# ---- rcv_timer_flat ----
<file path="config.mk">
export PLATFORM = sky130hd
export DESIGN_NAME = rcv_timer_flat
export DESIGN_NICKNAME = d
export VERILOG_FILES = /design/src/rtl/rcv_timer_if.sv /design/src/rtl/rcv_timer.sv /design/src/flat_wrapper.sv
export SDC_FILE = /design/constraint.sdc
export NUM_CORES = 1
export LEC_CHECK = 0
export CAP_MARGIN = 25
export CORE_MARGIN = 4
export CORE_UTILIZATION = 52
export DETAILED_ROUTE_END_ITERATION = 8
export PLACE_DENSITY = 0.76
export SYNTH_ARGS = -nofsm -noshare
export SYNTH_HDL_FRONTEND = slang
export SYNTH_SLANG_ARGS = --single-unit
</file>
<file path="constraint.sdc">
create_clock -name clk -period 2.4 [get_ports clk]
set_input_delay 0.48 -clock clk [delete_from_list [all_inputs] [get_ports clk]]
set_output_delay 0.48 -clock clk [all_outputs]
set_load 0.01 [all_outputs]
</file>
<file path="src/rtl/rcv_timer_if.sv">
// Bit-timing bus between the receive control FSM and the receive data path.
// With RCV_TIMER_PARITY_EN defined the bus also carries parity_strobe.
interface rcv_timer_if;
  logic       enable_timer;
  logic       shift_strobe;
  logic [3:0] bit_index;
  logic       packet_done;
`ifdef RCV_TIMER_PARITY_EN
  logic       parity_strobe;

  modport slave (
    input  enable_timer,
    output shift_strobe,
    output bit_index,
    output packet_done,
    output parity_strobe
  );

  modport master (
    output enable_timer,
    input  shift_strobe,
    input  bit_index,
    input  packet_done,
    input  parity_strobe
  );
`else
  modport slave (
    input  enable_timer,
    output shift_strobe,
    output bit_index,
    output packet_done
  );

  modport master (
    output enable_timer,
    input  shift_strobe,
    input  bit_index,
    input  packet_done
  );
`endif
endinterface

</file>
<file path="src/rtl/rcv_timer.sv">
// Receiver bit timer: strobes each data/stop bit centre, then pulses packet_done.
// Optional RCV_TIMER_PARITY_EN adds a parity slot between data and stop bits.
//
// state | meaning
// IDLE  | no frame in progress, counters clear; first enabled cycle is cycle 0
// RUN   | counting enabled cycles, strobing bit centres
// DONE  | final strobe seen; packet_done asserted this cycle
// HOLD  | frame complete, outputs quiet until enable_timer drops
module rcv_timer #(
  parameter int CLKS_PER_BIT = 10,
  parameter int DATA_BITS    = 8,
  parameter int START_OFFSET = 13
) (
  input  logic        clk,
  input  logic        rst,
  rcv_timer_if.slave  tmr
);

`ifdef RCV_TIMER_PARITY_EN
  localparam int NBITS = DATA_BITS + 2;
`else
  localparam int NBITS = DATA_BITS + 1;
`endif
  localparam int SUB_MAX = (START_OFFSET > CLKS_PER_BIT - 1) ? START_OFFSET : CLKS_PER_BIT - 1;
  localparam int SUB_W   = $clog2(SUB_MAX + 1);
  localparam int BIT_W   = $clog2(NBITS);

  if (START_OFFSET < 1 || CLKS_PER_BIT < 4 || DATA_BITS < 5 || DATA_BITS > 9) begin : g_param_err
    $error("rcv_timer: illegal parameter set");
  end

  typedef enum logic [1:0] {IDLE, RUN, DONE, HOLD} state_t;

  state_t             r_state;
  logic [SUB_W-1:0]   r_sub;
  logic               r_lead;
  logic [BIT_W-1:0]   r_bit;

  logic w_tc;
  logic w_last;
  logic w_strobe;

  // Before the first strobe r_sub tracks the enabled-cycle index directly;
  // afterwards it is a bit-period phase that hits 0 at each bit centre.
  assign w_tc     = r_lead ? (r_sub == SUB_W'(START_OFFSET)) : (r_sub == '0);
  assign w_last   = (r_bit == BIT_W'(NBITS - 1));
  assign w_strobe = tmr.enable_timer && (r_state == RUN) && w_tc;

  always_ff @(posedge clk) begin
    if (rst || !tmr.enable_timer) begin
      r_state <= IDLE;
      r_sub   <= '0;
      r_lead  <= 1'b1;
      r_bit   <= '0;
    end else begin
      case (r_state)
        IDLE: begin
          r_state <= RUN;
          r_sub   <= SUB_W'(1);
          r_lead  <= 1'b1;
          r_bit   <= '0;
        end
        RUN: begin
          if (w_tc) begin
            r_lead <= 1'b0;
            r_sub  <= SUB_W'(1);
            if (w_last) r_state <= DONE;
            else        r_bit   <= r_bit + BIT_W'(1);
          end else if (!r_lead && r_sub == SUB_W'(CLKS_PER_BIT - 1)) begin
            r_sub <= '0;
          end else begin
            r_sub <= r_sub + SUB_W'(1);
          end
        end
        DONE:    r_state <= HOLD;
        HOLD:    r_state <= HOLD;
        default: r_state <= IDLE;
      endcase
    end
  end

  assign tmr.shift_strobe = w_strobe;
  assign tmr.bit_index    = w_strobe ? 4'(r_bit) : 4'd0;
  assign tmr.packet_done  = tmr.enable_timer && (r_state == DONE);
`ifdef RCV_TIMER_PARITY_EN
  assign tmr.parity_strobe = w_strobe && (r_bit == BIT_W'(DATA_BITS));
`endif

endmodule
</file>
<file path="src/flat_wrapper.sv">
// flat-port wrapper written by rule: the top's interface ports become plain ports
module rcv_timer_flat 
#(
  parameter int CLKS_PER_BIT = 10,
  parameter int DATA_BITS    = 8,
  parameter int START_OFFSET = 13
)
  (clk, rst, tmr_enable_timer, tmr_shift_strobe, tmr_bit_index, tmr_packet_done);
  rcv_timer_if tmr_i ();
  input  logic clk;
  input  logic rst;
  input wire logic [$bits(tmr_i.enable_timer)-1:0] tmr_enable_timer;
  output wire logic [$bits(tmr_i.shift_strobe)-1:0] tmr_shift_strobe;
  output wire logic [$bits(tmr_i.bit_index)-1:0] tmr_bit_index;
  output wire logic [$bits(tmr_i.packet_done)-1:0] tmr_packet_done;
  assign tmr_i.enable_timer = tmr_enable_timer;
  assign tmr_shift_strobe = tmr_i.shift_strobe;
  assign tmr_bit_index = tmr_i.bit_index;
  assign tmr_packet_done = tmr_i.packet_done;
  rcv_timer #(.CLKS_PER_BIT(CLKS_PER_BIT), .DATA_BITS(DATA_BITS), .START_OFFSET(START_OFFSET)) u_core (.clk(clk), .rst(rst), .tmr(tmr_i));
endmodule
</file>
# ---- grey_code_sequencer ----
--- src/rtl/grey_pkg.sv ---
// Shared state encoding and the binary-to-Grey conversion used by the sequencer.
package grey_pkg;

  typedef enum logic [1:0] {
    S_IDLE = 2'd0,
    S_RUN  = 2'd1,
    S_DONE = 2'd2
  } state_t;

  localparam int GREY_MAX_WIDTH = 32;

  // Callers zero-extend into and truncate out of the fixed-width argument.
  function automatic logic [GREY_MAX_WIDTH-1:0] bin2grey(input logic [GREY_MAX_WIDTH-1:0] b);
    return b ^ (b >> 1);
  endfunction

endpackage

--- src/rtl/grey_code_sequencer_counter.sv ---
// Loadable modulo-2^WIDTH up/down counter with a registered Grey shadow and wrap flag.
module grey_seq_counter
  import grey_pkg::*;
#(
  parameter int WIDTH = 4
) (
  input  logic             clk,
  input  logic             rst,
  input  logic             load,
  input  logic [WIDTH-1:0] load_val,
  input  logic             step,
  input  logic             up_dn,
  output logic [WIDTH-1:0] count,
  output logic [WIDTH-1:0] grey,
  output logic             wrap_flag
);

  localparam logic [WIDTH-1:0] ONE      = WIDTH'(1);
  localparam logic [WIDTH-1:0] ALL_ONES = '1;
  localparam logic [WIDTH-1:0] ZERO     = '0;

  logic [WIDTH-1:0] count_reg;
  logic [WIDTH-1:0] count_next;
  logic [WIDTH-1:0] grey_reg;
  logic [WIDTH-1:0] grey_next;

  always_comb begin
    count_next = count_reg;
    if (load) begin
      count_next = load_val;
    end else if (step) begin
      count_next = up_dn ? (count_reg + ONE) : (count_reg - ONE);
    end
    // Grey code tracks the next count so both registers update on the same edge.
    grey_next = WIDTH'(bin2grey(GREY_MAX_WIDTH'(count_next)));
  end

  // Flags the step that crosses the modulo boundary; load takes priority.
  assign wrap_flag = step && !load &&
                     (up_dn ? (count_reg == ALL_ONES) : (count_reg == ZERO));

  always_ff @(posedge clk) begin
    if (rst) begin
      count_reg <= '0;
      grey_reg  <= '0;
    end else begin
      count_reg <= count_next;
      grey_reg  <= grey_next;
    end
  end

  assign count = count_reg;
  assign grey  = grey_reg;

endmodule

--- src/rtl/grey_code_sequencer.sv ---
// Sequences a binary count through a programmed range and streams each value with
// its Grey code on a valid/ready interface; FSM and handshake live here.
module grey_code_sequencer
  import grey_pkg::*;
#(
  parameter int WIDTH = 4
) (
  input  logic             clk,
  input  logic             rst,
  input  logic             start,
  input  logic             stop,
  input  logic             cont,
  input  logic             up_dn,
  input  logic [WIDTH-1:0] first_bin,
  input  logic [WIDTH-1:0] last_bin,
  input  logic             out_ready,
  output logic             out_valid,
  output logic [WIDTH-1:0] binary_out,
  output logic [WIDTH-1:0] grey_out,
  output logic             busy,
  output logic             done,
  output logic             wrap
);

  state_t state_reg;
  state_t state_next;

  logic             cont_reg;
  logic             up_dn_reg;
  logic [WIDTH-1:0] first_reg;
  logic [WIDTH-1:0] last_reg;
  logic             capture;

  logic out_valid_reg, out_valid_next;
  logic busy_reg, busy_next;
  logic done_reg, done_next;
  logic wrap_reg, wrap_next;

  logic             cnt_load;
  logic [WIDTH-1:0] cnt_load_val;
  logic             cnt_step;
  logic [WIDTH-1:0] cnt_count;
  logic [WIDTH-1:0] cnt_grey;
  logic             cnt_wrap;
  logic             xfer;

  assign xfer = out_valid_reg && out_ready;

  grey_seq_counter #(
    .WIDTH(WIDTH)
  ) u_counter (
    .clk      (clk),
    .rst      (rst),
    .load     (cnt_load),
    .load_val (cnt_load_val),
    .step     (cnt_step),
    .up_dn    (up_dn_reg),
    .count    (cnt_count),
    .grey     (cnt_grey),
    .wrap_flag(cnt_wrap)
  );

  always_comb begin
    state_next     = state_reg;
    capture        = 1'b0;
    cnt_load       = 1'b0;
    cnt_load_val   = first_reg;
    cnt_step       = 1'b0;
    out_valid_next = 1'b0;
    busy_next      = 1'b0;
    done_next      = 1'b0;
    wrap_next      = 1'b0;

    case (state_reg)
      S_IDLE: begin
        if (start && !stop) begin
          state_next     = S_RUN;
          capture        = 1'b1;
          cnt_load       = 1'b1;
          cnt_load_val   = first_bin;
          out_valid_next = 1'b1;
          busy_next      = 1'b1;
        end
      end

      S_RUN: begin
        out_valid_next = 1'b1;
        busy_next      = 1'b1;
        // A beat accepted alongside stop is consumed, but the count does not advance.
        if (stop) begin
          state_next     = S_IDLE;
          out_valid_next = 1'b0;
          busy_next      = 1'b0;
        end else if (xfer) begin
          if (cnt_count != last_reg) begin
            cnt_step  = 1'b1;
            wrap_next = cnt_wrap;
          end else if (cont_reg) begin
            cnt_load  = 1'b1;
            wrap_next = 1'b1;
          end else begin
            state_next     = S_DONE;
            out_valid_next = 1'b0;
            busy_next      = 1'b0;
            done_next      = 1'b1;
          end
        end
      end

      S_DONE: begin
        state_next = S_IDLE;
      end

      default: begin
        state_next = S_IDLE;
      end
    endcase
  end

  always_ff @(posedge clk) begin
    if (rst) begin
      state_reg     <= S_IDLE;
      out_valid_reg <= 1'b0;
      busy_reg      <= 1'b0;
      done_reg      <= 1'b0;
      wrap_reg      <= 1'b0;
      cont_reg      <= 1'b0;
      up_dn_reg     <= 1'b0;
      first_reg     <= '0;
      last_reg      <= '0;
    end else begin
      state_reg     <= state_next;
      out_valid_reg <= out_valid_next;
      busy_reg      <= busy_next;
      done_reg      <= done_next;
      wrap_reg      <= wrap_next;
      if (capture) begin
        cont_reg  <= cont;
        up_dn_reg <= up_dn;
        first_reg <= first_bin;
        last_reg  <= last_bin;
      end
    end
  end

  assign out_valid  = out_valid_reg;
  assign binary_out = cnt_count;
  assign grey_out   = cnt_grey;
  assign busy       = busy_reg;
  assign done       = done_reg;
  assign wrap       = wrap_reg;

endmodule

--- config.mk ---
export PLATFORM = sky130hd
export DESIGN_NAME = grey_code_sequencer
export DESIGN_NICKNAME = d
export VERILOG_FILES = /design/src/rtl/grey_pkg.sv /design/src/rtl/grey_code_sequencer_counter.sv /design/src/rtl/grey_code_sequencer.sv
export SDC_FILE = /design/constraint.sdc
export NUM_CORES = 1
export LEC_CHECK = 0
export ABC_AREA = 0
export CAP_MARGIN = 0
export CORE_ASPECT_RATIO = 1.1
export CORE_MARGIN = 1
export CORE_UTILIZATION = 40
export CTS_CLUSTER_SIZE = 20
export DETAILED_ROUTE_END_ITERATION = 10
export GPL_TIMING_DRIVEN = 0
export PLACE_DENSITY = 0.67
export SETUP_SLACK_MARGIN = 0.2
export SLEW_MARGIN = 15
export SYNTH_ARGS = -nofsm -noshare
export SYNTH_HDL_FRONTEND = slang
export SYNTH_SLANG_ARGS = --single-unit
--- constraint.sdc ---
create_clock -name clk -period 2 [get_ports clk]
set_input_delay 0.2 -clock clk [delete_from_list [all_inputs] [get_ports clk]]
set_output_delay 0.2 -clock clk [all_outputs]
set_load 0.02 [all_outputs]

## Gallery

Local utilization.
image #1
(8 px per micron) 9 x 9 tiles, from white (low) to dark blue (high), 0 to 100% covered.
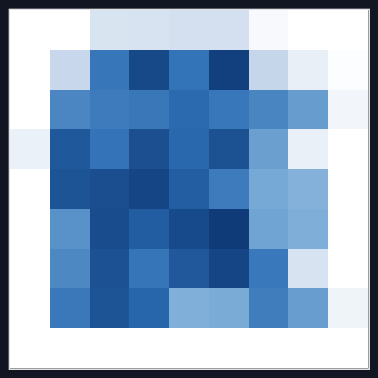
image #2
(6 px per micron) 11 x 12 tiles, from white (low) to dark blue (high), 0 to 100% covered.
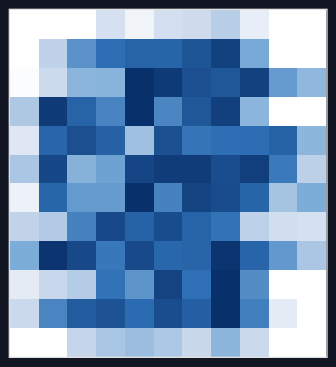
Of these, largest die: image #2
| from | picture |
|---|---|
| grey_code_sequencer | image #2 |
| rcv_timer_flat | image #1 |

Key to image #1:
mean over tiles: 42%
densest ninth of the die: centre
fullest tile: 95%
emptiest ninth of the die: north-east
nearly empty tiles: 30%

grey_code_sequencer, the clock network:
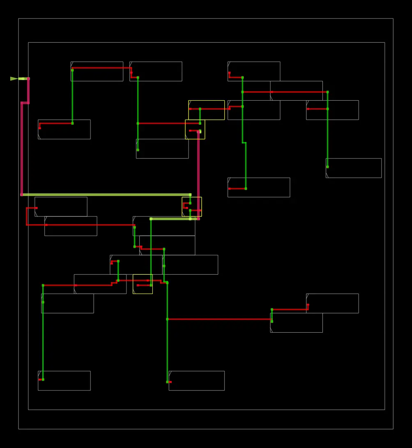
clock buffers created by TritonCTS: 3
worst clock skew on the final layout: 0.000700 ns
number of clock sinks: 22
insertion delay at the late pin of the worst-skew pair: 0.31 ns
Flops: 22

==> results_tabular.tex, grey_code_sequencer <==
% Auto-generated results table
\begin{tabular}{lr}
\hline
Metric & Value \\
\hline
\multicolumn{2}{l}{\textbf{Yosys}} \\
\quad Cell type with the highest aggregate area in the netlist & sky130\_fd\_sc\_hd\_\_dfxtp\_1 \\
\quad Post-synthesis async set-or-reset flop share & 0\% \\
\multicolumn{2}{l}{\textbf{Placement}} \\
\quad Port buffer count & 26 \\
\multicolumn{2}{l}{\textbf{CTS}} \\
\quad Root Buffer & sky130\_fd\_sc\_hd\_\_clkbuf\_4 \\
\quad Number of gates given a new drive strength after cts & 11 \\
\multicolumn{2}{l}{\textbf{Final layout}} \\
\quad Combinational gate area & around 750 sq um \\
\quad Final-layout clock-cell area share & roughly 2.2\% \\
\quad Storage element area & approximately 450 sq um \\
\quad Nonclk inv count & 3 \\
\quad Number of multi-input combinational cells & 86 \\
\multicolumn{2}{l}{\textbf{Timing}} \\
\quad Setup repair after global routing missed its margin & true \\
\quad Post-layout minimum cycle time & $\sim$1.8 ns \\
\quad Top achievable clock speed & roughly 560 MHz \\
\multicolumn{2}{l}{\textbf{Power}} \\
\quad Int Power & $\sim$0.73 mW \\
\quad Clk pwr share & around 24\% \\
\quad Sequential cell power & a little under 0.5 mW \\
\quad Fraction of power spent switching nets & approximately 29\% \\
\multicolumn{2}{l}{\textbf{Worst hold path}} \\
\quad Min-Delay Endpoint & state\_reg[0] \\
\multicolumn{2}{l}{\textbf{Status}} \\
\quad Result of the run & finished, final reports clean \\
\multicolumn{2}{l}{\textbf{Critical path}} \\
\quad Arrival time of the worst setup path & 2.03 ns \\
\quad Worst flop-to-flop path endpoint & u\_counter.grey[2] \\
\quad Maximum single-stage delay on the critical path & roughly 0.37 ns \\
\hline
\end{tabular}
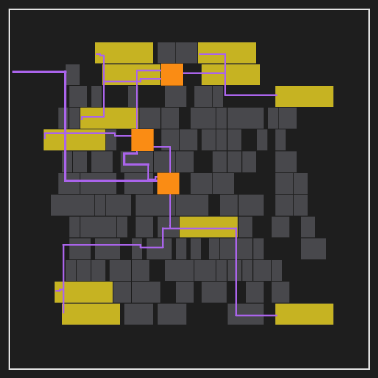
rcv_timer_flat: routed clock nets over the placement
(8 px per micron)
[yellow] flip-flops | count: 11
[orange] clock drivers | count: 3
[purple] clock wires | length: 175 microns
routed clock nets: 4
flops lie: widely spread
Clk pwr share: 37.6%
worst clock skew on the final layout: 0.0141 ns

==> results_tabular.tex, rcv_timer_flat <==
% Auto-generated results table
\begin{tabular}{lr}
\hline
Metric & Value \\
\hline
\multicolumn{2}{l}{\textbf{Global route}} \\
\quad Most crowded layer after global routing & met2 \\
\multicolumn{2}{l}{\textbf{Yosys}} \\
\quad Distinct cells, synth & 34 \\
\quad Syn\_area\_per\_cell & a little over 8 sq um \\
\quad Synthesized netlist cell count & $\sim$86 \\
\quad XOR-XNOR Cells, Area Fraction & 0\% \\
\quad Dominant comb cell & simple AND/OR/NAND/NOR gates \\
\quad Cells in synth\_stat.txt & between 80 and 90 \\
\multicolumn{2}{l}{\textbf{Placement}} \\
\quad Number of cells in the design after placement & approximately 120 \\
\multicolumn{2}{l}{\textbf{Final layout}} \\
\quad Combinational gate area & about 430 sq um \\
\quad Fillcell total & 118 \\
\quad Layout cell share with drive strength beyond 1 & 25.7\% \\
\quad Share of cell area taken by multi-input logic gates & about half \\
\multicolumn{2}{l}{\textbf{Power}} \\
\quad Total power of the final layout & 0.343 mW \\
\quad Net switching component of the power & 0.0812 mW \\
\multicolumn{2}{l}{\textbf{Timing}} \\
\quad Setup repair after global routing missed its margin & false \\
\quad Fin worst setup slack & about 0.10 ns \\
\quad Final Max Tran Viols & 0 \\
\multicolumn{2}{l}{\textbf{Routing}} \\
\quad Routed met1 length & between 600 and 700 microns \\
\quad Met2 wire len & around 840 microns \\
\multicolumn{2}{l}{\textbf{Critical path}} \\
\quad Critical path depth & 6 \\
\quad Reg2reg start & u\_core.r\_sub[1] \\
\quad Length in cells of the worst reg-to-reg path & 7 \\
\quad Crit-path max FO & 5 \\
\multicolumn{2}{l}{\textbf{Floorplan}} \\
\quad Core region area & 1280 sq um \\
\quad Die area & around 2000 sq um \\
\multicolumn{2}{l}{\textbf{CTS}} \\
\quad Number of gates given a new drive strength after cts & 13 \\
\quad Number of hold buffers added after CTS & 0 \\
\quad Clock tree buffer depth & 2 \\
\multicolumn{2}{l}{\textbf{Status}} \\
\quad Result of the run & finished, final reports clean \\
\hline
\end{tabular}

# ---- pool2d_relu_mc ----
[src/rtl/pool2d_relu_mc_pkg.sv]
// pool_pkg: mode encoding, FSM states and width helpers for 2x2 pooling.
// POOL_AVG_MODE_EN widens the pair buffer for average pooling.
package pool_pkg;

  typedef enum logic {
    MODE_MAX = 1'b0,
    MODE_AVG = 1'b1
  } mode_e;

  typedef logic [1:0] state_t;

  localparam state_t S_TOP  = 2'd0;
  localparam state_t S_BOT  = 2'd1;
  localparam state_t S_SKIP = 2'd2;

`ifdef POOL_AVG_MODE_EN
  localparam int PAIR_EXT = 1;
`else
  localparam int PAIR_EXT = 0;
`endif
  localparam int SUM_EXT = 2;

  function automatic int pair_w(input int dw);
    return dw + PAIR_EXT;
  endfunction

  function automatic int sum_w(input int dw);
    return dw + SUM_EXT;
  endfunction

endpackage

[src/rtl/pool2d_relu_mc_lane.sv]
// pool_lane: one channel of pair reduce, window combine, shift and ReLU.
// Average path exists only with POOL_AVG_MODE_EN.
module pool_lane
  import pool_pkg::*;
#(
  parameter int DATA_W = 32
) (
  input  logic                      iMode,
  input  logic                      iReluEn,
  input  logic [DATA_W-1:0]         iLeft,
  input  logic [DATA_W-1:0]         iRight,
  input  logic [pair_w(DATA_W)-1:0] iPair,
  output logic [pair_w(DATA_W)-1:0] oPair,
  output logic [DATA_W-1:0]         oRes
);

  logic signed [DATA_W-1:0] l;
  logic signed [DATA_W-1:0] r;
  logic signed [DATA_W-1:0] top;
  logic signed [DATA_W-1:0] bot;
  logic signed [DATA_W-1:0] mx;
  logic signed [DATA_W-1:0] res;

  assign l   = iLeft;
  assign r   = iRight;
  assign top = iPair[DATA_W-1:0];
  assign bot = (l > r) ? l : r;
  assign mx  = (top > bot) ? top : bot;

`ifdef POOL_AVG_MODE_EN
  localparam int SW = sum_w(DATA_W);
  logic [SW-1:0] sum4;

  // sign-extended adds; the 4-sum cannot overflow SW bits
  assign sum4 = {iPair[DATA_W], iPair}
              + {{2{l[DATA_W-1]}}, l}
              + {{2{r[DATA_W-1]}}, r};

  assign oPair = iMode ? ({l[DATA_W-1], l} + {r[DATA_W-1], r})
                       : {bot[DATA_W-1], bot};
  assign res   = iMode ? sum4[SW-1:2] : mx;
`else
  logic unused_mode;
  assign unused_mode = iMode;
  assign oPair       = bot;
  assign res         = mx;
`endif

  assign oRes = (iReluEn && res[DATA_W-1]) ? '0 : res;

endmodule

[src/rtl/pool2d_relu_mc.sv]
// pool2d_relu_mc: streaming 2x2/stride-2 max/avg pooling with optional ReLU.
// Average mode compiled in only with POOL_AVG_MODE_EN.
module pool2d_relu_mc
  import pool_pkg::*;
#(
  parameter int DATA_W = 32,
  parameter int IMG_W  = 26,
  parameter int IMG_H  = 26,
  parameter int CH     = 4
) (
  input  logic                 iClk,
  input  logic                 iRsn,
  input  logic                 iInValid,
  output logic                 oInReady,
  input  logic [CH*DATA_W-1:0] iData,
  input  logic                 iMode,
  input  logic                 iReluEn,
  output logic                 oOutValid,
  input  logic                 iOutReady,
  output logic [CH*DATA_W-1:0] oData,
  output logic                 oLast
);

  localparam int OW = IMG_W / 2;
  localparam int PW = pair_w(DATA_W);
  localparam int CW = $clog2(IMG_W);
  localparam int RW = $clog2(IMG_H);
  localparam int BW = (OW > 1) ? $clog2(OW) : 1;

  localparam logic [CW-1:0] COL_LAST = CW'(IMG_W - 1);
  localparam logic [CW-1:0] COL_OUT  = CW'(2 * OW - 1);
  localparam logic [RW-1:0] ROW_LAST = RW'(IMG_H - 1);
  localparam logic [RW-1:0] ROW_PEN  = RW'(IMG_H - 2);
  localparam logic [RW-1:0] ROW_OUT  = RW'(2 * (IMG_H / 2) - 1);
  localparam bit            H_ODD    = (IMG_H % 2) == 1;

  state_t             state;
  logic [CW-1:0]      col;
  logic [RW-1:0]      row;
  logic [BW-1:0]      bcol;
  mode_e              mode_q;
  logic               relu_q;
  logic [CH*DATA_W-1:0] hold_q;
  logic [CH*PW-1:0]   pbuf [OW];
  logic [CH*PW-1:0]   pair_rd;
  logic [CH*PW-1:0]   pair_wr;
  logic [CH*DATA_W-1:0] res;

  logic acc;
  logic row_end;
  logic frame_end;
  logic first;
  logic produce;

  assign oInReady  = !oOutValid || iOutReady;
  assign acc       = iInValid && oInReady;
  assign row_end   = col == COL_LAST;
  assign frame_end = row_end && (row == ROW_LAST);
  assign first     = (row == '0) && (col == '0);
  assign produce   = acc && (state == S_BOT) && col[0];
  assign pair_rd   = pbuf[bcol];

  for (genvar k = 0; k < CH; k++) begin : g_lane
    pool_lane #(
      .DATA_W (DATA_W)
    ) u_lane (
      .iMode   (mode_q == MODE_AVG),
      .iReluEn (relu_q),
      .iLeft   (hold_q[k*DATA_W +: DATA_W]),
      .iRight  (iData[k*DATA_W +: DATA_W]),
      .iPair   (pair_rd[k*PW +: PW]),
      .oPair   (pair_wr[k*PW +: PW]),
      .oRes    (res[k*DATA_W +: DATA_W])
    );
  end

  // mode and ReLU are frozen on pixel (0,0); first use is at col 1
  always_ff @(posedge iClk) begin
    if (!iRsn) begin
      state  <= S_TOP;
      col    <= '0;
      row    <= '0;
      bcol   <= '0;
      mode_q <= MODE_MAX;
      relu_q <= 1'b0;
      hold_q <= '0;
    end else if (acc) begin
      if (first) begin
        mode_q <= mode_e'(iMode);
        relu_q <= iReluEn;
      end
      hold_q <= iData;
      if (row_end) begin
        col  <= '0;
        bcol <= '0;
        row  <= frame_end ? '0 : row + 1'b1;
        unique case (1'b1)
          state == S_TOP:
            state <= S_BOT;
          state == S_BOT:
            state <= (H_ODD && row == ROW_PEN) ? S_SKIP : S_TOP;
          default:
            state <= S_TOP;
        endcase
      end else begin
        col <= col + 1'b1;
        if (col[0]) bcol <= bcol + 1'b1;
      end
    end
  end

  always_ff @(posedge iClk) begin
    if (acc && state == S_TOP && col[0]) begin
      pbuf[bcol] <= pair_wr;
    end
  end

  // a new result may replace a beat being accepted this same cycle
  always_ff @(posedge iClk) begin
    if (!iRsn) begin
      oOutValid <= 1'b0;
      oLast     <= 1'b0;
      oData     <= '0;
    end else if (produce) begin
      oOutValid <= 1'b1;
      oData     <= res;
      oLast     <= (row == ROW_OUT) && (col == COL_OUT);
    end else if (iOutReady) begin
      oOutValid <= 1'b0;
      oLast     <= 1'b0;
    end
  end

endmodule

[config.mk]
export PLATFORM = sky130hd
export DESIGN_NAME = pool2d_relu_mc
export DESIGN_NICKNAME = d
export VERILOG_FILES = /design/src/rtl/pool2d_relu_mc_pkg.sv /design/src/rtl/pool2d_relu_mc_lane.sv /design/src/rtl/pool2d_relu_mc.sv
export SDC_FILE = /design/constraint.sdc
export NUM_CORES = 2
export LEC_CHECK = 0
export CORE_MARGIN = 2
export CORE_UTILIZATION = 55
export DETAILED_ROUTE_END_ITERATION = 7
export PLACE_DENSITY = 0.73
export SYNTH_ARGS = -nofsm -noshare
export SYNTH_HDL_FRONTEND = slang
export SYNTH_SLANG_ARGS = --single-unit
[constraint.sdc]
create_clock -name iClk -period 48.6 [get_ports iClk]
set_clock_uncertainty 0.15 [all_clocks]
set_input_delay 9.72 -clock iClk [delete_from_list [all_inputs] [get_ports iClk]]
set_output_delay 9.72 -clock iClk [all_outputs]
set_load 0.03 [all_outputs]
# ---- instruction_fetch_unit ----
**config.mk**
```make
export PLATFORM = sky130hd
export DESIGN_NAME = instruction_fetch_unit
export DESIGN_NICKNAME = d
export VERILOG_FILES = /design/src/rtl/instruction_fetch_unit.sv
export SDC_FILE = /design/constraint.sdc
export NUM_CORES = 1
export LEC_CHECK = 0
export ABC_AREA = 0
export CAP_MARGIN = 30
export CELL_PAD_IN_SITES_DETAIL_PLACEMENT = 0
export CELL_PAD_IN_SITES_GLOBAL_PLACEMENT = 1
export CORE_MARGIN = 3
export CORE_UTILIZATION = 35
export CTS_BUF_LIST = sky130_fd_sc_hd__clkbuf_4 sky130_fd_sc_hd__clkbuf_8 sky130_fd_sc_hd__clkbuf_16
export CTS_CLUSTER_SIZE = 8
export DETAILED_ROUTE_END_ITERATION = 7
export PLACE_DENSITY = 0.92
export SYNTH_ARGS = -nofsm -noshare
export SYNTH_HDL_FRONTEND = slang
export SYNTH_SLANG_ARGS = --single-unit
```
**constraint.sdc**
```tcl
create_clock -name clk -period 6.1 [get_ports clk]
set_input_delay 0.915 -clock clk [delete_from_list [all_inputs] [get_ports clk]]
set_output_delay 0.915 -clock clk [all_outputs]
set_load 0.01 [all_outputs]
```
**src/rtl/instruction_fetch_unit.sv**
```systemverilog
// rtl/instruction_fetch_unit.sv - IF stage with PC, IF/ID register, redirect flush and sticky halt
module instruction_fetch_unit #(
    parameter int          PC_WIDTH     = 32,
    parameter logic [31:0] RESET_PC     = 32'h0,
    parameter int          FLUSH_CYCLES = 1,
    parameter logic [31:0] NOP_INSTR    = 32'h00000013
) (
    input  logic                clk,
    input  logic                rst_n,
    input  logic                stall,
    input  logic                pc_redirect_valid,
    input  logic [PC_WIDTH-1:0] pc_redirect_target,
    input  logic                halt,
    output logic [PC_WIDTH-1:0] imem_addr,
    input  logic [31:0]         imem_data,
    output logic [31:0]         if_instr,
    output logic [PC_WIDTH-1:0] if_pc,
    output logic [PC_WIDTH-1:0] if_pc_plus4,
    output logic [6:0]          if_opcode,
    output logic [2:0]          if_funct3,
    output logic [6:0]          if_funct7,
    output logic                if_nop,
    output logic                halted,
    output logic [31:0]         fetch_count
);

    typedef enum logic [1:0] {RUN, FLUSH, HALTED} state_t;

    localparam logic [1:0] FLUSH_RELOAD = 2'(FLUSH_CYCLES - 1);

    state_t              state, state_d;
    logic [PC_WIDTH-1:0] pc_q, pc_d;
    logic [31:0]         instr_q, instr_d;
    logic [PC_WIDTH-1:0] ifpc_q, ifpc_d;
    logic                nop_q, nop_d;
    logic [1:0]          bubble_cnt, bubble_cnt_d;
    logic [31:0]         fetch_count_d;

    always_ff @(posedge clk or negedge rst_n) begin
        if (!rst_n) begin
            state       <= RUN;
            pc_q        <= RESET_PC[PC_WIDTH-1:0];
            instr_q     <= NOP_INSTR;
            ifpc_q      <= '0;
            nop_q       <= 1'b1;
            bubble_cnt  <= 2'd0;
            fetch_count <= 32'd0;
        end else begin
            state       <= state_d;
            pc_q        <= pc_d;
            instr_q     <= instr_d;
            ifpc_q      <= ifpc_d;
            nop_q       <= nop_d;
            bubble_cnt  <= bubble_cnt_d;
            fetch_count <= fetch_count_d;
        end
    end

    always_comb begin
        state_d       = state;
        pc_d          = pc_q;
        instr_d       = instr_q;
        ifpc_d        = ifpc_q;
        nop_d         = nop_q;
        bubble_cnt_d  = bubble_cnt;
        fetch_count_d = fetch_count;
        if (state == HALTED) begin
            state_d = HALTED;
        end else if (pc_redirect_valid) begin
            pc_d         = pc_redirect_target;
            instr_d      = NOP_INSTR;
            nop_d        = 1'b1;
            bubble_cnt_d = FLUSH_RELOAD;
            state_d      = (FLUSH_CYCLES > 1) ? FLUSH : RUN;
        end else if (state == FLUSH) begin
            // Bubbles keep coming regardless of stall; pc stays parked on the target.
            instr_d      = NOP_INSTR;
            nop_d        = 1'b1;
            bubble_cnt_d = bubble_cnt - 2'd1;
            if (bubble_cnt <= 2'd1) begin
                state_d = RUN;
            end
        end else if (halt && !nop_q) begin
            state_d = HALTED;
            instr_d = NOP_INSTR;
            nop_d   = 1'b1;
        end else if (!stall) begin
            pc_d          = pc_q + PC_WIDTH'(4);
            instr_d       = imem_data;
            ifpc_d        = pc_q;
            nop_d         = 1'b0;
            fetch_count_d = fetch_count + 32'd1;
        end
    end

    assign imem_addr   = pc_q;
    assign if_instr    = instr_q;
    assign if_pc       = ifpc_q;
    assign if_pc_plus4 = ifpc_q + PC_WIDTH'(4);
    assign if_opcode   = instr_q[6:0];
    assign if_funct3   = instr_q[14:12];
    assign if_funct7   = instr_q[31:25];
    assign if_nop      = nop_q | pc_redirect_valid | (state == HALTED);
    assign halted      = (state == HALTED);

endmodule

```
# ---- seq_div ----
### src/rtl/seq_div.sv
// ---------------------------------------------------------------------------
// seq_div - multi-cycle unsigned restoring divider
//
// Computes Dividend / Divisor one quotient bit per clock. It sits beside the
// combinational multiplier in the ALU datapath and uses a start/done handshake.
// Quotient, Remainder and div_zero are loaded only on completion. They hold
// their values until the next completion or reset, so they never show
// partial results.
//
// Ports
//   clk        rising-edge clock
//   rst        synchronous reset, active-high
//   start      request, sampled only while ready=1
//   Dividend   unsigned dividend, captured on the accept edge
//   Divisor    unsigned divisor, captured on the accept edge
//   ready      1 while idle
//   busy       1 while iterating
//   done       one-cycle pulse, result valid
//   Quotient   registered quotient
//   Remainder  registered remainder
//   div_zero   registered: last result had Divisor==0
//
// States
//   state  | meaning
//   S_IDLE | waiting for start, operands not yet captured
//   S_RUN  | one restoring step per clock, DIVIDEND_W steps
//   S_DONE | result registered, done pulse, returns to idle
// ---------------------------------------------------------------------------
module seq_div #(
    parameter int DIVIDEND_W = 8,
    parameter int DIVISOR_W  = 4
) (
    input  logic                  clk,
    input  logic                  rst,
    input  logic                  start,
    input  logic [DIVIDEND_W-1:0] Dividend,
    input  logic [DIVISOR_W-1:0]  Divisor,
    output logic                  ready,
    output logic                  busy,
    output logic                  done,
    output logic [DIVIDEND_W-1:0] Quotient,
    output logic [DIVISOR_W-1:0]  Remainder,
    output logic                  div_zero
);

    localparam int CNT_W = (DIVIDEND_W > 1) ? $clog2(DIVIDEND_W) : 1;
    localparam logic [CNT_W-1:0] LAST_CNT = CNT_W'(DIVIDEND_W - 1);

    typedef enum logic [1:0] {
        S_IDLE = 2'd0,
        S_RUN  = 2'd1,
        S_DONE = 2'd2
    } state_t;

    state_t                 state_q,     state_d;
    logic [CNT_W-1:0]       cnt_q,       cnt_d;
    logic [DIVISOR_W:0]     r_q,         r_d;
    logic [DIVIDEND_W-1:0]  q_sh_q,      q_sh_d;
    logic [DIVISOR_W-1:0]   dvs_q,       dvs_d;
    logic [DIVIDEND_W-1:0]  quotient_q,  quotient_d;
    logic [DIVISOR_W-1:0]   remainder_q, remainder_d;
    logic                   div_zero_q,  div_zero_d;
    logic                   ready_q,     ready_d;
    logic                   busy_q,      busy_d;
    logic                   done_q,      done_d;

    // One restoring step on the current partial remainder / shift register.
    logic [DIVISOR_W:0]     r_shift;
    logic [DIVISOR_W:0]     r_sub;
    logic                   r_ge;
    logic [DIVISOR_W:0]     r_step;
    logic [DIVIDEND_W-1:0]  q_step;

    always_comb begin
        r_shift = {r_q[DIVISOR_W-1:0], q_sh_q[DIVIDEND_W-1]};
        r_sub   = r_shift - {1'b0, dvs_q};
        r_ge    = (r_shift >= {1'b0, dvs_q});
        r_step  = r_ge ? r_sub : r_shift;
        q_step  = {q_sh_q[DIVIDEND_W-2:0], r_ge};
    end

    always_comb begin
        state_d     = state_q;
        cnt_d       = cnt_q;
        r_d         = r_q;
        q_sh_d      = q_sh_q;
        dvs_d       = dvs_q;
        quotient_d  = quotient_q;
        remainder_d = remainder_q;
        div_zero_d  = div_zero_q;
        ready_d     = ready_q;
        busy_d      = busy_q;
        done_d      = 1'b0;

        case (state_q)
            S_IDLE: begin
                if (start) begin
                    dvs_d   = Divisor;
                    r_d     = '0;
                    q_sh_d  = Dividend;
                    cnt_d   = '0;
                    state_d = S_RUN;
                    ready_d = 1'b0;
                    busy_d  = 1'b1;
                end
            end
            S_RUN: begin
                r_d    = r_step;
                q_sh_d = q_step;
                cnt_d  = cnt_q + 1'b1;
                if (cnt_q == LAST_CNT) begin
                    state_d = S_DONE;
                    busy_d  = 1'b0;
                    done_d  = 1'b1;
                    // A zero divisor runs the same path so latency is uniform;
                    // only the published result is overridden.
                    if (dvs_q == '0) begin
                        quotient_d  = '1;
                        remainder_d = '0;
                        div_zero_d  = 1'b1;
                    end else begin
                        quotient_d  = q_step;
                        remainder_d = r_step[DIVISOR_W-1:0];
                        div_zero_d  = 1'b0;
                    end
                end
            end
            S_DONE: begin
                // Leaving DONE is never an accept edge; idle must be seen first.
                state_d = S_IDLE;
                ready_d = 1'b1;
            end
            default: begin
                state_d = S_IDLE;
                ready_d = 1'b1;
                busy_d  = 1'b0;
            end
        endcase
    end

    always_ff @(posedge clk) begin
        if (rst) begin
            state_q     <= S_IDLE;
            cnt_q       <= '0;
            r_q         <= '0;
            q_sh_q      <= '0;
            dvs_q       <= '0;
            quotient_q  <= '0;
            remainder_q <= '0;
            div_zero_q  <= 1'b0;
            ready_q     <= 1'b1;
            busy_q      <= 1'b0;
            done_q      <= 1'b0;
        end else begin
            state_q     <= state_d;
            cnt_q       <= cnt_d;
            r_q         <= r_d;
            q_sh_q      <= q_sh_d;
            dvs_q       <= dvs_d;
            quotient_q  <= quotient_d;
            remainder_q <= remainder_d;
            div_zero_q  <= div_zero_d;
            ready_q     <= ready_d;
            busy_q      <= busy_d;
            done_q      <= done_d;
        end
    end

    assign ready     = ready_q;
    assign busy      = busy_q;
    assign done      = done_q;
    assign Quotient  = quotient_q;
    assign Remainder = remainder_q;
    assign div_zero  = div_zero_q;

endmodule

### config.mk
export PLATFORM = sky130hd
export DESIGN_NAME = seq_div
export DESIGN_NICKNAME = d
export VERILOG_FILES = /design/src/rtl/seq_div.sv
export SDC_FILE = /design/constraint.sdc
export NUM_CORES = 1
export LEC_CHECK = 0
export ABC_AREA = 0
export CAP_MARGIN = 20
export CORE_ASPECT_RATIO = 1.2
export CORE_UTILIZATION = 40
export CTS_BUF_LIST = sky130_fd_sc_hd__clkbuf_4
export CTS_CLUSTER_SIZE = 25
export DETAILED_ROUTE_END_ITERATION = 7
export GPL_TIMING_DRIVEN = 1
export PLACE_DENSITY = 0.68
export SLEW_MARGIN = 20
export SYNTH_ARGS = -nofsm -noshare
export SYNTH_HDL_FRONTEND = slang
export SYNTH_SLANG_ARGS = --single-unit
### constraint.sdc
create_clock -name clk -period 2.6 [get_ports clk]
set_clock_uncertainty 0.15 [all_clocks]
set_input_delay 0.52 -clock clk [delete_from_list [all_inputs] [get_ports clk]]
set_output_delay 0.52 -clock clk [all_outputs]
set_load 0.01 [all_outputs]
# ---- rc4_key_search_ctrl ----
<file path="src/rtl/rc4_key_search_ctrl.sv">
// Key-space dispatcher for the multi-core RC4 brute-force search: hands ascending
// candidate keys to NUM_CORES decrypt cores, stops on first success or exhaustion.
module rc4_key_search_ctrl #(
    parameter int                   NUM_CORES = 4,
    parameter int                   KEY_WIDTH = 24,
    parameter logic [KEY_WIDTH-1:0] KEY_MAX   = 24'h3FFFFF
) (
    input  logic                           clk,
    input  logic                           reset,
    input  logic                           start,
    output logic [NUM_CORES-1:0]           core_start,
    output logic [NUM_CORES*KEY_WIDTH-1:0] core_key,
    input  logic [NUM_CORES-1:0]           core_done,
    input  logic [NUM_CORES-1:0]           core_success,
    output logic                           core_abort,
    output logic                           busy,
    output logic [1:0]                     status,
    output logic [KEY_WIDTH-1:0]           found_key,
    output logic [KEY_WIDTH:0]             keys_tested
);

    localparam int IDX_W = (NUM_CORES > 1) ? $clog2(NUM_CORES) : 1;
    localparam int CNT_W = $clog2(NUM_CORES + 1);
    localparam int TW    = KEY_WIDTH + 1;
    // One extra bit so that KEY_MAX = all-ones still terminates instead of wrapping.
    localparam logic [KEY_WIDTH:0] KEY_LIMIT = {1'b0, KEY_MAX};

    typedef enum logic [1:0] {IDLE, RUN, FOUND, EXHAUSTED} state_t;

    state_t                 state_reg, state_next;
    logic [NUM_CORES-1:0]   core_busy_reg, core_busy_next;
    logic [KEY_WIDTH:0]     next_key_reg, next_key_next;
    logic [KEY_WIDTH-1:0]   key_slot_reg [NUM_CORES];
    logic [KEY_WIDTH-1:0]   key_slot_next [NUM_CORES];
    logic [NUM_CORES-1:0]   core_start_reg, core_start_next;
    logic                   core_abort_reg, core_abort_next;
    logic                   busy_reg, busy_next;
    logic [1:0]             status_reg, status_next;
    logic [KEY_WIDTH-1:0]   found_key_reg, found_key_next;
    logic [KEY_WIDTH:0]     keys_tested_reg, keys_tested_next;

    logic [NUM_CORES-1:0]   done_valid, fail_vec, succ_vec;
    logic [CNT_W-1:0]       fail_count;
    logic [IDX_W-1:0]       succ_idx, free_idx;
    logic                   free_any;

    // Results from cores that are not marked busy are stale and dropped here.
    always_comb begin
        done_valid = core_done & core_busy_reg;
        fail_vec   = done_valid & ~core_success;
        succ_vec   = done_valid & core_success;
        fail_count = '0;
        succ_idx   = '0;
        free_idx   = '0;
        free_any   = 1'b0;
        // Scanning downward lets the lowest index overwrite and win.
        for (int i = NUM_CORES - 1; i >= 0; i--) begin
            fail_count = fail_count + CNT_W'(fail_vec[i]);
            if (succ_vec[i]) begin
                succ_idx = IDX_W'(i);
            end
            if (!core_busy_reg[i]) begin
                free_idx = IDX_W'(i);
                free_any = 1'b1;
            end
        end
    end

    always_comb begin
        state_next       = state_reg;
        core_busy_next   = core_busy_reg;
        next_key_next    = next_key_reg;
        key_slot_next    = key_slot_reg;
        core_start_next  = '0;
        core_abort_next  = 1'b0;
        status_next      = status_reg;
        found_key_next   = found_key_reg;
        keys_tested_next = keys_tested_reg;
        case (state_reg)
            RUN: begin
                core_busy_next   = core_busy_reg & ~done_valid;
                keys_tested_next = keys_tested_reg + TW'(fail_count);
                if (|succ_vec) begin
                    found_key_next  = key_slot_reg[succ_idx];
                    core_abort_next = 1'b1;
                    status_next     = 2'b01;
                    state_next      = FOUND;
                end else if (free_any && (next_key_reg <= KEY_LIMIT)) begin
                    // Free status comes from the registered busy bits, so a core
                    // finishing this cycle is only redispatched next cycle.
                    key_slot_next[free_idx]   = next_key_reg[KEY_WIDTH-1:0];
                    core_start_next[free_idx] = 1'b1;
                    core_busy_next[free_idx]  = 1'b1;
                    next_key_next             = next_key_reg + TW'(1);
                end else if ((next_key_reg > KEY_LIMIT) && (core_busy_next == '0)) begin
                    status_next = 2'b10;
                    state_next  = EXHAUSTED;
                end
            end
            default: begin
                if (start) begin
                    state_next       = RUN;
                    status_next      = 2'b00;
                    found_key_next   = '0;
                    keys_tested_next = '0;
                    next_key_next    = '0;
                    core_busy_next   = '0;
                end
            end
        endcase
        busy_next = (state_next == RUN);
    end

    always_ff @(posedge clk or posedge reset) begin
        if (reset) begin
            state_reg       <= IDLE;
            core_busy_reg   <= '0;
            next_key_reg    <= '0;
            core_start_reg  <= '0;
            core_abort_reg  <= 1'b0;
            busy_reg        <= 1'b0;
            status_reg      <= 2'b00;
            found_key_reg   <= '0;
            keys_tested_reg <= '0;
            for (int i = 0; i < NUM_CORES; i++) begin
                key_slot_reg[i] <= '0;
            end
        end else begin
            state_reg       <= state_next;
            core_busy_reg   <= core_busy_next;
            next_key_reg    <= next_key_next;
            core_start_reg  <= core_start_next;
            core_abort_reg  <= core_abort_next;
            busy_reg        <= busy_next;
            status_reg      <= status_next;
            found_key_reg   <= found_key_next;
            keys_tested_reg <= keys_tested_next;
            for (int i = 0; i < NUM_CORES; i++) begin
                key_slot_reg[i] <= key_slot_next[i];
            end
        end
    end

    genvar gi;
    generate
        for (gi = 0; gi < NUM_CORES; gi++) begin : g_key
            assign core_key[gi*KEY_WIDTH +: KEY_WIDTH] = key_slot_reg[gi];
        end
    endgenerate

    assign core_start  = core_start_reg;
    assign core_abort  = core_abort_reg;
    assign busy        = busy_reg;
    assign status      = status_reg;
    assign found_key   = found_key_reg;
    assign keys_tested = keys_tested_reg;

endmodule

</file>
<file path="config.mk">
export PLATFORM = sky130hd
export DESIGN_NAME = rc4_key_search_ctrl
export DESIGN_NICKNAME = d
export VERILOG_FILES = /design/src/rtl/rc4_key_search_ctrl.sv
export SDC_FILE = /design/constraint.sdc
export NUM_CORES = 1
export LEC_CHECK = 0
export ABC_AREA = 1
export CAP_MARGIN = 20
export CORE_AREA = 2 2 247 127
export DETAILED_ROUTE_END_ITERATION = 10
export DIE_AREA = 0 0 249 129
export GPL_TIMING_DRIVEN = 0
export PLACE_DENSITY_LB_ADDON = 0.08
export SLEW_MARGIN = 20
export SYNTH_ARGS = -nofsm -noshare
export SYNTH_HDL_FRONTEND = slang
export SYNTH_SLANG_ARGS = --single-unit
</file>
<file path="constraint.sdc">
create_clock -name clk -period 11.2 [get_ports clk]
set_input_delay 1.12 -clock clk [delete_from_list [all_inputs] [get_ports clk]]
set_output_delay 1.12 -clock clk [all_outputs]
set_load 0.1 [all_outputs]
</file>
# ---- bsmodadd_flat ----
### src/rtl/bsmodadd_if.sv
// bsmodadd_if: serial operand/result bus with single-pulse frame sync
interface bsmodadd_if;
    logic a;
    logic b;
    logic isync;
    logic q;
    logic osync;
    modport master(output a, output b, output isync, input q, input osync);
    modport slave(input a, input b, input isync, output q, output osync);
endinterface

### src/rtl/bsmodadd.sv
// bsmodadd: bit-serial (a + b) mod MOD, LSB-first, one frame every LEN cycles
module bsmodadd #(
    parameter int LEN = 94,
    parameter int MOD = 29
) (
    input logic clk,
    input logic reset,
    bsmodadd_if.slave bus
);
    localparam int CW = $clog2(LEN);
    localparam logic [LEN-1:0] M = LEN'(MOD);
    typedef enum logic {CIDLE, CAP} cstate_t;
    typedef enum logic {OIDLE, OUT} ostate_t;
    cstate_t cstate;
    ostate_t ostate;
    logic [CW-1:0] ci, co, idx;
    logic c, w, cin, win, s, d, c_nx, w_nx, active, last, sel;
    logic [LEN-1:0] sreg, dreg, s_nx, d_nx, obuf, chosen;
    // One bit of the running sum and of sum-minus-modulus; isync forces a fresh start
    always_comb begin
        active = bus.isync | (cstate == CAP);
        idx = bus.isync ? '0 : ci;
        cin = ~bus.isync & c;
        win = ~bus.isync & w;
        s = bus.a ^ bus.b ^ cin;
        c_nx = (bus.a & bus.b) | (cin & (bus.a ^ bus.b));
        d = s ^ M[idx] ^ win;
        w_nx = (~s & (M[idx] | win)) | (M[idx] & win);
        s_nx = {s, sreg[LEN-1:1]};
        d_nx = {d, dreg[LEN-1:1]};
        last = active & (idx == CW'(LEN - 1));
        sel = c_nx | ~w_nx;
        chosen = sel ? d_nx : s_nx;
    end
    // Capture engine: accumulate both candidate results while a frame is arriving
    always_ff @(posedge clk or posedge reset) begin
        if (reset) begin
            cstate <= CIDLE;
            ci <= '0;
            c <= 1'b0;
            w <= 1'b0;
            sreg <= '0;
            dreg <= '0;
        end else if (active) begin
            c <= c_nx;
            w <= w_nx;
            sreg <= s_nx;
            dreg <= d_nx;
            ci <= last ? '0 : idx + 1'b1;
            cstate <= last ? CIDLE : CAP;
        end
    end
    // Output engine: a completed frame loads the buffer and is streamed out LSB-first
    always_ff @(posedge clk or posedge reset) begin
        if (reset) begin
            ostate <= OIDLE;
            co <= '0;
            obuf <= '0;
            bus.q <= 1'b0;
            bus.osync <= 1'b0;
        end else if (last) begin
            ostate <= OUT;
            co <= '0;
            obuf <= chosen >> 1;
            bus.q <= chosen[0];
            bus.osync <= 1'b1;
        end else if (ostate == OUT && co != CW'(LEN - 1)) begin
            co <= co + 1'b1;
            obuf <= obuf >> 1;
            bus.q <= obuf[0];
            bus.osync <= 1'b0;
        end else begin
            ostate <= OIDLE;
            co <= '0;
            bus.q <= 1'b0;
            bus.osync <= 1'b0;
        end
    end
endmodule

### src/flat_wrapper.sv
// flat-port wrapper written by rule: the top's interface ports become plain ports
module bsmodadd_flat 
#(
    parameter int LEN = 94,
    parameter int MOD = 29
)
  (clk, reset, bus_a, bus_b, bus_isync, bus_q, bus_osync);
  bsmodadd_if bus_i ();
  input logic clk;
  input logic reset;
  input wire logic [$bits(bus_i.a)-1:0] bus_a;
  input wire logic [$bits(bus_i.b)-1:0] bus_b;
  input wire logic [$bits(bus_i.isync)-1:0] bus_isync;
  output wire logic [$bits(bus_i.q)-1:0] bus_q;
  output wire logic [$bits(bus_i.osync)-1:0] bus_osync;
  assign bus_i.a = bus_a;
  assign bus_i.b = bus_b;
  assign bus_i.isync = bus_isync;
  assign bus_q = bus_i.q;
  assign bus_osync = bus_i.osync;
  bsmodadd #(.LEN(LEN), .MOD(MOD)) u_core (.clk(clk), .reset(reset), .bus(bus_i));
endmodule
### config.mk
export PLATFORM = sky130hd
export DESIGN_NAME = bsmodadd_flat
export DESIGN_NICKNAME = d
export VERILOG_FILES = /design/src/rtl/bsmodadd_if.sv /design/src/rtl/bsmodadd.sv /design/src/flat_wrapper.sv
export SDC_FILE = /design/constraint.sdc
export NUM_CORES = 1
export LEC_CHECK = 0
export ABC_AREA = 1
export CORE_ASPECT_RATIO = 0.75
export CORE_MARGIN = 5
export CORE_UTILIZATION = 65
export DETAILED_ROUTE_END_ITERATION = 12
export HOLD_SLACK_MARGIN = 0.1
export MAX_ROUTING_LAYER = met4
export PLACE_DENSITY = 0.8
export SYNTH_ARGS = -nofsm -noshare
export SYNTH_HDL_FRONTEND = slang
export SYNTH_SLANG_ARGS = --single-unit
### constraint.sdc
create_clock -name clk -period 24.9 [get_ports clk]
set_input_delay 4.98 -clock clk [delete_from_list [all_inputs] [get_ports clk]]
set_output_delay 4.98 -clock clk [all_outputs]
set_load 0.05 [all_outputs]
instruction_fetch_unit, the clock network:
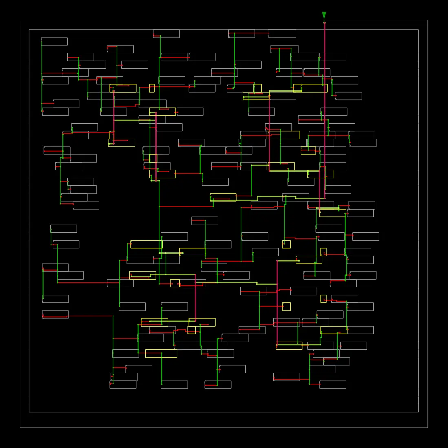
clock distribution power: 1.04 mW
insertion delay at the late pin of the worst-skew pair: 0.43 ns

==> results_tabular.tex, instruction_fetch_unit <==
% Auto-generated results table
\begin{tabular}{lr}
\hline
Metric & Value \\
\hline
\multicolumn{2}{l}{\textbf{Status}} \\
\quad Result of the run & finished, final reports clean \\
\multicolumn{2}{l}{\textbf{Routing}} \\
\quad DRT Pass-1 Iters & 5 \\
\quad Met2 wire len & between 9000 and 10000 microns \\
\quad DRC violation count after routing & 0 \\
\multicolumn{2}{l}{\textbf{Final layout}} \\
\quad Commonest non-fill, non-tap cells in the layout & sky130\_fd\_sc\_hd\_\_clkdlybuf4s50\_1, sky130\_fd\_sc\_hd\_\_nand2\_1, sky130\_fd\_sc\_hd\_\_dfrtp\_1 \\
\quad Final cell area excluding filler cells & 9630 sq um \\
\quad Dominant kind of cell & flip-flops and latches \\
\multicolumn{2}{l}{\textbf{Critical path}} \\
\quad Worst setup endpoint & if\_pc\_plus4[29] \\
\quad Length in cells of the worst reg-to-reg path & 6 \\
\quad Critical path depth & 6 \\
\quad Sum of buffers and inverters on the critical path & 1 \\
\multicolumn{2}{l}{\textbf{Floorplan}} \\
\quad Tap cells & approximately 230 \\
\quad Height of the die & between 100 and 150 microns \\
\multicolumn{2}{l}{\textbf{CTS}} \\
\quad Clock-pin slew of the registers on the worst-case setup and hold paths & 0.06 ns \\
\quad Clock buffers created by TritonCTS & 17 \\
\multicolumn{2}{l}{\textbf{Worst hold path}} \\
\quad Worst min path class & in2async \\
\multicolumn{2}{l}{\textbf{Timing}} \\
\quad Setup repair after global routing missed its margin & false \\
\quad Worst Tran Pin Value & approximately 0.92 ns \\
\multicolumn{2}{l}{\textbf{Global route}} \\
\quad Leftover overflow at the end of global routing & 0 \\
\quad Maximum number of pins on one net before global-route repair & about 76 \\
\quad Global-route met1 utilization & 25.1\% \\
\quad First-pass GRT wire length & about 30000 microns \\
\multicolumn{2}{l}{\textbf{Run}} \\
\quad Max-cap viol count & 0 \\
\multicolumn{2}{l}{\textbf{Yosys}} \\
\quad Distinct cells, synth & 58 \\
\multicolumn{2}{l}{\textbf{Placement}} \\
\quad Place WS & about 2.5 ns \\
\hline
\end{tabular}
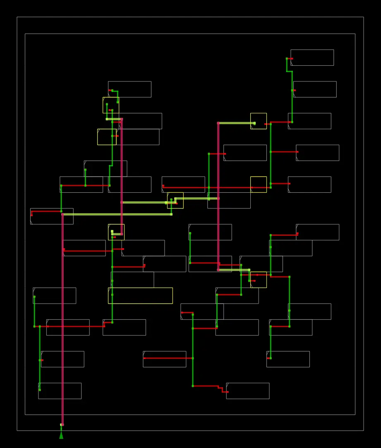
seq_div: the clock network
layout clock buffer count: 5
clock buffers created by TritonCTS: 5
insertion delay at the late pin of the worst-skew pair: 0.35 ns

==> results_tabular.tex, seq_div <==
% Auto-generated results table
\begin{tabular}{lr}
\hline
Metric & Value \\
\hline
\multicolumn{2}{l}{\textbf{Power}} \\
\quad Seq pwr share & around 50\% \\
\quad Clock distribution power & about 0.4 mW \\
\multicolumn{2}{l}{\textbf{Yosys}} \\
\quad Post-synthesis instance area & around 1600 sq um \\
\quad Arithmetic-cell share of the synthesized area counting full adders, half adders and majority gates & under 10\% \\
\multicolumn{2}{l}{\textbf{Timing}} \\
\quad Final tally of hold violations & 0 \\
\quad Headroom to the max-slew limit & 64.5\% \\
\quad Post-layout minimum cycle time & $\sim$2.1 ns \\
\quad Setup repair after global routing missed its margin & false \\
\quad Final setup vio count & 0 \\
\multicolumn{2}{l}{\textbf{Routing}} \\
\quad Post-route ant nets & 0 \\
\quad DRC violation count after routing & 0 \\
\quad Uppermost routed layer & met4 \\
\quad Routed met1 length & 1490 microns \\
\multicolumn{2}{l}{\textbf{Final layout}} \\
\quad Nonclk inv count & 7 \\
\quad Final cell area excluding filler cells & about 2000 sq um \\
\quad Data buffer area share & $\sim$17\% \\
\quad Fin util & between 50\% and 60\% \\
\quad Combinational gate area & a little under 800 sq um \\
\quad Layout cell share with drive strength beyond 1 & between 10\% and 20\% \\
\multicolumn{2}{l}{\textbf{CTS}} \\
\quad Clock tree buffer depth & 2 \\
\quad Postcts setup bufs & 0 \\
\quad Number of hold buffers added after CTS & 0 \\
\multicolumn{2}{l}{\textbf{Critical path}} \\
\quad Cell-by-cell trace of the critical path & inv\_1, ha\_1, or4\_4, a21oi\_2, nor2\_2, mux2\_4, a2bb2o\_4 \\
\quad Maximum single-stage delay on the critical path & about 0.51 ns \\
\quad Crit-path slowest cell & sky130\_fd\_sc\_hd\_\_or4\_4 \\
\multicolumn{2}{l}{\textbf{Placement}} \\
\quad Final weighted congestion in routability-driven placement & slightly below 0.8 \\
\multicolumn{2}{l}{\textbf{Status}} \\
\quad Result of the run & finished, final reports clean \\
\hline
\end{tabular}
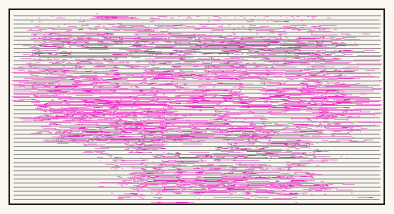
rc4_key_search_ctrl: signal wires on met1
(1.5 px per micron) Supply wires on this layer in grey.
longest straight run: 88.3 microns
wire length on this layer: 18600 microns
nets with wire on the layer: 1215
main direction: horizontal
Total Wirelength: 35000 microns
number of vias after detailed routing: 8619
global-route met1 utilization: 35.8%

==> results_tabular.tex, rc4_key_search_ctrl <==
% Auto-generated results table
\begin{tabular}{lr}
\hline
Metric & Value \\
\hline
\multicolumn{2}{l}{\textbf{Power}} \\
\quad Dominant power group & combinational logic \\
\quad Clock distribution power & just over 0.6 mW \\
\quad Seq pwr share & between 30 and 40\% \\
\quad Clk pwr share & 25.9\% \\
\multicolumn{2}{l}{\textbf{Global route}} \\
\quad GR Util met3 & 5.83\% \\
\quad Maximum number of pins on one net before global-route repair & 98 \\
\multicolumn{2}{l}{\textbf{Placement}} \\
\quad Port buffer count & approximately 160 \\
\quad Final weighted congestion in routability-driven placement & around 0.96 \\
\multicolumn{2}{l}{\textbf{Critical path}} \\
\quad Kind of critical path & in2reg \\
\quad Reg2reg start & core\_busy\_reg[0] \\
\quad Worst setup endpoint & keys\_tested[18] \\
\quad Worst-case register-to-register setup slack & 8.00 ns \\
\quad Crit-path max FO & 4 \\
\multicolumn{2}{l}{\textbf{CTS}} \\
\quad Insertion delay at the late pin of the worst-skew pair & approximately 0.46 ns \\
\quad Root Buffer & sky130\_fd\_sc\_hd\_\_clkbuf\_16 \\
\multicolumn{2}{l}{\textbf{Yosys}} \\
\quad Top cells by instance count after synthesis & sky130\_fd\_sc\_hd\_\_nand2\_1, sky130\_fd\_sc\_hd\_\_dfrtp\_1, sky130\_fd\_sc\_hd\_\_nand3\_1 \\
\quad Number of nets at floorplan & approximately 1200 \\
\quad Synth Seq Share & 50.0\% \\
\multicolumn{2}{l}{\textbf{Floorplan}} \\
\quad Die X & $\sim$250 microns \\
\multicolumn{2}{l}{\textbf{Timing}} \\
\quad Setup total negative slack & 0 ns \\
\multicolumn{2}{l}{\textbf{Status}} \\
\quad Result of the run & finished, final reports clean \\
\multicolumn{2}{l}{\textbf{Worst hold path}} \\
\quad Worst min path class & reg2reg \\
\multicolumn{2}{l}{\textbf{Routing}} \\
\quad Drt via density & between 4 and 5 \\
\quad Post-route ant nets & 0 \\
\multicolumn{2}{l}{\textbf{Final layout}} \\
\quad Area growth from synthesis to layout & 30.1\% \\
\quad Final Instance Count excl. Fillers & $\sim$1700 \\
\hline
\end{tabular}
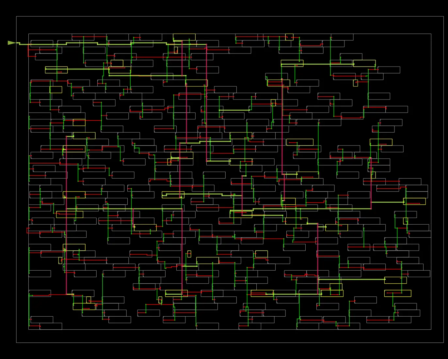
bsmodadd_flat: the clock network
worst clock skew on the final layout: 0.0136 ns
number of clock sinks: 299

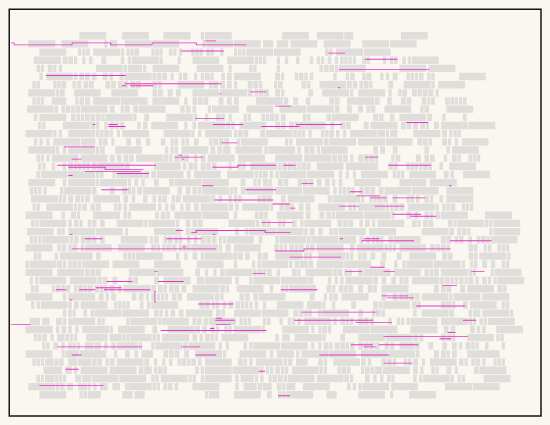
bsmodadd_flat: metal 3
(3 px per micron)
longest straight run: 48.8 microns
main direction: horizontal
number of vias after detailed routing: 10300
GR Util met3: 3.41%
Total Wirelength: 26000 microns

==> results_tabular.tex, bsmodadd_flat <==
% Auto-generated results table
\begin{tabular}{lr}
\hline
Metric & Value \\
\hline
\multicolumn{2}{l}{\textbf{Yosys}} \\
\quad Post-synthesis instance area & between 10000 and 15000 sq um \\
\quad Synthesized chip area reported by yosys & $\sim$14000 sq um \\
\quad Syn\_area\_per\_cell & 8.27 sq um \\
\quad Flip-flops with a built-in enable & 0 \\
\quad Distinct cells, synth & 29 \\
\multicolumn{2}{l}{\textbf{Power}} \\
\quad Reported leakage power & about 7 nW \\
\quad Seq pwr share & around half \\
\quad Total power of the final layout & 1.14 mW \\
\quad Power per cell area & roughly 80 nW/um\^{}2 \\
\multicolumn{2}{l}{\textbf{Worst hold path}} \\
\quad Startpoint of the most critical hold path & u\_core.sreg[1] \\
\quad Hold depth & 2 \\
\multicolumn{2}{l}{\textbf{Critical path}} \\
\quad Category of cells accounting for the largest share of critical-path delay & buffers and inverters \\
\quad Arrival time of the worst setup path & between 8 and 9 ns \\
\quad Length in cells of the worst reg-to-reg path & 11 \\
\multicolumn{2}{l}{\textbf{Timing}} \\
\quad Final Max Tran Viols & 0 \\
\quad Final tally of hold violations & 0 \\
\multicolumn{2}{l}{\textbf{Final layout}} \\
\quad Data buffer area share & 1.05\% \\
\quad Dominant kind of cell & flip-flops and latches \\
\multicolumn{2}{l}{\textbf{Placement}} \\
\quad Post-detailed-placement cell area & approximately 13000 sq um \\
\multicolumn{2}{l}{\textbf{Routing}} \\
\quad DRC violation count after routing & 0 \\
\quad Met2 wire len & 11700 microns \\
\quad DRT Pass-1 Iters & 7 \\
\quad Uppermost routed layer & met4 \\
\quad Final routed wire length divided by cell count & $\sim$14 microns \\
\quad Drt via density & roughly 5.5 \\
\multicolumn{2}{l}{\textbf{Floorplan}} \\
\quad Number of top-level design ports & 7 \\
\multicolumn{2}{l}{\textbf{Status}} \\
\quad Result of the run & finished, final reports clean \\
\multicolumn{2}{l}{\textbf{CTS}} \\
\quad Number of gates given a new drive strength after cts & 0 \\
\hline
\end{tabular}
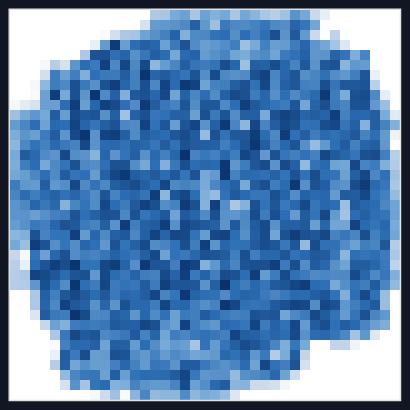
pool2d_relu_mc: local utilization
(1 px per micron) 39 x 39 tiles, from white (low) to dark blue (high), 0 to 100% covered.
nearly empty tiles: 14%
tiles over 75% full: 38%
mean over tiles: 60%
fullest tile: 100%
fin util: 63.1%
Starting Density: 55.4%
core region area: 148000 sq um

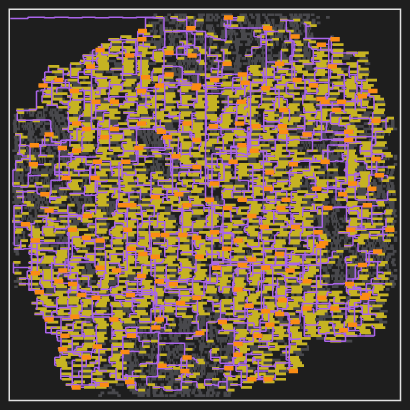
pool2d_relu_mc: routed clock nets over the placement
(1 px per micron)
[purple] clock wires | length: 21.1 mm
[orange] clock drivers | count: 190
[yellow] flip-flops | count: 1942
routed clock nets: 191
flops lie: widely spread
clock distribution power: 1.43 mW
insertion delay at the late pin of the worst-skew pair: 0.82 ns
Clk pwr share: 39.3%

==> results_tabular.tex, pool2d_relu_mc <==
% Auto-generated results table
\begin{tabular}{lr}
\hline
Metric & Value \\
\hline
\multicolumn{2}{l}{\textbf{CTS}} \\
\quad Clock buffers created by TritonCTS & 190 \\
\quad Postcts setup bufs & 0 \\
\multicolumn{2}{l}{\textbf{Global route}} \\
\quad Vias in the first global route & between 40000 and 50000 \\
\multicolumn{2}{l}{\textbf{Timing}} \\
\quad Post-layout minimum cycle time & $\sim$21 ns \\
\quad Setup repair after global routing missed its margin & false \\
\quad Final setup vio count & 0 \\
\quad Final Max Tran Viols & 0 \\
\quad Min Hold Slack & between 0.3 and 0.4 ns \\
\multicolumn{2}{l}{\textbf{Yosys}} \\
\quad Synthesized netlist cell count & 5119 \\
\quad Warnings from Yosys & 0 \\
\multicolumn{2}{l}{\textbf{Final layout}} \\
\quad Number of multi-input combinational cells & 2643 \\
\quad Layout cell share with drive strength beyond 1 & between 15 and 20\% \\
\quad Flip-flop count of the largest register, all copies and words added & around 1700 \\
\multicolumn{2}{l}{\textbf{Status}} \\
\quad Result of the run & finished with violations \\
\quad Violated checks & design-rule violations \\
\multicolumn{2}{l}{\textbf{Routing}} \\
\quad DRC violation count after routing & 1 \\
\multicolumn{2}{l}{\textbf{Critical path}} \\
\quad Category of cells accounting for the largest share of critical-path delay & buffers and inverters \\
\quad Cell-by-cell trace of the critical path & clkdlybuf4s50\_1, inv\_1, nand2\_1, clkdlybuf4s50\_1 \\
\hline
\end{tabular}

# ---- gcd_op_queue_flat ----
gcd_op_queue_flat, metal 3:
(4 px per micron)
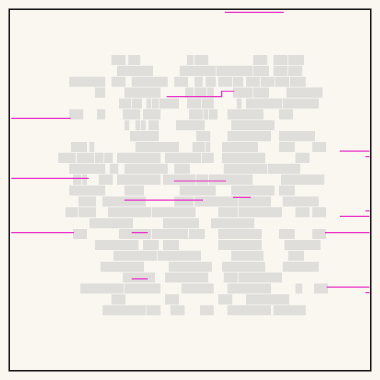

==> src/rtl/gcd_pkg.sv <==
// gcd_pkg: operand width, operand-pair struct and FSM state enum shared by the gcd op queue.
package gcd_pkg;
   localparam int W = 4;
   typedef struct packed {
      logic [W-1:0] a;
      logic [W-1:0] b;
   } pair_t;
   typedef enum logic [1:0] {IDLE, REQ, WAIT, OUT} state_t;
endpackage

==> src/rtl/gcd_op_queue_if.sv <==
// gcd_op_queue_if: producer, engine and result-stream signals of gcd_op_queue.
// Ports (queue view): push_i/op_a_i/op_b_i in, full_o/overflow_o out; req_o/a_o/b_o out,
// busy_i/valid_i/result_val_i in; res_valid_o/result_val_o out, res_ready_i in.
interface gcd_op_queue_if;
   import gcd_pkg::*;
   logic         push_i;
   logic [W-1:0] op_a_i;
   logic [W-1:0] op_b_i;
   logic         full_o;
   logic         overflow_o;
   logic         req_o;
   logic [W-1:0] a_o;
   logic [W-1:0] b_o;
   logic         busy_i;
   logic         valid_i;
   logic [W-1:0] result_val_i;
   logic         res_valid_o;
   logic         res_ready_i;
   logic [W-1:0] result_val_o;
   modport master (
      output push_i, op_a_i, op_b_i, busy_i, valid_i, result_val_i, res_ready_i,
      input  full_o, overflow_o, req_o, a_o, b_o, res_valid_o, result_val_o
   );
   modport slave (
      input  push_i, op_a_i, op_b_i, busy_i, valid_i, result_val_i, res_ready_i,
      output full_o, overflow_o, req_o, a_o, b_o, res_valid_o, result_val_o
   );
endinterface

==> src/rtl/gcd_pair_fifo.sv <==
// gcd_pair_fifo: DEPTH-entry circular FIFO of operand pairs.
// Ports: clk_i, rst_ni (async active-low); push_i/pair_i write; pop_i read;
// full_o, empty_o status; head_o oldest entry.
module gcd_pair_fifo import gcd_pkg::*; #(
   parameter int DEPTH = 4
) (
   input  logic  clk_i,
   input  logic  rst_ni,
   input  logic  push_i,
   input  pair_t pair_i,
   input  logic  pop_i,
   output logic  full_o,
   output logic  empty_o,
   output pair_t head_o
);
   localparam int AW = $clog2(DEPTH);
   pair_t         mem_q [DEPTH];
   logic [AW-1:0] wr_q, rd_q;
   logic [AW:0]   cnt_q;
   logic          wr, rd;
   // full is judged on the current count, so a push into a full FIFO is dropped even if a pop happens
   assign wr      = push_i && !full_o;
   assign rd      = pop_i && !empty_o;
   assign full_o  = cnt_q == (AW+1)'(DEPTH);
   assign empty_o = cnt_q == '0;
   assign head_o  = mem_q[rd_q];
   always_ff @(posedge clk_i or negedge rst_ni) begin
      if (!rst_ni) begin
         wr_q  <= '0;
         rd_q  <= '0;
         cnt_q <= '0;
      end else begin
         if (wr) wr_q <= wr_q + 1'b1;
         if (rd) rd_q <= rd_q + 1'b1;
         cnt_q <= cnt_q + (AW+1)'(wr) - (AW+1)'(rd);
      end
   end
   always_ff @(posedge clk_i) begin
      if (wr) mem_q[wr_q] <= pair_i;
   end
endmodule

==> src/rtl/gcd_op_queue.sv <==
// gcd_op_queue: queues operand pairs and feeds them one at a time to a gcd engine, streaming results in order.
// Ports: clk_i, rst_ni (async active-low); bus (gcd_op_queue_if.slave) carries push, engine and result signals.
// Option: GCD_QUEUE_ZERO_BYPASS_EN answers pairs with a zero operand locally (a|b) without using the engine.
module gcd_op_queue import gcd_pkg::*; #(
   parameter int DEPTH = 4
) (
   input  logic          clk_i,
   input  logic          rst_ni,
   gcd_op_queue_if.slave bus
);
   state_t       state_q, state_d;
   logic [W-1:0] a_q, a_d, b_q, b_d, res_q, res_d;
   logic         overflow_q, full, empty, leave, pop, zero;
   pair_t        head;
   gcd_pair_fifo #(.DEPTH(DEPTH)) u_fifo (
      .clk_i   (clk_i),
      .rst_ni  (rst_ni),
      .push_i  (bus.push_i),
      .pair_i  ({bus.op_a_i, bus.op_b_i}),
      .pop_i   (pop),
      .full_o  (full),
      .empty_o (empty),
      .head_o  (head)
   );
   // leave: the FSM is free to start a new pair this edge (idle, or result being accepted)
   assign leave = state_q == IDLE || (state_q == OUT && bus.res_ready_i);
   assign pop   = leave && !empty && !bus.busy_i;
`ifdef GCD_QUEUE_ZERO_BYPASS_EN
   assign zero = head.a == '0 || head.b == '0;
`else
   assign zero = 1'b0;
`endif
   always_comb begin
      state_d = state_q;
      a_d     = a_q;
      b_d     = b_q;
      res_d   = res_q;
      if (leave) begin
         state_d = pop ? (zero ? OUT : REQ) : IDLE;
         if (pop) begin
            a_d   = head.a;
            b_d   = head.b;
            res_d = zero ? (head.a | head.b) : res_q;
         end
      end else if (state_q == REQ) begin
         state_d = WAIT;
      end else if (state_q == WAIT && bus.valid_i) begin
         state_d = OUT;
         res_d   = bus.result_val_i;
      end
   end
   always_ff @(posedge clk_i or negedge rst_ni) begin
      if (!rst_ni) begin
         state_q    <= IDLE;
         a_q        <= '0;
         b_q        <= '0;
         res_q      <= '0;
         overflow_q <= 1'b0;
      end else begin
         state_q    <= state_d;
         a_q        <= a_d;
         b_q        <= b_d;
         res_q      <= res_d;
         overflow_q <= overflow_q || (bus.push_i && full);
      end
   end
   assign bus.req_o        = state_q == REQ;
   assign bus.a_o          = a_q;
   assign bus.b_o          = b_q;
   assign bus.res_valid_o  = state_q == OUT;
   assign bus.result_val_o = res_q;
   assign bus.full_o       = full;
   assign bus.overflow_o   = overflow_q;
endmodule

==> src/flat_wrapper.sv <==
// flat-port wrapper written by rule: the top's interface ports become plain ports
module gcd_op_queue_flat import gcd_pkg::*;
#(
   parameter int DEPTH = 4
)
  (clk_i, rst_ni, bus_push_i, bus_op_a_i, bus_op_b_i, bus_busy_i, bus_valid_i, bus_result_val_i, bus_res_ready_i, bus_full_o, bus_overflow_o, bus_req_o, bus_a_o, bus_b_o, bus_res_valid_o, bus_result_val_o);
  gcd_op_queue_if bus_i ();
  input  logic clk_i;
  input  logic rst_ni;
  input wire logic [$bits(bus_i.push_i)-1:0] bus_push_i;
  input wire logic [$bits(bus_i.op_a_i)-1:0] bus_op_a_i;
  input wire logic [$bits(bus_i.op_b_i)-1:0] bus_op_b_i;
  input wire logic [$bits(bus_i.busy_i)-1:0] bus_busy_i;
  input wire logic [$bits(bus_i.valid_i)-1:0] bus_valid_i;
  input wire logic [$bits(bus_i.result_val_i)-1:0] bus_result_val_i;
  input wire logic [$bits(bus_i.res_ready_i)-1:0] bus_res_ready_i;
  output wire logic [$bits(bus_i.full_o)-1:0] bus_full_o;
  output wire logic [$bits(bus_i.overflow_o)-1:0] bus_overflow_o;
  output wire logic [$bits(bus_i.req_o)-1:0] bus_req_o;
  output wire logic [$bits(bus_i.a_o)-1:0] bus_a_o;
  output wire logic [$bits(bus_i.b_o)-1:0] bus_b_o;
  output wire logic [$bits(bus_i.res_valid_o)-1:0] bus_res_valid_o;
  output wire logic [$bits(bus_i.result_val_o)-1:0] bus_result_val_o;
  assign bus_i.push_i = bus_push_i;
  assign bus_i.op_a_i = bus_op_a_i;
  assign bus_i.op_b_i = bus_op_b_i;
  assign bus_i.busy_i = bus_busy_i;
  assign bus_i.valid_i = bus_valid_i;
  assign bus_i.result_val_i = bus_result_val_i;
  assign bus_i.res_ready_i = bus_res_ready_i;
  assign bus_full_o = bus_i.full_o;
  assign bus_overflow_o = bus_i.overflow_o;
  assign bus_req_o = bus_i.req_o;
  assign bus_a_o = bus_i.a_o;
  assign bus_b_o = bus_i.b_o;
  assign bus_res_valid_o = bus_i.res_valid_o;
  assign bus_result_val_o = bus_i.result_val_o;
  gcd_op_queue #(.DEPTH(DEPTH)) u_core (.clk_i(clk_i), .rst_ni(rst_ni), .bus(bus_i));
endmodule
==> config.mk <==
export PLATFORM = sky130hd
export DESIGN_NAME = gcd_op_queue_flat
export DESIGN_NICKNAME = d
export VERILOG_FILES = /design/src/rtl/gcd_pkg.sv /design/src/rtl/gcd_op_queue_if.sv /design/src/rtl/gcd_pair_fifo.sv /design/src/rtl/gcd_op_queue.sv /design/src/flat_wrapper.sv
export SDC_FILE = /design/constraint.sdc
export NUM_CORES = 1
export LEC_CHECK = 0
export CAP_MARGIN = 10
export CORE_MARGIN = 10
export CORE_UTILIZATION = 44
export CTS_CLUSTER_DIAMETER = 50
export CTS_CLUSTER_SIZE = 16
export DETAILED_ROUTE_END_ITERATION = 6
export GPL_ROUTABILITY_DRIVEN = 1
export PLACE_DENSITY = 0.67
export REMOVE_ABC_BUFFERS = 1
export SKIP_CTS_REPAIR_TIMING = 1
export SLEW_MARGIN = 15
export SYNTH_ARGS = -nofsm -noshare
export SYNTH_HDL_FRONTEND = slang
export SYNTH_SLANG_ARGS = --single-unit
export TNS_END_PERCENT = 10
==> constraint.sdc <==
create_clock -name clk_i -period 5.11 [get_ports clk_i]
set_clock_uncertainty 0.2 [all_clocks]
set_input_delay 0.511 -clock clk_i [delete_from_list [all_inputs] [get_ports clk_i]]
set_output_delay 0.511 -clock clk_i [all_outputs]
set_load 0.005 [all_outputs]
# ---- stream_fifo ----
==> config.mk <==
export PLATFORM = sky130hd
export DESIGN_NAME = stream_fifo
export DESIGN_NICKNAME = d
export VERILOG_FILES = /design/src/rtl/fifo_mem.sv /design/src/rtl/stream_fifo.sv
export SDC_FILE = /design/constraint.sdc
export NUM_CORES = 1
export LEC_CHECK = 0
export CAP_MARGIN = 5
export CORE_ASPECT_RATIO = 0.8
export CORE_UTILIZATION = 59
export CTS_BUF_LIST = sky130_fd_sc_hd__clkbuf_16
export DETAILED_ROUTE_END_ITERATION = 10
export PLACE_DENSITY = 0.79
export SLEW_MARGIN = 10
export SYNTH_ARGS = -nofsm -noshare
export SYNTH_HDL_FRONTEND = slang
export SYNTH_SLANG_ARGS = --single-unit
==> constraint.sdc <==
create_clock -name clk -period 3.8 [get_ports clk]
set_clock_uncertainty 0.05 [all_clocks]
set_input_delay 0.57 -clock clk [delete_from_list [all_inputs] [get_ports clk]]
set_output_delay 0.57 -clock clk [all_outputs]
set_load 0.02 [all_outputs]
==> src/rtl/fifo_mem.sv <==
// rtl/fifo_mem.sv - DEPTH x WIDTH storage, one synchronous write port, one asynchronous read port
//
// Ports:
//   clk      in   write clock (posedge)
//   wr_en    in   store wr_data at wr_addr on this edge
//   wr_addr  in   write address
//   wr_data  in   write word
//   rd_addr  in   read address
//   rd_data  out  mem[rd_addr], combinational
module fifo_mem #(
  parameter int WIDTH  = 8,
  parameter int DEPTH  = 16,
  parameter int ADDR_W = 4
) (
  input  logic              clk,
  input  logic              wr_en,
  input  logic [ADDR_W-1:0] wr_addr,
  input  logic [WIDTH-1:0]  wr_data,
  input  logic [ADDR_W-1:0] rd_addr,
  output logic [WIDTH-1:0]  rd_data
);

  // Contents are deliberately not reset; the pointers in the parent define validity.
  logic [WIDTH-1:0] mem_q [DEPTH];

  always_ff @(posedge clk) begin
    if (wr_en) begin
      mem_q[wr_addr] <= wr_data;
    end
  end

  assign rd_data = mem_q[rd_addr];

endmodule

==> src/rtl/stream_fifo.sv <==
// rtl/stream_fifo.sv - valid/ready FIFO with level, almost-full, flush and sticky error flags
//
// Ports:
//   clk          in   clock (posedge)
//   rst_n        in   asynchronous active-low reset
//   flush        in   synchronous clear of pointers and flags
//   wr_valid     in   write request
//   wr_ready     out  space available (!full)
//   wr_data      in   write word
//   rd_valid     out  head word present (!empty)
//   rd_ready     in   consumer takes head word
//   rd_data      out  head word (fall-through)
//   level        out  stored entry count, 0..DEPTH
//   almost_full  out  level >= AF_LVL
//   overflow     out  sticky: write attempted while full
//   underflow    out  sticky: read attempted while empty
module stream_fifo #(
  parameter int WIDTH  = 8,
  parameter int DEPTH  = 16,
  parameter int AF_LVL = 12
) (
  input  logic                       clk,
  input  logic                       rst_n,
  input  logic                       flush,
  input  logic                       wr_valid,
  output logic                       wr_ready,
  input  logic [WIDTH-1:0]           wr_data,
  output logic                       rd_valid,
  input  logic                       rd_ready,
  output logic [WIDTH-1:0]           rd_data,
  output logic [$clog2(DEPTH):0]     level,
  output logic                       almost_full,
  output logic                       overflow,
  output logic                       underflow
);

  localparam int ADDR_W = $clog2(DEPTH);
  localparam int PTR_W  = ADDR_W + 1;
  localparam logic [PTR_W-1:0] PTR_ONE  = PTR_W'(1);
  localparam logic [PTR_W-1:0] AF_LVL_V = PTR_W'(AF_LVL);

  generate
    if (WIDTH < 1) begin : g_bad_width
      $error("stream_fifo: WIDTH must be >= 1");
    end
    if (DEPTH < 2 || (DEPTH & (DEPTH - 1)) != 0) begin : g_bad_depth
      $error("stream_fifo: DEPTH must be a power of two >= 2");
    end
    if (AF_LVL < 1 || AF_LVL > DEPTH) begin : g_bad_af
      $error("stream_fifo: AF_LVL must be in 1..DEPTH");
    end
  endgenerate

  logic [PTR_W-1:0] w_ptr_q, w_ptr_d;
  logic [PTR_W-1:0] r_ptr_q, r_ptr_d;
  logic             overflow_q, overflow_d;
  logic             underflow_q, underflow_d;

  logic empty;
  logic full;
  logic wr_fire;
  logic rd_fire;

  // The extra pointer bit distinguishes full (laps differ) from empty (same lap).
  assign empty = (w_ptr_q == r_ptr_q);
  assign full  = (w_ptr_q[ADDR_W] != r_ptr_q[ADDR_W]) &&
                 (w_ptr_q[ADDR_W-1:0] == r_ptr_q[ADDR_W-1:0]);

  assign wr_ready    = !full;
  assign rd_valid    = !empty;
  assign level       = w_ptr_q - r_ptr_q;
  assign almost_full = (level >= AF_LVL_V);
  assign overflow    = overflow_q;
  assign underflow   = underflow_q;

  // Flush overrides any handshake presented in the same cycle.
  assign wr_fire = wr_valid && wr_ready && !flush;
  assign rd_fire = rd_valid && rd_ready && !flush;

  always_comb begin
    w_ptr_d     = w_ptr_q;
    r_ptr_d     = r_ptr_q;
    overflow_d  = overflow_q;
    underflow_d = underflow_q;
    if (flush) begin
      w_ptr_d     = '0;
      r_ptr_d     = '0;
      overflow_d  = 1'b0;
      underflow_d = 1'b0;
    end else begin
      if (wr_fire) w_ptr_d = w_ptr_q + PTR_ONE;
      if (rd_fire) r_ptr_d = r_ptr_q + PTR_ONE;
      if (wr_valid && !wr_ready) overflow_d  = 1'b1;
      if (rd_ready && !rd_valid) underflow_d = 1'b1;
    end
  end

  always_ff @(posedge clk or negedge rst_n) begin
    if (!rst_n) begin
      w_ptr_q     <= '0;
      r_ptr_q     <= '0;
      overflow_q  <= 1'b0;
      underflow_q <= 1'b0;
    end else begin
      w_ptr_q     <= w_ptr_d;
      r_ptr_q     <= r_ptr_d;
      overflow_q  <= overflow_d;
      underflow_q <= underflow_d;
    end
  end

  fifo_mem #(
    .WIDTH  (WIDTH),
    .DEPTH  (DEPTH),
    .ADDR_W (ADDR_W)
  ) u_mem (
    .clk     (clk),
    .wr_en   (wr_fire),
    .wr_addr (w_ptr_q[ADDR_W-1:0]),
    .wr_data (wr_data),
    .rd_addr (r_ptr_q[ADDR_W-1:0]),
    .rd_data (rd_data)
  );

endmodule

gcd_op_queue_flat, signal wires on met1:
(3 px per micron) Supply wires on this layer in grey.
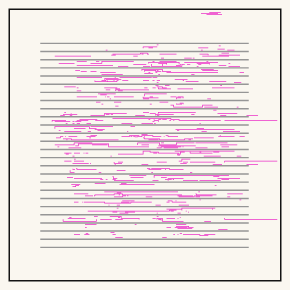
main direction: horizontal
wire length on this layer: 1490 microns
Total Wirelength: 3770 microns
number of vias after detailed routing: 1125

Notes on 'metal 3' of gcd_op_queue_flat above:
longest straight run: 19.3 microns
nets with wire on the layer: 15
share of all routed wire: 4.3%
GR Util met3: 3.33%

==> results_tabular.tex, gcd_op_queue_flat <==
% Auto-generated results table
\begin{tabular}{lr}
\hline
Metric & Value \\
\hline
\multicolumn{2}{l}{\textbf{Timing}} \\
\quad Final tally of hold violations & 22 \\
\quad Setup repair after global routing missed its margin & false \\
\quad Final Max Tran Viols & 0 \\
\quad Worst Tran Pin Value & slightly below 0.6 ns \\
\quad Min Hold Slack & -0.0284 ns \\
\quad Top achievable clock speed & approximately 330 MHz \\
\multicolumn{2}{l}{\textbf{Status}} \\
\quad Result of the run & finished with violations \\
\quad Violated checks & negative hold slack \\
\multicolumn{2}{l}{\textbf{Critical path}} \\
\quad Maximum single-stage delay on the critical path & 0.59 ns \\
\quad Category of cells accounting for the largest share of critical-path delay & adder cells \\
\multicolumn{2}{l}{\textbf{Floorplan}} \\
\quad Die area & around 8100 sq um \\
\quad Number of top-level design ports & 34 \\
\multicolumn{2}{l}{\textbf{Yosys}} \\
\quad Synthesized chip area reported by yosys & about 2200 sq um \\
\quad Cell type with the highest aggregate area in the netlist & sky130\_fd\_sc\_hd\_\_edfxtp\_1 \\
\quad Count leader, synth & sky130\_fd\_sc\_hd\_\_edfxtp\_1 \\
\quad Synth Seq Share & 70.1\% \\
\quad Flop and latch count out of synthesis & 54 \\
\multicolumn{2}{l}{\textbf{CTS}} \\
\quad Number of clock sinks & between 50 and 60 \\
\multicolumn{2}{l}{\textbf{Final layout}} \\
\quad Final cell area excluding filler cells & around 2700 sq um \\
\quad Seq area share & $\sim$57\% \\
\quad Area growth from synthesis to layout & 23.7\% \\
\quad Register with the highest flop count & u\_core.u\_fifo.mem\_q \\
\multicolumn{2}{l}{\textbf{Power}} \\
\quad Dominant power group & sequential cells \\
\quad Reported leakage power & $\sim$0.98 nW \\
\quad Power per cell area & roughly 560 nW/um\^{}2 \\
\multicolumn{2}{l}{\textbf{Placement}} \\
\quad Port buffer count & 33 \\
\quad Final weighted congestion in routability-driven placement & 0.663 \\
\multicolumn{2}{l}{\textbf{Global route}} \\
\quad First-pass GRT wire length & 6200 microns \\
\hline
\end{tabular}
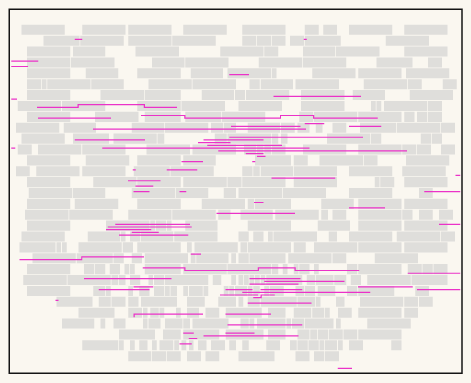
stream_fifo: metal 3
(4 px per micron)
share of all routed wire: 7.9%
wire length on this layer: 972 microns
Total Wirelength: 12300 microns
number of vias after detailed routing: 3226

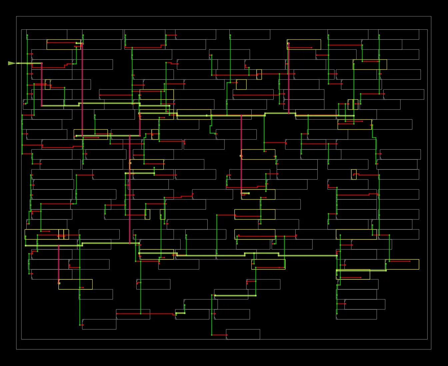
stream_fifo: the clock network
insertion delay at the late pin of the worst-skew pair: 0.42 ns
layout clock buffer count: 17
clock buffers created by TritonCTS: 17

==> results_tabular.tex, stream_fifo <==
% Auto-generated results table
\begin{tabular}{lr}
\hline
Metric & Value \\
\hline
\multicolumn{2}{l}{\textbf{Yosys}} \\
\quad Dominant register cell & sky130\_fd\_sc\_hd\_\_edfxtp\_1 \\
\quad Flop and latch count out of synthesis & around 140 \\
\quad Arithmetic-cell share of the synthesized area counting full adders, half adders and majority gates & under 10\% \\
\quad Cell type with the highest aggregate area in the netlist & sky130\_fd\_sc\_hd\_\_edfxtp\_1 \\
\quad Count leader, synth & sky130\_fd\_sc\_hd\_\_edfxtp\_1 \\
\quad Post-synthesis instance area & between 5000 and 6000 sq um \\
\quad Warnings from Yosys & 0 \\
\quad Mux cell area share & about 14\% \\
\quad Synth Seq Share & a little under three quarters \\
\multicolumn{2}{l}{\textbf{Worst hold path}} \\
\quad Startpoint of the most critical hold path & overflow \\
\multicolumn{2}{l}{\textbf{Run}} \\
\quad Number of warnings in the stage logs & 29 \\
\multicolumn{2}{l}{\textbf{CTS}} \\
\quad Level count of the clock H-tree & 4 \\
\quad Number of hold buffers added after CTS & 0 \\
\quad Clock-pin slew of the registers on the worst-case setup and hold paths & about 0.060 ns \\
\multicolumn{2}{l}{\textbf{Global route}} \\
\quad Vias in the first global route & around 3300 \\
\multicolumn{2}{l}{\textbf{Critical path}} \\
\quad Length in cells of the worst reg-to-reg path & 7 \\
\quad Worst-case register-to-register setup slack & between 0.7 and 0.8 ns \\
\quad Cell-by-cell trace of the critical path & inv\_1, ha\_1, a21o\_1, a21oi\_1, xnor2\_1, o31ai\_1, clkdlybuf4s50\_1 \\
\multicolumn{2}{l}{\textbf{Final layout}} \\
\quad Largest registers & u\_mem.mem\_q (128), r\_ptr\_q (5), w\_ptr\_q (5) \\
\multicolumn{2}{l}{\textbf{Power}} \\
\quad Int Power & $\sim$3 mW \\
\quad Worst vdd rail ir drop & 404 uV \\
\quad Fraction of power spent switching nets & approximately a quarter \\
\quad Sequential cell power & roughly 1.7 mW \\
\multicolumn{2}{l}{\textbf{Routing}} \\
\quad DRT Pass-1 Iters & 4 \\
\quad DRC violation count after routing & 0 \\
\multicolumn{2}{l}{\textbf{Status}} \\
\quad Result of the run & finished, final reports clean \\
\multicolumn{2}{l}{\textbf{Placement}} \\
\quad Number of cells in the design after placement & between 400 and 500 \\
\hline
\end{tabular}

# ---- hazard_stall_unit_flat ----
hazard_stall_unit_flat, metal 3:
(8 px per micron)
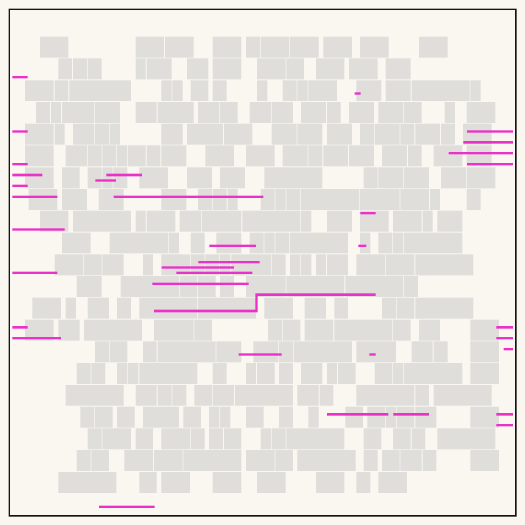

==> config.mk <==
export PLATFORM = sky130hd
export DESIGN_NAME = hazard_stall_unit_flat
export DESIGN_NICKNAME = d
export VERILOG_FILES = /design/src/rtl/hazard_stall_unit_if.sv /design/src/rtl/hazard_stall_unit.sv /design/src/flat_wrapper.sv
export SDC_FILE = /design/constraint.sdc
export NUM_CORES = 1
export LEC_CHECK = 0
export CAP_MARGIN = 20
export CORE_UTILIZATION = 51
export DETAILED_ROUTE_END_ITERATION = 7
export GPL_ROUTABILITY_DRIVEN = 0
export PLACE_DENSITY = 0.85
export SYNTH_ARGS = -nofsm -noshare
export SYNTH_HDL_FRONTEND = slang
export SYNTH_SLANG_ARGS = --single-unit
==> constraint.sdc <==
create_clock -name clk -period 4.64 [get_ports clk]
set_clock_uncertainty 0.2 [all_clocks]
set_input_delay 0.928 -clock clk [delete_from_list [all_inputs] [get_ports clk]]
set_output_delay 0.928 -clock clk [all_outputs]
set_load 0.005 [all_outputs]
==> src/rtl/hazard_stall_unit_if.sv <==
// Decode-stage hazard bus: the ID instruction and memory-wait status flow in,
// the pipeline stall/freeze controls and the stall-cycle counter flow out.
interface hazard_stall_unit_if #(
    parameter int CNT_W = 16
);
    logic [31:0]      INS;
    logic             INS_valid;
    logic             mem_wait;
    logic             Stall;
    logic             Freeze;
    logic [CNT_W-1:0] StallCount;

    // Pipeline side: presents the ID instruction, consumes the stall controls.
    modport master (
        output INS, INS_valid, mem_wait,
        input  Stall, Freeze, StallCount
    );

    // Hazard unit side.
    modport slave (
        input  INS, INS_valid, mem_wait,
        output Stall, Freeze, StallCount
    );
endinterface

==> src/rtl/hazard_stall_unit.sv <==
// Decode-stage hazard detector. Decodes the ID instruction on its own (no
// dependency on control-unit outputs) and compares its sources against a
// two-entry scoreboard that mirrors the destinations held in EX and MEM.
// Stall inserts a bubble into EX; Freeze holds the whole pipeline.
module hazard_stall_unit #(
    parameter int CNT_W = 16
) (
    input  logic               clk,
    input  logic               rst,
    hazard_stall_unit_if.slave bus
);

    typedef struct packed {
        logic       valid;
        logic [4:0] dest;
        logic       load;
    } sb_entry_t;

    typedef struct packed {
        logic       use_rs;
        logic       use_rt;
        logic       branch;
        logic [4:0] dest;
        logic       load;
    } decode_t;

    logic [5:0] op;
    logic [5:0] fn;
    logic [4:0] rs;
    logic [4:0] rt;
    logic [4:0] rd;

    assign op = bus.INS[31:26];
    assign rs = bus.INS[25:21];
    assign rt = bus.INS[20:16];
    assign rd = bus.INS[15:11];
    assign fn = bus.INS[5:0];

    decode_t          dec;
    sb_entry_t        ex_q;
    sb_entry_t        mem_q;
    logic             ex_match;
    logic             mem_match;
    logic             hazard;
    logic             stall;
    logic             freeze;
    logic [CNT_W-1:0] stall_count;

    // Classify the ID instruction: which register sources it reads, whether
    // it resolves a branch in decode, and which register it writes.
    always_comb begin
        // NOTE: every field gets a default before the case so no path leaves
        // a bit unassigned; otherwise synthesis infers a latch.
        dec = '0;
        case (op)
            6'h00: begin
                case (fn)
                    6'h00, 6'h02, 6'h03: begin
                        dec.use_rt = 1'b1;
                        dec.dest   = rd;
                    end
                    6'h08: begin
                        dec.use_rs = 1'b1;
                        dec.branch = 1'b1;
                    end
                    6'h09: begin
                        dec.use_rs = 1'b1;
                        dec.branch = 1'b1;
                        dec.dest   = rd;
                    end
                    default: begin
                        dec.use_rs = 1'b1;
                        dec.use_rt = 1'b1;
                        dec.dest   = rd;
                    end
                endcase
            end
            6'h08, 6'h09, 6'h0A, 6'h0B, 6'h0C, 6'h0D, 6'h0E: begin
                dec.use_rs = 1'b1;
                dec.dest   = rt;
            end
            6'h0F: begin
                dec.dest = rt;
            end
            6'h20, 6'h21, 6'h23, 6'h24, 6'h25: begin
                dec.use_rs = 1'b1;
                dec.dest   = rt;
                dec.load   = 1'b1;
            end
            6'h28, 6'h29, 6'h2B: begin
                dec.use_rs = 1'b1;
                dec.use_rt = 1'b1;
            end
            6'h04, 6'h05: begin
                dec.use_rs = 1'b1;
                dec.use_rt = 1'b1;
                dec.branch = 1'b1;
            end
            6'h06, 6'h07: begin
                dec.use_rs = 1'b1;
                dec.branch = 1'b1;
            end
            6'h01: begin
                dec.use_rs = 1'b1;
                dec.branch = 1'b1;
                dec.dest   = rt[4] ? 5'd31 : 5'd0;
            end
            6'h03: begin
                dec.dest = 5'd31;
            end
            default: begin
                dec = '0;
            end
        endcase
    end

    // Compare ID sources with the in-flight destinations and form the
    // load-use and decode-branch hazards; $zero never creates a dependency.
    always_comb begin
        ex_match  = (dec.use_rs && rs != 5'd0 && rs == ex_q.dest) ||
                    (dec.use_rt && rt != 5'd0 && rt == ex_q.dest);
        mem_match = (dec.use_rs && rs != 5'd0 && rs == mem_q.dest) ||
                    (dec.use_rt && rt != 5'd0 && rt == mem_q.dest);
        hazard    = bus.INS_valid && (
                        (ex_q.valid && ex_q.load && ex_match) ||
                        (dec.branch && ex_q.valid && ex_match) ||
                        (dec.branch && mem_q.valid && mem_q.load && mem_match));
        stall     = !rst && (hazard || bus.mem_wait);
        freeze    = !rst && bus.mem_wait;
    end

    assign bus.Stall      = stall;
    assign bus.Freeze     = freeze;
    assign bus.StallCount = stall_count;

    // Advance the EX/MEM scoreboard with the pipeline: hold while frozen,
    // shift in a bubble while stalled, otherwise shift in the ID instruction.
    always_ff @(posedge clk) begin
        // NOTE: registered state uses non-blocking assignments so every
        // register samples pre-edge values, matching real flip-flops.
        if (rst) begin
            ex_q  <= '0;
            mem_q <= '0;
        end else if (!freeze) begin
            mem_q <= ex_q;
            if (stall) begin
                ex_q <= '0;
            end else begin
                ex_q.valid <= bus.INS_valid && (dec.dest != 5'd0);
                ex_q.dest  <= dec.dest;
                ex_q.load  <= dec.load;
            end
        end
    end

    // Saturating count of cycles spent stalled or frozen.
    always_ff @(posedge clk) begin
        if (rst) begin
            stall_count <= '0;
        end else if (stall && stall_count != {CNT_W{1'b1}}) begin
            stall_count <= stall_count + CNT_W'(1);
        end
    end

endmodule

==> src/flat_wrapper.sv <==
// flat-port wrapper written by rule: the top's interface ports become plain ports
module hazard_stall_unit_flat 
#(
    parameter int CNT_W = 16
)
  (clk, rst, bus_INS, bus_INS_valid, bus_mem_wait, bus_Stall, bus_Freeze, bus_StallCount);
  hazard_stall_unit_if #(.CNT_W(CNT_W)) bus_i ();
  input  logic clk;
  input  logic rst;
  input wire logic [$bits(bus_i.INS)-1:0] bus_INS;
  input wire logic [$bits(bus_i.INS_valid)-1:0] bus_INS_valid;
  input wire logic [$bits(bus_i.mem_wait)-1:0] bus_mem_wait;
  output wire logic [$bits(bus_i.Stall)-1:0] bus_Stall;
  output wire logic [$bits(bus_i.Freeze)-1:0] bus_Freeze;
  output wire logic [$bits(bus_i.StallCount)-1:0] bus_StallCount;
  assign bus_i.INS = bus_INS;
  assign bus_i.INS_valid = bus_INS_valid;
  assign bus_i.mem_wait = bus_mem_wait;
  assign bus_Stall = bus_i.Stall;
  assign bus_Freeze = bus_i.Freeze;
  assign bus_StallCount = bus_i.StallCount;
  hazard_stall_unit #(.CNT_W(CNT_W)) u_core (.clk(clk), .rst(rst), .bus(bus_i));
endmodule
# ---- mem_ula_seq ----
`config.mk`:
```
export PLATFORM = sky130hd
export DESIGN_NAME = mem_ula_seq
export DESIGN_NICKNAME = d
export VERILOG_FILES = /design/src/rtl/mem_ula_seq.sv
export SDC_FILE = /design/constraint.sdc
export NUM_CORES = 1
export LEC_CHECK = 0
export ABC_AREA = 1
export CAP_MARGIN = 20
export CORE_MARGIN = 2
export CORE_UTILIZATION = 43
export CTS_CLUSTER_DIAMETER = 80
export CTS_CLUSTER_SIZE = 16
export DETAILED_ROUTE_END_ITERATION = 10
export HOLD_SLACK_MARGIN = 0.1
export PLACE_DENSITY = 0.84
export RECOVER_POWER = 50
export SLEW_MARGIN = 5
export SYNTH_ARGS = -nofsm -noshare
export SYNTH_HDL_FRONTEND = slang
export SYNTH_SLANG_ARGS = --single-unit
```
`constraint.sdc`:
```
create_clock -name clk -period 1.6 [get_ports clk]
set_input_delay 0.16 -clock clk [delete_from_list [all_inputs] [get_ports clk]]
set_output_delay 0.16 -clock clk [all_outputs]
set_load 0.05 [all_outputs]
```
`src/rtl/mem_ula_seq.sv`:
```
// mem_ula_seq: command sequencer in front of the memory/ALU datapath.
// Accepts one LOAD or EXEC command at a time (start/busy/done handshake),
// drives the datapath control/address/data lines, captures the ALU output
// and counts completed commands.
//
// Ports:
//   clk, rst                 clock, synchronous active-high reset
//   start, cmd_*             command request and its fields (sampled in IDLE)
//   s_ula                    ALU output coming back from the datapath
//   cs, we_mem_in,
//   we_resultado             datapath chip select and write enables
//   enderecoA/B,
//   endereco_saida,
//   dado_in, opcode          datapath address/data/opcode lines
//   busy, done               handshake status
//   result                   last ALU value captured by an EXEC
//   op_count                 completed-command counter (wraps)
module mem_ula_seq #(
    parameter int ADDR_W  = 9,
    parameter int DATA_W  = 8,
    parameter int MEM_LAT = 1,
    parameter int CNT_W   = 16
) (
    input  logic              clk,
    input  logic              rst,
    input  logic              start,
    input  logic              cmd_load,
    input  logic [2:0]        cmd_op,
    input  logic [ADDR_W-1:0] cmd_addr_a,
    input  logic [ADDR_W-1:0] cmd_addr_b,
    input  logic [ADDR_W-1:0] cmd_addr_dst,
    input  logic [DATA_W-1:0] cmd_dado,
    input  logic [DATA_W-1:0] s_ula,
    output logic              cs,
    output logic              we_mem_in,
    output logic              we_resultado,
    output logic [ADDR_W-1:0] enderecoA,
    output logic [ADDR_W-1:0] enderecoB,
    output logic [ADDR_W-1:0] endereco_saida,
    output logic [DATA_W-1:0] dado_in,
    output logic [2:0]        opcode,
    output logic              busy,
    output logic              done,
    output logic [DATA_W-1:0] result,
    output logic [CNT_W-1:0]  op_count
);

    typedef enum logic [2:0] {
        S_IDLE  = 3'd0,
        S_LOAD  = 3'd1,
        S_READ  = 3'd2,
        S_WRITE = 3'd3,
        S_DONE  = 3'd4
    } state_t;

    localparam logic [3:0] WAIT_INIT = 4'(MEM_LAT - 1);

    state_t     state, state_nxt;
    logic [3:0] wait_cnt;
    logic       accept;

    // control outputs for the state being entered
    logic cs_d, we_mem_in_d, we_resultado_d, busy_d, done_d;

    assign accept = (state == S_IDLE) && start;

    // state register and READ wait counter
    always_ff @(posedge clk) begin
        if (rst) begin
            state    <= S_IDLE;
            wait_cnt <= '0;
        end else begin
            state <= state_nxt;
            // READ always follows acceptance of an EXEC, so loading on
            // acceptance is the same as loading on READ entry
            if (accept)
                wait_cnt <= WAIT_INIT;
            else if (state == S_READ && wait_cnt != 4'd0)
                wait_cnt <= wait_cnt - 4'd1;
        end
    end

    // next-state logic
    always_comb begin
        state_nxt = state;
        case (state)
            S_IDLE:  if (start) state_nxt = cmd_load ? S_LOAD : S_READ;
            S_LOAD:  state_nxt = S_DONE;
            S_READ:  if (wait_cnt == 4'd0) state_nxt = S_WRITE;
            S_WRITE: state_nxt = S_DONE;
            S_DONE:  state_nxt = S_IDLE;
            default: state_nxt = S_IDLE;
        endcase
    end

    // Outputs are registered, so they are decoded from the state being
    // entered; this lines them up with the state they belong to.
    always_comb begin
        cs_d           = 1'b0;
        we_mem_in_d    = 1'b0;
        we_resultado_d = 1'b0;
        busy_d         = 1'b1;
        done_d         = 1'b0;
        case (state_nxt)
            S_IDLE:  busy_d         = 1'b0;
            S_LOAD:  begin cs_d = 1'b1; we_mem_in_d = 1'b1; end
            S_READ:  cs_d           = 1'b1;
            S_WRITE: begin cs_d = 1'b1; we_resultado_d = 1'b1; end
            S_DONE:  done_d         = 1'b1;
            default: busy_d         = 1'b0;
        endcase
    end

    // Output registers. The address/data/opcode registers double as the
    // latched command: loaded only on acceptance, held everywhere else.
    always_ff @(posedge clk) begin
        if (rst) begin
            cs             <= 1'b0;
            we_mem_in      <= 1'b0;
            we_resultado   <= 1'b0;
            busy           <= 1'b0;
            done           <= 1'b0;
            enderecoA      <= '0;
            enderecoB      <= '0;
            endereco_saida <= '0;
            dado_in        <= '0;
            opcode         <= '0;
            result         <= '0;
            op_count       <= '0;
        end else begin
            cs           <= cs_d;
            we_mem_in    <= we_mem_in_d;
            we_resultado <= we_resultado_d;
            busy         <= busy_d;
            done         <= done_d;
            if (accept) begin
                enderecoA      <= cmd_addr_a;
                enderecoB      <= cmd_addr_b;
                endereco_saida <= cmd_addr_dst;
                dado_in        <= cmd_dado;
                opcode         <= cmd_op;
            end
            if (state == S_WRITE)
                result <= s_ula;
            if (state == S_DONE)
                op_count <= op_count + CNT_W'(1);
        end
    end

endmodule

```
# ---- match_turn_ctrl ----
--- src/rtl/match_turn_ctrl.sv ---
// Turn sequencer for the 6x6 memory-match game: accepts picks, reads symbols, scores pairs.
// Optional build macro MATCH_HOLD_SKIP_EN: a pick during the mismatch hold ends the hold early.
module match_turn_ctrl #(
  parameter int unsigned NUM_CARDS   = 36,
  parameter int unsigned ADDR_W      = 6,
  parameter int unsigned SYM_W       = 5,
  parameter int unsigned HIDE_CYCLES = 25_000_000,
  parameter int unsigned TURN_W      = 8
) (
  input  logic                 clk,
  input  logic                 rst_n,
  input  logic                 new_game_i,
  input  logic                 pick_valid_i,
  input  logic [ADDR_W-1:0]    pick_addr_i,
  output logic                 pick_ready_o,
  output logic                 sym_rd_o,
  output logic [ADDR_W-1:0]    sym_addr_o,
  input  logic [SYM_W-1:0]     sym_data_i,
  output logic [ADDR_W-1:0]    first_card_o,
  output logic [ADDR_W-1:0]    second_card_o,
  output logic                 show_first_o,
  output logic                 show_second_o,
  output logic [NUM_CARDS-1:0] found_o,
  output logic                 match_pulse_o,
  output logic                 miss_pulse_o,
  output logic                 reject_pulse_o,
  output logic [ADDR_W-1:0]    pairs_found_o,
  output logic [TURN_W-1:0]    turns_o,
  output logic                 game_over_o
);

  localparam int unsigned HOLD_W     = $clog2(HIDE_CYCLES);
  localparam int unsigned CARD_SPACE = 1 << ADDR_W;
  localparam int unsigned CMP_W      = ADDR_W + 1;

  typedef enum logic [3:0] {
    S_PICK1, S_RD1, S_WAIT1, S_PICK2, S_RD2, S_WAIT2, S_CMP, S_HOLD, S_DONE
  } state_e;

  state_e                state_q, state_d;
  logic [ADDR_W-1:0]     first_card_q, first_card_d, second_card_q, second_card_d;
  logic                  show_first_q, show_first_d, show_second_q, show_second_d;
  logic [NUM_CARDS-1:0]  found_q, found_d;
  logic                  match_q, match_d, miss_q, miss_d, reject_q, reject_d;
  logic [ADDR_W-1:0]     pairs_q, pairs_d;
  logic [TURN_W-1:0]     turns_q, turns_d;
  logic                  game_over_q, game_over_d;
  logic [SYM_W-1:0]      sym1_q, sym1_d, sym2_q, sym2_d;
  logic [HOLD_W-1:0]     hold_q, hold_d;

  logic                  accept;
  logic                  pick_bad;
  logic [CARD_SPACE-1:0] found_ext;
  logic [ADDR_W-1:0]     pairs_inc;

  // Handshake and RAM port decode straight from the state
  always_comb begin
    pick_ready_o = (state_q == S_PICK1) || (state_q == S_PICK2);
`ifdef MATCH_HOLD_SKIP_EN
    if (state_q == S_HOLD) pick_ready_o = 1'b1;
`endif
    sym_rd_o   = (state_q == S_RD1) || (state_q == S_RD2);
    sym_addr_o = '0;
    if (state_q == S_RD1) sym_addr_o = first_card_q;
    if (state_q == S_RD2) sym_addr_o = second_card_q;
  end

  // Found vector widened to the full address space so any pick address indexes safely
  assign found_ext = CARD_SPACE'(found_q);
  assign accept    = pick_valid_i && pick_ready_o;
  assign pick_bad  = ({1'b0, pick_addr_i} >= CMP_W'(NUM_CARDS)) || found_ext[pick_addr_i] ||
                     ((state_q == S_PICK2) && (pick_addr_i == first_card_q));
  assign pairs_inc = pairs_q + ADDR_W'(1);

  always_comb begin
    state_d       = state_q;
    first_card_d  = first_card_q;
    second_card_d = second_card_q;
    show_first_d  = show_first_q;
    show_second_d = show_second_q;
    found_d       = found_q;
    match_d       = 1'b0;
    miss_d        = 1'b0;
    reject_d      = 1'b0;
    pairs_d       = pairs_q;
    turns_d       = turns_q;
    sym1_d        = sym1_q;
    sym2_d        = sym2_q;
    hold_d        = hold_q;

    if (new_game_i) begin
      state_d       = S_PICK1;
      show_first_d  = 1'b0;
      show_second_d = 1'b0;
      found_d       = '0;
      pairs_d       = '0;
      turns_d       = '0;
      hold_d        = '0;
    end else begin
      case (state_q)
        S_PICK1: begin
          if (accept) begin
            if (pick_bad) begin
              reject_d = 1'b1;
            end else begin
              first_card_d = pick_addr_i;
              show_first_d = 1'b1;
              state_d      = S_RD1;
            end
          end
        end
        S_RD1:   state_d = S_WAIT1;
        S_WAIT1: begin
          sym1_d  = sym_data_i;
          state_d = S_PICK2;
        end
        S_PICK2: begin
          if (accept) begin
            if (pick_bad) begin
              reject_d = 1'b1;
            end else begin
              second_card_d = pick_addr_i;
              show_second_d = 1'b1;
              state_d       = S_RD2;
            end
          end
        end
        S_RD2:   state_d = S_WAIT2;
        S_WAIT2: begin
          sym2_d  = sym_data_i;
          state_d = S_CMP;
        end
        S_CMP: begin
          if (turns_q != '1) turns_d = turns_q + TURN_W'(1);
          if (sym1_q == sym2_q) begin
            found_d       = found_q | (NUM_CARDS'(1) << first_card_q) | (NUM_CARDS'(1) << second_card_q);
            pairs_d       = pairs_inc;
            match_d       = 1'b1;
            show_first_d  = 1'b0;
            show_second_d = 1'b0;
            state_d       = (pairs_inc == ADDR_W'(NUM_CARDS / 2)) ? S_DONE : S_PICK1;
          end else begin
            miss_d  = 1'b1;
            hold_d  = HOLD_W'(HIDE_CYCLES - 1);
            state_d = S_HOLD;
          end
        end
        S_HOLD: begin
          if (hold_q == '0) begin
            show_first_d  = 1'b0;
            show_second_d = 1'b0;
            state_d       = S_PICK1;
          end else begin
            hold_d = hold_q - HOLD_W'(1);
          end
`ifdef MATCH_HOLD_SKIP_EN
          // Early pick abandons the hold and opens the next turn in the same edge
          if (accept) begin
            if (pick_bad) begin
              reject_d = 1'b1;
            end else begin
              show_second_d = 1'b0;
              first_card_d  = pick_addr_i;
              show_first_d  = 1'b1;
              hold_d        = '0;
              state_d       = S_RD1;
            end
          end
`endif
        end
        S_DONE:  state_d = S_DONE;
        default: state_d = S_PICK1;
      endcase
    end

    game_over_d = (state_d == S_DONE);
  end

  always_ff @(posedge clk or negedge rst_n) begin
    if (!rst_n) begin
      state_q       <= S_PICK1;
      first_card_q  <= '0;
      second_card_q <= '0;
      show_first_q  <= 1'b0;
      show_second_q <= 1'b0;
      found_q       <= '0;
      match_q       <= 1'b0;
      miss_q        <= 1'b0;
      reject_q      <= 1'b0;
      pairs_q       <= '0;
      turns_q       <= '0;
      game_over_q   <= 1'b0;
      sym1_q        <= '0;
      sym2_q        <= '0;
      hold_q        <= '0;
    end else begin
      state_q       <= state_d;
      first_card_q  <= first_card_d;
      second_card_q <= second_card_d;
      show_first_q  <= show_first_d;
      show_second_q <= show_second_d;
      found_q       <= found_d;
      match_q       <= match_d;
      miss_q        <= miss_d;
      reject_q      <= reject_d;
      pairs_q       <= pairs_d;
      turns_q       <= turns_d;
      game_over_q   <= game_over_d;
      sym1_q        <= sym1_d;
      sym2_q        <= sym2_d;
      hold_q        <= hold_d;
    end
  end

  assign first_card_o   = first_card_q;
  assign second_card_o  = second_card_q;
  assign show_first_o   = show_first_q;
  assign show_second_o  = show_second_q;
  assign found_o        = found_q;
  assign match_pulse_o  = match_q;
  assign miss_pulse_o   = miss_q;
  assign reject_pulse_o = reject_q;
  assign pairs_found_o  = pairs_q;
  assign turns_o        = turns_q;
  assign game_over_o    = game_over_q;

endmodule

--- config.mk ---
export PLATFORM = sky130hd
export DESIGN_NAME = match_turn_ctrl
export DESIGN_NICKNAME = d
export VERILOG_FILES = /design/src/rtl/match_turn_ctrl.sv
export SDC_FILE = /design/constraint.sdc
export NUM_CORES = 1
export LEC_CHECK = 0
export CORE_MARGIN = 2
export CORE_UTILIZATION = 54
export DETAILED_ROUTE_END_ITERATION = 10
export MAX_ROUTING_LAYER = met4
export PLACE_DENSITY = 0.8
export SYNTH_ARGS = -nofsm -noshare
export SYNTH_HDL_FRONTEND = slang
export SYNTH_SLANG_ARGS = --single-unit
--- constraint.sdc ---
create_clock -name clk -period 3.3 [get_ports clk]
set_clock_uncertainty 0.1 [all_clocks]
set_input_delay 0.66 -clock clk [delete_from_list [all_inputs] [get_ports clk]]
set_output_delay 0.66 -clock clk [all_outputs]
set_load 0.005 [all_outputs]
# ---- req_ack_arbiter ----
File: config.mk
export PLATFORM = sky130hd
export DESIGN_NAME = req_ack_arbiter
export DESIGN_NICKNAME = d
export VERILOG_FILES = /design/src/rtl/req_ack_arbiter.sv
export SDC_FILE = /design/constraint.sdc
export NUM_CORES = 1
export LEC_CHECK = 0
export CAP_MARGIN = 0
export CORE_UTILIZATION = 45
export DETAILED_ROUTE_END_ITERATION = 8
export GPL_TIMING_DRIVEN = 1
export PLACE_DENSITY = 0.75
export REMOVE_ABC_BUFFERS = 1
export SYNTH_ARGS = -nofsm -noshare
export SYNTH_HDL_FRONTEND = slang
export SYNTH_SLANG_ARGS = --single-unit
File: constraint.sdc
create_clock -name clk -period 1.6 [get_ports clk]
set_input_delay 0.48 -clock clk [delete_from_list [all_inputs] [get_ports clk]]
set_output_delay 0.48 -clock clk [all_outputs]
set_load 0.02 [all_outputs]
File: src/rtl/req_ack_arbiter.sv
// Round-robin arbiter sharing one four-phase req/ack slave among N
// four-phase req/ack masters. The winning master owns the slave for the full
// return-to-zero cycle, and every output comes straight from a register.
module req_ack_arbiter #(
  parameter int N    = 4,
  parameter int IDW  = $clog2(N),
  parameter int CNTW = 16
) (
  input  logic            clk,
  input  logic            rst,
  input  logic [N-1:0]    m_req,
  output logic [N-1:0]    m_ack,
  output logic            slv_req,
  input  logic            slv_ack,
  output logic [IDW-1:0]  gnt_id,
  output logic            busy,
  output logic [CNTW-1:0] txn_cnt
);

  // Handshake phases of the shared slave channel.
  localparam logic [1:0] S_IDLE = 2'd0;
  localparam logic [1:0] S_REQ  = 2'd1;
  localparam logic [1:0] S_ACK  = 2'd2;
  localparam logic [1:0] S_REL  = 2'd3;

  // After reset the pointer sits on the highest index, so the search
  // begins at master 0.
  localparam logic [IDW-1:0]  LAST_RST = IDW'(N - 1);
  localparam logic [N-1:0]    ONE_N    = N'(1);
  localparam logic [CNTW-1:0] ONE_C    = CNTW'(1);

  logic [1:0]      state_q,   state_d;
  logic [N-1:0]    m_ack_q,   m_ack_d;
  logic            slv_req_q, slv_req_d;
  logic [IDW-1:0]  gnt_id_q,  gnt_id_d;
  logic            busy_q,    busy_d;
  logic [CNTW-1:0] txn_cnt_q, txn_cnt_d;
  logic [IDW-1:0]  last_q,    last_d;

  logic [N-1:0]    gnt_mask;
  logic            gnt_req;

  // Round-robin search: start one past the last served master and take the
  // first set request bit in increasing index order, wrapping modulo N. The
  // modulo is done on integers so that non-power-of-two N wraps correctly.
  function automatic logic [IDW-1:0] rr_pick(input logic [N-1:0]   req,
                                             input logic [IDW-1:0] last);
    logic [IDW-1:0] win;
    logic [N-1:0]   shifted;
    logic           found;
    int             idx;
    win   = last;
    found = 1'b0;
    for (int off = 1; off <= N; off++) begin
      idx     = (int'(last) + off) % N;
      shifted = req >> idx;
      if (!found && shifted[0]) begin
        win   = IDW'(idx);
        found = 1'b1;
      end
    end
    return win;
  endfunction

  // One-hot mask for the granted master. It selects that master's request
  // and drives its acknowledge. The shift avoids indexing past N-1 when N
  // is not a power of two.
  assign gnt_mask = ONE_N << gnt_id_q;
  assign gnt_req  = |(m_req & gnt_mask);

  // Next-state logic for the four-phase handshake FSM and its outputs.
  always_comb begin
    state_d   = state_q;
    m_ack_d   = m_ack_q;
    slv_req_d = slv_req_q;
    gnt_id_d  = gnt_id_q;
    busy_d    = busy_q;
    txn_cnt_d = txn_cnt_q;
    last_d    = last_q;
    case (state_q)
      S_IDLE: begin
        // Arbitration happens only here. Requests raised during a
        // transaction are simply seen again on return to IDLE.
        if (|m_req) begin
          gnt_id_d  = rr_pick(m_req, last_q);
          slv_req_d = 1'b1;
          busy_d    = 1'b1;
          state_d   = S_REQ;
        end
      end
      S_REQ: begin
        // The request stays committed even if the master withdraws, so the
        // slave always sees a complete four-phase cycle.
        if (slv_ack) begin
          m_ack_d = gnt_mask;
          state_d = S_ACK;
        end
      end
      S_ACK: begin
        if (!gnt_req) begin
          slv_req_d = 1'b0;
          state_d   = S_REL;
        end
      end
      S_REL: begin
        if (!slv_ack) begin
          m_ack_d   = '0;
          last_d    = gnt_id_q;
          txn_cnt_d = txn_cnt_q + ONE_C;
          busy_d    = 1'b0;
          state_d   = S_IDLE;
        end
      end
      default: begin
        state_d = S_IDLE;
      end
    endcase
  end

  // State and output registers. Reset aborts any transaction in flight;
  // the slave is expected to be reset alongside.
  always_ff @(posedge clk) begin
    if (rst) begin
      state_q   <= S_IDLE;
      m_ack_q   <= '0;
      slv_req_q <= 1'b0;
      gnt_id_q  <= '0;
      busy_q    <= 1'b0;
      txn_cnt_q <= '0;
      last_q    <= LAST_RST;
    end else begin
      state_q   <= state_d;
      m_ack_q   <= m_ack_d;
      slv_req_q <= slv_req_d;
      gnt_id_q  <= gnt_id_d;
      busy_q    <= busy_d;
      txn_cnt_q <= txn_cnt_d;
      last_q    <= last_d;
    end
  end

  assign m_ack   = m_ack_q;
  assign slv_req = slv_req_q;
  assign gnt_id  = gnt_id_q;
  assign busy    = busy_q;
  assign txn_cnt = txn_cnt_q;

endmodule

match_turn_ctrl, metal 3:
(4 px per micron)
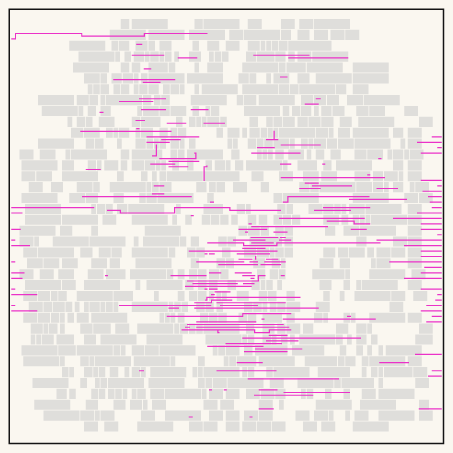
wire length on this layer: 1410 microns
nets with wire on the layer: 136
Total Wirelength: 16800 microns
GR Util met3: 5.91%

==> results_tabular.tex, match_turn_ctrl <==
% Auto-generated results table
\begin{tabular}{lr}
\hline
Metric & Value \\
\hline
\multicolumn{2}{l}{\textbf{Timing}} \\
\quad Share of the clock period used by the worst path & a little over nine tenths \\
\multicolumn{2}{l}{\textbf{Final layout}} \\
\quad Flops & 107 \\
\quad Final cell area excluding filler cells & between 7000 and 8000 sq um \\
\quad Commonest non-fill, non-tap cells in the layout & sky130\_fd\_sc\_hd\_\_dfrtp\_1, sky130\_fd\_sc\_hd\_\_clkdlybuf4s50\_1, sky130\_fd\_sc\_hd\_\_nor2\_1 \\
\quad Total of plain and repair buffers excluding clock buffers & 113 \\
\quad Nets & $\sim$700 \\
\multicolumn{2}{l}{\textbf{Status}} \\
\quad Result of the run & finished, final reports clean \\
\multicolumn{2}{l}{\textbf{Global route}} \\
\quad Leftover overflow at the end of global routing & 0 \\
\multicolumn{2}{l}{\textbf{Critical path}} \\
\quad Kind of critical path & reg2out \\
\quad Cell-by-cell trace of the critical path & nor2b\_1, a22oi\_1, nor2\_1, clkdlybuf4s50\_1 \\
\quad Arrival time of the worst setup path & between 2 and 2.5 ns \\
\multicolumn{2}{l}{\textbf{Power}} \\
\quad Dominant power group & sequential cells \\
\quad Sequential cell power & $\sim$1.5 mW \\
\quad Power per cell area & about 420 nW/um\^{}2 \\
\quad Power attributed to combinational cells & 0.635 mW \\
\multicolumn{2}{l}{\textbf{Routing}} \\
\quad Uppermost routed layer & met4 \\
\quad Met3 Wirelength & approximately 1400 microns \\
\quad 1st-iter DRT viols & $\sim$500 \\
\multicolumn{2}{l}{\textbf{CTS}} \\
\quad Clock tree buffer depth & 2 \\
\quad Clock buffers created by TritonCTS & 9 \\
\multicolumn{2}{l}{\textbf{Yosys}} \\
\quad Top cells by instance count after synthesis & sky130\_fd\_sc\_hd\_\_dfrtp\_1, sky130\_fd\_sc\_hd\_\_nor2\_1, sky130\_fd\_sc\_hd\_\_a21oi\_1 \\
\quad Syn\_area\_per\_cell & approximately 9.4 sq um \\
\quad Synthesized netlist cell count & roughly 620 \\
\hline
\end{tabular}
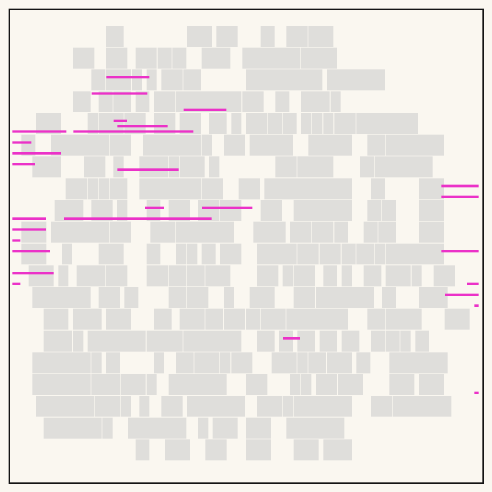
req_ack_arbiter: metal 3
(8 px per micron)
nets with wire on the layer: 26
longest straight run: 18.2 microns
wire length on this layer: 128 microns
main direction: horizontal
number of vias after detailed routing: 1440
Total Wirelength: 3440 microns

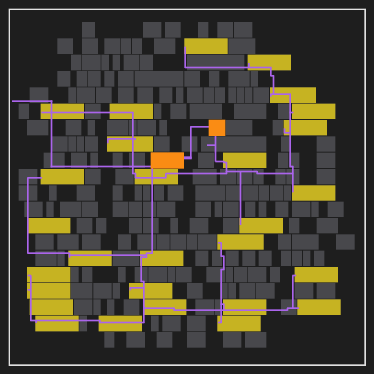
req_ack_arbiter: routed clock nets over the placement
(6 px per micron)
[purple] clock wires | length: 324 microns
[yellow] flip-flops | count: 28
[orange] clock drivers | count: 3
routed clock nets: 4
clock distribution power: 0.473 mW
insertion delay at the late pin of the worst-skew pair: 0.33 ns

==> results_tabular.tex, req_ack_arbiter <==
% Auto-generated results table
\begin{tabular}{lr}
\hline
Metric & Value \\
\hline
\multicolumn{2}{l}{\textbf{Worst hold path}} \\
\quad Worst min path class & reg2reg \\
\quad Min-Delay Endpoint & txn\_cnt[1] \\
\multicolumn{2}{l}{\textbf{Final layout}} \\
\quad Share of cell area taken by multi-input logic gates & 43.6\% \\
\quad Nonclk inv count & 7 \\
\multicolumn{2}{l}{\textbf{Placement}} \\
\quad HPWL after detailed placement & about 2600 microns \\
\multicolumn{2}{l}{\textbf{Timing}} \\
\quad Post-layout minimum cycle time & roughly 1.6 ns \\
\multicolumn{2}{l}{\textbf{Global route}} \\
\quad Vias in the first global route & between 1000 and 1500 \\
\multicolumn{2}{l}{\textbf{Yosys}} \\
\quad Top cells by instance count after synthesis & sky130\_fd\_sc\_hd\_\_dfxtp\_1, sky130\_fd\_sc\_hd\_\_nor2\_1, sky130\_fd\_sc\_hd\_\_nand2\_1 \\
\quad Cells in synth\_stat.txt & 170 \\
\quad XOR-XNOR Cells, Area Fraction & roughly 6.0\% \\
\quad Synthesized chip area reported by yosys & 1470 sq um \\
\multicolumn{2}{l}{\textbf{Power}} \\
\quad Dominant power group & sequential cells \\
\quad Seq pwr share & approximately two fifths \\
\multicolumn{2}{l}{\textbf{Critical path}} \\
\quad Category of the worst setup path launch point & flop \\
\quad Category of cells accounting for the largest share of critical-path delay & multiplexers \\
\quad Crit-path max FO & 3 \\
\quad Worst flop-to-flop path endpoint & state\_q[0] \\
\multicolumn{2}{l}{\textbf{Status}} \\
\quad Result of the run & finished, final reports clean \\
\multicolumn{2}{l}{\textbf{CTS}} \\
\quad Clock-pin slew of the registers on the worst-case setup and hold paths & about 0.16 ns \\
\quad Clock buffers created by TritonCTS & 3 \\
\multicolumn{2}{l}{\textbf{Routing}} \\
\quad Drt via density & roughly 5.4 \\
\hline
\end{tabular}
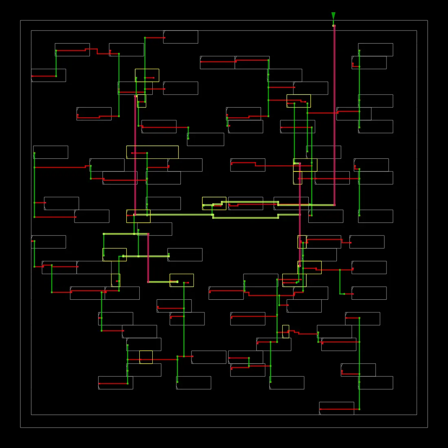
mem_ula_seq: the clock network
clock distribution power: 1.38 mW
layout clock buffer count: 10
number of clock sinks: 74
insertion delay at the late pin of the worst-skew pair: 0.34 ns

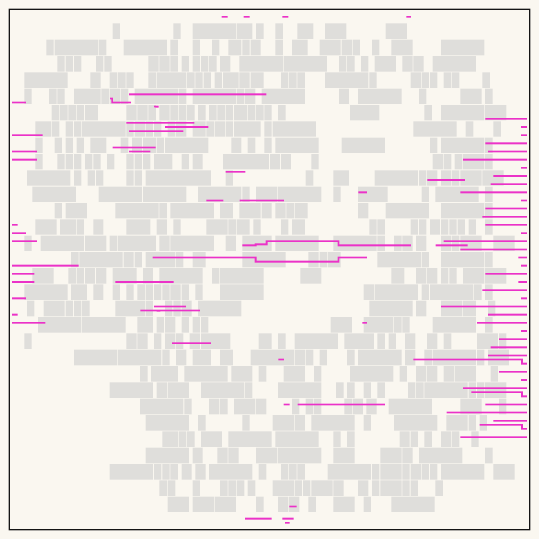
mem_ula_seq: metal 3
(6 px per micron)
share of all routed wire: 6.9%
main direction: horizontal
nets with wire on the layer: 73
GR Util met3: 4.38%
number of vias after detailed routing: 2862
Total Wirelength: 7360 microns

==> results_tabular.tex, mem_ula_seq <==
% Auto-generated results table
\begin{tabular}{lr}
\hline
Metric & Value \\
\hline
\multicolumn{2}{l}{\textbf{Status}} \\
\quad Result of the run & finished, final reports clean \\
\multicolumn{2}{l}{\textbf{Placement}} \\
\quad Final weighted congestion in routability-driven placement & around 0.85 \\
\quad Place WS & 0.192 ns \\
\quad Port buffer count & about 120 \\
\multicolumn{2}{l}{\textbf{Global route}} \\
\quad Global-route met1 utilization & a little under a quarter \\
\quad Maximum number of pins on one net before global-route repair & 36 \\
\quad Number of antenna violations at the first check in global routing & 0 \\
\multicolumn{2}{l}{\textbf{Power}} \\
\quad Reported leakage power & between 1.5 and 2 nW \\
\quad Worst vdd rail ir drop & roughly 600 uV \\
\multicolumn{2}{l}{\textbf{Final layout}} \\
\quad Flops & 74 \\
\quad Total of plain and repair buffers excluding clock buffers & between 100 and 150 \\
\quad Storage element area & 1480 sq um \\
\multicolumn{2}{l}{\textbf{Critical path}} \\
\quad Arrival time of the worst setup path & between 1 and 1.5 ns \\
\quad Launch point of the critical path & op\_count[8] \\
\multicolumn{2}{l}{\textbf{Yosys}} \\
\quad Post-synthesis share of cell area spent on and, or, nand and nor gates & between 20 and 30\% \\
\quad Flip-flops with a built-in enable & 0 \\
\quad Fraction of synthesized cell area taken by the top area cell type & between 50\% and 60\% \\
\quad Most area-consuming cells after synthesis & sky130\_fd\_sc\_hd\_\_dfxtp\_1, sky130\_fd\_sc\_hd\_\_nor2\_1, sky130\_fd\_sc\_hd\_\_o21ai\_0 \\
\multicolumn{2}{l}{\textbf{Routing}} \\
\quad Uppermost routed layer & met4 \\
\multicolumn{2}{l}{\textbf{Timing}} \\
\quad Setup total negative slack & 0 ns \\
\hline
\end{tabular}
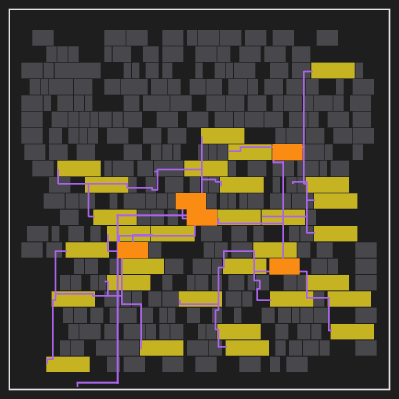
hazard_stall_unit_flat: routed clock nets over the placement
(6 px per micron)
[orange] clock drivers | count: 5
[yellow] flip-flops | count: 30
[purple] clock wires | length: 363 microns
routed clock nets: 6
clock distribution power: 0.213 mW
Clk pwr share: 37.1%

Notes on 'metal 3' of hazard_stall_unit_flat above:
share of all routed wire: 4.2%
main direction: horizontal
nets with wire on the layer: 31
GR Util met3: 3.99%
number of vias after detailed routing: 1915
Total Wirelength: 4530 microns

==> results_tabular.tex, hazard_stall_unit_flat <==
% Auto-generated results table
\begin{tabular}{lr}
\hline
Metric & Value \\
\hline
\multicolumn{2}{l}{\textbf{Floorplan}} \\
\quad Die area & roughly 4000 sq um \\
\quad Tap cells & approximately 46 \\
\multicolumn{2}{l}{\textbf{Yosys}} \\
\quad Synth Seq Share & 31.5\% \\
\quad Post-synthesis async set-or-reset flop share & 0\% \\
\quad Flip-flops with a built-in enable & 0 \\
\multicolumn{2}{l}{\textbf{CTS}} \\
\quad Number of hold buffers added after CTS & 0 \\
\quad Clock tree buffer depth & 2 \\
\quad Clock buffers created by TritonCTS & 5 \\
\quad Level count of the clock H-tree & 2 \\
\quad Root Buffer & sky130\_fd\_sc\_hd\_\_clkbuf\_8 \\
\multicolumn{2}{l}{\textbf{Power}} \\
\quad Total power of the final layout & 0.576 mW \\
\quad Sequential cell power & 0.268 mW \\
\multicolumn{2}{l}{\textbf{Global route}} \\
\quad Global-route met1 utilization & 32.4\% \\
\multicolumn{2}{l}{\textbf{Placement}} \\
\quad Port buffer count & about 48 \\
\quad Place WS & around 0.26 ns \\
\multicolumn{2}{l}{\textbf{Worst hold path}} \\
\quad Startpoint of the most critical hold path & u\_core.ex\_q[0] \\
\multicolumn{2}{l}{\textbf{Timing}} \\
\quad Top achievable clock speed & 227 MHz \\
\quad Fin worst setup slack & between 0.2 and 0.25 ns \\
\multicolumn{2}{l}{\textbf{Status}} \\
\quad Result of the run & finished, final reports clean \\
\hline
\end{tabular}

==> layout pictures side by side <==
Signal wires on met1.
Plate I
(2 px per micron) Supply wires on this layer in grey.
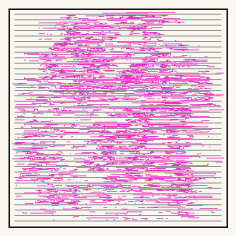
Plate II
(4 px per micron) Supply wires on this layer in grey.
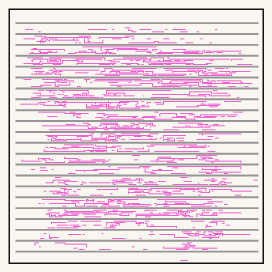
Plate III
(3 px per micron) Supply wires on this layer in grey.
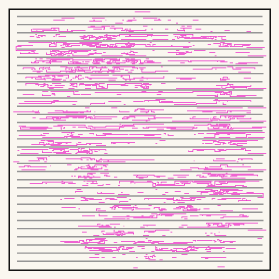
Plate IV
(4 px per micron) Supply wires on this layer in grey.
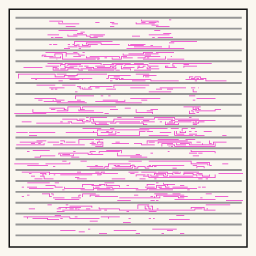
For req_ack_arbiter, see Plate IV.
For mem_ula_seq, see Plate III.
For hazard_stall_unit_flat, see Plate II.
For match_turn_ctrl, see Plate I.
- largest die: Plate I

Key to Plate I:
longest straight run: 38.6 microns
wire length on this layer: 7020 microns


# ---- mac_result_accumulator ----
mac_result_accumulator, routed clock nets over the placement:
(4 px per micron)
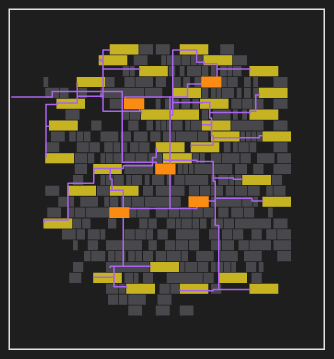

==> config.mk <==
export PLATFORM = sky130hd
export DESIGN_NAME = mac_result_accumulator
export DESIGN_NICKNAME = d
export VERILOG_FILES = /design/src/rtl/mac_result_accumulator.sv
export SDC_FILE = /design/constraint.sdc
export NUM_CORES = 1
export LEC_CHECK = 0
export CORE_ASPECT_RATIO = 1.1
export CORE_MARGIN = 8
export CORE_UTILIZATION = 46
export DETAILED_ROUTE_END_ITERATION = 8
export PLACE_DENSITY = 0.81
export SLEW_MARGIN = 20
export SYNTH_ARGS = -nofsm -noshare
export SYNTH_HDL_FRONTEND = slang
export SYNTH_SLANG_ARGS = --single-unit
==> constraint.sdc <==
create_clock -name CLK -period 2.5 [get_ports CLK]
set_clock_uncertainty 0.1 [all_clocks]
set_input_delay 0.5 -clock CLK [delete_from_list [all_inputs] [get_ports CLK]]
set_output_delay 0.5 -clock CLK [all_outputs]
set_load 0.03 [all_outputs]
==> src/rtl/mac_result_accumulator.sv <==
// Accumulates NSAMP valid results from the ((x*a)+b)*c pipeline, then scales, narrows and holds the sum for a ready/valid consumer.
// Optional saturating narrow: define ACC_SAT_EN (default build wraps, sat tied low).
module mac_result_accumulator #(
   parameter int WLin     = 13,
   parameter int PIPE_LAT = 3,
   parameter int NSAMP    = 4,
   parameter int SHIFT    = 2,
   parameter int WLres    = 12
) (
   input  logic                    CLK,
   input  logic                    RST,
   input  logic                    issue_valid,
   input  logic signed [WLin-1:0]  din,
   input  logic                    out_ready,
   output logic                    out_valid,
   output logic signed [WLres-1:0] out_data,
   output logic                    sat,
   output logic                    overrun
);
   localparam int WLacc = WLin + $clog2(NSAMP);
   localparam int CW    = $clog2(NSAMP);
   localparam logic signed [WLacc-1:0] RES_MAX = WLacc'((2 ** (WLres - 1)) - 1);
   localparam logic signed [WLacc-1:0] RES_MIN = ~RES_MAX;

   typedef enum logic {IDLE, ACC} state_t;

   state_t                    state;
   logic [PIPE_LAT-1:0]       vld_pipe;
   logic                      v_al;
   logic [CW-1:0]             cnt;
   logic signed [WLacc-1:0]   acc;
   logic signed [WLacc-1:0]   din_ext;
   logic signed [WLacc-1:0]   sum;
   logic signed [WLacc-1:0]   scaled;
   logic signed [WLres-1:0]   nar;
   logic                      sat_n;
   logic                      complete;

   // Tail of the issue delay line lines up with din
   assign v_al     = vld_pipe[PIPE_LAT-1];
   assign din_ext  = {{(WLacc - WLin){din[WLin-1]}}, din};
   assign sum      = acc + din_ext;
   assign scaled   = sum >>> SHIFT;
   assign complete = v_al && (state == ACC) && (cnt == CW'(NSAMP - 1));

   always_comb begin
      nar   = WLres'(scaled);
      sat_n = 1'b0;
`ifdef ACC_SAT_EN
      if (scaled > RES_MAX) begin
         nar   = RES_MAX[WLres-1:0];
         sat_n = 1'b1;
      end else if (scaled < RES_MIN) begin
         nar   = RES_MIN[WLres-1:0];
         sat_n = 1'b1;
      end
`endif
   end

   always_ff @(posedge CLK) begin
      if (RST) begin
         vld_pipe <= '0;
      end else begin
         vld_pipe[0] <= issue_valid;
         for (int i = 1; i < PIPE_LAT; i++) vld_pipe[i] <= vld_pipe[i-1];
      end
   end

   always_ff @(posedge CLK) begin
      if (RST) begin
         state <= IDLE;
         cnt   <= '0;
         acc   <= '0;
      end else if (v_al) begin
         case (state)
            IDLE: begin
               acc   <= din_ext;
               cnt   <= CW'(1);
               state <= ACC;
            end
            ACC: begin
               if (complete) begin
                  acc   <= '0;
                  cnt   <= '0;
                  state <= IDLE;
               end else begin
                  acc <= sum;
                  cnt <= cnt + CW'(1);
               end
            end
            default: state <= IDLE;
         endcase
      end
   end

   // Single holding register; a result that finds it occupied and not draining is lost
   always_ff @(posedge CLK) begin
      if (RST) begin
         out_valid <= 1'b0;
         out_data  <= '0;
         sat       <= 1'b0;
         overrun   <= 1'b0;
      end else if (complete && (!out_valid || out_ready)) begin
         out_valid <= 1'b1;
         out_data  <= nar;
         sat       <= sat_n;
      end else if (complete) begin
         overrun <= 1'b1;
      end else if (out_valid && out_ready) begin
         out_valid <= 1'b0;
      end
   end
endmodule

# ---- uart_tx_cfg ----
## src/rtl/uart_tx_cfg.sv

```systemverilog
// Parametrised UART transmitter: LSB-first frames with optional parity and 1 or 2 stop bits.
// Define UART_TX_BREAK_EN to add the tx_break input, which holds the line low while idle.
module uart_tx_cfg #(
    parameter int CLKS_PER_BIT = 87,
    parameter int DATA_BITS    = 8,
    parameter int PARITY_MODE  = 0,
    parameter int STOP_BITS    = 1
) (
    input  logic                 clk,
    input  logic                 rst_n,
    input  logic                 tx_valid,
    input  logic [DATA_BITS-1:0] tx_data,
`ifdef UART_TX_BREAK_EN
    input  logic                 tx_break,
`endif
    output logic                 tx_ready,
    output logic                 tx_active,
    output logic                 tx_done,
    output logic                 tx_serial
);

    localparam int CNT_W = $clog2(CLKS_PER_BIT);
    localparam int IDX_W = $clog2(DATA_BITS);

    if (PARITY_MODE < 0 || PARITY_MODE > 2) begin : g_bad_parity
        $error("uart_tx_cfg: PARITY_MODE must be 0, 1 or 2");
    end
    if (STOP_BITS < 1 || STOP_BITS > 2) begin : g_bad_stop
        $error("uart_tx_cfg: STOP_BITS must be 1 or 2");
    end
    if (DATA_BITS < 5 || DATA_BITS > 9) begin : g_bad_data
        $error("uart_tx_cfg: DATA_BITS must be in 5..9");
    end
    if (CLKS_PER_BIT < 2 || CLKS_PER_BIT > 65535) begin : g_bad_baud
        $error("uart_tx_cfg: CLKS_PER_BIT must be in 2..65535");
    end

    typedef enum logic [2:0] {
        IDLE,
        START,
        DATA,
        PARITY,
        STOP
    } state_t;

    state_t               state_q, state_n;
    logic [CNT_W-1:0]     cnt_q, cnt_n;
    logic [IDX_W-1:0]     idx_q, idx_n;
    logic [DATA_BITS-1:0] shift_q, shift_n;
    logic                 par_q, par_n;
    logic                 ready_n, active_n, done_n, serial_n;
    logic                 bit_end;

    always_ff @(posedge clk or negedge rst_n) begin
        if (!rst_n) begin
            state_q   <= IDLE;
            cnt_q     <= '0;
            idx_q     <= '0;
            shift_q   <= '0;
            par_q     <= 1'b0;
            tx_ready  <= 1'b1;
            tx_active <= 1'b0;
            tx_done   <= 1'b0;
            tx_serial <= 1'b1;
        end else begin
            state_q   <= state_n;
            cnt_q     <= cnt_n;
            idx_q     <= idx_n;
            shift_q   <= shift_n;
            par_q     <= par_n;
            tx_ready  <= ready_n;
            tx_active <= active_n;
            tx_done   <= done_n;
            tx_serial <= serial_n;
        end
    end

    // Outputs are computed for the next cycle so every port comes straight from a flop;
    // the counter only wraps at a bit boundary, which is also the only place the state moves.
    always_comb begin
        state_n  = state_q;
        cnt_n    = cnt_q;
        idx_n    = idx_q;
        shift_n  = shift_q;
        par_n    = par_q;
        ready_n  = tx_ready;
        active_n = tx_active;
        done_n   = 1'b0;
        serial_n = tx_serial;
        bit_end  = (cnt_q == CNT_W'(CLKS_PER_BIT - 1));

        if (state_q != IDLE) begin
            cnt_n = bit_end ? '0 : cnt_q + 1'b1;
        end

        case (state_q)
            IDLE: begin
                cnt_n = '0;
                idx_n = '0;
`ifdef UART_TX_BREAK_EN
                if (tx_break) begin
                    serial_n = 1'b0;
                    ready_n  = 1'b0;
                    active_n = 1'b0;
                end else
`endif
                if (tx_valid && tx_ready) begin
                    state_n  = START;
                    shift_n  = tx_data;
                    par_n    = (PARITY_MODE == 1) ? ~(^tx_data) : ^tx_data;
                    serial_n = 1'b0;
                    ready_n  = 1'b0;
                    active_n = 1'b1;
                end else begin
                    serial_n = 1'b1;
                    ready_n  = 1'b1;
                    active_n = 1'b0;
                end
            end
            START: begin
                if (bit_end) begin
                    state_n  = DATA;
                    idx_n    = '0;
                    serial_n = shift_q[0];
                end
            end
            DATA: begin
                if (bit_end) begin
                    if (idx_q == IDX_W'(DATA_BITS - 1)) begin
                        idx_n = '0;
                        if (PARITY_MODE != 0) begin
                            state_n  = PARITY;
                            serial_n = par_q;
                        end else begin
                            state_n  = STOP;
                            serial_n = 1'b1;
                        end
                    end else begin
                        idx_n    = idx_q + 1'b1;
                        shift_n  = shift_q >> 1;
                        serial_n = shift_q[1];
                    end
                end
            end
            PARITY: begin
                if (bit_end) begin
                    state_n  = STOP;
                    idx_n    = '0;
                    serial_n = 1'b1;
                end
            end
            STOP: begin
                if (bit_end) begin
                    if (idx_q == IDX_W'(STOP_BITS - 1)) begin
                        state_n  = IDLE;
                        idx_n    = '0;
                        done_n   = 1'b1;
                        ready_n  = 1'b1;
                        active_n = 1'b0;
                        serial_n = 1'b1;
                    end else begin
                        idx_n = idx_q + 1'b1;
                    end
                end
            end
            default: begin
                state_n  = IDLE;
                serial_n = 1'b1;
                ready_n  = 1'b1;
                active_n = 1'b0;
            end
        endcase
    end

endmodule
```

## config.mk

```make
export PLATFORM = sky130hd
export DESIGN_NAME = uart_tx_cfg
export DESIGN_NICKNAME = d
export VERILOG_FILES = /design/src/rtl/uart_tx_cfg.sv
export SDC_FILE = /design/constraint.sdc
export NUM_CORES = 1
export LEC_CHECK = 0
export CAP_MARGIN = 20
export CORE_MARGIN = 2
export CORE_UTILIZATION = 59
export CTS_BUF_LIST = sky130_fd_sc_hd__clkbuf_16
export DETAILED_ROUTE_END_ITERATION = 10
export PLACE_DENSITY_LB_ADDON = 0.2
export SETUP_SLACK_MARGIN = 0.5
export SLEW_MARGIN = 20
export SYNTH_ARGS = -nofsm -noshare
export SYNTH_HDL_FRONTEND = slang
export SYNTH_SLANG_ARGS = --single-unit
```

## constraint.sdc

```tcl
create_clock -name clk -period 2.6 [get_ports clk]
set_clock_uncertainty 0.05 [all_clocks]
set_input_delay 0.52 -clock clk [delete_from_list [all_inputs] [get_ports clk]]
set_output_delay 0.52 -clock clk [all_outputs]
set_load 0.02 [all_outputs]
```

# ---- hazard_stall_ctrl ----
==> src/rtl/hazard_stall_ctrl.sv <==
// Pipeline hazard/stall controller: load-use interlock, MEM-stage hold on a
// busy data memory, and branch flush with a deferred-branch latch for branches
// that resolve while memory is holding. Control outputs are combinational
// (same-cycle effect); only the FSM state, br_pend and StallCount are stored.
module hazard_stall_ctrl #(
  parameter int unsigned XZR_IDX = 31,
  parameter int unsigned CNT_W   = 16
) (
  input  logic             clk,
  input  logic             Reset,
  input  logic [4:0]       ID_Rn,
  input  logic [4:0]       ID_Rm,
  input  logic             ID_UsesRm,
  input  logic             EX_MemRead,
  input  logic [4:0]       EX_Rd,
  input  logic             BranchTaken,
  input  logic             MemBusy,
  output logic             PC_Stall,
  output logic             IFID_Stall,
  output logic             IDEX_Stall,
  output logic             EXMEM_Stall,
  output logic             IDEX_Bubble,
  output logic             IFID_Flush,
  output logic             IDEX_Flush,
  output logic             EXMEM_Flush,
  output logic [CNT_W-1:0] StallCount
);

  typedef enum logic [1:0] {RUN, MEMWAIT, FLUSH} state_t;

  localparam logic [4:0] XZR = 5'(XZR_IDX);

  state_t           state_q, state_d;
  logic             br_pend_q, br_pend_d;
  logic [CNT_W-1:0] cnt_q, cnt_d;
  logic             load_use, branch;
  logic             pc_stall, ifid_stall, idex_stall, exmem_stall;
  logic             idex_bubble, flush_all;

  // The zero register never carries a real dependency.
  assign load_use = EX_MemRead && (EX_Rd != XZR) &&
                    ((EX_Rd == ID_Rn) || (ID_UsesRm && (EX_Rd == ID_Rm)));
  assign branch   = BranchTaken || br_pend_q;

  // Priority decode: memory hold > branch flush > load-use interlock.
  always_comb begin
    state_d     = RUN;
    br_pend_d   = br_pend_q;
    pc_stall    = 1'b0;
    ifid_stall  = 1'b0;
    idex_stall  = 1'b0;
    exmem_stall = 1'b0;
    idex_bubble = 1'b0;
    flush_all   = 1'b0;
    if (MemBusy) begin
      // Whole front of the pipe holds; a branch arriving now is deferred.
      pc_stall    = 1'b1;
      ifid_stall  = 1'b1;
      idex_stall  = 1'b1;
      exmem_stall = 1'b1;
      br_pend_d   = br_pend_q | BranchTaken;
      state_d     = MEMWAIT;
    end else if (state_q == FLUSH) begin
      // ID holds a flushed NOP, so any apparent load-use is stale.
      state_d = RUN;
    end else if (branch) begin
      flush_all = 1'b1;
      br_pend_d = 1'b0;
      state_d   = FLUSH;
    end else if (load_use) begin
      pc_stall    = 1'b1;
      ifid_stall  = 1'b1;
      idex_bubble = 1'b1;
    end
  end

  // Outputs are forced low while reset is held, independent of the inputs.
  assign PC_Stall    = Reset & pc_stall;
  assign IFID_Stall  = Reset & ifid_stall;
  assign IDEX_Stall  = Reset & idex_stall;
  assign EXMEM_Stall = Reset & exmem_stall;
  assign IDEX_Bubble = Reset & idex_bubble;
  assign IFID_Flush  = Reset & flush_all;
  assign IDEX_Flush  = Reset & flush_all;
  assign EXMEM_Flush = Reset & flush_all;

  // Saturating count of PC-stall cycles.
  always_comb begin
    cnt_d = cnt_q;
    if (PC_Stall && (cnt_q != {CNT_W{1'b1}})) cnt_d = cnt_q + 1'b1;
  end

  assign StallCount = cnt_q;

  // State, deferred-branch flag and counter; reset drops any pending branch.
  always_ff @(posedge clk or negedge Reset) begin
    if (!Reset) begin
      state_q   <= RUN;
      br_pend_q <= 1'b0;
      cnt_q     <= '0;
    end else begin
      state_q   <= state_d;
      br_pend_q <= br_pend_d;
      cnt_q     <= cnt_d;
    end
  end

endmodule

==> config.mk <==
export PLATFORM = sky130hd
export DESIGN_NAME = hazard_stall_ctrl
export DESIGN_NICKNAME = d
export VERILOG_FILES = /design/src/rtl/hazard_stall_ctrl.sv
export SDC_FILE = /design/constraint.sdc
export NUM_CORES = 1
export LEC_CHECK = 0
export CELL_PAD_IN_SITES_DETAIL_PLACEMENT = 1
export CELL_PAD_IN_SITES_GLOBAL_PLACEMENT = 1
export CORE_MARGIN = 4
export CORE_UTILIZATION = 31
export DETAILED_ROUTE_END_ITERATION = 12
export PLACE_DENSITY_LB_ADDON = 0.1
export SYNTH_ARGS = -nofsm -noshare
export SYNTH_HDL_FRONTEND = slang
export SYNTH_SLANG_ARGS = --single-unit
==> constraint.sdc <==
create_clock -name clk -period 2.3 [get_ports clk]
set_clock_uncertainty 0.05 [all_clocks]
set_input_delay 0.46 -clock clk [delete_from_list [all_inputs] [get_ports clk]]
set_output_delay 0.46 -clock clk [all_outputs]
set_load 0.01 [all_outputs]
# ---- psum_accumulator ----
**config.mk**
```make
export PLATFORM = sky130hd
export DESIGN_NAME = psum_accumulator
export DESIGN_NICKNAME = d
export VERILOG_FILES = /design/src/rtl/psum_accumulator.sv
export SDC_FILE = /design/constraint.sdc
export NUM_CORES = 1
export LEC_CHECK = 0
export ABC_AREA = 0
export CAP_MARGIN = 0
export CELL_PAD_IN_SITES_DETAIL_PLACEMENT = 1
export CELL_PAD_IN_SITES_GLOBAL_PLACEMENT = 1
export CORE_MARGIN = 5
export CORE_UTILIZATION = 45
export CTS_CLUSTER_SIZE = 30
export DETAILED_ROUTE_END_ITERATION = 12
export PLACE_DENSITY_LB_ADDON = 0.1
export SYNTH_ARGS = -nofsm -noshare
export SYNTH_HDL_FRONTEND = slang
export SYNTH_SLANG_ARGS = --single-unit
```
**constraint.sdc**
```tcl
create_clock -name clk -period 12.45 [get_ports clk]
set_clock_uncertainty 0.2 [all_clocks]
set_input_delay 2.49 -clock clk [delete_from_list [all_inputs] [get_ports clk]]
set_output_delay 2.49 -clock clk [all_outputs]
set_load 0.01 [all_outputs]
```
**src/rtl/psum_accumulator.sv**
```systemverilog
`default_nettype none
// ============================================================================
// Module   : psum_accumulator
// Purpose  : Per-PE-row output stage. Accumulates NUM_TILES signed row sums
//            into one output element, requantizes the total with a rounding
//            arithmetic right shift plus saturation, and presents the result
//            through a single-entry valid/ready output register.
// Ports    : clk, rstn (async active-low)    - clock / reset
//            clear                           - synchronous soft clear
//            shift                           - right-shift amount (final beat)
//            in_valid/in_ready/psum_in       - row-sum input stream
//            out_valid/out_ready             - result handshake
//            out_data/out_acc/out_sat        - requantized result, raw sum, clip flag
//            tile_cnt                        - beats accepted in current group
// Revision : 1.0 - initial release
// ============================================================================
module psum_accumulator #(
  parameter int PARTIAL_SUM_BW = 20,
  parameter int ACC_BW         = 24,
  parameter int NUM_TILES      = 4,
  parameter int OUT_BW         = 8,
  parameter int SHIFT_BW       = 5,
  localparam int CNT_W         = (NUM_TILES > 1) ? $clog2(NUM_TILES) : 1
) (
  input  logic                      clk,
  input  logic                      rstn,
  input  logic                      clear,
  input  logic [SHIFT_BW-1:0]       shift,
  input  logic                      in_valid,
  output logic                      in_ready,
  input  logic [PARTIAL_SUM_BW-1:0] psum_in,
  output logic                      out_valid,
  input  logic                      out_ready,
  output logic [OUT_BW-1:0]         out_data,
  output logic [ACC_BW-1:0]         out_acc,
  output logic                      out_sat,
  output logic [CNT_W-1:0]          tile_cnt
);

  localparam logic [CNT_W-1:0] C_LAST = CNT_W'(NUM_TILES - 1);
  // Saturation bounds expressed in the widened (ACC_BW+1) requantize domain.
  localparam logic signed [ACC_BW:0] C_MAX = (ACC_BW+1)'((64'sd1 <<< (OUT_BW - 1)) - 64'sd1);
  localparam logic signed [ACC_BW:0] C_MIN = -C_MAX - (ACC_BW+1)'(1);

  logic signed [ACC_BW-1:0] acc_q, acc_d;
  logic [CNT_W-1:0]         tile_cnt_q, tile_cnt_d;
  logic                     out_valid_q, out_valid_d;
  logic [OUT_BW-1:0]        out_data_q, out_data_d;
  logic [ACC_BW-1:0]        out_acc_q, out_acc_d;
  logic                     out_sat_q, out_sat_d;

  logic                     last_beat;
  logic                     accept;
  logic signed [ACC_BW-1:0] psum_ext;
  logic signed [ACC_BW-1:0] sum;
  logic signed [ACC_BW:0]   half;
  logic signed [ACC_BW:0]   rounded;
  logic signed [ACC_BW:0]   shifted;
  logic [OUT_BW-1:0]        sat_data;
  logic                     sat_flag;

  assign last_beat = (tile_cnt_q == C_LAST);
  // Only the final beat of a group needs room in the output register.
  assign in_ready  = !(last_beat && out_valid_q && !out_ready);
  // clear wins over an input beat even while in_ready reads 1.
  assign accept    = in_valid && in_ready && !clear;

  assign psum_ext  = ACC_BW'(signed'(psum_in));
  assign sum       = (tile_cnt_q == '0) ? psum_ext : (acc_q + psum_ext);

  // One extra bit of headroom so adding the rounding constant never wraps.
  assign half    = (shift == '0) ? '0 : ((ACC_BW+1)'(1) << (shift - SHIFT_BW'(1)));
  assign rounded = (ACC_BW+1)'(sum) + half;
  assign shifted = rounded >>> shift;

  always_comb begin
    sat_flag = 1'b0;
    sat_data = shifted[OUT_BW-1:0];
    if (shifted > C_MAX) begin
      sat_flag = 1'b1;
      sat_data = C_MAX[OUT_BW-1:0];
    end else if (shifted < C_MIN) begin
      sat_flag = 1'b1;
      sat_data = C_MIN[OUT_BW-1:0];
    end
  end

  always_comb begin
    acc_d       = acc_q;
    tile_cnt_d  = tile_cnt_q;
    out_valid_d = out_valid_q;
    out_data_d  = out_data_q;
    out_acc_d   = out_acc_q;
    out_sat_d   = out_sat_q;
    if (clear) begin
      acc_d       = '0;
      tile_cnt_d  = '0;
      out_valid_d = 1'b0;
    end else begin
      if (out_valid_q && out_ready) begin
        out_valid_d = 1'b0;
      end
      if (accept) begin
        acc_d = sum;
        if (last_beat) begin
          // A load here overrides the dequeue above so out_valid stays high.
          tile_cnt_d  = '0;
          out_valid_d = 1'b1;
          out_data_d  = sat_data;
          out_acc_d   = sum;
          out_sat_d   = sat_flag;
        end else begin
          tile_cnt_d = tile_cnt_q + CNT_W'(1);
        end
      end
    end
  end

  always_ff @(posedge clk or negedge rstn) begin
    if (!rstn) begin
      acc_q       <= '0;
      tile_cnt_q  <= '0;
      out_valid_q <= 1'b0;
      out_data_q  <= '0;
      out_acc_q   <= '0;
      out_sat_q   <= 1'b0;
    end else begin
      acc_q       <= acc_d;
      tile_cnt_q  <= tile_cnt_d;
      out_valid_q <= out_valid_d;
      out_data_q  <= out_data_d;
      out_acc_q   <= out_acc_d;
      out_sat_q   <= out_sat_d;
    end
  end

  assign out_valid = out_valid_q;
  assign out_data  = out_data_q;
  assign out_acc   = out_acc_q;
  assign out_sat   = out_sat_q;
  assign tile_cnt  = tile_cnt_q;

endmodule
`default_nettype wire
```

==> notes/layouts.md <==
Pictures saved along the way, in no particular order.

The clock network.
shot_01.png
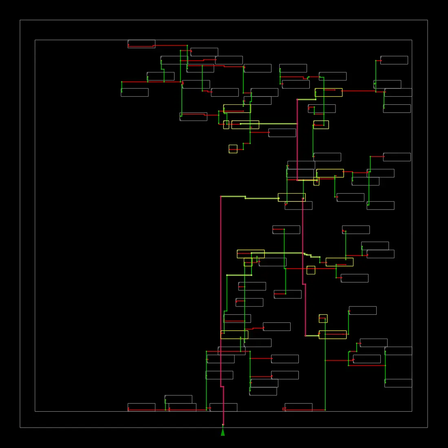
shot_02.png
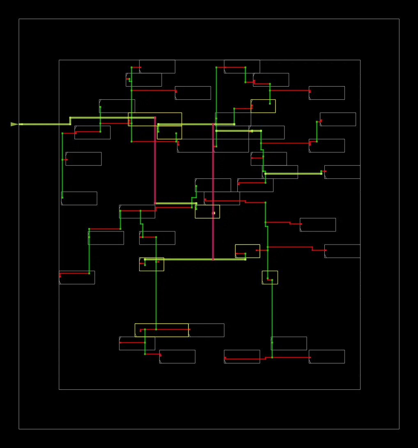
shot_03.png
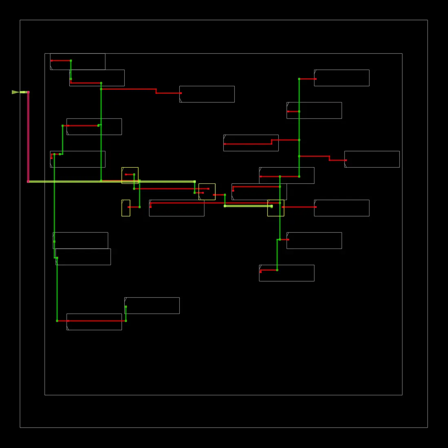
Of these, most clock buffers: shot_01.png
shot_01.png: psum_accumulator
shot_02.png: mac_result_accumulator
shot_03.png: hazard_stall_ctrl

uart_tx_cfg, local utilization:
(8 px per micron) 10 x 10 tiles, from white (low) to dark blue (high), 0 to 100% covered.
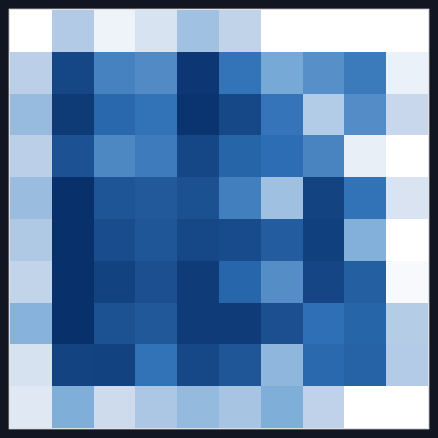
mean over tiles: 58%
fullest tile: 100%
tiles over 75% full: 42%
emptiest ninth of the die: north-east
nearly empty tiles: 9.0%
densest ninth of the die: centre
core region area: 2210 sq um
Starting Density: 62.0%
fin util: 73.2%

==> results_tabular.tex, uart_tx_cfg <==
% Auto-generated results table
\begin{tabular}{lr}
\hline
Metric & Value \\
\hline
\multicolumn{2}{l}{\textbf{Worst hold path}} \\
\quad Hold depth & 2 \\
\multicolumn{2}{l}{\textbf{Critical path}} \\
\quad Worst setup endpoint & tx\_ready \\
\quad Maximum single-stage delay on the critical path & about 0.6 ns \\
\quad Worst-case register-to-register setup slack & 0.65 ns \\
\quad Crit path capture type & output pin \\
\multicolumn{2}{l}{\textbf{Final layout}} \\
\quad Final-layout clock-cell area share & slightly below 5\% \\
\quad Dominant kind of cell & multi-input combinational cells \\
\quad Final Instance Count excl. Fillers & about 160 \\
\multicolumn{2}{l}{\textbf{Floorplan}} \\
\quad Rows & 17 \\
\quad Die area & around 2700 sq um \\
\multicolumn{2}{l}{\textbf{Power}} \\
\quad Relative contribution of combinational cells to total power & under 10\% \\
\quad Net switching component of the power & approximately 0.14 mW \\
\quad Power per cell area & 465 nW/um\^{}2 \\
\multicolumn{2}{l}{\textbf{Global route}} \\
\quad Most crowded layer after global routing & met2 \\
\multicolumn{2}{l}{\textbf{Status}} \\
\quad Result of the run & finished, final reports clean \\
\multicolumn{2}{l}{\textbf{Yosys}} \\
\quad Dominant register cell & sky130\_fd\_sc\_hd\_\_dfrtp\_1 \\
\multicolumn{2}{l}{\textbf{Placement}} \\
\quad Final weighted congestion in routability-driven placement & between 0.7 and 0.8 \\
\hline
\end{tabular}
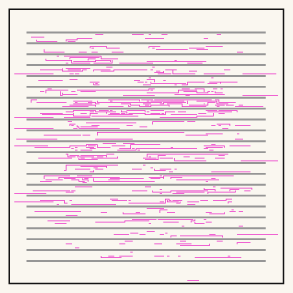
hazard_stall_ctrl: signal wires on met1
(4 px per micron) Supply wires on this layer in grey.
main direction: horizontal
longest straight run: 21.6 microns
share of all routed wire: 44%
wire length on this layer: 1490 microns
nets with wire on the layer: 174
Total Wirelength: 3380 microns
number of vias after detailed routing: 1078
global-route met1 utilization: 18.5%

==> results_tabular.tex, hazard_stall_ctrl <==
% Auto-generated results table
\begin{tabular}{lr}
\hline
Metric & Value \\
\hline
\multicolumn{2}{l}{\textbf{Power}} \\
\quad Relative contribution of combinational cells to total power & between 30\% and 40\% \\
\multicolumn{2}{l}{\textbf{Critical path}} \\
\quad Launch point of the critical path & Reset \\
\quad Category of cells accounting for the largest share of critical-path delay & buffers and inverters \\
\quad Reg2reg start & StallCount[0] \\
\quad Worst flop-to-flop path endpoint & StallCount[4] \\
\multicolumn{2}{l}{\textbf{Final layout}} \\
\quad Dominant kind of cell & multi-input combinational cells \\
\quad Area growth from synthesis to layout & 53.6\% \\
\multicolumn{2}{l}{\textbf{Yosys}} \\
\quad Number of nets at floorplan & between 100 and 150 \\
\quad XOR-XNOR Cells, Area Fraction & between 10 and 15\% \\
\quad Complex-gate fraction of the synthesized area & roughly 6.6\% \\
\multicolumn{2}{l}{\textbf{Global route}} \\
\quad Met2 Resource Use GR & between 20\% and 30\% \\
\multicolumn{2}{l}{\textbf{Timing}} \\
\quad Final tally of hold violations & 0 \\
\quad Headroom to the max-slew limit & between 60\% and 70\% \\
\multicolumn{2}{l}{\textbf{CTS}} \\
\quad Number of gates given a new drive strength after cts & 31 \\
\multicolumn{2}{l}{\textbf{Status}} \\
\quad Result of the run & finished, final reports clean \\
\multicolumn{2}{l}{\textbf{Worst hold path}} \\
\quad Hold depth & 1 \\
\hline
\end{tabular}
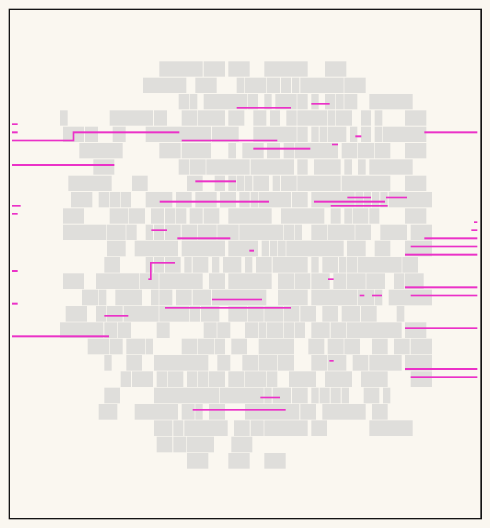
mac_result_accumulator: metal 3
(6 px per micron)
wire length on this layer: 324 microns
main direction: horizontal
longest straight run: 20.7 microns
share of all routed wire: 5.3%
nets with wire on the layer: 32
Total Wirelength: 6100 microns
number of vias after detailed routing: 2128
GR Util met3: 4.81%

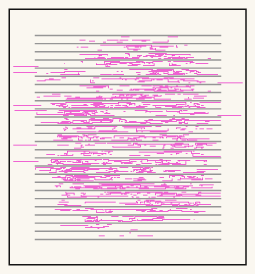
mac_result_accumulator: signal wires on met1
(3 px per micron) Supply wires on this layer in grey.
wire length on this layer: 2480 microns
main direction: horizontal
longest straight run: 28.1 microns
global-route met1 utilization: 19.3%

## Picture notes: 'routed clock nets over the placement' of mac_result_accumulator
[purple] clock wires | length: 502 microns
[yellow] flip-flops | count: 34
[orange] clock drivers | count: 5
flops lie: widely spread
Clk pwr share: 43.4%
clock distribution power: 0.630 mW

==> results_tabular.tex, mac_result_accumulator <==
% Auto-generated results table
\begin{tabular}{lr}
\hline
Metric & Value \\
\hline
\multicolumn{2}{l}{\textbf{Critical path}} \\
\quad Critical path depth & 8 \\
\quad Reg2reg start & acc[0] \\
\quad Launch point of the critical path & din[6] \\
\quad Cell-by-cell trace of the critical path & clkdlybuf4s50\_1, ha\_1, a21oi\_2, o221ai\_1, a221o\_1, a21oi\_2, nor4\_2, a211o\_1 \\
\multicolumn{2}{l}{\textbf{Yosys}} \\
\quad Number of nets at floorplan & 269 \\
\quad Flip-flops with a built-in enable & 0 \\
\quad Post-synthesis async set-or-reset flop share & 0\% \\
\multicolumn{2}{l}{\textbf{Status}} \\
\quad Result of the run & finished, final reports clean \\
\multicolumn{2}{l}{\textbf{Placement}} \\
\quad Post-detailed-placement cell area & approximately 2600 sq um \\
\quad Final weighted congestion in routability-driven placement & around 0.88 \\
\multicolumn{2}{l}{\textbf{Global route}} \\
\quad First-pass GRT wire length & 9540 microns \\
\multicolumn{2}{l}{\textbf{Routing}} \\
\quad Met3 Wirelength & around 320 microns \\
\quad Uppermost routed layer & met4 \\
\quad Post-route ant nets & 0 \\
\multicolumn{2}{l}{\textbf{Final layout}} \\
\quad Data buffer area share & between 20\% and 30\% \\
\quad Combinational gate area & between 1000 and 1500 sq um \\
\quad Nets & approximately 330 \\
\multicolumn{2}{l}{\textbf{Timing}} \\
\quad Post-layout minimum cycle time & between 2 and 2.5 ns \\
\multicolumn{2}{l}{\textbf{CTS}} \\
\quad Insertion delay at the late pin of the worst-skew pair & about 0.30 ns \\
\multicolumn{2}{l}{\textbf{Power}} \\
\quad Worst vdd rail ir drop & approximately 370 uV \\
\quad Seq pwr share & 38.7\% \\
\multicolumn{2}{l}{\textbf{Floorplan}} \\
\quad Number of top-level design ports & 32 \\
\hline
\end{tabular}
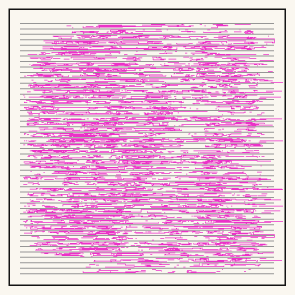
psum_accumulator: signal wires on met1
(2 px per micron) Supply wires on this layer in grey.
longest straight run: 38.2 microns
wire length on this layer: 12000 microns
Total Wirelength: 24900 microns
global-route met1 utilization: 38.0%

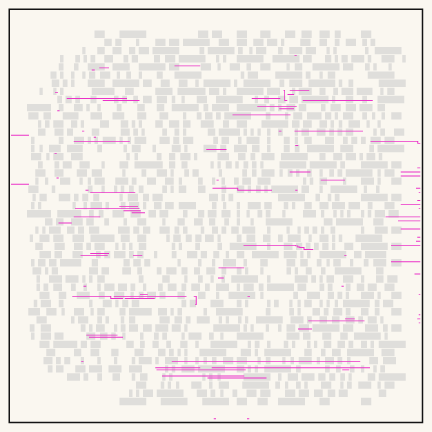
psum_accumulator: metal 3
(3 px per micron)
share of all routed wire: 3.0%
longest straight run: 62.6 microns
nets with wire on the layer: 69
main direction: horizontal
GR Util met3: 2.74%
number of vias after detailed routing: 7342

==> results_tabular.tex, psum_accumulator <==
% Auto-generated results table
\begin{tabular}{lr}
\hline
Metric & Value \\
\hline
\multicolumn{2}{l}{\textbf{Status}} \\
\quad Result of the run & finished, final reports clean \\
\multicolumn{2}{l}{\textbf{CTS}} \\
\quad Clock buffers created by TritonCTS & 9 \\
\quad Number of gates given a new drive strength after cts & 0 \\
\multicolumn{2}{l}{\textbf{Final layout}} \\
\quad Layout clock buffer count & 10 \\
\quad Fillcell total & between 1500 and 2000 \\
\quad Number of multi-input combinational cells & 802 \\
\quad Commonest Layout Cell & sky130\_fd\_sc\_hd\_\_nand2\_1 \\
\multicolumn{2}{l}{\textbf{Yosys}} \\
\quad Complex-gate fraction of the synthesized area & between 20 and 30\% \\
\quad Dominant register cell & sky130\_fd\_sc\_hd\_\_dfrtp\_1 \\
\quad Dominant comb cell & AND-OR/OR-AND gates \\
\multicolumn{2}{l}{\textbf{Floorplan}} \\
\quad Rows & between 40 and 50 \\
\quad Height of the die & 137 microns \\
\multicolumn{2}{l}{\textbf{Global route}} \\
\quad All-layer global routing usage & a little over a quarter \\
\quad Vias in the first global route & 7356 \\
\multicolumn{2}{l}{\textbf{Power}} \\
\quad Seq pwr share & around 26\% \\
\multicolumn{2}{l}{\textbf{Timing}} \\
\quad Headroom to the max-slew limit & a little under a third \\
\multicolumn{2}{l}{\textbf{Critical path}} \\
\quad Maximum single-stage delay on the critical path & roughly 0.65 ns \\
\hline
\end{tabular}

# ---- four_seven_segment_flat ----
four_seven_segment_flat, signal wires on met1:
(3 px per micron) Supply wires on this layer in grey.
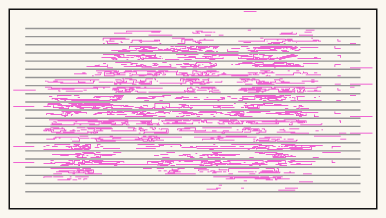

--- src/rtl/seg7_pkg.sv ---
// seg7_pkg: shared constants for the four-digit 7-segment display block.
//   digit_t      4-bit decimal digit code (0..9 valid; 10..15 decode to blank)
//   SEG_0..SEG_9 segment patterns in active-low form, bit[0]=a .. bit[6]=g
//   SEG_BLANK    all segments off (active-low form)
//   NUM_DIGITS   number of displayed digits
package seg7_pkg;
  typedef logic [3:0] digit_t;

  localparam int NUM_DIGITS = 4;

  localparam logic [6:0] SEG_0     = 7'h40;
  localparam logic [6:0] SEG_1     = 7'h79;
  localparam logic [6:0] SEG_2     = 7'h24;
  localparam logic [6:0] SEG_3     = 7'h30;
  localparam logic [6:0] SEG_4     = 7'h19;
  localparam logic [6:0] SEG_5     = 7'h12;
  localparam logic [6:0] SEG_6     = 7'h02;
  localparam logic [6:0] SEG_7     = 7'h78;
  localparam logic [6:0] SEG_8     = 7'h00;
  localparam logic [6:0] SEG_9     = 7'h10;
  localparam logic [6:0] SEG_BLANK = 7'h7F;

  // Code fed to a decoder to force a blank digit.
  localparam digit_t DIGIT_BLANK = 4'hF;
endpackage

--- src/rtl/four_seven_segment_if.sv ---
// four_seven_segment_if: value in / segment patterns out for four_seven_segment.
//   bcd        10-bit unsigned binary value to display
//   u_segment  units segments     (bit[0]=a .. bit[6]=g)
//   d_segment  tens segments
//   h_segment  hundreds segments
//   t_segment  thousands segments
// Modports: master drives bcd and reads segments; slave is the display block.
interface four_seven_segment_if;
  logic [9:0] bcd;
  logic [6:0] u_segment;
  logic [6:0] d_segment;
  logic [6:0] h_segment;
  logic [6:0] t_segment;

  modport master (output bcd, input u_segment, d_segment, h_segment, t_segment);
  modport slave  (input bcd, output u_segment, d_segment, h_segment, t_segment);
endinterface

--- src/rtl/seven_segment_decoder.sv ---
// seven_segment_decoder: combinational digit -> 7-segment pattern.
//   digit    in  4  digit code; 0..9 shown, 10..15 blank
//   pattern  out 7  segments, bit[0]=a .. bit[6]=g
// ACTIVE_LOW=1: lit segment driven 0; ACTIVE_LOW=0: lit segment driven 1.
module seven_segment_decoder
  import seg7_pkg::*;
#(
  parameter bit ACTIVE_LOW = 1'b1
) (
  input  digit_t     digit,
  output logic [6:0] pattern
);
  logic [6:0] pat_al;

  always_comb begin
    pat_al = SEG_BLANK;
    unique case (digit)
      4'd0:    pat_al = SEG_0;
      4'd1:    pat_al = SEG_1;
      4'd2:    pat_al = SEG_2;
      4'd3:    pat_al = SEG_3;
      4'd4:    pat_al = SEG_4;
      4'd5:    pat_al = SEG_5;
      4'd6:    pat_al = SEG_6;
      4'd7:    pat_al = SEG_7;
      4'd8:    pat_al = SEG_8;
      4'd9:    pat_al = SEG_9;
      default: pat_al = SEG_BLANK;
    endcase
  end

  assign pattern = ACTIVE_LOW ? pat_al : ~pat_al;
endmodule

--- src/rtl/four_seven_segment.sv ---
// four_seven_segment: 10-bit binary value -> four registered 7-segment digits.
//   clk  in  system clock, rising edge
//   rst  in  synchronous active-high reset; outputs go to all-segments-off
//   seg  slave modport of four_seven_segment_if (bcd in, u/d/h/t_segment out)
// Binary-to-BCD is combinational shift-add-3; the only register is the
// output stage, so latency is one clock.
// Optional macro LEADING_ZERO_BLANK_EN: blank leading zero digits (units never blanked).
module four_seven_segment
  import seg7_pkg::*;
#(
  parameter bit ACTIVE_LOW = 1'b1
) (
  input  logic                  clk,
  input  logic                  rst,
  four_seven_segment_if.slave   seg
);
  localparam logic [6:0] SEG_OFF = ACTIVE_LOW ? SEG_BLANK : ~SEG_BLANK;

  // Digit index 0=units .. 3=thousands.
  digit_t [NUM_DIGITS-1:0]  dig;
  digit_t [NUM_DIGITS-1:0]  dig_show;
  logic   [NUM_DIGITS-1:0][6:0] pat;
  logic   [NUM_DIGITS-1:0][6:0] seg_q;

  // Double dabble: 16 BCD bits above the 10 binary bits; correct each
  // digit >=5 before every shift so it carries correctly into the next.
  logic [25:0] sr;
  always_comb begin
    sr = {16'd0, seg.bcd};
    for (int i = 0; i < 10; i++) begin
      for (int j = 0; j < NUM_DIGITS; j++) begin
        if (sr[10+4*j +: 4] >= 4'd5)
          sr[10+4*j +: 4] = sr[10+4*j +: 4] + 4'd3;
      end
      sr = sr << 1;
    end
    dig = sr[25:10];
  end

`ifdef LEADING_ZERO_BLANK_EN
  // A digit is blank when it and every more significant digit are zero.
  logic [NUM_DIGITS-1:0] blank;
  always_comb begin
    blank    = '0;
    dig_show = dig;
    blank[3] = (dig[3] == 4'd0);
    blank[2] = blank[3] && (dig[2] == 4'd0);
    blank[1] = blank[2] && (dig[1] == 4'd0);
    for (int k = 1; k < NUM_DIGITS; k++)
      if (blank[k]) dig_show[k] = DIGIT_BLANK;
  end
`else
  assign dig_show = dig;
`endif

  for (genvar g = 0; g < NUM_DIGITS; g++) begin : g_dec
    seven_segment_decoder #(.ACTIVE_LOW(ACTIVE_LOW)) u_dec (
      .digit   (dig_show[g]),
      .pattern (pat[g])
    );
  end

  always_ff @(posedge clk) begin
    if (rst) seg_q <= {NUM_DIGITS{SEG_OFF}};
    else     seg_q <= pat;
  end

  assign seg.u_segment = seg_q[0];
  assign seg.d_segment = seg_q[1];
  assign seg.h_segment = seg_q[2];
  assign seg.t_segment = seg_q[3];
endmodule

--- src/flat_wrapper.sv ---
// flat-port wrapper written by rule: the top's interface ports become plain ports
module four_seven_segment_flat import seg7_pkg::*;
#(
  parameter bit ACTIVE_LOW = 1'b1
)
  (clk, rst, seg_bcd, seg_u_segment, seg_d_segment, seg_h_segment, seg_t_segment);
  four_seven_segment_if seg_i ();
  input  logic clk;
  input  logic rst;
  input wire logic [$bits(seg_i.bcd)-1:0] seg_bcd;
  output wire logic [$bits(seg_i.u_segment)-1:0] seg_u_segment;
  output wire logic [$bits(seg_i.d_segment)-1:0] seg_d_segment;
  output wire logic [$bits(seg_i.h_segment)-1:0] seg_h_segment;
  output wire logic [$bits(seg_i.t_segment)-1:0] seg_t_segment;
  assign seg_i.bcd = seg_bcd;
  assign seg_u_segment = seg_i.u_segment;
  assign seg_d_segment = seg_i.d_segment;
  assign seg_h_segment = seg_i.h_segment;
  assign seg_t_segment = seg_i.t_segment;
  four_seven_segment #(.ACTIVE_LOW(ACTIVE_LOW)) u_core (.clk(clk), .rst(rst), .seg(seg_i));
endmodule
--- config.mk ---
export PLATFORM = sky130hd
export DESIGN_NAME = four_seven_segment_flat
export DESIGN_NICKNAME = d
export VERILOG_FILES = /design/src/rtl/seg7_pkg.sv /design/src/rtl/four_seven_segment_if.sv /design/src/rtl/seven_segment_decoder.sv /design/src/rtl/four_seven_segment.sv /design/src/flat_wrapper.sv
export SDC_FILE = /design/constraint.sdc
export NUM_CORES = 1
export LEC_CHECK = 0
export CORE_ASPECT_RATIO = 0.5
export CORE_MARGIN = 5
export CORE_UTILIZATION = 48
export CTS_BUF_LIST = sky130_fd_sc_hd__clkbuf_16
export CTS_CLUSTER_SIZE = 10
export DETAILED_ROUTE_END_ITERATION = 12
export PLACE_DENSITY = 0.77
export REMOVE_ABC_BUFFERS = 1
export SLEW_MARGIN = 20
export SYNTH_ARGS = -nofsm -noshare
export SYNTH_HDL_FRONTEND = slang
export SYNTH_SLANG_ARGS = --single-unit
--- constraint.sdc ---
create_clock -name clk -period 12.65 [get_ports clk]
set_clock_uncertainty 0.2 [all_clocks]
set_input_delay 2.53 -clock clk [delete_from_list [all_inputs] [get_ports clk]]
set_output_delay 2.53 -clock clk [all_outputs]
set_load 0.005 [all_outputs]
# ---- rect_fill ----
--- config.mk ---
export PLATFORM = sky130hd
export DESIGN_NAME = rect_fill
export DESIGN_NICKNAME = d
export VERILOG_FILES = /design/src/rtl/rect_fill.sv
export SDC_FILE = /design/constraint.sdc
export NUM_CORES = 1
export LEC_CHECK = 0
export ABC_AREA = 1
export CORE_AREA = 3 3 107 109
export CTS_BUF_LIST = sky130_fd_sc_hd__clkbuf_8
export CTS_CLUSTER_SIZE = 24
export DETAILED_ROUTE_END_ITERATION = 8
export DIE_AREA = 0 0 110 112
export GPL_ROUTABILITY_DRIVEN = 0
export SLEW_MARGIN = 5
export SYNTH_ARGS = -nofsm -noshare
export SYNTH_HDL_FRONTEND = slang
export SYNTH_SLANG_ARGS = --single-unit
--- constraint.sdc ---
create_clock -name CLOCK_50 -period 3.8 [get_ports CLOCK_50]
set_input_delay 0.38 -clock CLOCK_50 [delete_from_list [all_inputs] [get_ports CLOCK_50]]
set_output_delay 0.38 -clock CLOCK_50 [all_outputs]
set_load 0.01 [all_outputs]
--- src/rtl/rect_fill.sv ---
// Rectangle fill engine: sweeps a latched rectangle row-major onto a VGA pixel port.
// Define RECT_CLIP_EN to suppress plot for pixels outside SCREEN_W x SCREEN_H.
module rect_fill #(
  parameter int unsigned SCREEN_W = 160,
  parameter int unsigned SCREEN_H = 120
) (
  input  logic       CLOCK_50,
  input  logic       resetn,
  input  logic       start,
  input  logic       clear,
  input  logic [7:0] x0,
  input  logic [6:0] y0,
  input  logic [7:0] w,
  input  logic [6:0] h,
  input  logic [2:0] colour_in,
  output logic [7:0] x,
  output logic [6:0] y,
  output logic [2:0] colour,
  output logic       plot,
  output logic       vga_resetn,
  output logic       busy,
  output logic       done
);

  typedef enum logic [1:0] {StIdle, StDraw, StDone} state_e;

`ifdef RECT_CLIP_EN
  localparam bit ClipEn = 1'b1;
`else
  localparam bit ClipEn = 1'b0;
`endif
  localparam logic [8:0] ScreenW = 9'(SCREEN_W);
  localparam logic [7:0] ScreenH = 8'(SCREEN_H);

  state_e     state_q, state_d;
  logic [7:0] x0_q, x0_d, w_q, w_d, col_q, col_d;
  logic [6:0] y0_q, y0_d, h_q, h_d, row_q, row_d;
  logic [2:0] fill_q, fill_d;
  logic [7:0] x_q, x_d;
  logic [6:0] y_q, y_d;
  logic [2:0] colour_q, colour_d;
  logic       plot_q, plot_d, busy_q, busy_d, done_q, done_d, vres_q, vres_d;

  // Next pixel to emit: the rectangle origin when leaving IDLE, else the next sweep step.
  logic       last_col, last_row;
  logic [7:0] col_nxt, px;
  logic [6:0] row_nxt, py;
  logic [2:0] pc;
  logic       pix_on;

  always_comb begin
    last_col = (col_q == w_q - 8'd1);
    last_row = (row_q == h_q - 7'd1);
    col_nxt  = last_col ? 8'd0 : col_q + 8'd1;
    row_nxt  = last_col ? row_q + 7'd1 : row_q;
    if (state_q == StIdle) begin
      px = x0;
      py = y0;
      pc = colour_in;
    end else begin
      px = x0_q + col_nxt;
      py = y0_q + row_nxt;
      pc = fill_q;
    end
    pix_on = !ClipEn || (({1'b0, px} < ScreenW) && ({1'b0, py} < ScreenH));
  end

  always_comb begin
    state_d  = state_q;
    x0_d     = x0_q;
    y0_d     = y0_q;
    w_d      = w_q;
    h_d      = h_q;
    fill_d   = fill_q;
    col_d    = col_q;
    row_d    = row_q;
    x_d      = x_q;
    y_d      = y_q;
    colour_d = colour_q;
    plot_d   = 1'b0;
    busy_d   = 1'b0;
    done_d   = 1'b0;
    vres_d   = 1'b1;
    unique case (state_q)
      StIdle: begin
        if (clear) begin
          vres_d = 1'b0;
        end else if (start) begin
          x0_d   = x0;
          y0_d   = y0;
          w_d    = w;
          h_d    = h;
          fill_d = colour_in;
          col_d  = 8'd0;
          row_d  = 7'd0;
          if (w != 8'd0 && h != 7'd0) begin
            state_d = StDraw;
            busy_d  = 1'b1;
            if (pix_on) begin
              x_d      = px;
              y_d      = py;
              colour_d = pc;
              plot_d   = 1'b1;
            end
          end else begin
            state_d = StDone;
            done_d  = 1'b1;
          end
        end
      end
      StDraw: begin
        if (last_col && last_row) begin
          state_d = StDone;
          done_d  = 1'b1;
        end else begin
          col_d  = col_nxt;
          row_d  = row_nxt;
          busy_d = 1'b1;
          if (pix_on) begin
            x_d      = px;
            y_d      = py;
            colour_d = pc;
            plot_d   = 1'b1;
          end
        end
      end
      StDone: state_d = StIdle;
      default: state_d = StIdle;
    endcase
  end

  always_ff @(posedge CLOCK_50 or negedge resetn) begin
    if (!resetn) begin
      state_q  <= StIdle;
      x0_q     <= '0;
      y0_q     <= '0;
      w_q      <= '0;
      h_q      <= '0;
      fill_q   <= '0;
      col_q    <= '0;
      row_q    <= '0;
      x_q      <= '0;
      y_q      <= '0;
      colour_q <= '0;
      plot_q   <= 1'b0;
      busy_q   <= 1'b0;
      done_q   <= 1'b0;
      vres_q   <= 1'b1;
    end else begin
      state_q  <= state_d;
      x0_q     <= x0_d;
      y0_q     <= y0_d;
      w_q      <= w_d;
      h_q      <= h_d;
      fill_q   <= fill_d;
      col_q    <= col_d;
      row_q    <= row_d;
      x_q      <= x_d;
      y_q      <= y_d;
      colour_q <= colour_d;
      plot_q   <= plot_d;
      busy_q   <= busy_d;
      done_q   <= done_d;
      vres_q   <= vres_d;
    end
  end

  assign x          = x_q;
  assign y          = y_q;
  assign colour     = colour_q;
  assign plot       = plot_q;
  assign busy       = busy_q;
  assign done       = done_q;
  assign vga_resetn = vres_q;

endmodule

# ---- mul_unit ----
## src/rtl/mul_unit_pkg.sv

```systemverilog
// Shared encodings for the iterative RV32M multiplier: funct3 op codes and FSM states.
package mul_unit_pkg;

    localparam logic [2:0] FUNCT3_MUL    = 3'b000;
    localparam logic [2:0] FUNCT3_MULH   = 3'b001;
    localparam logic [2:0] FUNCT3_MULHSU = 3'b010;
    localparam logic [2:0] FUNCT3_MULHU  = 3'b011;

    typedef enum logic [1:0] {
        OP_MUL    = 2'b00,
        OP_MULH   = 2'b01,
        OP_MULHSU = 2'b10,
        OP_MULHU  = 2'b11
    } mul_op_e;

    typedef enum logic [1:0] {
        MU_IDLE = 2'b00,
        MU_CALC = 2'b01,
        MU_FIX  = 2'b10,
        MU_DONE = 2'b11
    } mu_state_e;

    // The low product half is only selected by MUL; all others return the high half.
    function automatic logic op_wants_high(input mul_op_e op);
        return op != OP_MUL;
    endfunction

endpackage

```

## src/rtl/mul_unit_operand_conv.sv

```systemverilog
// Converts raw operands into unsigned magnitudes plus the product sign for the selected op.
module mul_operand_conv
    import mul_unit_pkg::*;
#(
    parameter int XLEN = 32
) (
    input  logic [XLEN-1:0] rs1,
    input  logic [XLEN-1:0] rs2,
    input  mul_op_e         op,
    output logic [XLEN-1:0] mag_a,
    output logic [XLEN-1:0] mag_b,
    output logic            neg
);

    localparam logic [XLEN-1:0] ONE = {{(XLEN-1){1'b0}}, 1'b1};

    logic sign_a;
    logic sign_b;

    assign sign_a = rs1[XLEN-1] & (op != OP_MULHU);
    assign sign_b = rs2[XLEN-1] & ((op == OP_MUL) || (op == OP_MULH));

    // Two's complement of the most negative value wraps to 2^(XLEN-1), which is the correct magnitude.
    assign mag_a = sign_a ? (~rs1 + ONE) : rs1;
    assign mag_b = sign_b ? (~rs2 + ONE) : rs2;
    assign neg   = sign_a ^ sign_b;

endmodule

```

## src/rtl/mul_unit.sv

```systemverilog
// Multi-cycle radix-2^BITS_PER_CYCLE multiplier for MUL/MULH/MULHSU/MULHU with flush and fixed latency.
module mul_unit
    import mul_unit_pkg::*;
#(
    parameter int XLEN           = 32,
    parameter int BITS_PER_CYCLE = 8
) (
    input  logic            clk,
    input  logic            rst,
    input  logic            start,
    input  logic [2:0]      funct3,
    input  logic [XLEN-1:0] rs1_data,
    input  logic [XLEN-1:0] rs2_data,
    input  logic            flush,
    output logic            busy,
    output logic            done,
    output logic [XLEN-1:0] result
);

    localparam int ITER  = XLEN / BITS_PER_CYCLE;
    localparam int CNT_W = (ITER > 1) ? $clog2(ITER) : 1;
    localparam logic [2*XLEN-1:0] ONE_W = {{(2*XLEN-1){1'b0}}, 1'b1};

    mu_state_e             state_reg;
    mu_state_e             state_next;
    logic [CNT_W-1:0]      cnt_reg;
    logic [2*XLEN-1:0]     mcand_reg;
    logic [XLEN-1:0]       mplier_reg;
    logic [2*XLEN-1:0]     acc_reg;
    logic                  neg_reg;
    mul_op_e               op_reg;
    logic [XLEN-1:0]       result_reg;

    mul_op_e               op_in;
    logic [XLEN-1:0]       conv_mag_a;
    logic [XLEN-1:0]       conv_mag_b;
    logic                  conv_neg;
    logic                  funct3_unused;

    logic [2*XLEN-1:0]     pp [BITS_PER_CYCLE];
    logic [2*XLEN-1:0]     step_sum;
    logic [2*XLEN-1:0]     acc_fixed;
    logic                  accept;

    assign op_in         = mul_op_e'(funct3[1:0]);
    assign funct3_unused = funct3[2];
    assign accept        = start && !flush;

    mul_operand_conv #(
        .XLEN (XLEN)
    ) u_conv (
        .rs1   (rs1_data),
        .rs2   (rs2_data),
        .op    (op_in),
        .mag_a (conv_mag_a),
        .mag_b (conv_mag_b),
        .neg   (conv_neg)
    );

    // One gated, pre-shifted partial product per multiplier bit of the current slice.
    // The multiplicand is shifted left each CALC cycle, so no variable shift is needed here.
    for (genvar gi = 0; gi < BITS_PER_CYCLE; gi++) begin : g_pp
        assign pp[gi] = mplier_reg[gi] ? (mcand_reg << gi) : '0;
    end

    always_comb begin
        step_sum = '0;
        for (int i = 0; i < BITS_PER_CYCLE; i++) begin
            step_sum = step_sum + pp[i];
        end
    end

    assign acc_fixed = neg_reg ? (~acc_reg + ONE_W) : acc_reg;

    always_comb begin
        state_next = state_reg;
        case (state_reg)
            MU_IDLE: if (accept) state_next = MU_CALC;
            MU_CALC: begin
                if (flush)                                state_next = MU_IDLE;
                else if (cnt_reg == CNT_W'(ITER - 1))     state_next = MU_FIX;
            end
            MU_FIX:  state_next = flush ? MU_IDLE : MU_DONE;
            MU_DONE: state_next = MU_IDLE;
            default: state_next = MU_IDLE;
        endcase
    end

    always_ff @(posedge clk) begin
        if (rst) begin
            state_reg  <= MU_IDLE;
            cnt_reg    <= '0;
            mcand_reg  <= '0;
            mplier_reg <= '0;
            acc_reg    <= '0;
            neg_reg    <= 1'b0;
            op_reg     <= OP_MUL;
            result_reg <= '0;
        end else begin
            state_reg <= state_next;
            case (state_reg)
                MU_IDLE: begin
                    if (accept) begin
                        mcand_reg  <= {{XLEN{1'b0}}, conv_mag_a};
                        mplier_reg <= conv_mag_b;
                        neg_reg    <= conv_neg;
                        op_reg     <= op_in;
                        cnt_reg    <= '0;
                        acc_reg    <= '0;
                    end
                end
                MU_CALC: begin
                    acc_reg    <= acc_reg + step_sum;
                    mcand_reg  <= mcand_reg << BITS_PER_CYCLE;
                    mplier_reg <= mplier_reg >> BITS_PER_CYCLE;
                    cnt_reg    <= cnt_reg + CNT_W'(1);
                end
                MU_FIX: begin
                    // A flushed op must leave the previous result visible.
                    if (!flush) begin
                        result_reg <= op_wants_high(op_reg) ? acc_fixed[2*XLEN-1:XLEN]
                                                            : acc_fixed[XLEN-1:0];
                    end
                end
                default: ;
            endcase
        end
    end

    assign busy   = (state_reg != MU_IDLE);
    assign done   = (state_reg == MU_DONE);
    assign result = result_reg;

endmodule

```

## config.mk

```make
export PLATFORM = sky130hd
export DESIGN_NAME = mul_unit
export DESIGN_NICKNAME = d
export VERILOG_FILES = /design/src/rtl/mul_unit_pkg.sv /design/src/rtl/mul_unit_operand_conv.sv /design/src/rtl/mul_unit.sv
export SDC_FILE = /design/constraint.sdc
export NUM_CORES = 2
export LEC_CHECK = 0
export ABC_AREA = 1
export CORE_MARGIN = 4
export CORE_UTILIZATION = 42
export DETAILED_ROUTE_END_ITERATION = 8
export DONT_BUFFER_PORTS = 1
export HOLD_SLACK_MARGIN = 0.05
export PLACE_DENSITY_LB_ADDON = 0.12
export SLEW_MARGIN = 20
export SYNTH_ARGS = -nofsm -noshare
export SYNTH_HDL_FRONTEND = slang
export SYNTH_SLANG_ARGS = --single-unit
```

## constraint.sdc

```tcl
create_clock -name clk -period 8.2 [get_ports clk]
set_input_delay 1.23 -clock clk [delete_from_list [all_inputs] [get_ports clk]]
set_output_delay 1.23 -clock clk [all_outputs]
set_load 0.01 [all_outputs]
```

# ---- vga_capture ----
===== src/rtl/vga_capture.sv =====
// vga_capture: captures one VGA frame into a 1-bit-per-pixel framebuffer.
//
// Each pixel strobe (pix_en_i) samples the syncs and the pixel colour. After
// an accepted arm the block waits for the start of a new frame (vsync
// assertion). It then counts hsync deassertion edges through the vertical
// back porch and skips the horizontal back porch on every line. Each active
// pixel becomes one bit (colour != 0 means live). Every 8 pixels are packed
// into one byte (leftmost pixel = LSB), and the byte is emitted as a
// one-clock framebuffer write.
//
// Ports:
//   clk_i             system clock, rising edge
//   rst_ni            asynchronous active-low reset
//   pix_en_i          pixel strobe; sync/pixel inputs only sampled when high
//   hsync_i, vsync_i  active-low sync inputs
//   px_i[11:0]        pixel colour, nonzero = live
//   arm_i             request capture of the next full frame (level)
//   write_address_o   framebuffer byte address
//   write_value_o     packed pixel byte
//   write_enable_o    one-clock write strobe
//   busy_o            capture armed or in progress
//   done_o            one-clock pulse when a frame completes
//   frame_err_o       one-clock pulse when a frame is aborted
module vga_capture #(
    parameter int H_ACTIVE = 640,
    parameter int V_ACTIVE = 480,
    parameter int H_BP     = 48,
    parameter int V_BP     = 33
) (
    input  logic        clk_i,
    input  logic        rst_ni,
    input  logic        pix_en_i,
    input  logic        hsync_i,
    input  logic        vsync_i,
    input  logic [11:0] px_i,
    input  logic        arm_i,
    output logic [15:0] write_address_o,
    output logic [7:0]  write_value_o,
    output logic        write_enable_o,
    output logic        busy_o,
    output logic        done_o,
    output logic        frame_err_o
);

    localparam int HSW = $clog2(H_BP + 2);
    localparam int VSW = $clog2(V_BP + 2);
    localparam logic [9:0]     X_LAST         = 10'(H_ACTIVE - 1);
    localparam logic [8:0]     Y_LAST         = 9'(V_ACTIVE - 1);
    localparam logic [15:0]    BYTES_PER_LINE = 16'(H_ACTIVE / 8);
    localparam logic [HSW-1:0] H_BP_CNT       = HSW'(H_BP);
    localparam logic [VSW-1:0] V_BP_CNT       = VSW'(V_BP);

    typedef enum logic [2:0] {
        S_IDLE    = 3'd0,
        S_WAIT_VS = 3'd1,
        S_V_SKIP  = 3'd2,
        S_H_WAIT  = 3'd3,
        S_H_SKIP  = 3'd4,
        S_ACTIVE  = 3'd5,
        S_FINISH  = 3'd6
    } state_e;

    state_e         state_q, state_d;
    logic           hs_q, hs_d;
    logic           vs_q, vs_d;
    logic [9:0]     x_q, x_d;
    logic [8:0]     y_q, y_d;
    logic [VSW-1:0] vcnt_q, vcnt_d;
    logic [HSW-1:0] hcnt_q, hcnt_d;
    logic [7:0]     acc_q, acc_d;
    logic [15:0]    addr_q, addr_d;
    logic [7:0]     wval_q, wval_d;
    logic           we_q, we_d;
    logic           busy_q, busy_d;
    logic           done_q, done_d;
    logic           err_q, err_d;

    logic           hs_fall_s, hs_rise_s, vs_fall_s;
    logic [7:0]     acc_set_s;

    // Sync edges are relative to the previous strobe-qualified sample.
    assign hs_fall_s = pix_en_i & hs_q & ~hsync_i;
    assign hs_rise_s = pix_en_i & ~hs_q & hsync_i;
    assign vs_fall_s = pix_en_i & vs_q & ~vsync_i;

    // Accumulator with the current pixel merged in at bit x%8.
    always_comb begin
        acc_set_s = acc_q;
        acc_set_s[x_q[2:0]] = (px_i != 12'd0);
    end

    // Next-state and registered-output logic.
    always_comb begin
        state_d = state_q;
        hs_d    = hs_q;
        vs_d    = vs_q;
        x_d     = x_q;
        y_d     = y_q;
        vcnt_d  = vcnt_q;
        hcnt_d  = hcnt_q;
        acc_d   = acc_q;
        addr_d  = addr_q;
        wval_d  = wval_q;
        we_d    = 1'b0;
        busy_d  = busy_q;
        done_d  = 1'b0;
        err_d   = 1'b0;

        if (pix_en_i) begin
            hs_d = hsync_i;
            vs_d = vsync_i;
        end else begin
            hs_d = hs_q;
            vs_d = vs_q;
        end

        case (state_q)
            S_IDLE: begin
                x_d   = 10'd0;
                y_d   = 9'd0;
                acc_d = 8'd0;
                if (arm_i) begin
                    state_d = S_WAIT_VS;
                    busy_d  = 1'b1;
                end else begin
                    busy_d  = 1'b0;
                end
            end

            // Waiting for a fresh vsync assertion guarantees that a frame
            // already running when arm arrived is never captured partially.
            S_WAIT_VS: begin
                if (vs_fall_s) begin
                    state_d = S_V_SKIP;
                    vcnt_d  = {VSW{1'b0}};
                end else begin
                    state_d = S_WAIT_VS;
                end
            end

            // Only hsync deassertions seen while vsync is already released
            // count towards the vertical back porch.
            S_V_SKIP: begin
                if (hs_rise_s && vsync_i) begin
                    if (vcnt_q == V_BP_CNT) begin
                        x_d    = 10'd0;
                        acc_d  = 8'd0;
                        hcnt_d = HSW'(1);
                        if (H_BP <= 1) begin
                            state_d = S_ACTIVE;
                        end else begin
                            state_d = S_H_SKIP;
                        end
                    end else begin
                        vcnt_d = vcnt_q + VSW'(1);
                    end
                end else begin
                    vcnt_d = vcnt_q;
                end
            end

            // The strobe carrying the hsync deassertion is itself the first
            // back-porch strobe, so the skip counter starts at 1.
            S_H_WAIT: begin
                if (vs_fall_s) begin
                    state_d = S_IDLE;
                    busy_d  = 1'b0;
                    err_d   = 1'b1;
                    acc_d   = 8'd0;
                end else if (hs_rise_s) begin
                    x_d    = 10'd0;
                    acc_d  = 8'd0;
                    hcnt_d = HSW'(1);
                    if (H_BP <= 1) begin
                        state_d = S_ACTIVE;
                    end else begin
                        state_d = S_H_SKIP;
                    end
                end else begin
                    state_d = S_H_WAIT;
                end
            end

            S_H_SKIP: begin
                if (vs_fall_s) begin
                    state_d = S_IDLE;
                    busy_d  = 1'b0;
                    err_d   = 1'b1;
                    acc_d   = 8'd0;
                end else if (pix_en_i) begin
                    if ((hcnt_q + HSW'(1)) == H_BP_CNT) begin
                        state_d = S_ACTIVE;
                    end else begin
                        hcnt_d = hcnt_q + HSW'(1);
                    end
                end else begin
                    hcnt_d = hcnt_q;
                end
            end

            // An abort on a strobe discards that strobe's pixel and any
            // partially packed byte.
            S_ACTIVE: begin
                if (vs_fall_s || hs_fall_s) begin
                    state_d = S_IDLE;
                    busy_d  = 1'b0;
                    err_d   = 1'b1;
                    acc_d   = 8'd0;
                end else if (pix_en_i) begin
                    acc_d = acc_set_s;
                    if (x_q[2:0] == 3'd7) begin
                        we_d   = 1'b1;
                        wval_d = acc_set_s;
                        addr_d = ({7'd0, y_q} * BYTES_PER_LINE) + {9'd0, x_q[9:3]};
                        acc_d  = 8'd0;
                    end else begin
                        we_d   = 1'b0;
                    end
                    if (x_q == X_LAST) begin
                        x_d = 10'd0;
                        if (y_q == Y_LAST) begin
                            state_d = S_FINISH;
                        end else begin
                            y_d     = y_q + 9'd1;
                            state_d = S_H_WAIT;
                        end
                    end else begin
                        x_d = x_q + 10'd1;
                    end
                end else begin
                    acc_d = acc_q;
                end
            end

            S_FINISH: begin
                done_d  = 1'b1;
                busy_d  = 1'b0;
                state_d = S_IDLE;
            end

            default: begin
                state_d = S_IDLE;
                busy_d  = 1'b0;
                acc_d   = 8'd0;
            end
        endcase
    end

    // State, counters and registered outputs; reset forces an idle block
    // with both previous sync samples deasserted.
    always_ff @(posedge clk_i or negedge rst_ni) begin
        if (!rst_ni) begin
            state_q <= S_IDLE;
            hs_q    <= 1'b1;
            vs_q    <= 1'b1;
            x_q     <= 10'd0;
            y_q     <= 9'd0;
            vcnt_q  <= {VSW{1'b0}};
            hcnt_q  <= {HSW{1'b0}};
            acc_q   <= 8'd0;
            addr_q  <= 16'd0;
            wval_q  <= 8'd0;
            we_q    <= 1'b0;
            busy_q  <= 1'b0;
            done_q  <= 1'b0;
            err_q   <= 1'b0;
        end else begin
            state_q <= state_d;
            hs_q    <= hs_d;
            vs_q    <= vs_d;
            x_q     <= x_d;
            y_q     <= y_d;
            vcnt_q  <= vcnt_d;
            hcnt_q  <= hcnt_d;
            acc_q   <= acc_d;
            addr_q  <= addr_d;
            wval_q  <= wval_d;
            we_q    <= we_d;
            busy_q  <= busy_d;
            done_q  <= done_d;
            err_q   <= err_d;
        end
    end

    assign write_address_o = addr_q;
    assign write_value_o   = wval_q;
    assign write_enable_o  = we_q;
    assign busy_o          = busy_q;
    assign done_o          = done_q;
    assign frame_err_o     = err_q;

endmodule

===== config.mk =====
export PLATFORM = sky130hd
export DESIGN_NAME = vga_capture
export DESIGN_NICKNAME = d
export VERILOG_FILES = /design/src/rtl/vga_capture.sv
export SDC_FILE = /design/constraint.sdc
export NUM_CORES = 1
export LEC_CHECK = 0
export CORE_ASPECT_RATIO = 1.1
export CORE_UTILIZATION = 25
export CTS_BUF_LIST = sky130_fd_sc_hd__clkbuf_8
export CTS_CLUSTER_DIAMETER = 30
export CTS_CLUSTER_SIZE = 24
export DETAILED_ROUTE_END_ITERATION = 7
export HOLD_SLACK_MARGIN = 0.03
export SLEW_MARGIN = 20
export SYNTH_ARGS = -nofsm -noshare
export SYNTH_HDL_FRONTEND = slang
export SYNTH_SLANG_ARGS = --single-unit

===== constraint.sdc =====
create_clock -name clk_i -period 4.65 [get_ports clk_i]
set_input_delay 1.395 -clock clk_i [delete_from_list [all_inputs] [get_ports clk_i]]
set_output_delay 1.395 -clock clk_i [all_outputs]
set_load 0.01 [all_outputs]


==> notes/layouts.md <==
Pictures saved along the way, in no particular order.

Local utilization.
(a)
(4 px per micron) 12 x 7 tiles, from white (low) to dark blue (high), 0 to 100% covered.
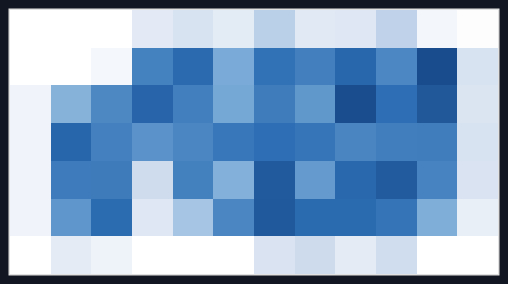
(b)
(3 px per micron) 13 x 14 tiles, from white (low) to dark blue (high), 0 to 100% covered.
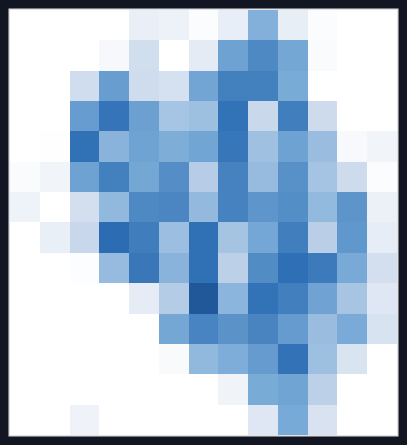
(c)
(1.5 px per micron) 28 x 28 tiles, from white (low) to dark blue (high), 0 to 100% covered.
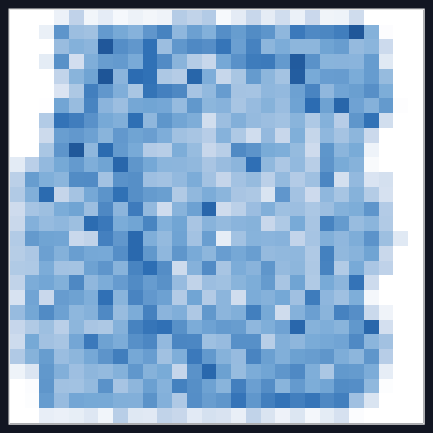
(d)
(3 px per micron) 11 x 11 tiles, from white (low) to dark blue (high), 0 to 100% covered.
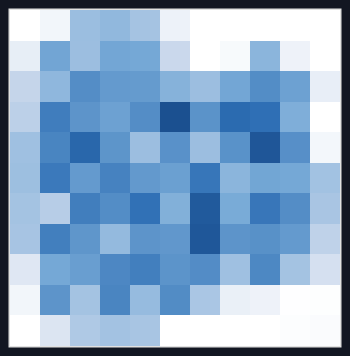
vga_capture -> (b)
rect_fill -> (d)
four_seven_segment_flat -> (a)
mul_unit -> (c)

Key to (a):
emptiest ninth of the die: north-west
nearly empty tiles: 14%
densest ninth of the die: centre
mean over tiles: 42%
tiles over 75% full: 17%

mul_unit, signal wires on met1:
(1 px per micron) Supply wires on this layer in grey.
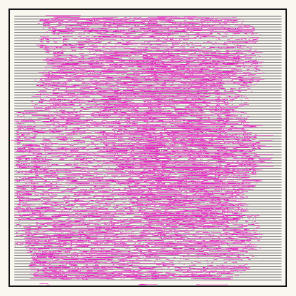
share of all routed wire: 45%
nets with wire on the layer: 4916
global-route met1 utilization: 42.2%
number of vias after detailed routing: 28900
Total Wirelength: 107000 microns

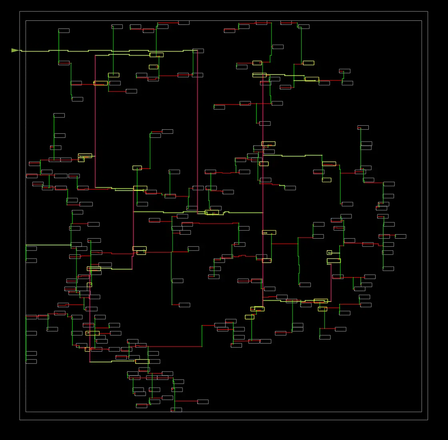
mul_unit: the clock network
insertion delay at the late pin of the worst-skew pair: 0.53 ns
number of clock sinks: 199

==> results_tabular.tex, mul_unit <==
% Auto-generated results table
\begin{tabular}{lr}
\hline
Metric & Value \\
\hline
\multicolumn{2}{l}{\textbf{Status}} \\
\quad Result of the run & finished, final reports clean \\
\multicolumn{2}{l}{\textbf{Timing}} \\
\quad Min Hold Slack & about 0.47 ns \\
\quad Setup repair after global routing missed its margin & false \\
\quad Top achievable clock speed & roughly 170 MHz \\
\multicolumn{2}{l}{\textbf{Final layout}} \\
\quad Layout cell share with drive strength beyond 1 & roughly 2.4\% \\
\quad Commonest non-fill, non-tap cells in the layout & sky130\_fd\_sc\_hd\_\_nand2\_1, sky130\_fd\_sc\_hd\_\_inv\_1, sky130\_fd\_sc\_hd\_\_fa\_1 \\
\quad Final-layout clock-cell area share & approximately 2.1\% \\
\multicolumn{2}{l}{\textbf{Placement}} \\
\quad Port buffer count & 0 \\
\quad Final weighted congestion in routability-driven placement & $\sim$0.99 \\
\multicolumn{2}{l}{\textbf{Critical path}} \\
\quad Length in cells of the worst reg-to-reg path & 20 \\
\multicolumn{2}{l}{\textbf{CTS}} \\
\quad Number of hold buffers added after CTS & 0 \\
\quad CTS tree & done \\
\multicolumn{2}{l}{\textbf{Yosys}} \\
\quad Flop and latch count out of synthesis & 199 \\
\quad Dominant register cell & sky130\_fd\_sc\_hd\_\_dfxtp\_1 \\
\quad Fraction of synthesized cell area taken by the top area cell type & 27.4\% \\
\multicolumn{2}{l}{\textbf{Floorplan}} \\
\quad Rows & between 90 and 100 \\
\quad Number of top-level design ports & between 100 and 150 \\
\multicolumn{2}{l}{\textbf{Power}} \\
\quad Dominant power group & sequential cells \\
\multicolumn{2}{l}{\textbf{Routing}} \\
\quad DRC violation count after routing & 0 \\
\hline
\end{tabular}
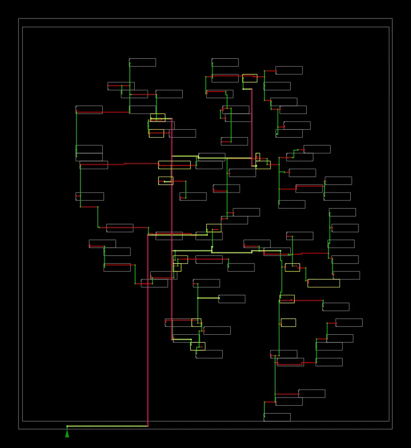
vga_capture: the clock network
worst clock skew on the final layout: 0.0145 ns
layout clock buffer count: 11
number of clock sinks: 72

==> results_tabular.tex, vga_capture <==
% Auto-generated results table
\begin{tabular}{lr}
\hline
Metric & Value \\
\hline
\multicolumn{2}{l}{\textbf{Critical path}} \\
\quad Worst setup endpoint & acc\_q[5] \\
\quad Reg2reg start & y\_q[1] \\
\quad Worst-case register-to-register setup slack & approximately 1.8 ns \\
\quad Worst flop-to-flop path endpoint & write\_address\_o[15] \\
\quad Category of cells accounting for the largest share of critical-path delay & simple AND/OR/NAND/NOR gates \\
\multicolumn{2}{l}{\textbf{Yosys}} \\
\quad Post-synthesis instance area & 4430 sq um \\
\quad Warnings from Yosys & 0 \\
\quad Synth Seq Share & roughly 40\% \\
\quad Dominant register cell & sky130\_fd\_sc\_hd\_\_dfrtp\_1 \\
\quad Synthesized netlist cell count & $\sim$490 \\
\quad Fraction of synthesized cell area taken by the top area cell type & 39.5\% \\
\multicolumn{2}{l}{\textbf{Placement}} \\
\quad Final weighted congestion in routability-driven placement & between 0.8 and 0.9 \\
\quad Number of cells in the design after placement & about 760 \\
\quad HPWL after detailed placement & about 7300 microns \\
\multicolumn{2}{l}{\textbf{Final layout}} \\
\quad Layout cell share with drive strength beyond 1 & about 8\% \\
\quad Storage element area & about 1800 sq um \\
\quad Commonest non-fill, non-tap cells in the layout & sky130\_fd\_sc\_hd\_\_nand2\_1, sky130\_fd\_sc\_hd\_\_dfrtp\_1, sky130\_fd\_sc\_hd\_\_o21ai\_0, sky130\_fd\_sc\_hd\_\_clkdlybuf4s50\_1, sky130\_fd\_sc\_hd\_\_nor2\_1 \\
\quad Nets & just under 600 \\
\quad Dominant kind of cell & multi-input combinational cells \\
\multicolumn{2}{l}{\textbf{Routing}} \\
\quad 1st-iter DRT viols & $\sim$250 \\
\quad Number of vias after detailed routing & between 3000 and 4000 \\
\multicolumn{2}{l}{\textbf{CTS}} \\
\quad Postcts setup bufs & 0 \\
\multicolumn{2}{l}{\textbf{Timing}} \\
\quad Worst Tran Pin Value & between 0.9 and 1 ns \\
\multicolumn{2}{l}{\textbf{Power}} \\
\quad Relative contribution of combinational cells to total power & between 20\% and 30\% \\
\quad Worst vdd rail ir drop & approximately 130 uV \\
\multicolumn{2}{l}{\textbf{Status}} \\
\quad Result of the run & finished, final reports clean \\
\multicolumn{2}{l}{\textbf{Floorplan}} \\
\quad Rows & roughly 50 \\
\hline
\end{tabular}
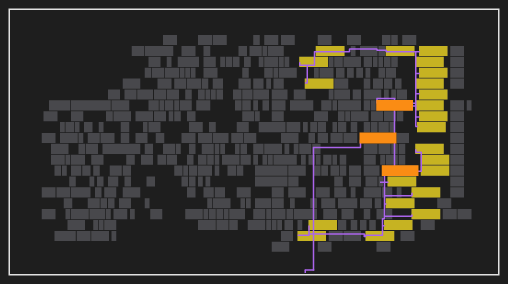
four_seven_segment_flat: routed clock nets over the placement
(4 px per micron)
[purple] clock wires | length: 212 microns
[yellow] flip-flops | count: 23
[orange] clock drivers | count: 3
routed clock nets: 4
clock distribution power: 0.0641 mW
Clk pwr share: 7.0%

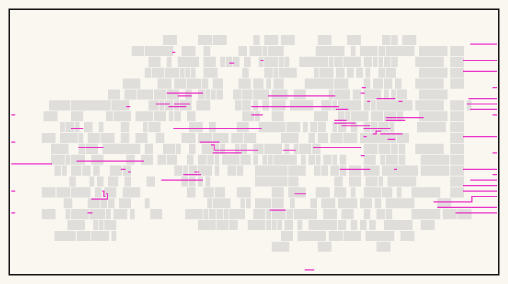
four_seven_segment_flat: metal 3
(4 px per micron)
wire length on this layer: 387 microns
nets with wire on the layer: 62
GR Util met3: 1.28%
Total Wirelength: 7500 microns

## Picture notes: 'signal wires on met1' of four_seven_segment_flat
main direction: horizontal
nets with wire on the layer: 395
wire length on this layer: 3480 microns
global-route met1 utilization: 23.9%
number of vias after detailed routing: 3029

==> results_tabular.tex, four_seven_segment_flat <==
% Auto-generated results table
\begin{tabular}{lr}
\hline
Metric & Value \\
\hline
\multicolumn{2}{l}{\textbf{Final layout}} \\
\quad Final-layout clock-cell area share & about 2.3\% \\
\quad Area growth from synthesis to layout & 15.9\% \\
\quad Share of cell area taken by multi-input logic gates & between 60\% and 70\% \\
\quad Storage element area & between 400 and 500 sq um \\
\multicolumn{2}{l}{\textbf{Yosys}} \\
\quad Syn\_area\_per\_cell & 8.07 sq um \\
\quad Warnings from Yosys & 0 \\
\quad Dominant register cell & sky130\_fd\_sc\_hd\_\_dfxtp\_1 \\
\quad Complex-gate fraction of the synthesized area & 40.5\% \\
\quad Count leader, synth & sky130\_fd\_sc\_hd\_\_nor2\_1 \\
\multicolumn{2}{l}{\textbf{Status}} \\
\quad Result of the run & finished, final reports clean \\
\multicolumn{2}{l}{\textbf{Run}} \\
\quad Max-cap viol count & 0 \\
\multicolumn{2}{l}{\textbf{Global route}} \\
\quad Met2 Resource Use GR & 32.3\% \\
\quad Maximum number of pins on one net before global-route repair & 13 \\
\quad All-layer global routing usage & 18.2\% \\
\multicolumn{2}{l}{\textbf{Floorplan}} \\
\quad Number of top-level design ports & 40 \\
\quad Tap cells & slightly below 90 \\
\multicolumn{2}{l}{\textbf{Critical path}} \\
\quad Arrival time of the worst setup path & 11.88 ns \\
\quad Category of the worst setup path launch point & input port \\
\quad Maximum single-stage delay on the critical path & about 0.66 ns \\
\multicolumn{2}{l}{\textbf{Power}} \\
\quad Total power of the final layout & 0.912 mW \\
\quad Power per cell area & about 260 nW/um\^{}2 \\
\quad Dominant power group & combinational logic \\
\multicolumn{2}{l}{\textbf{Timing}} \\
\quad Share of the clock period used by the worst path & a little over nine tenths \\
\multicolumn{2}{l}{\textbf{Routing}} \\
\quad Drt via density & 6.21 \\
\hline
\end{tabular}
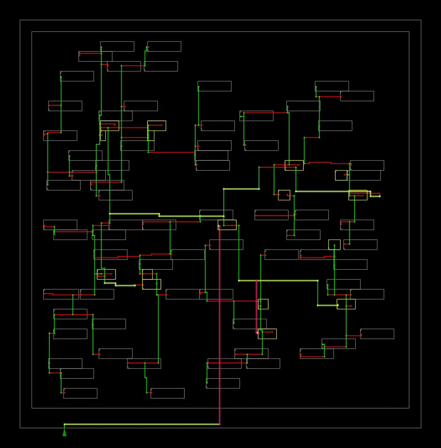
rect_fill: the clock network
worst clock skew on the final layout: 0.00938 ns
number of clock sinks: 71
insertion delay at the late pin of the worst-skew pair: 0.37 ns

==> results_tabular.tex, rect_fill <==
% Auto-generated results table
\begin{tabular}{lr}
\hline
Metric & Value \\
\hline
\multicolumn{2}{l}{\textbf{Status}} \\
\quad Result of the run & finished, final reports clean \\
\multicolumn{2}{l}{\textbf{Final layout}} \\
\quad Combinational gate area & around 2100 sq um \\
\quad Flops & 71 \\
\quad Commonest non-fill, non-tap cells in the layout & sky130\_fd\_sc\_hd\_\_nand2\_1, sky130\_fd\_sc\_hd\_\_dfrtp\_1, sky130\_fd\_sc\_hd\_\_inv\_1 \\
\multicolumn{2}{l}{\textbf{Timing}} \\
\quad Fin worst setup slack & between 0.3 and 0.4 ns \\
\quad Min Hold Slack & roughly 0.018 ns \\
\quad Setup repair after global routing missed its margin & true \\
\multicolumn{2}{l}{\textbf{Critical path}} \\
\quad Crit-path slowest cell & sky130\_fd\_sc\_hd\_\_dfrtp\_1 \\
\quad Worst setup endpoint & y[6] \\
\quad Category of the worst setup path launch point & flop \\
\multicolumn{2}{l}{\textbf{Run}} \\
\quad Number of warnings in the stage logs & 29 \\
\multicolumn{2}{l}{\textbf{Yosys}} \\
\quad Synthesized netlist cell count & around 540 \\
\quad Arithmetic-cell share of the synthesized area counting full adders, half adders and majority gates & about 6.3\% \\
\multicolumn{2}{l}{\textbf{Global route}} \\
\quad All-layer global routing usage & between 10\% and 20\% \\
\quad Maximum number of pins on one net before global-route repair & 36 \\
\multicolumn{2}{l}{\textbf{Power}} \\
\quad Int Power & about 2.1 mW \\
\quad Net switching component of the power & $\sim$1.6 mW \\
\multicolumn{2}{l}{\textbf{CTS}} \\
\quad CTS tree & done \\
\quad Clock buffers created by TritonCTS & 9 \\
\multicolumn{2}{l}{\textbf{Routing}} \\
\quad Post-route ant nets & 0 \\
\hline
\end{tabular}


==> layout pictures side by side <==
Routed clock nets over the placement.
panel A
(3 px per micron)
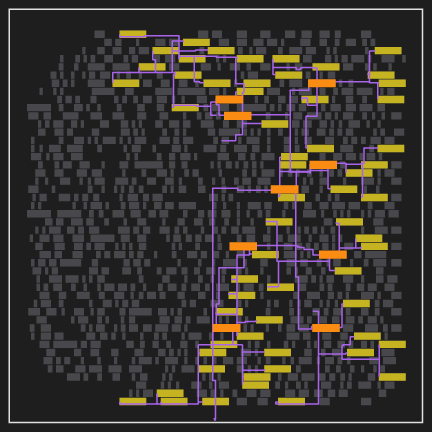
panel B
(3 px per micron)
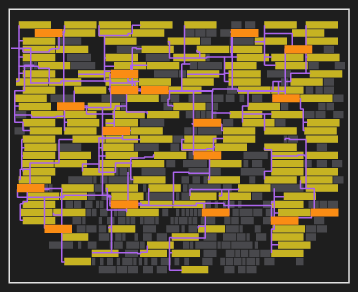
panel C
(4 px per micron)
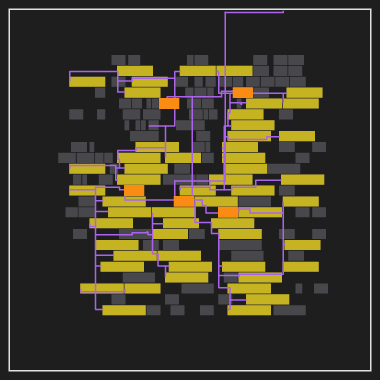
panel D
(1.5 px per micron)
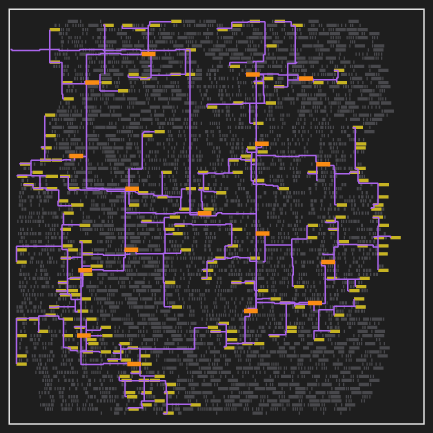
panel E
(2 px per micron)
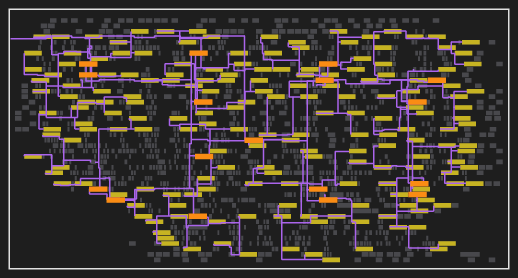
panel F
(3 px per micron)
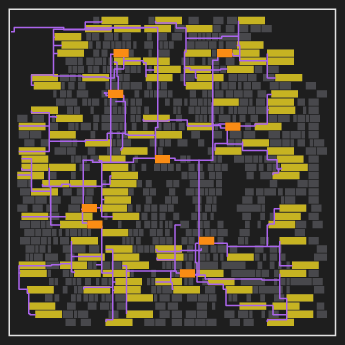
mul_unit is panel D.
psum_accumulator is panel A.
match_turn_ctrl is panel F.
stream_fifo is panel B.
rc4_key_search_ctrl is panel E.
gcd_op_queue_flat is panel C.
Of these, smallest die: panel C
Of these, largest die: panel D


==> layout pictures side by side <==
Local utilization.
picture 1
(2 px per micron) 18 x 14 tiles, from white (low) to dark blue (high), 0 to 100% covered.
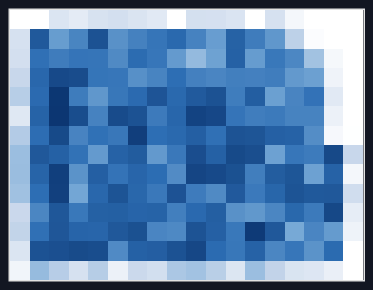
picture 2
(6 px per micron) 6 x 6 tiles, from white (low) to dark blue (high), 0 to 100% covered.
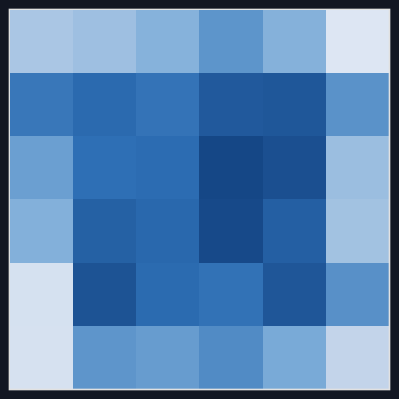
picture 3
(6 px per micron) 7 x 7 tiles, from white (low) to dark blue (high), 0 to 100% covered.
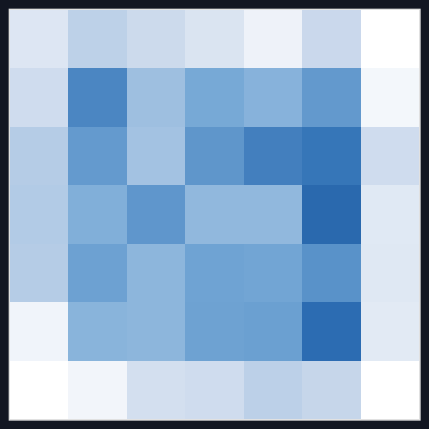
picture 4
(6 px per micron) 12 x 12 tiles, from white (low) to dark blue (high), 0 to 100% covered.
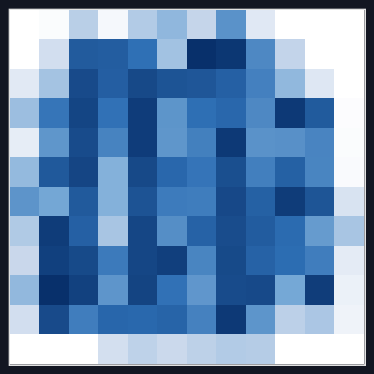
picture 5
(6 px per micron) 6 x 7 tiles, from white (low) to dark blue (high), 0 to 100% covered.
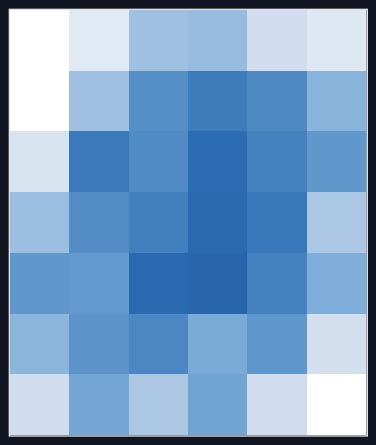
picture 6
(3 px per micron) 11 x 11 tiles, from white (low) to dark blue (high), 0 to 100% covered.
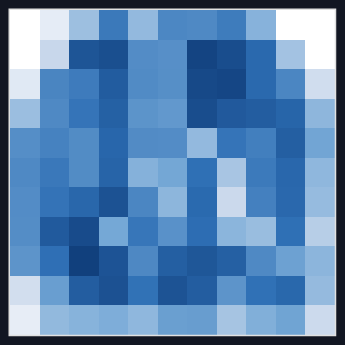
The one with the largest die is picture 1.
picture 4 -> req_ack_arbiter
picture 3 -> hazard_stall_ctrl
picture 2 -> hazard_stall_unit_flat
picture 1 -> bsmodadd_flat
picture 6 -> match_turn_ctrl
picture 5 -> seq_div

No activity file was given, so power comes from the tool's default toggle rates.
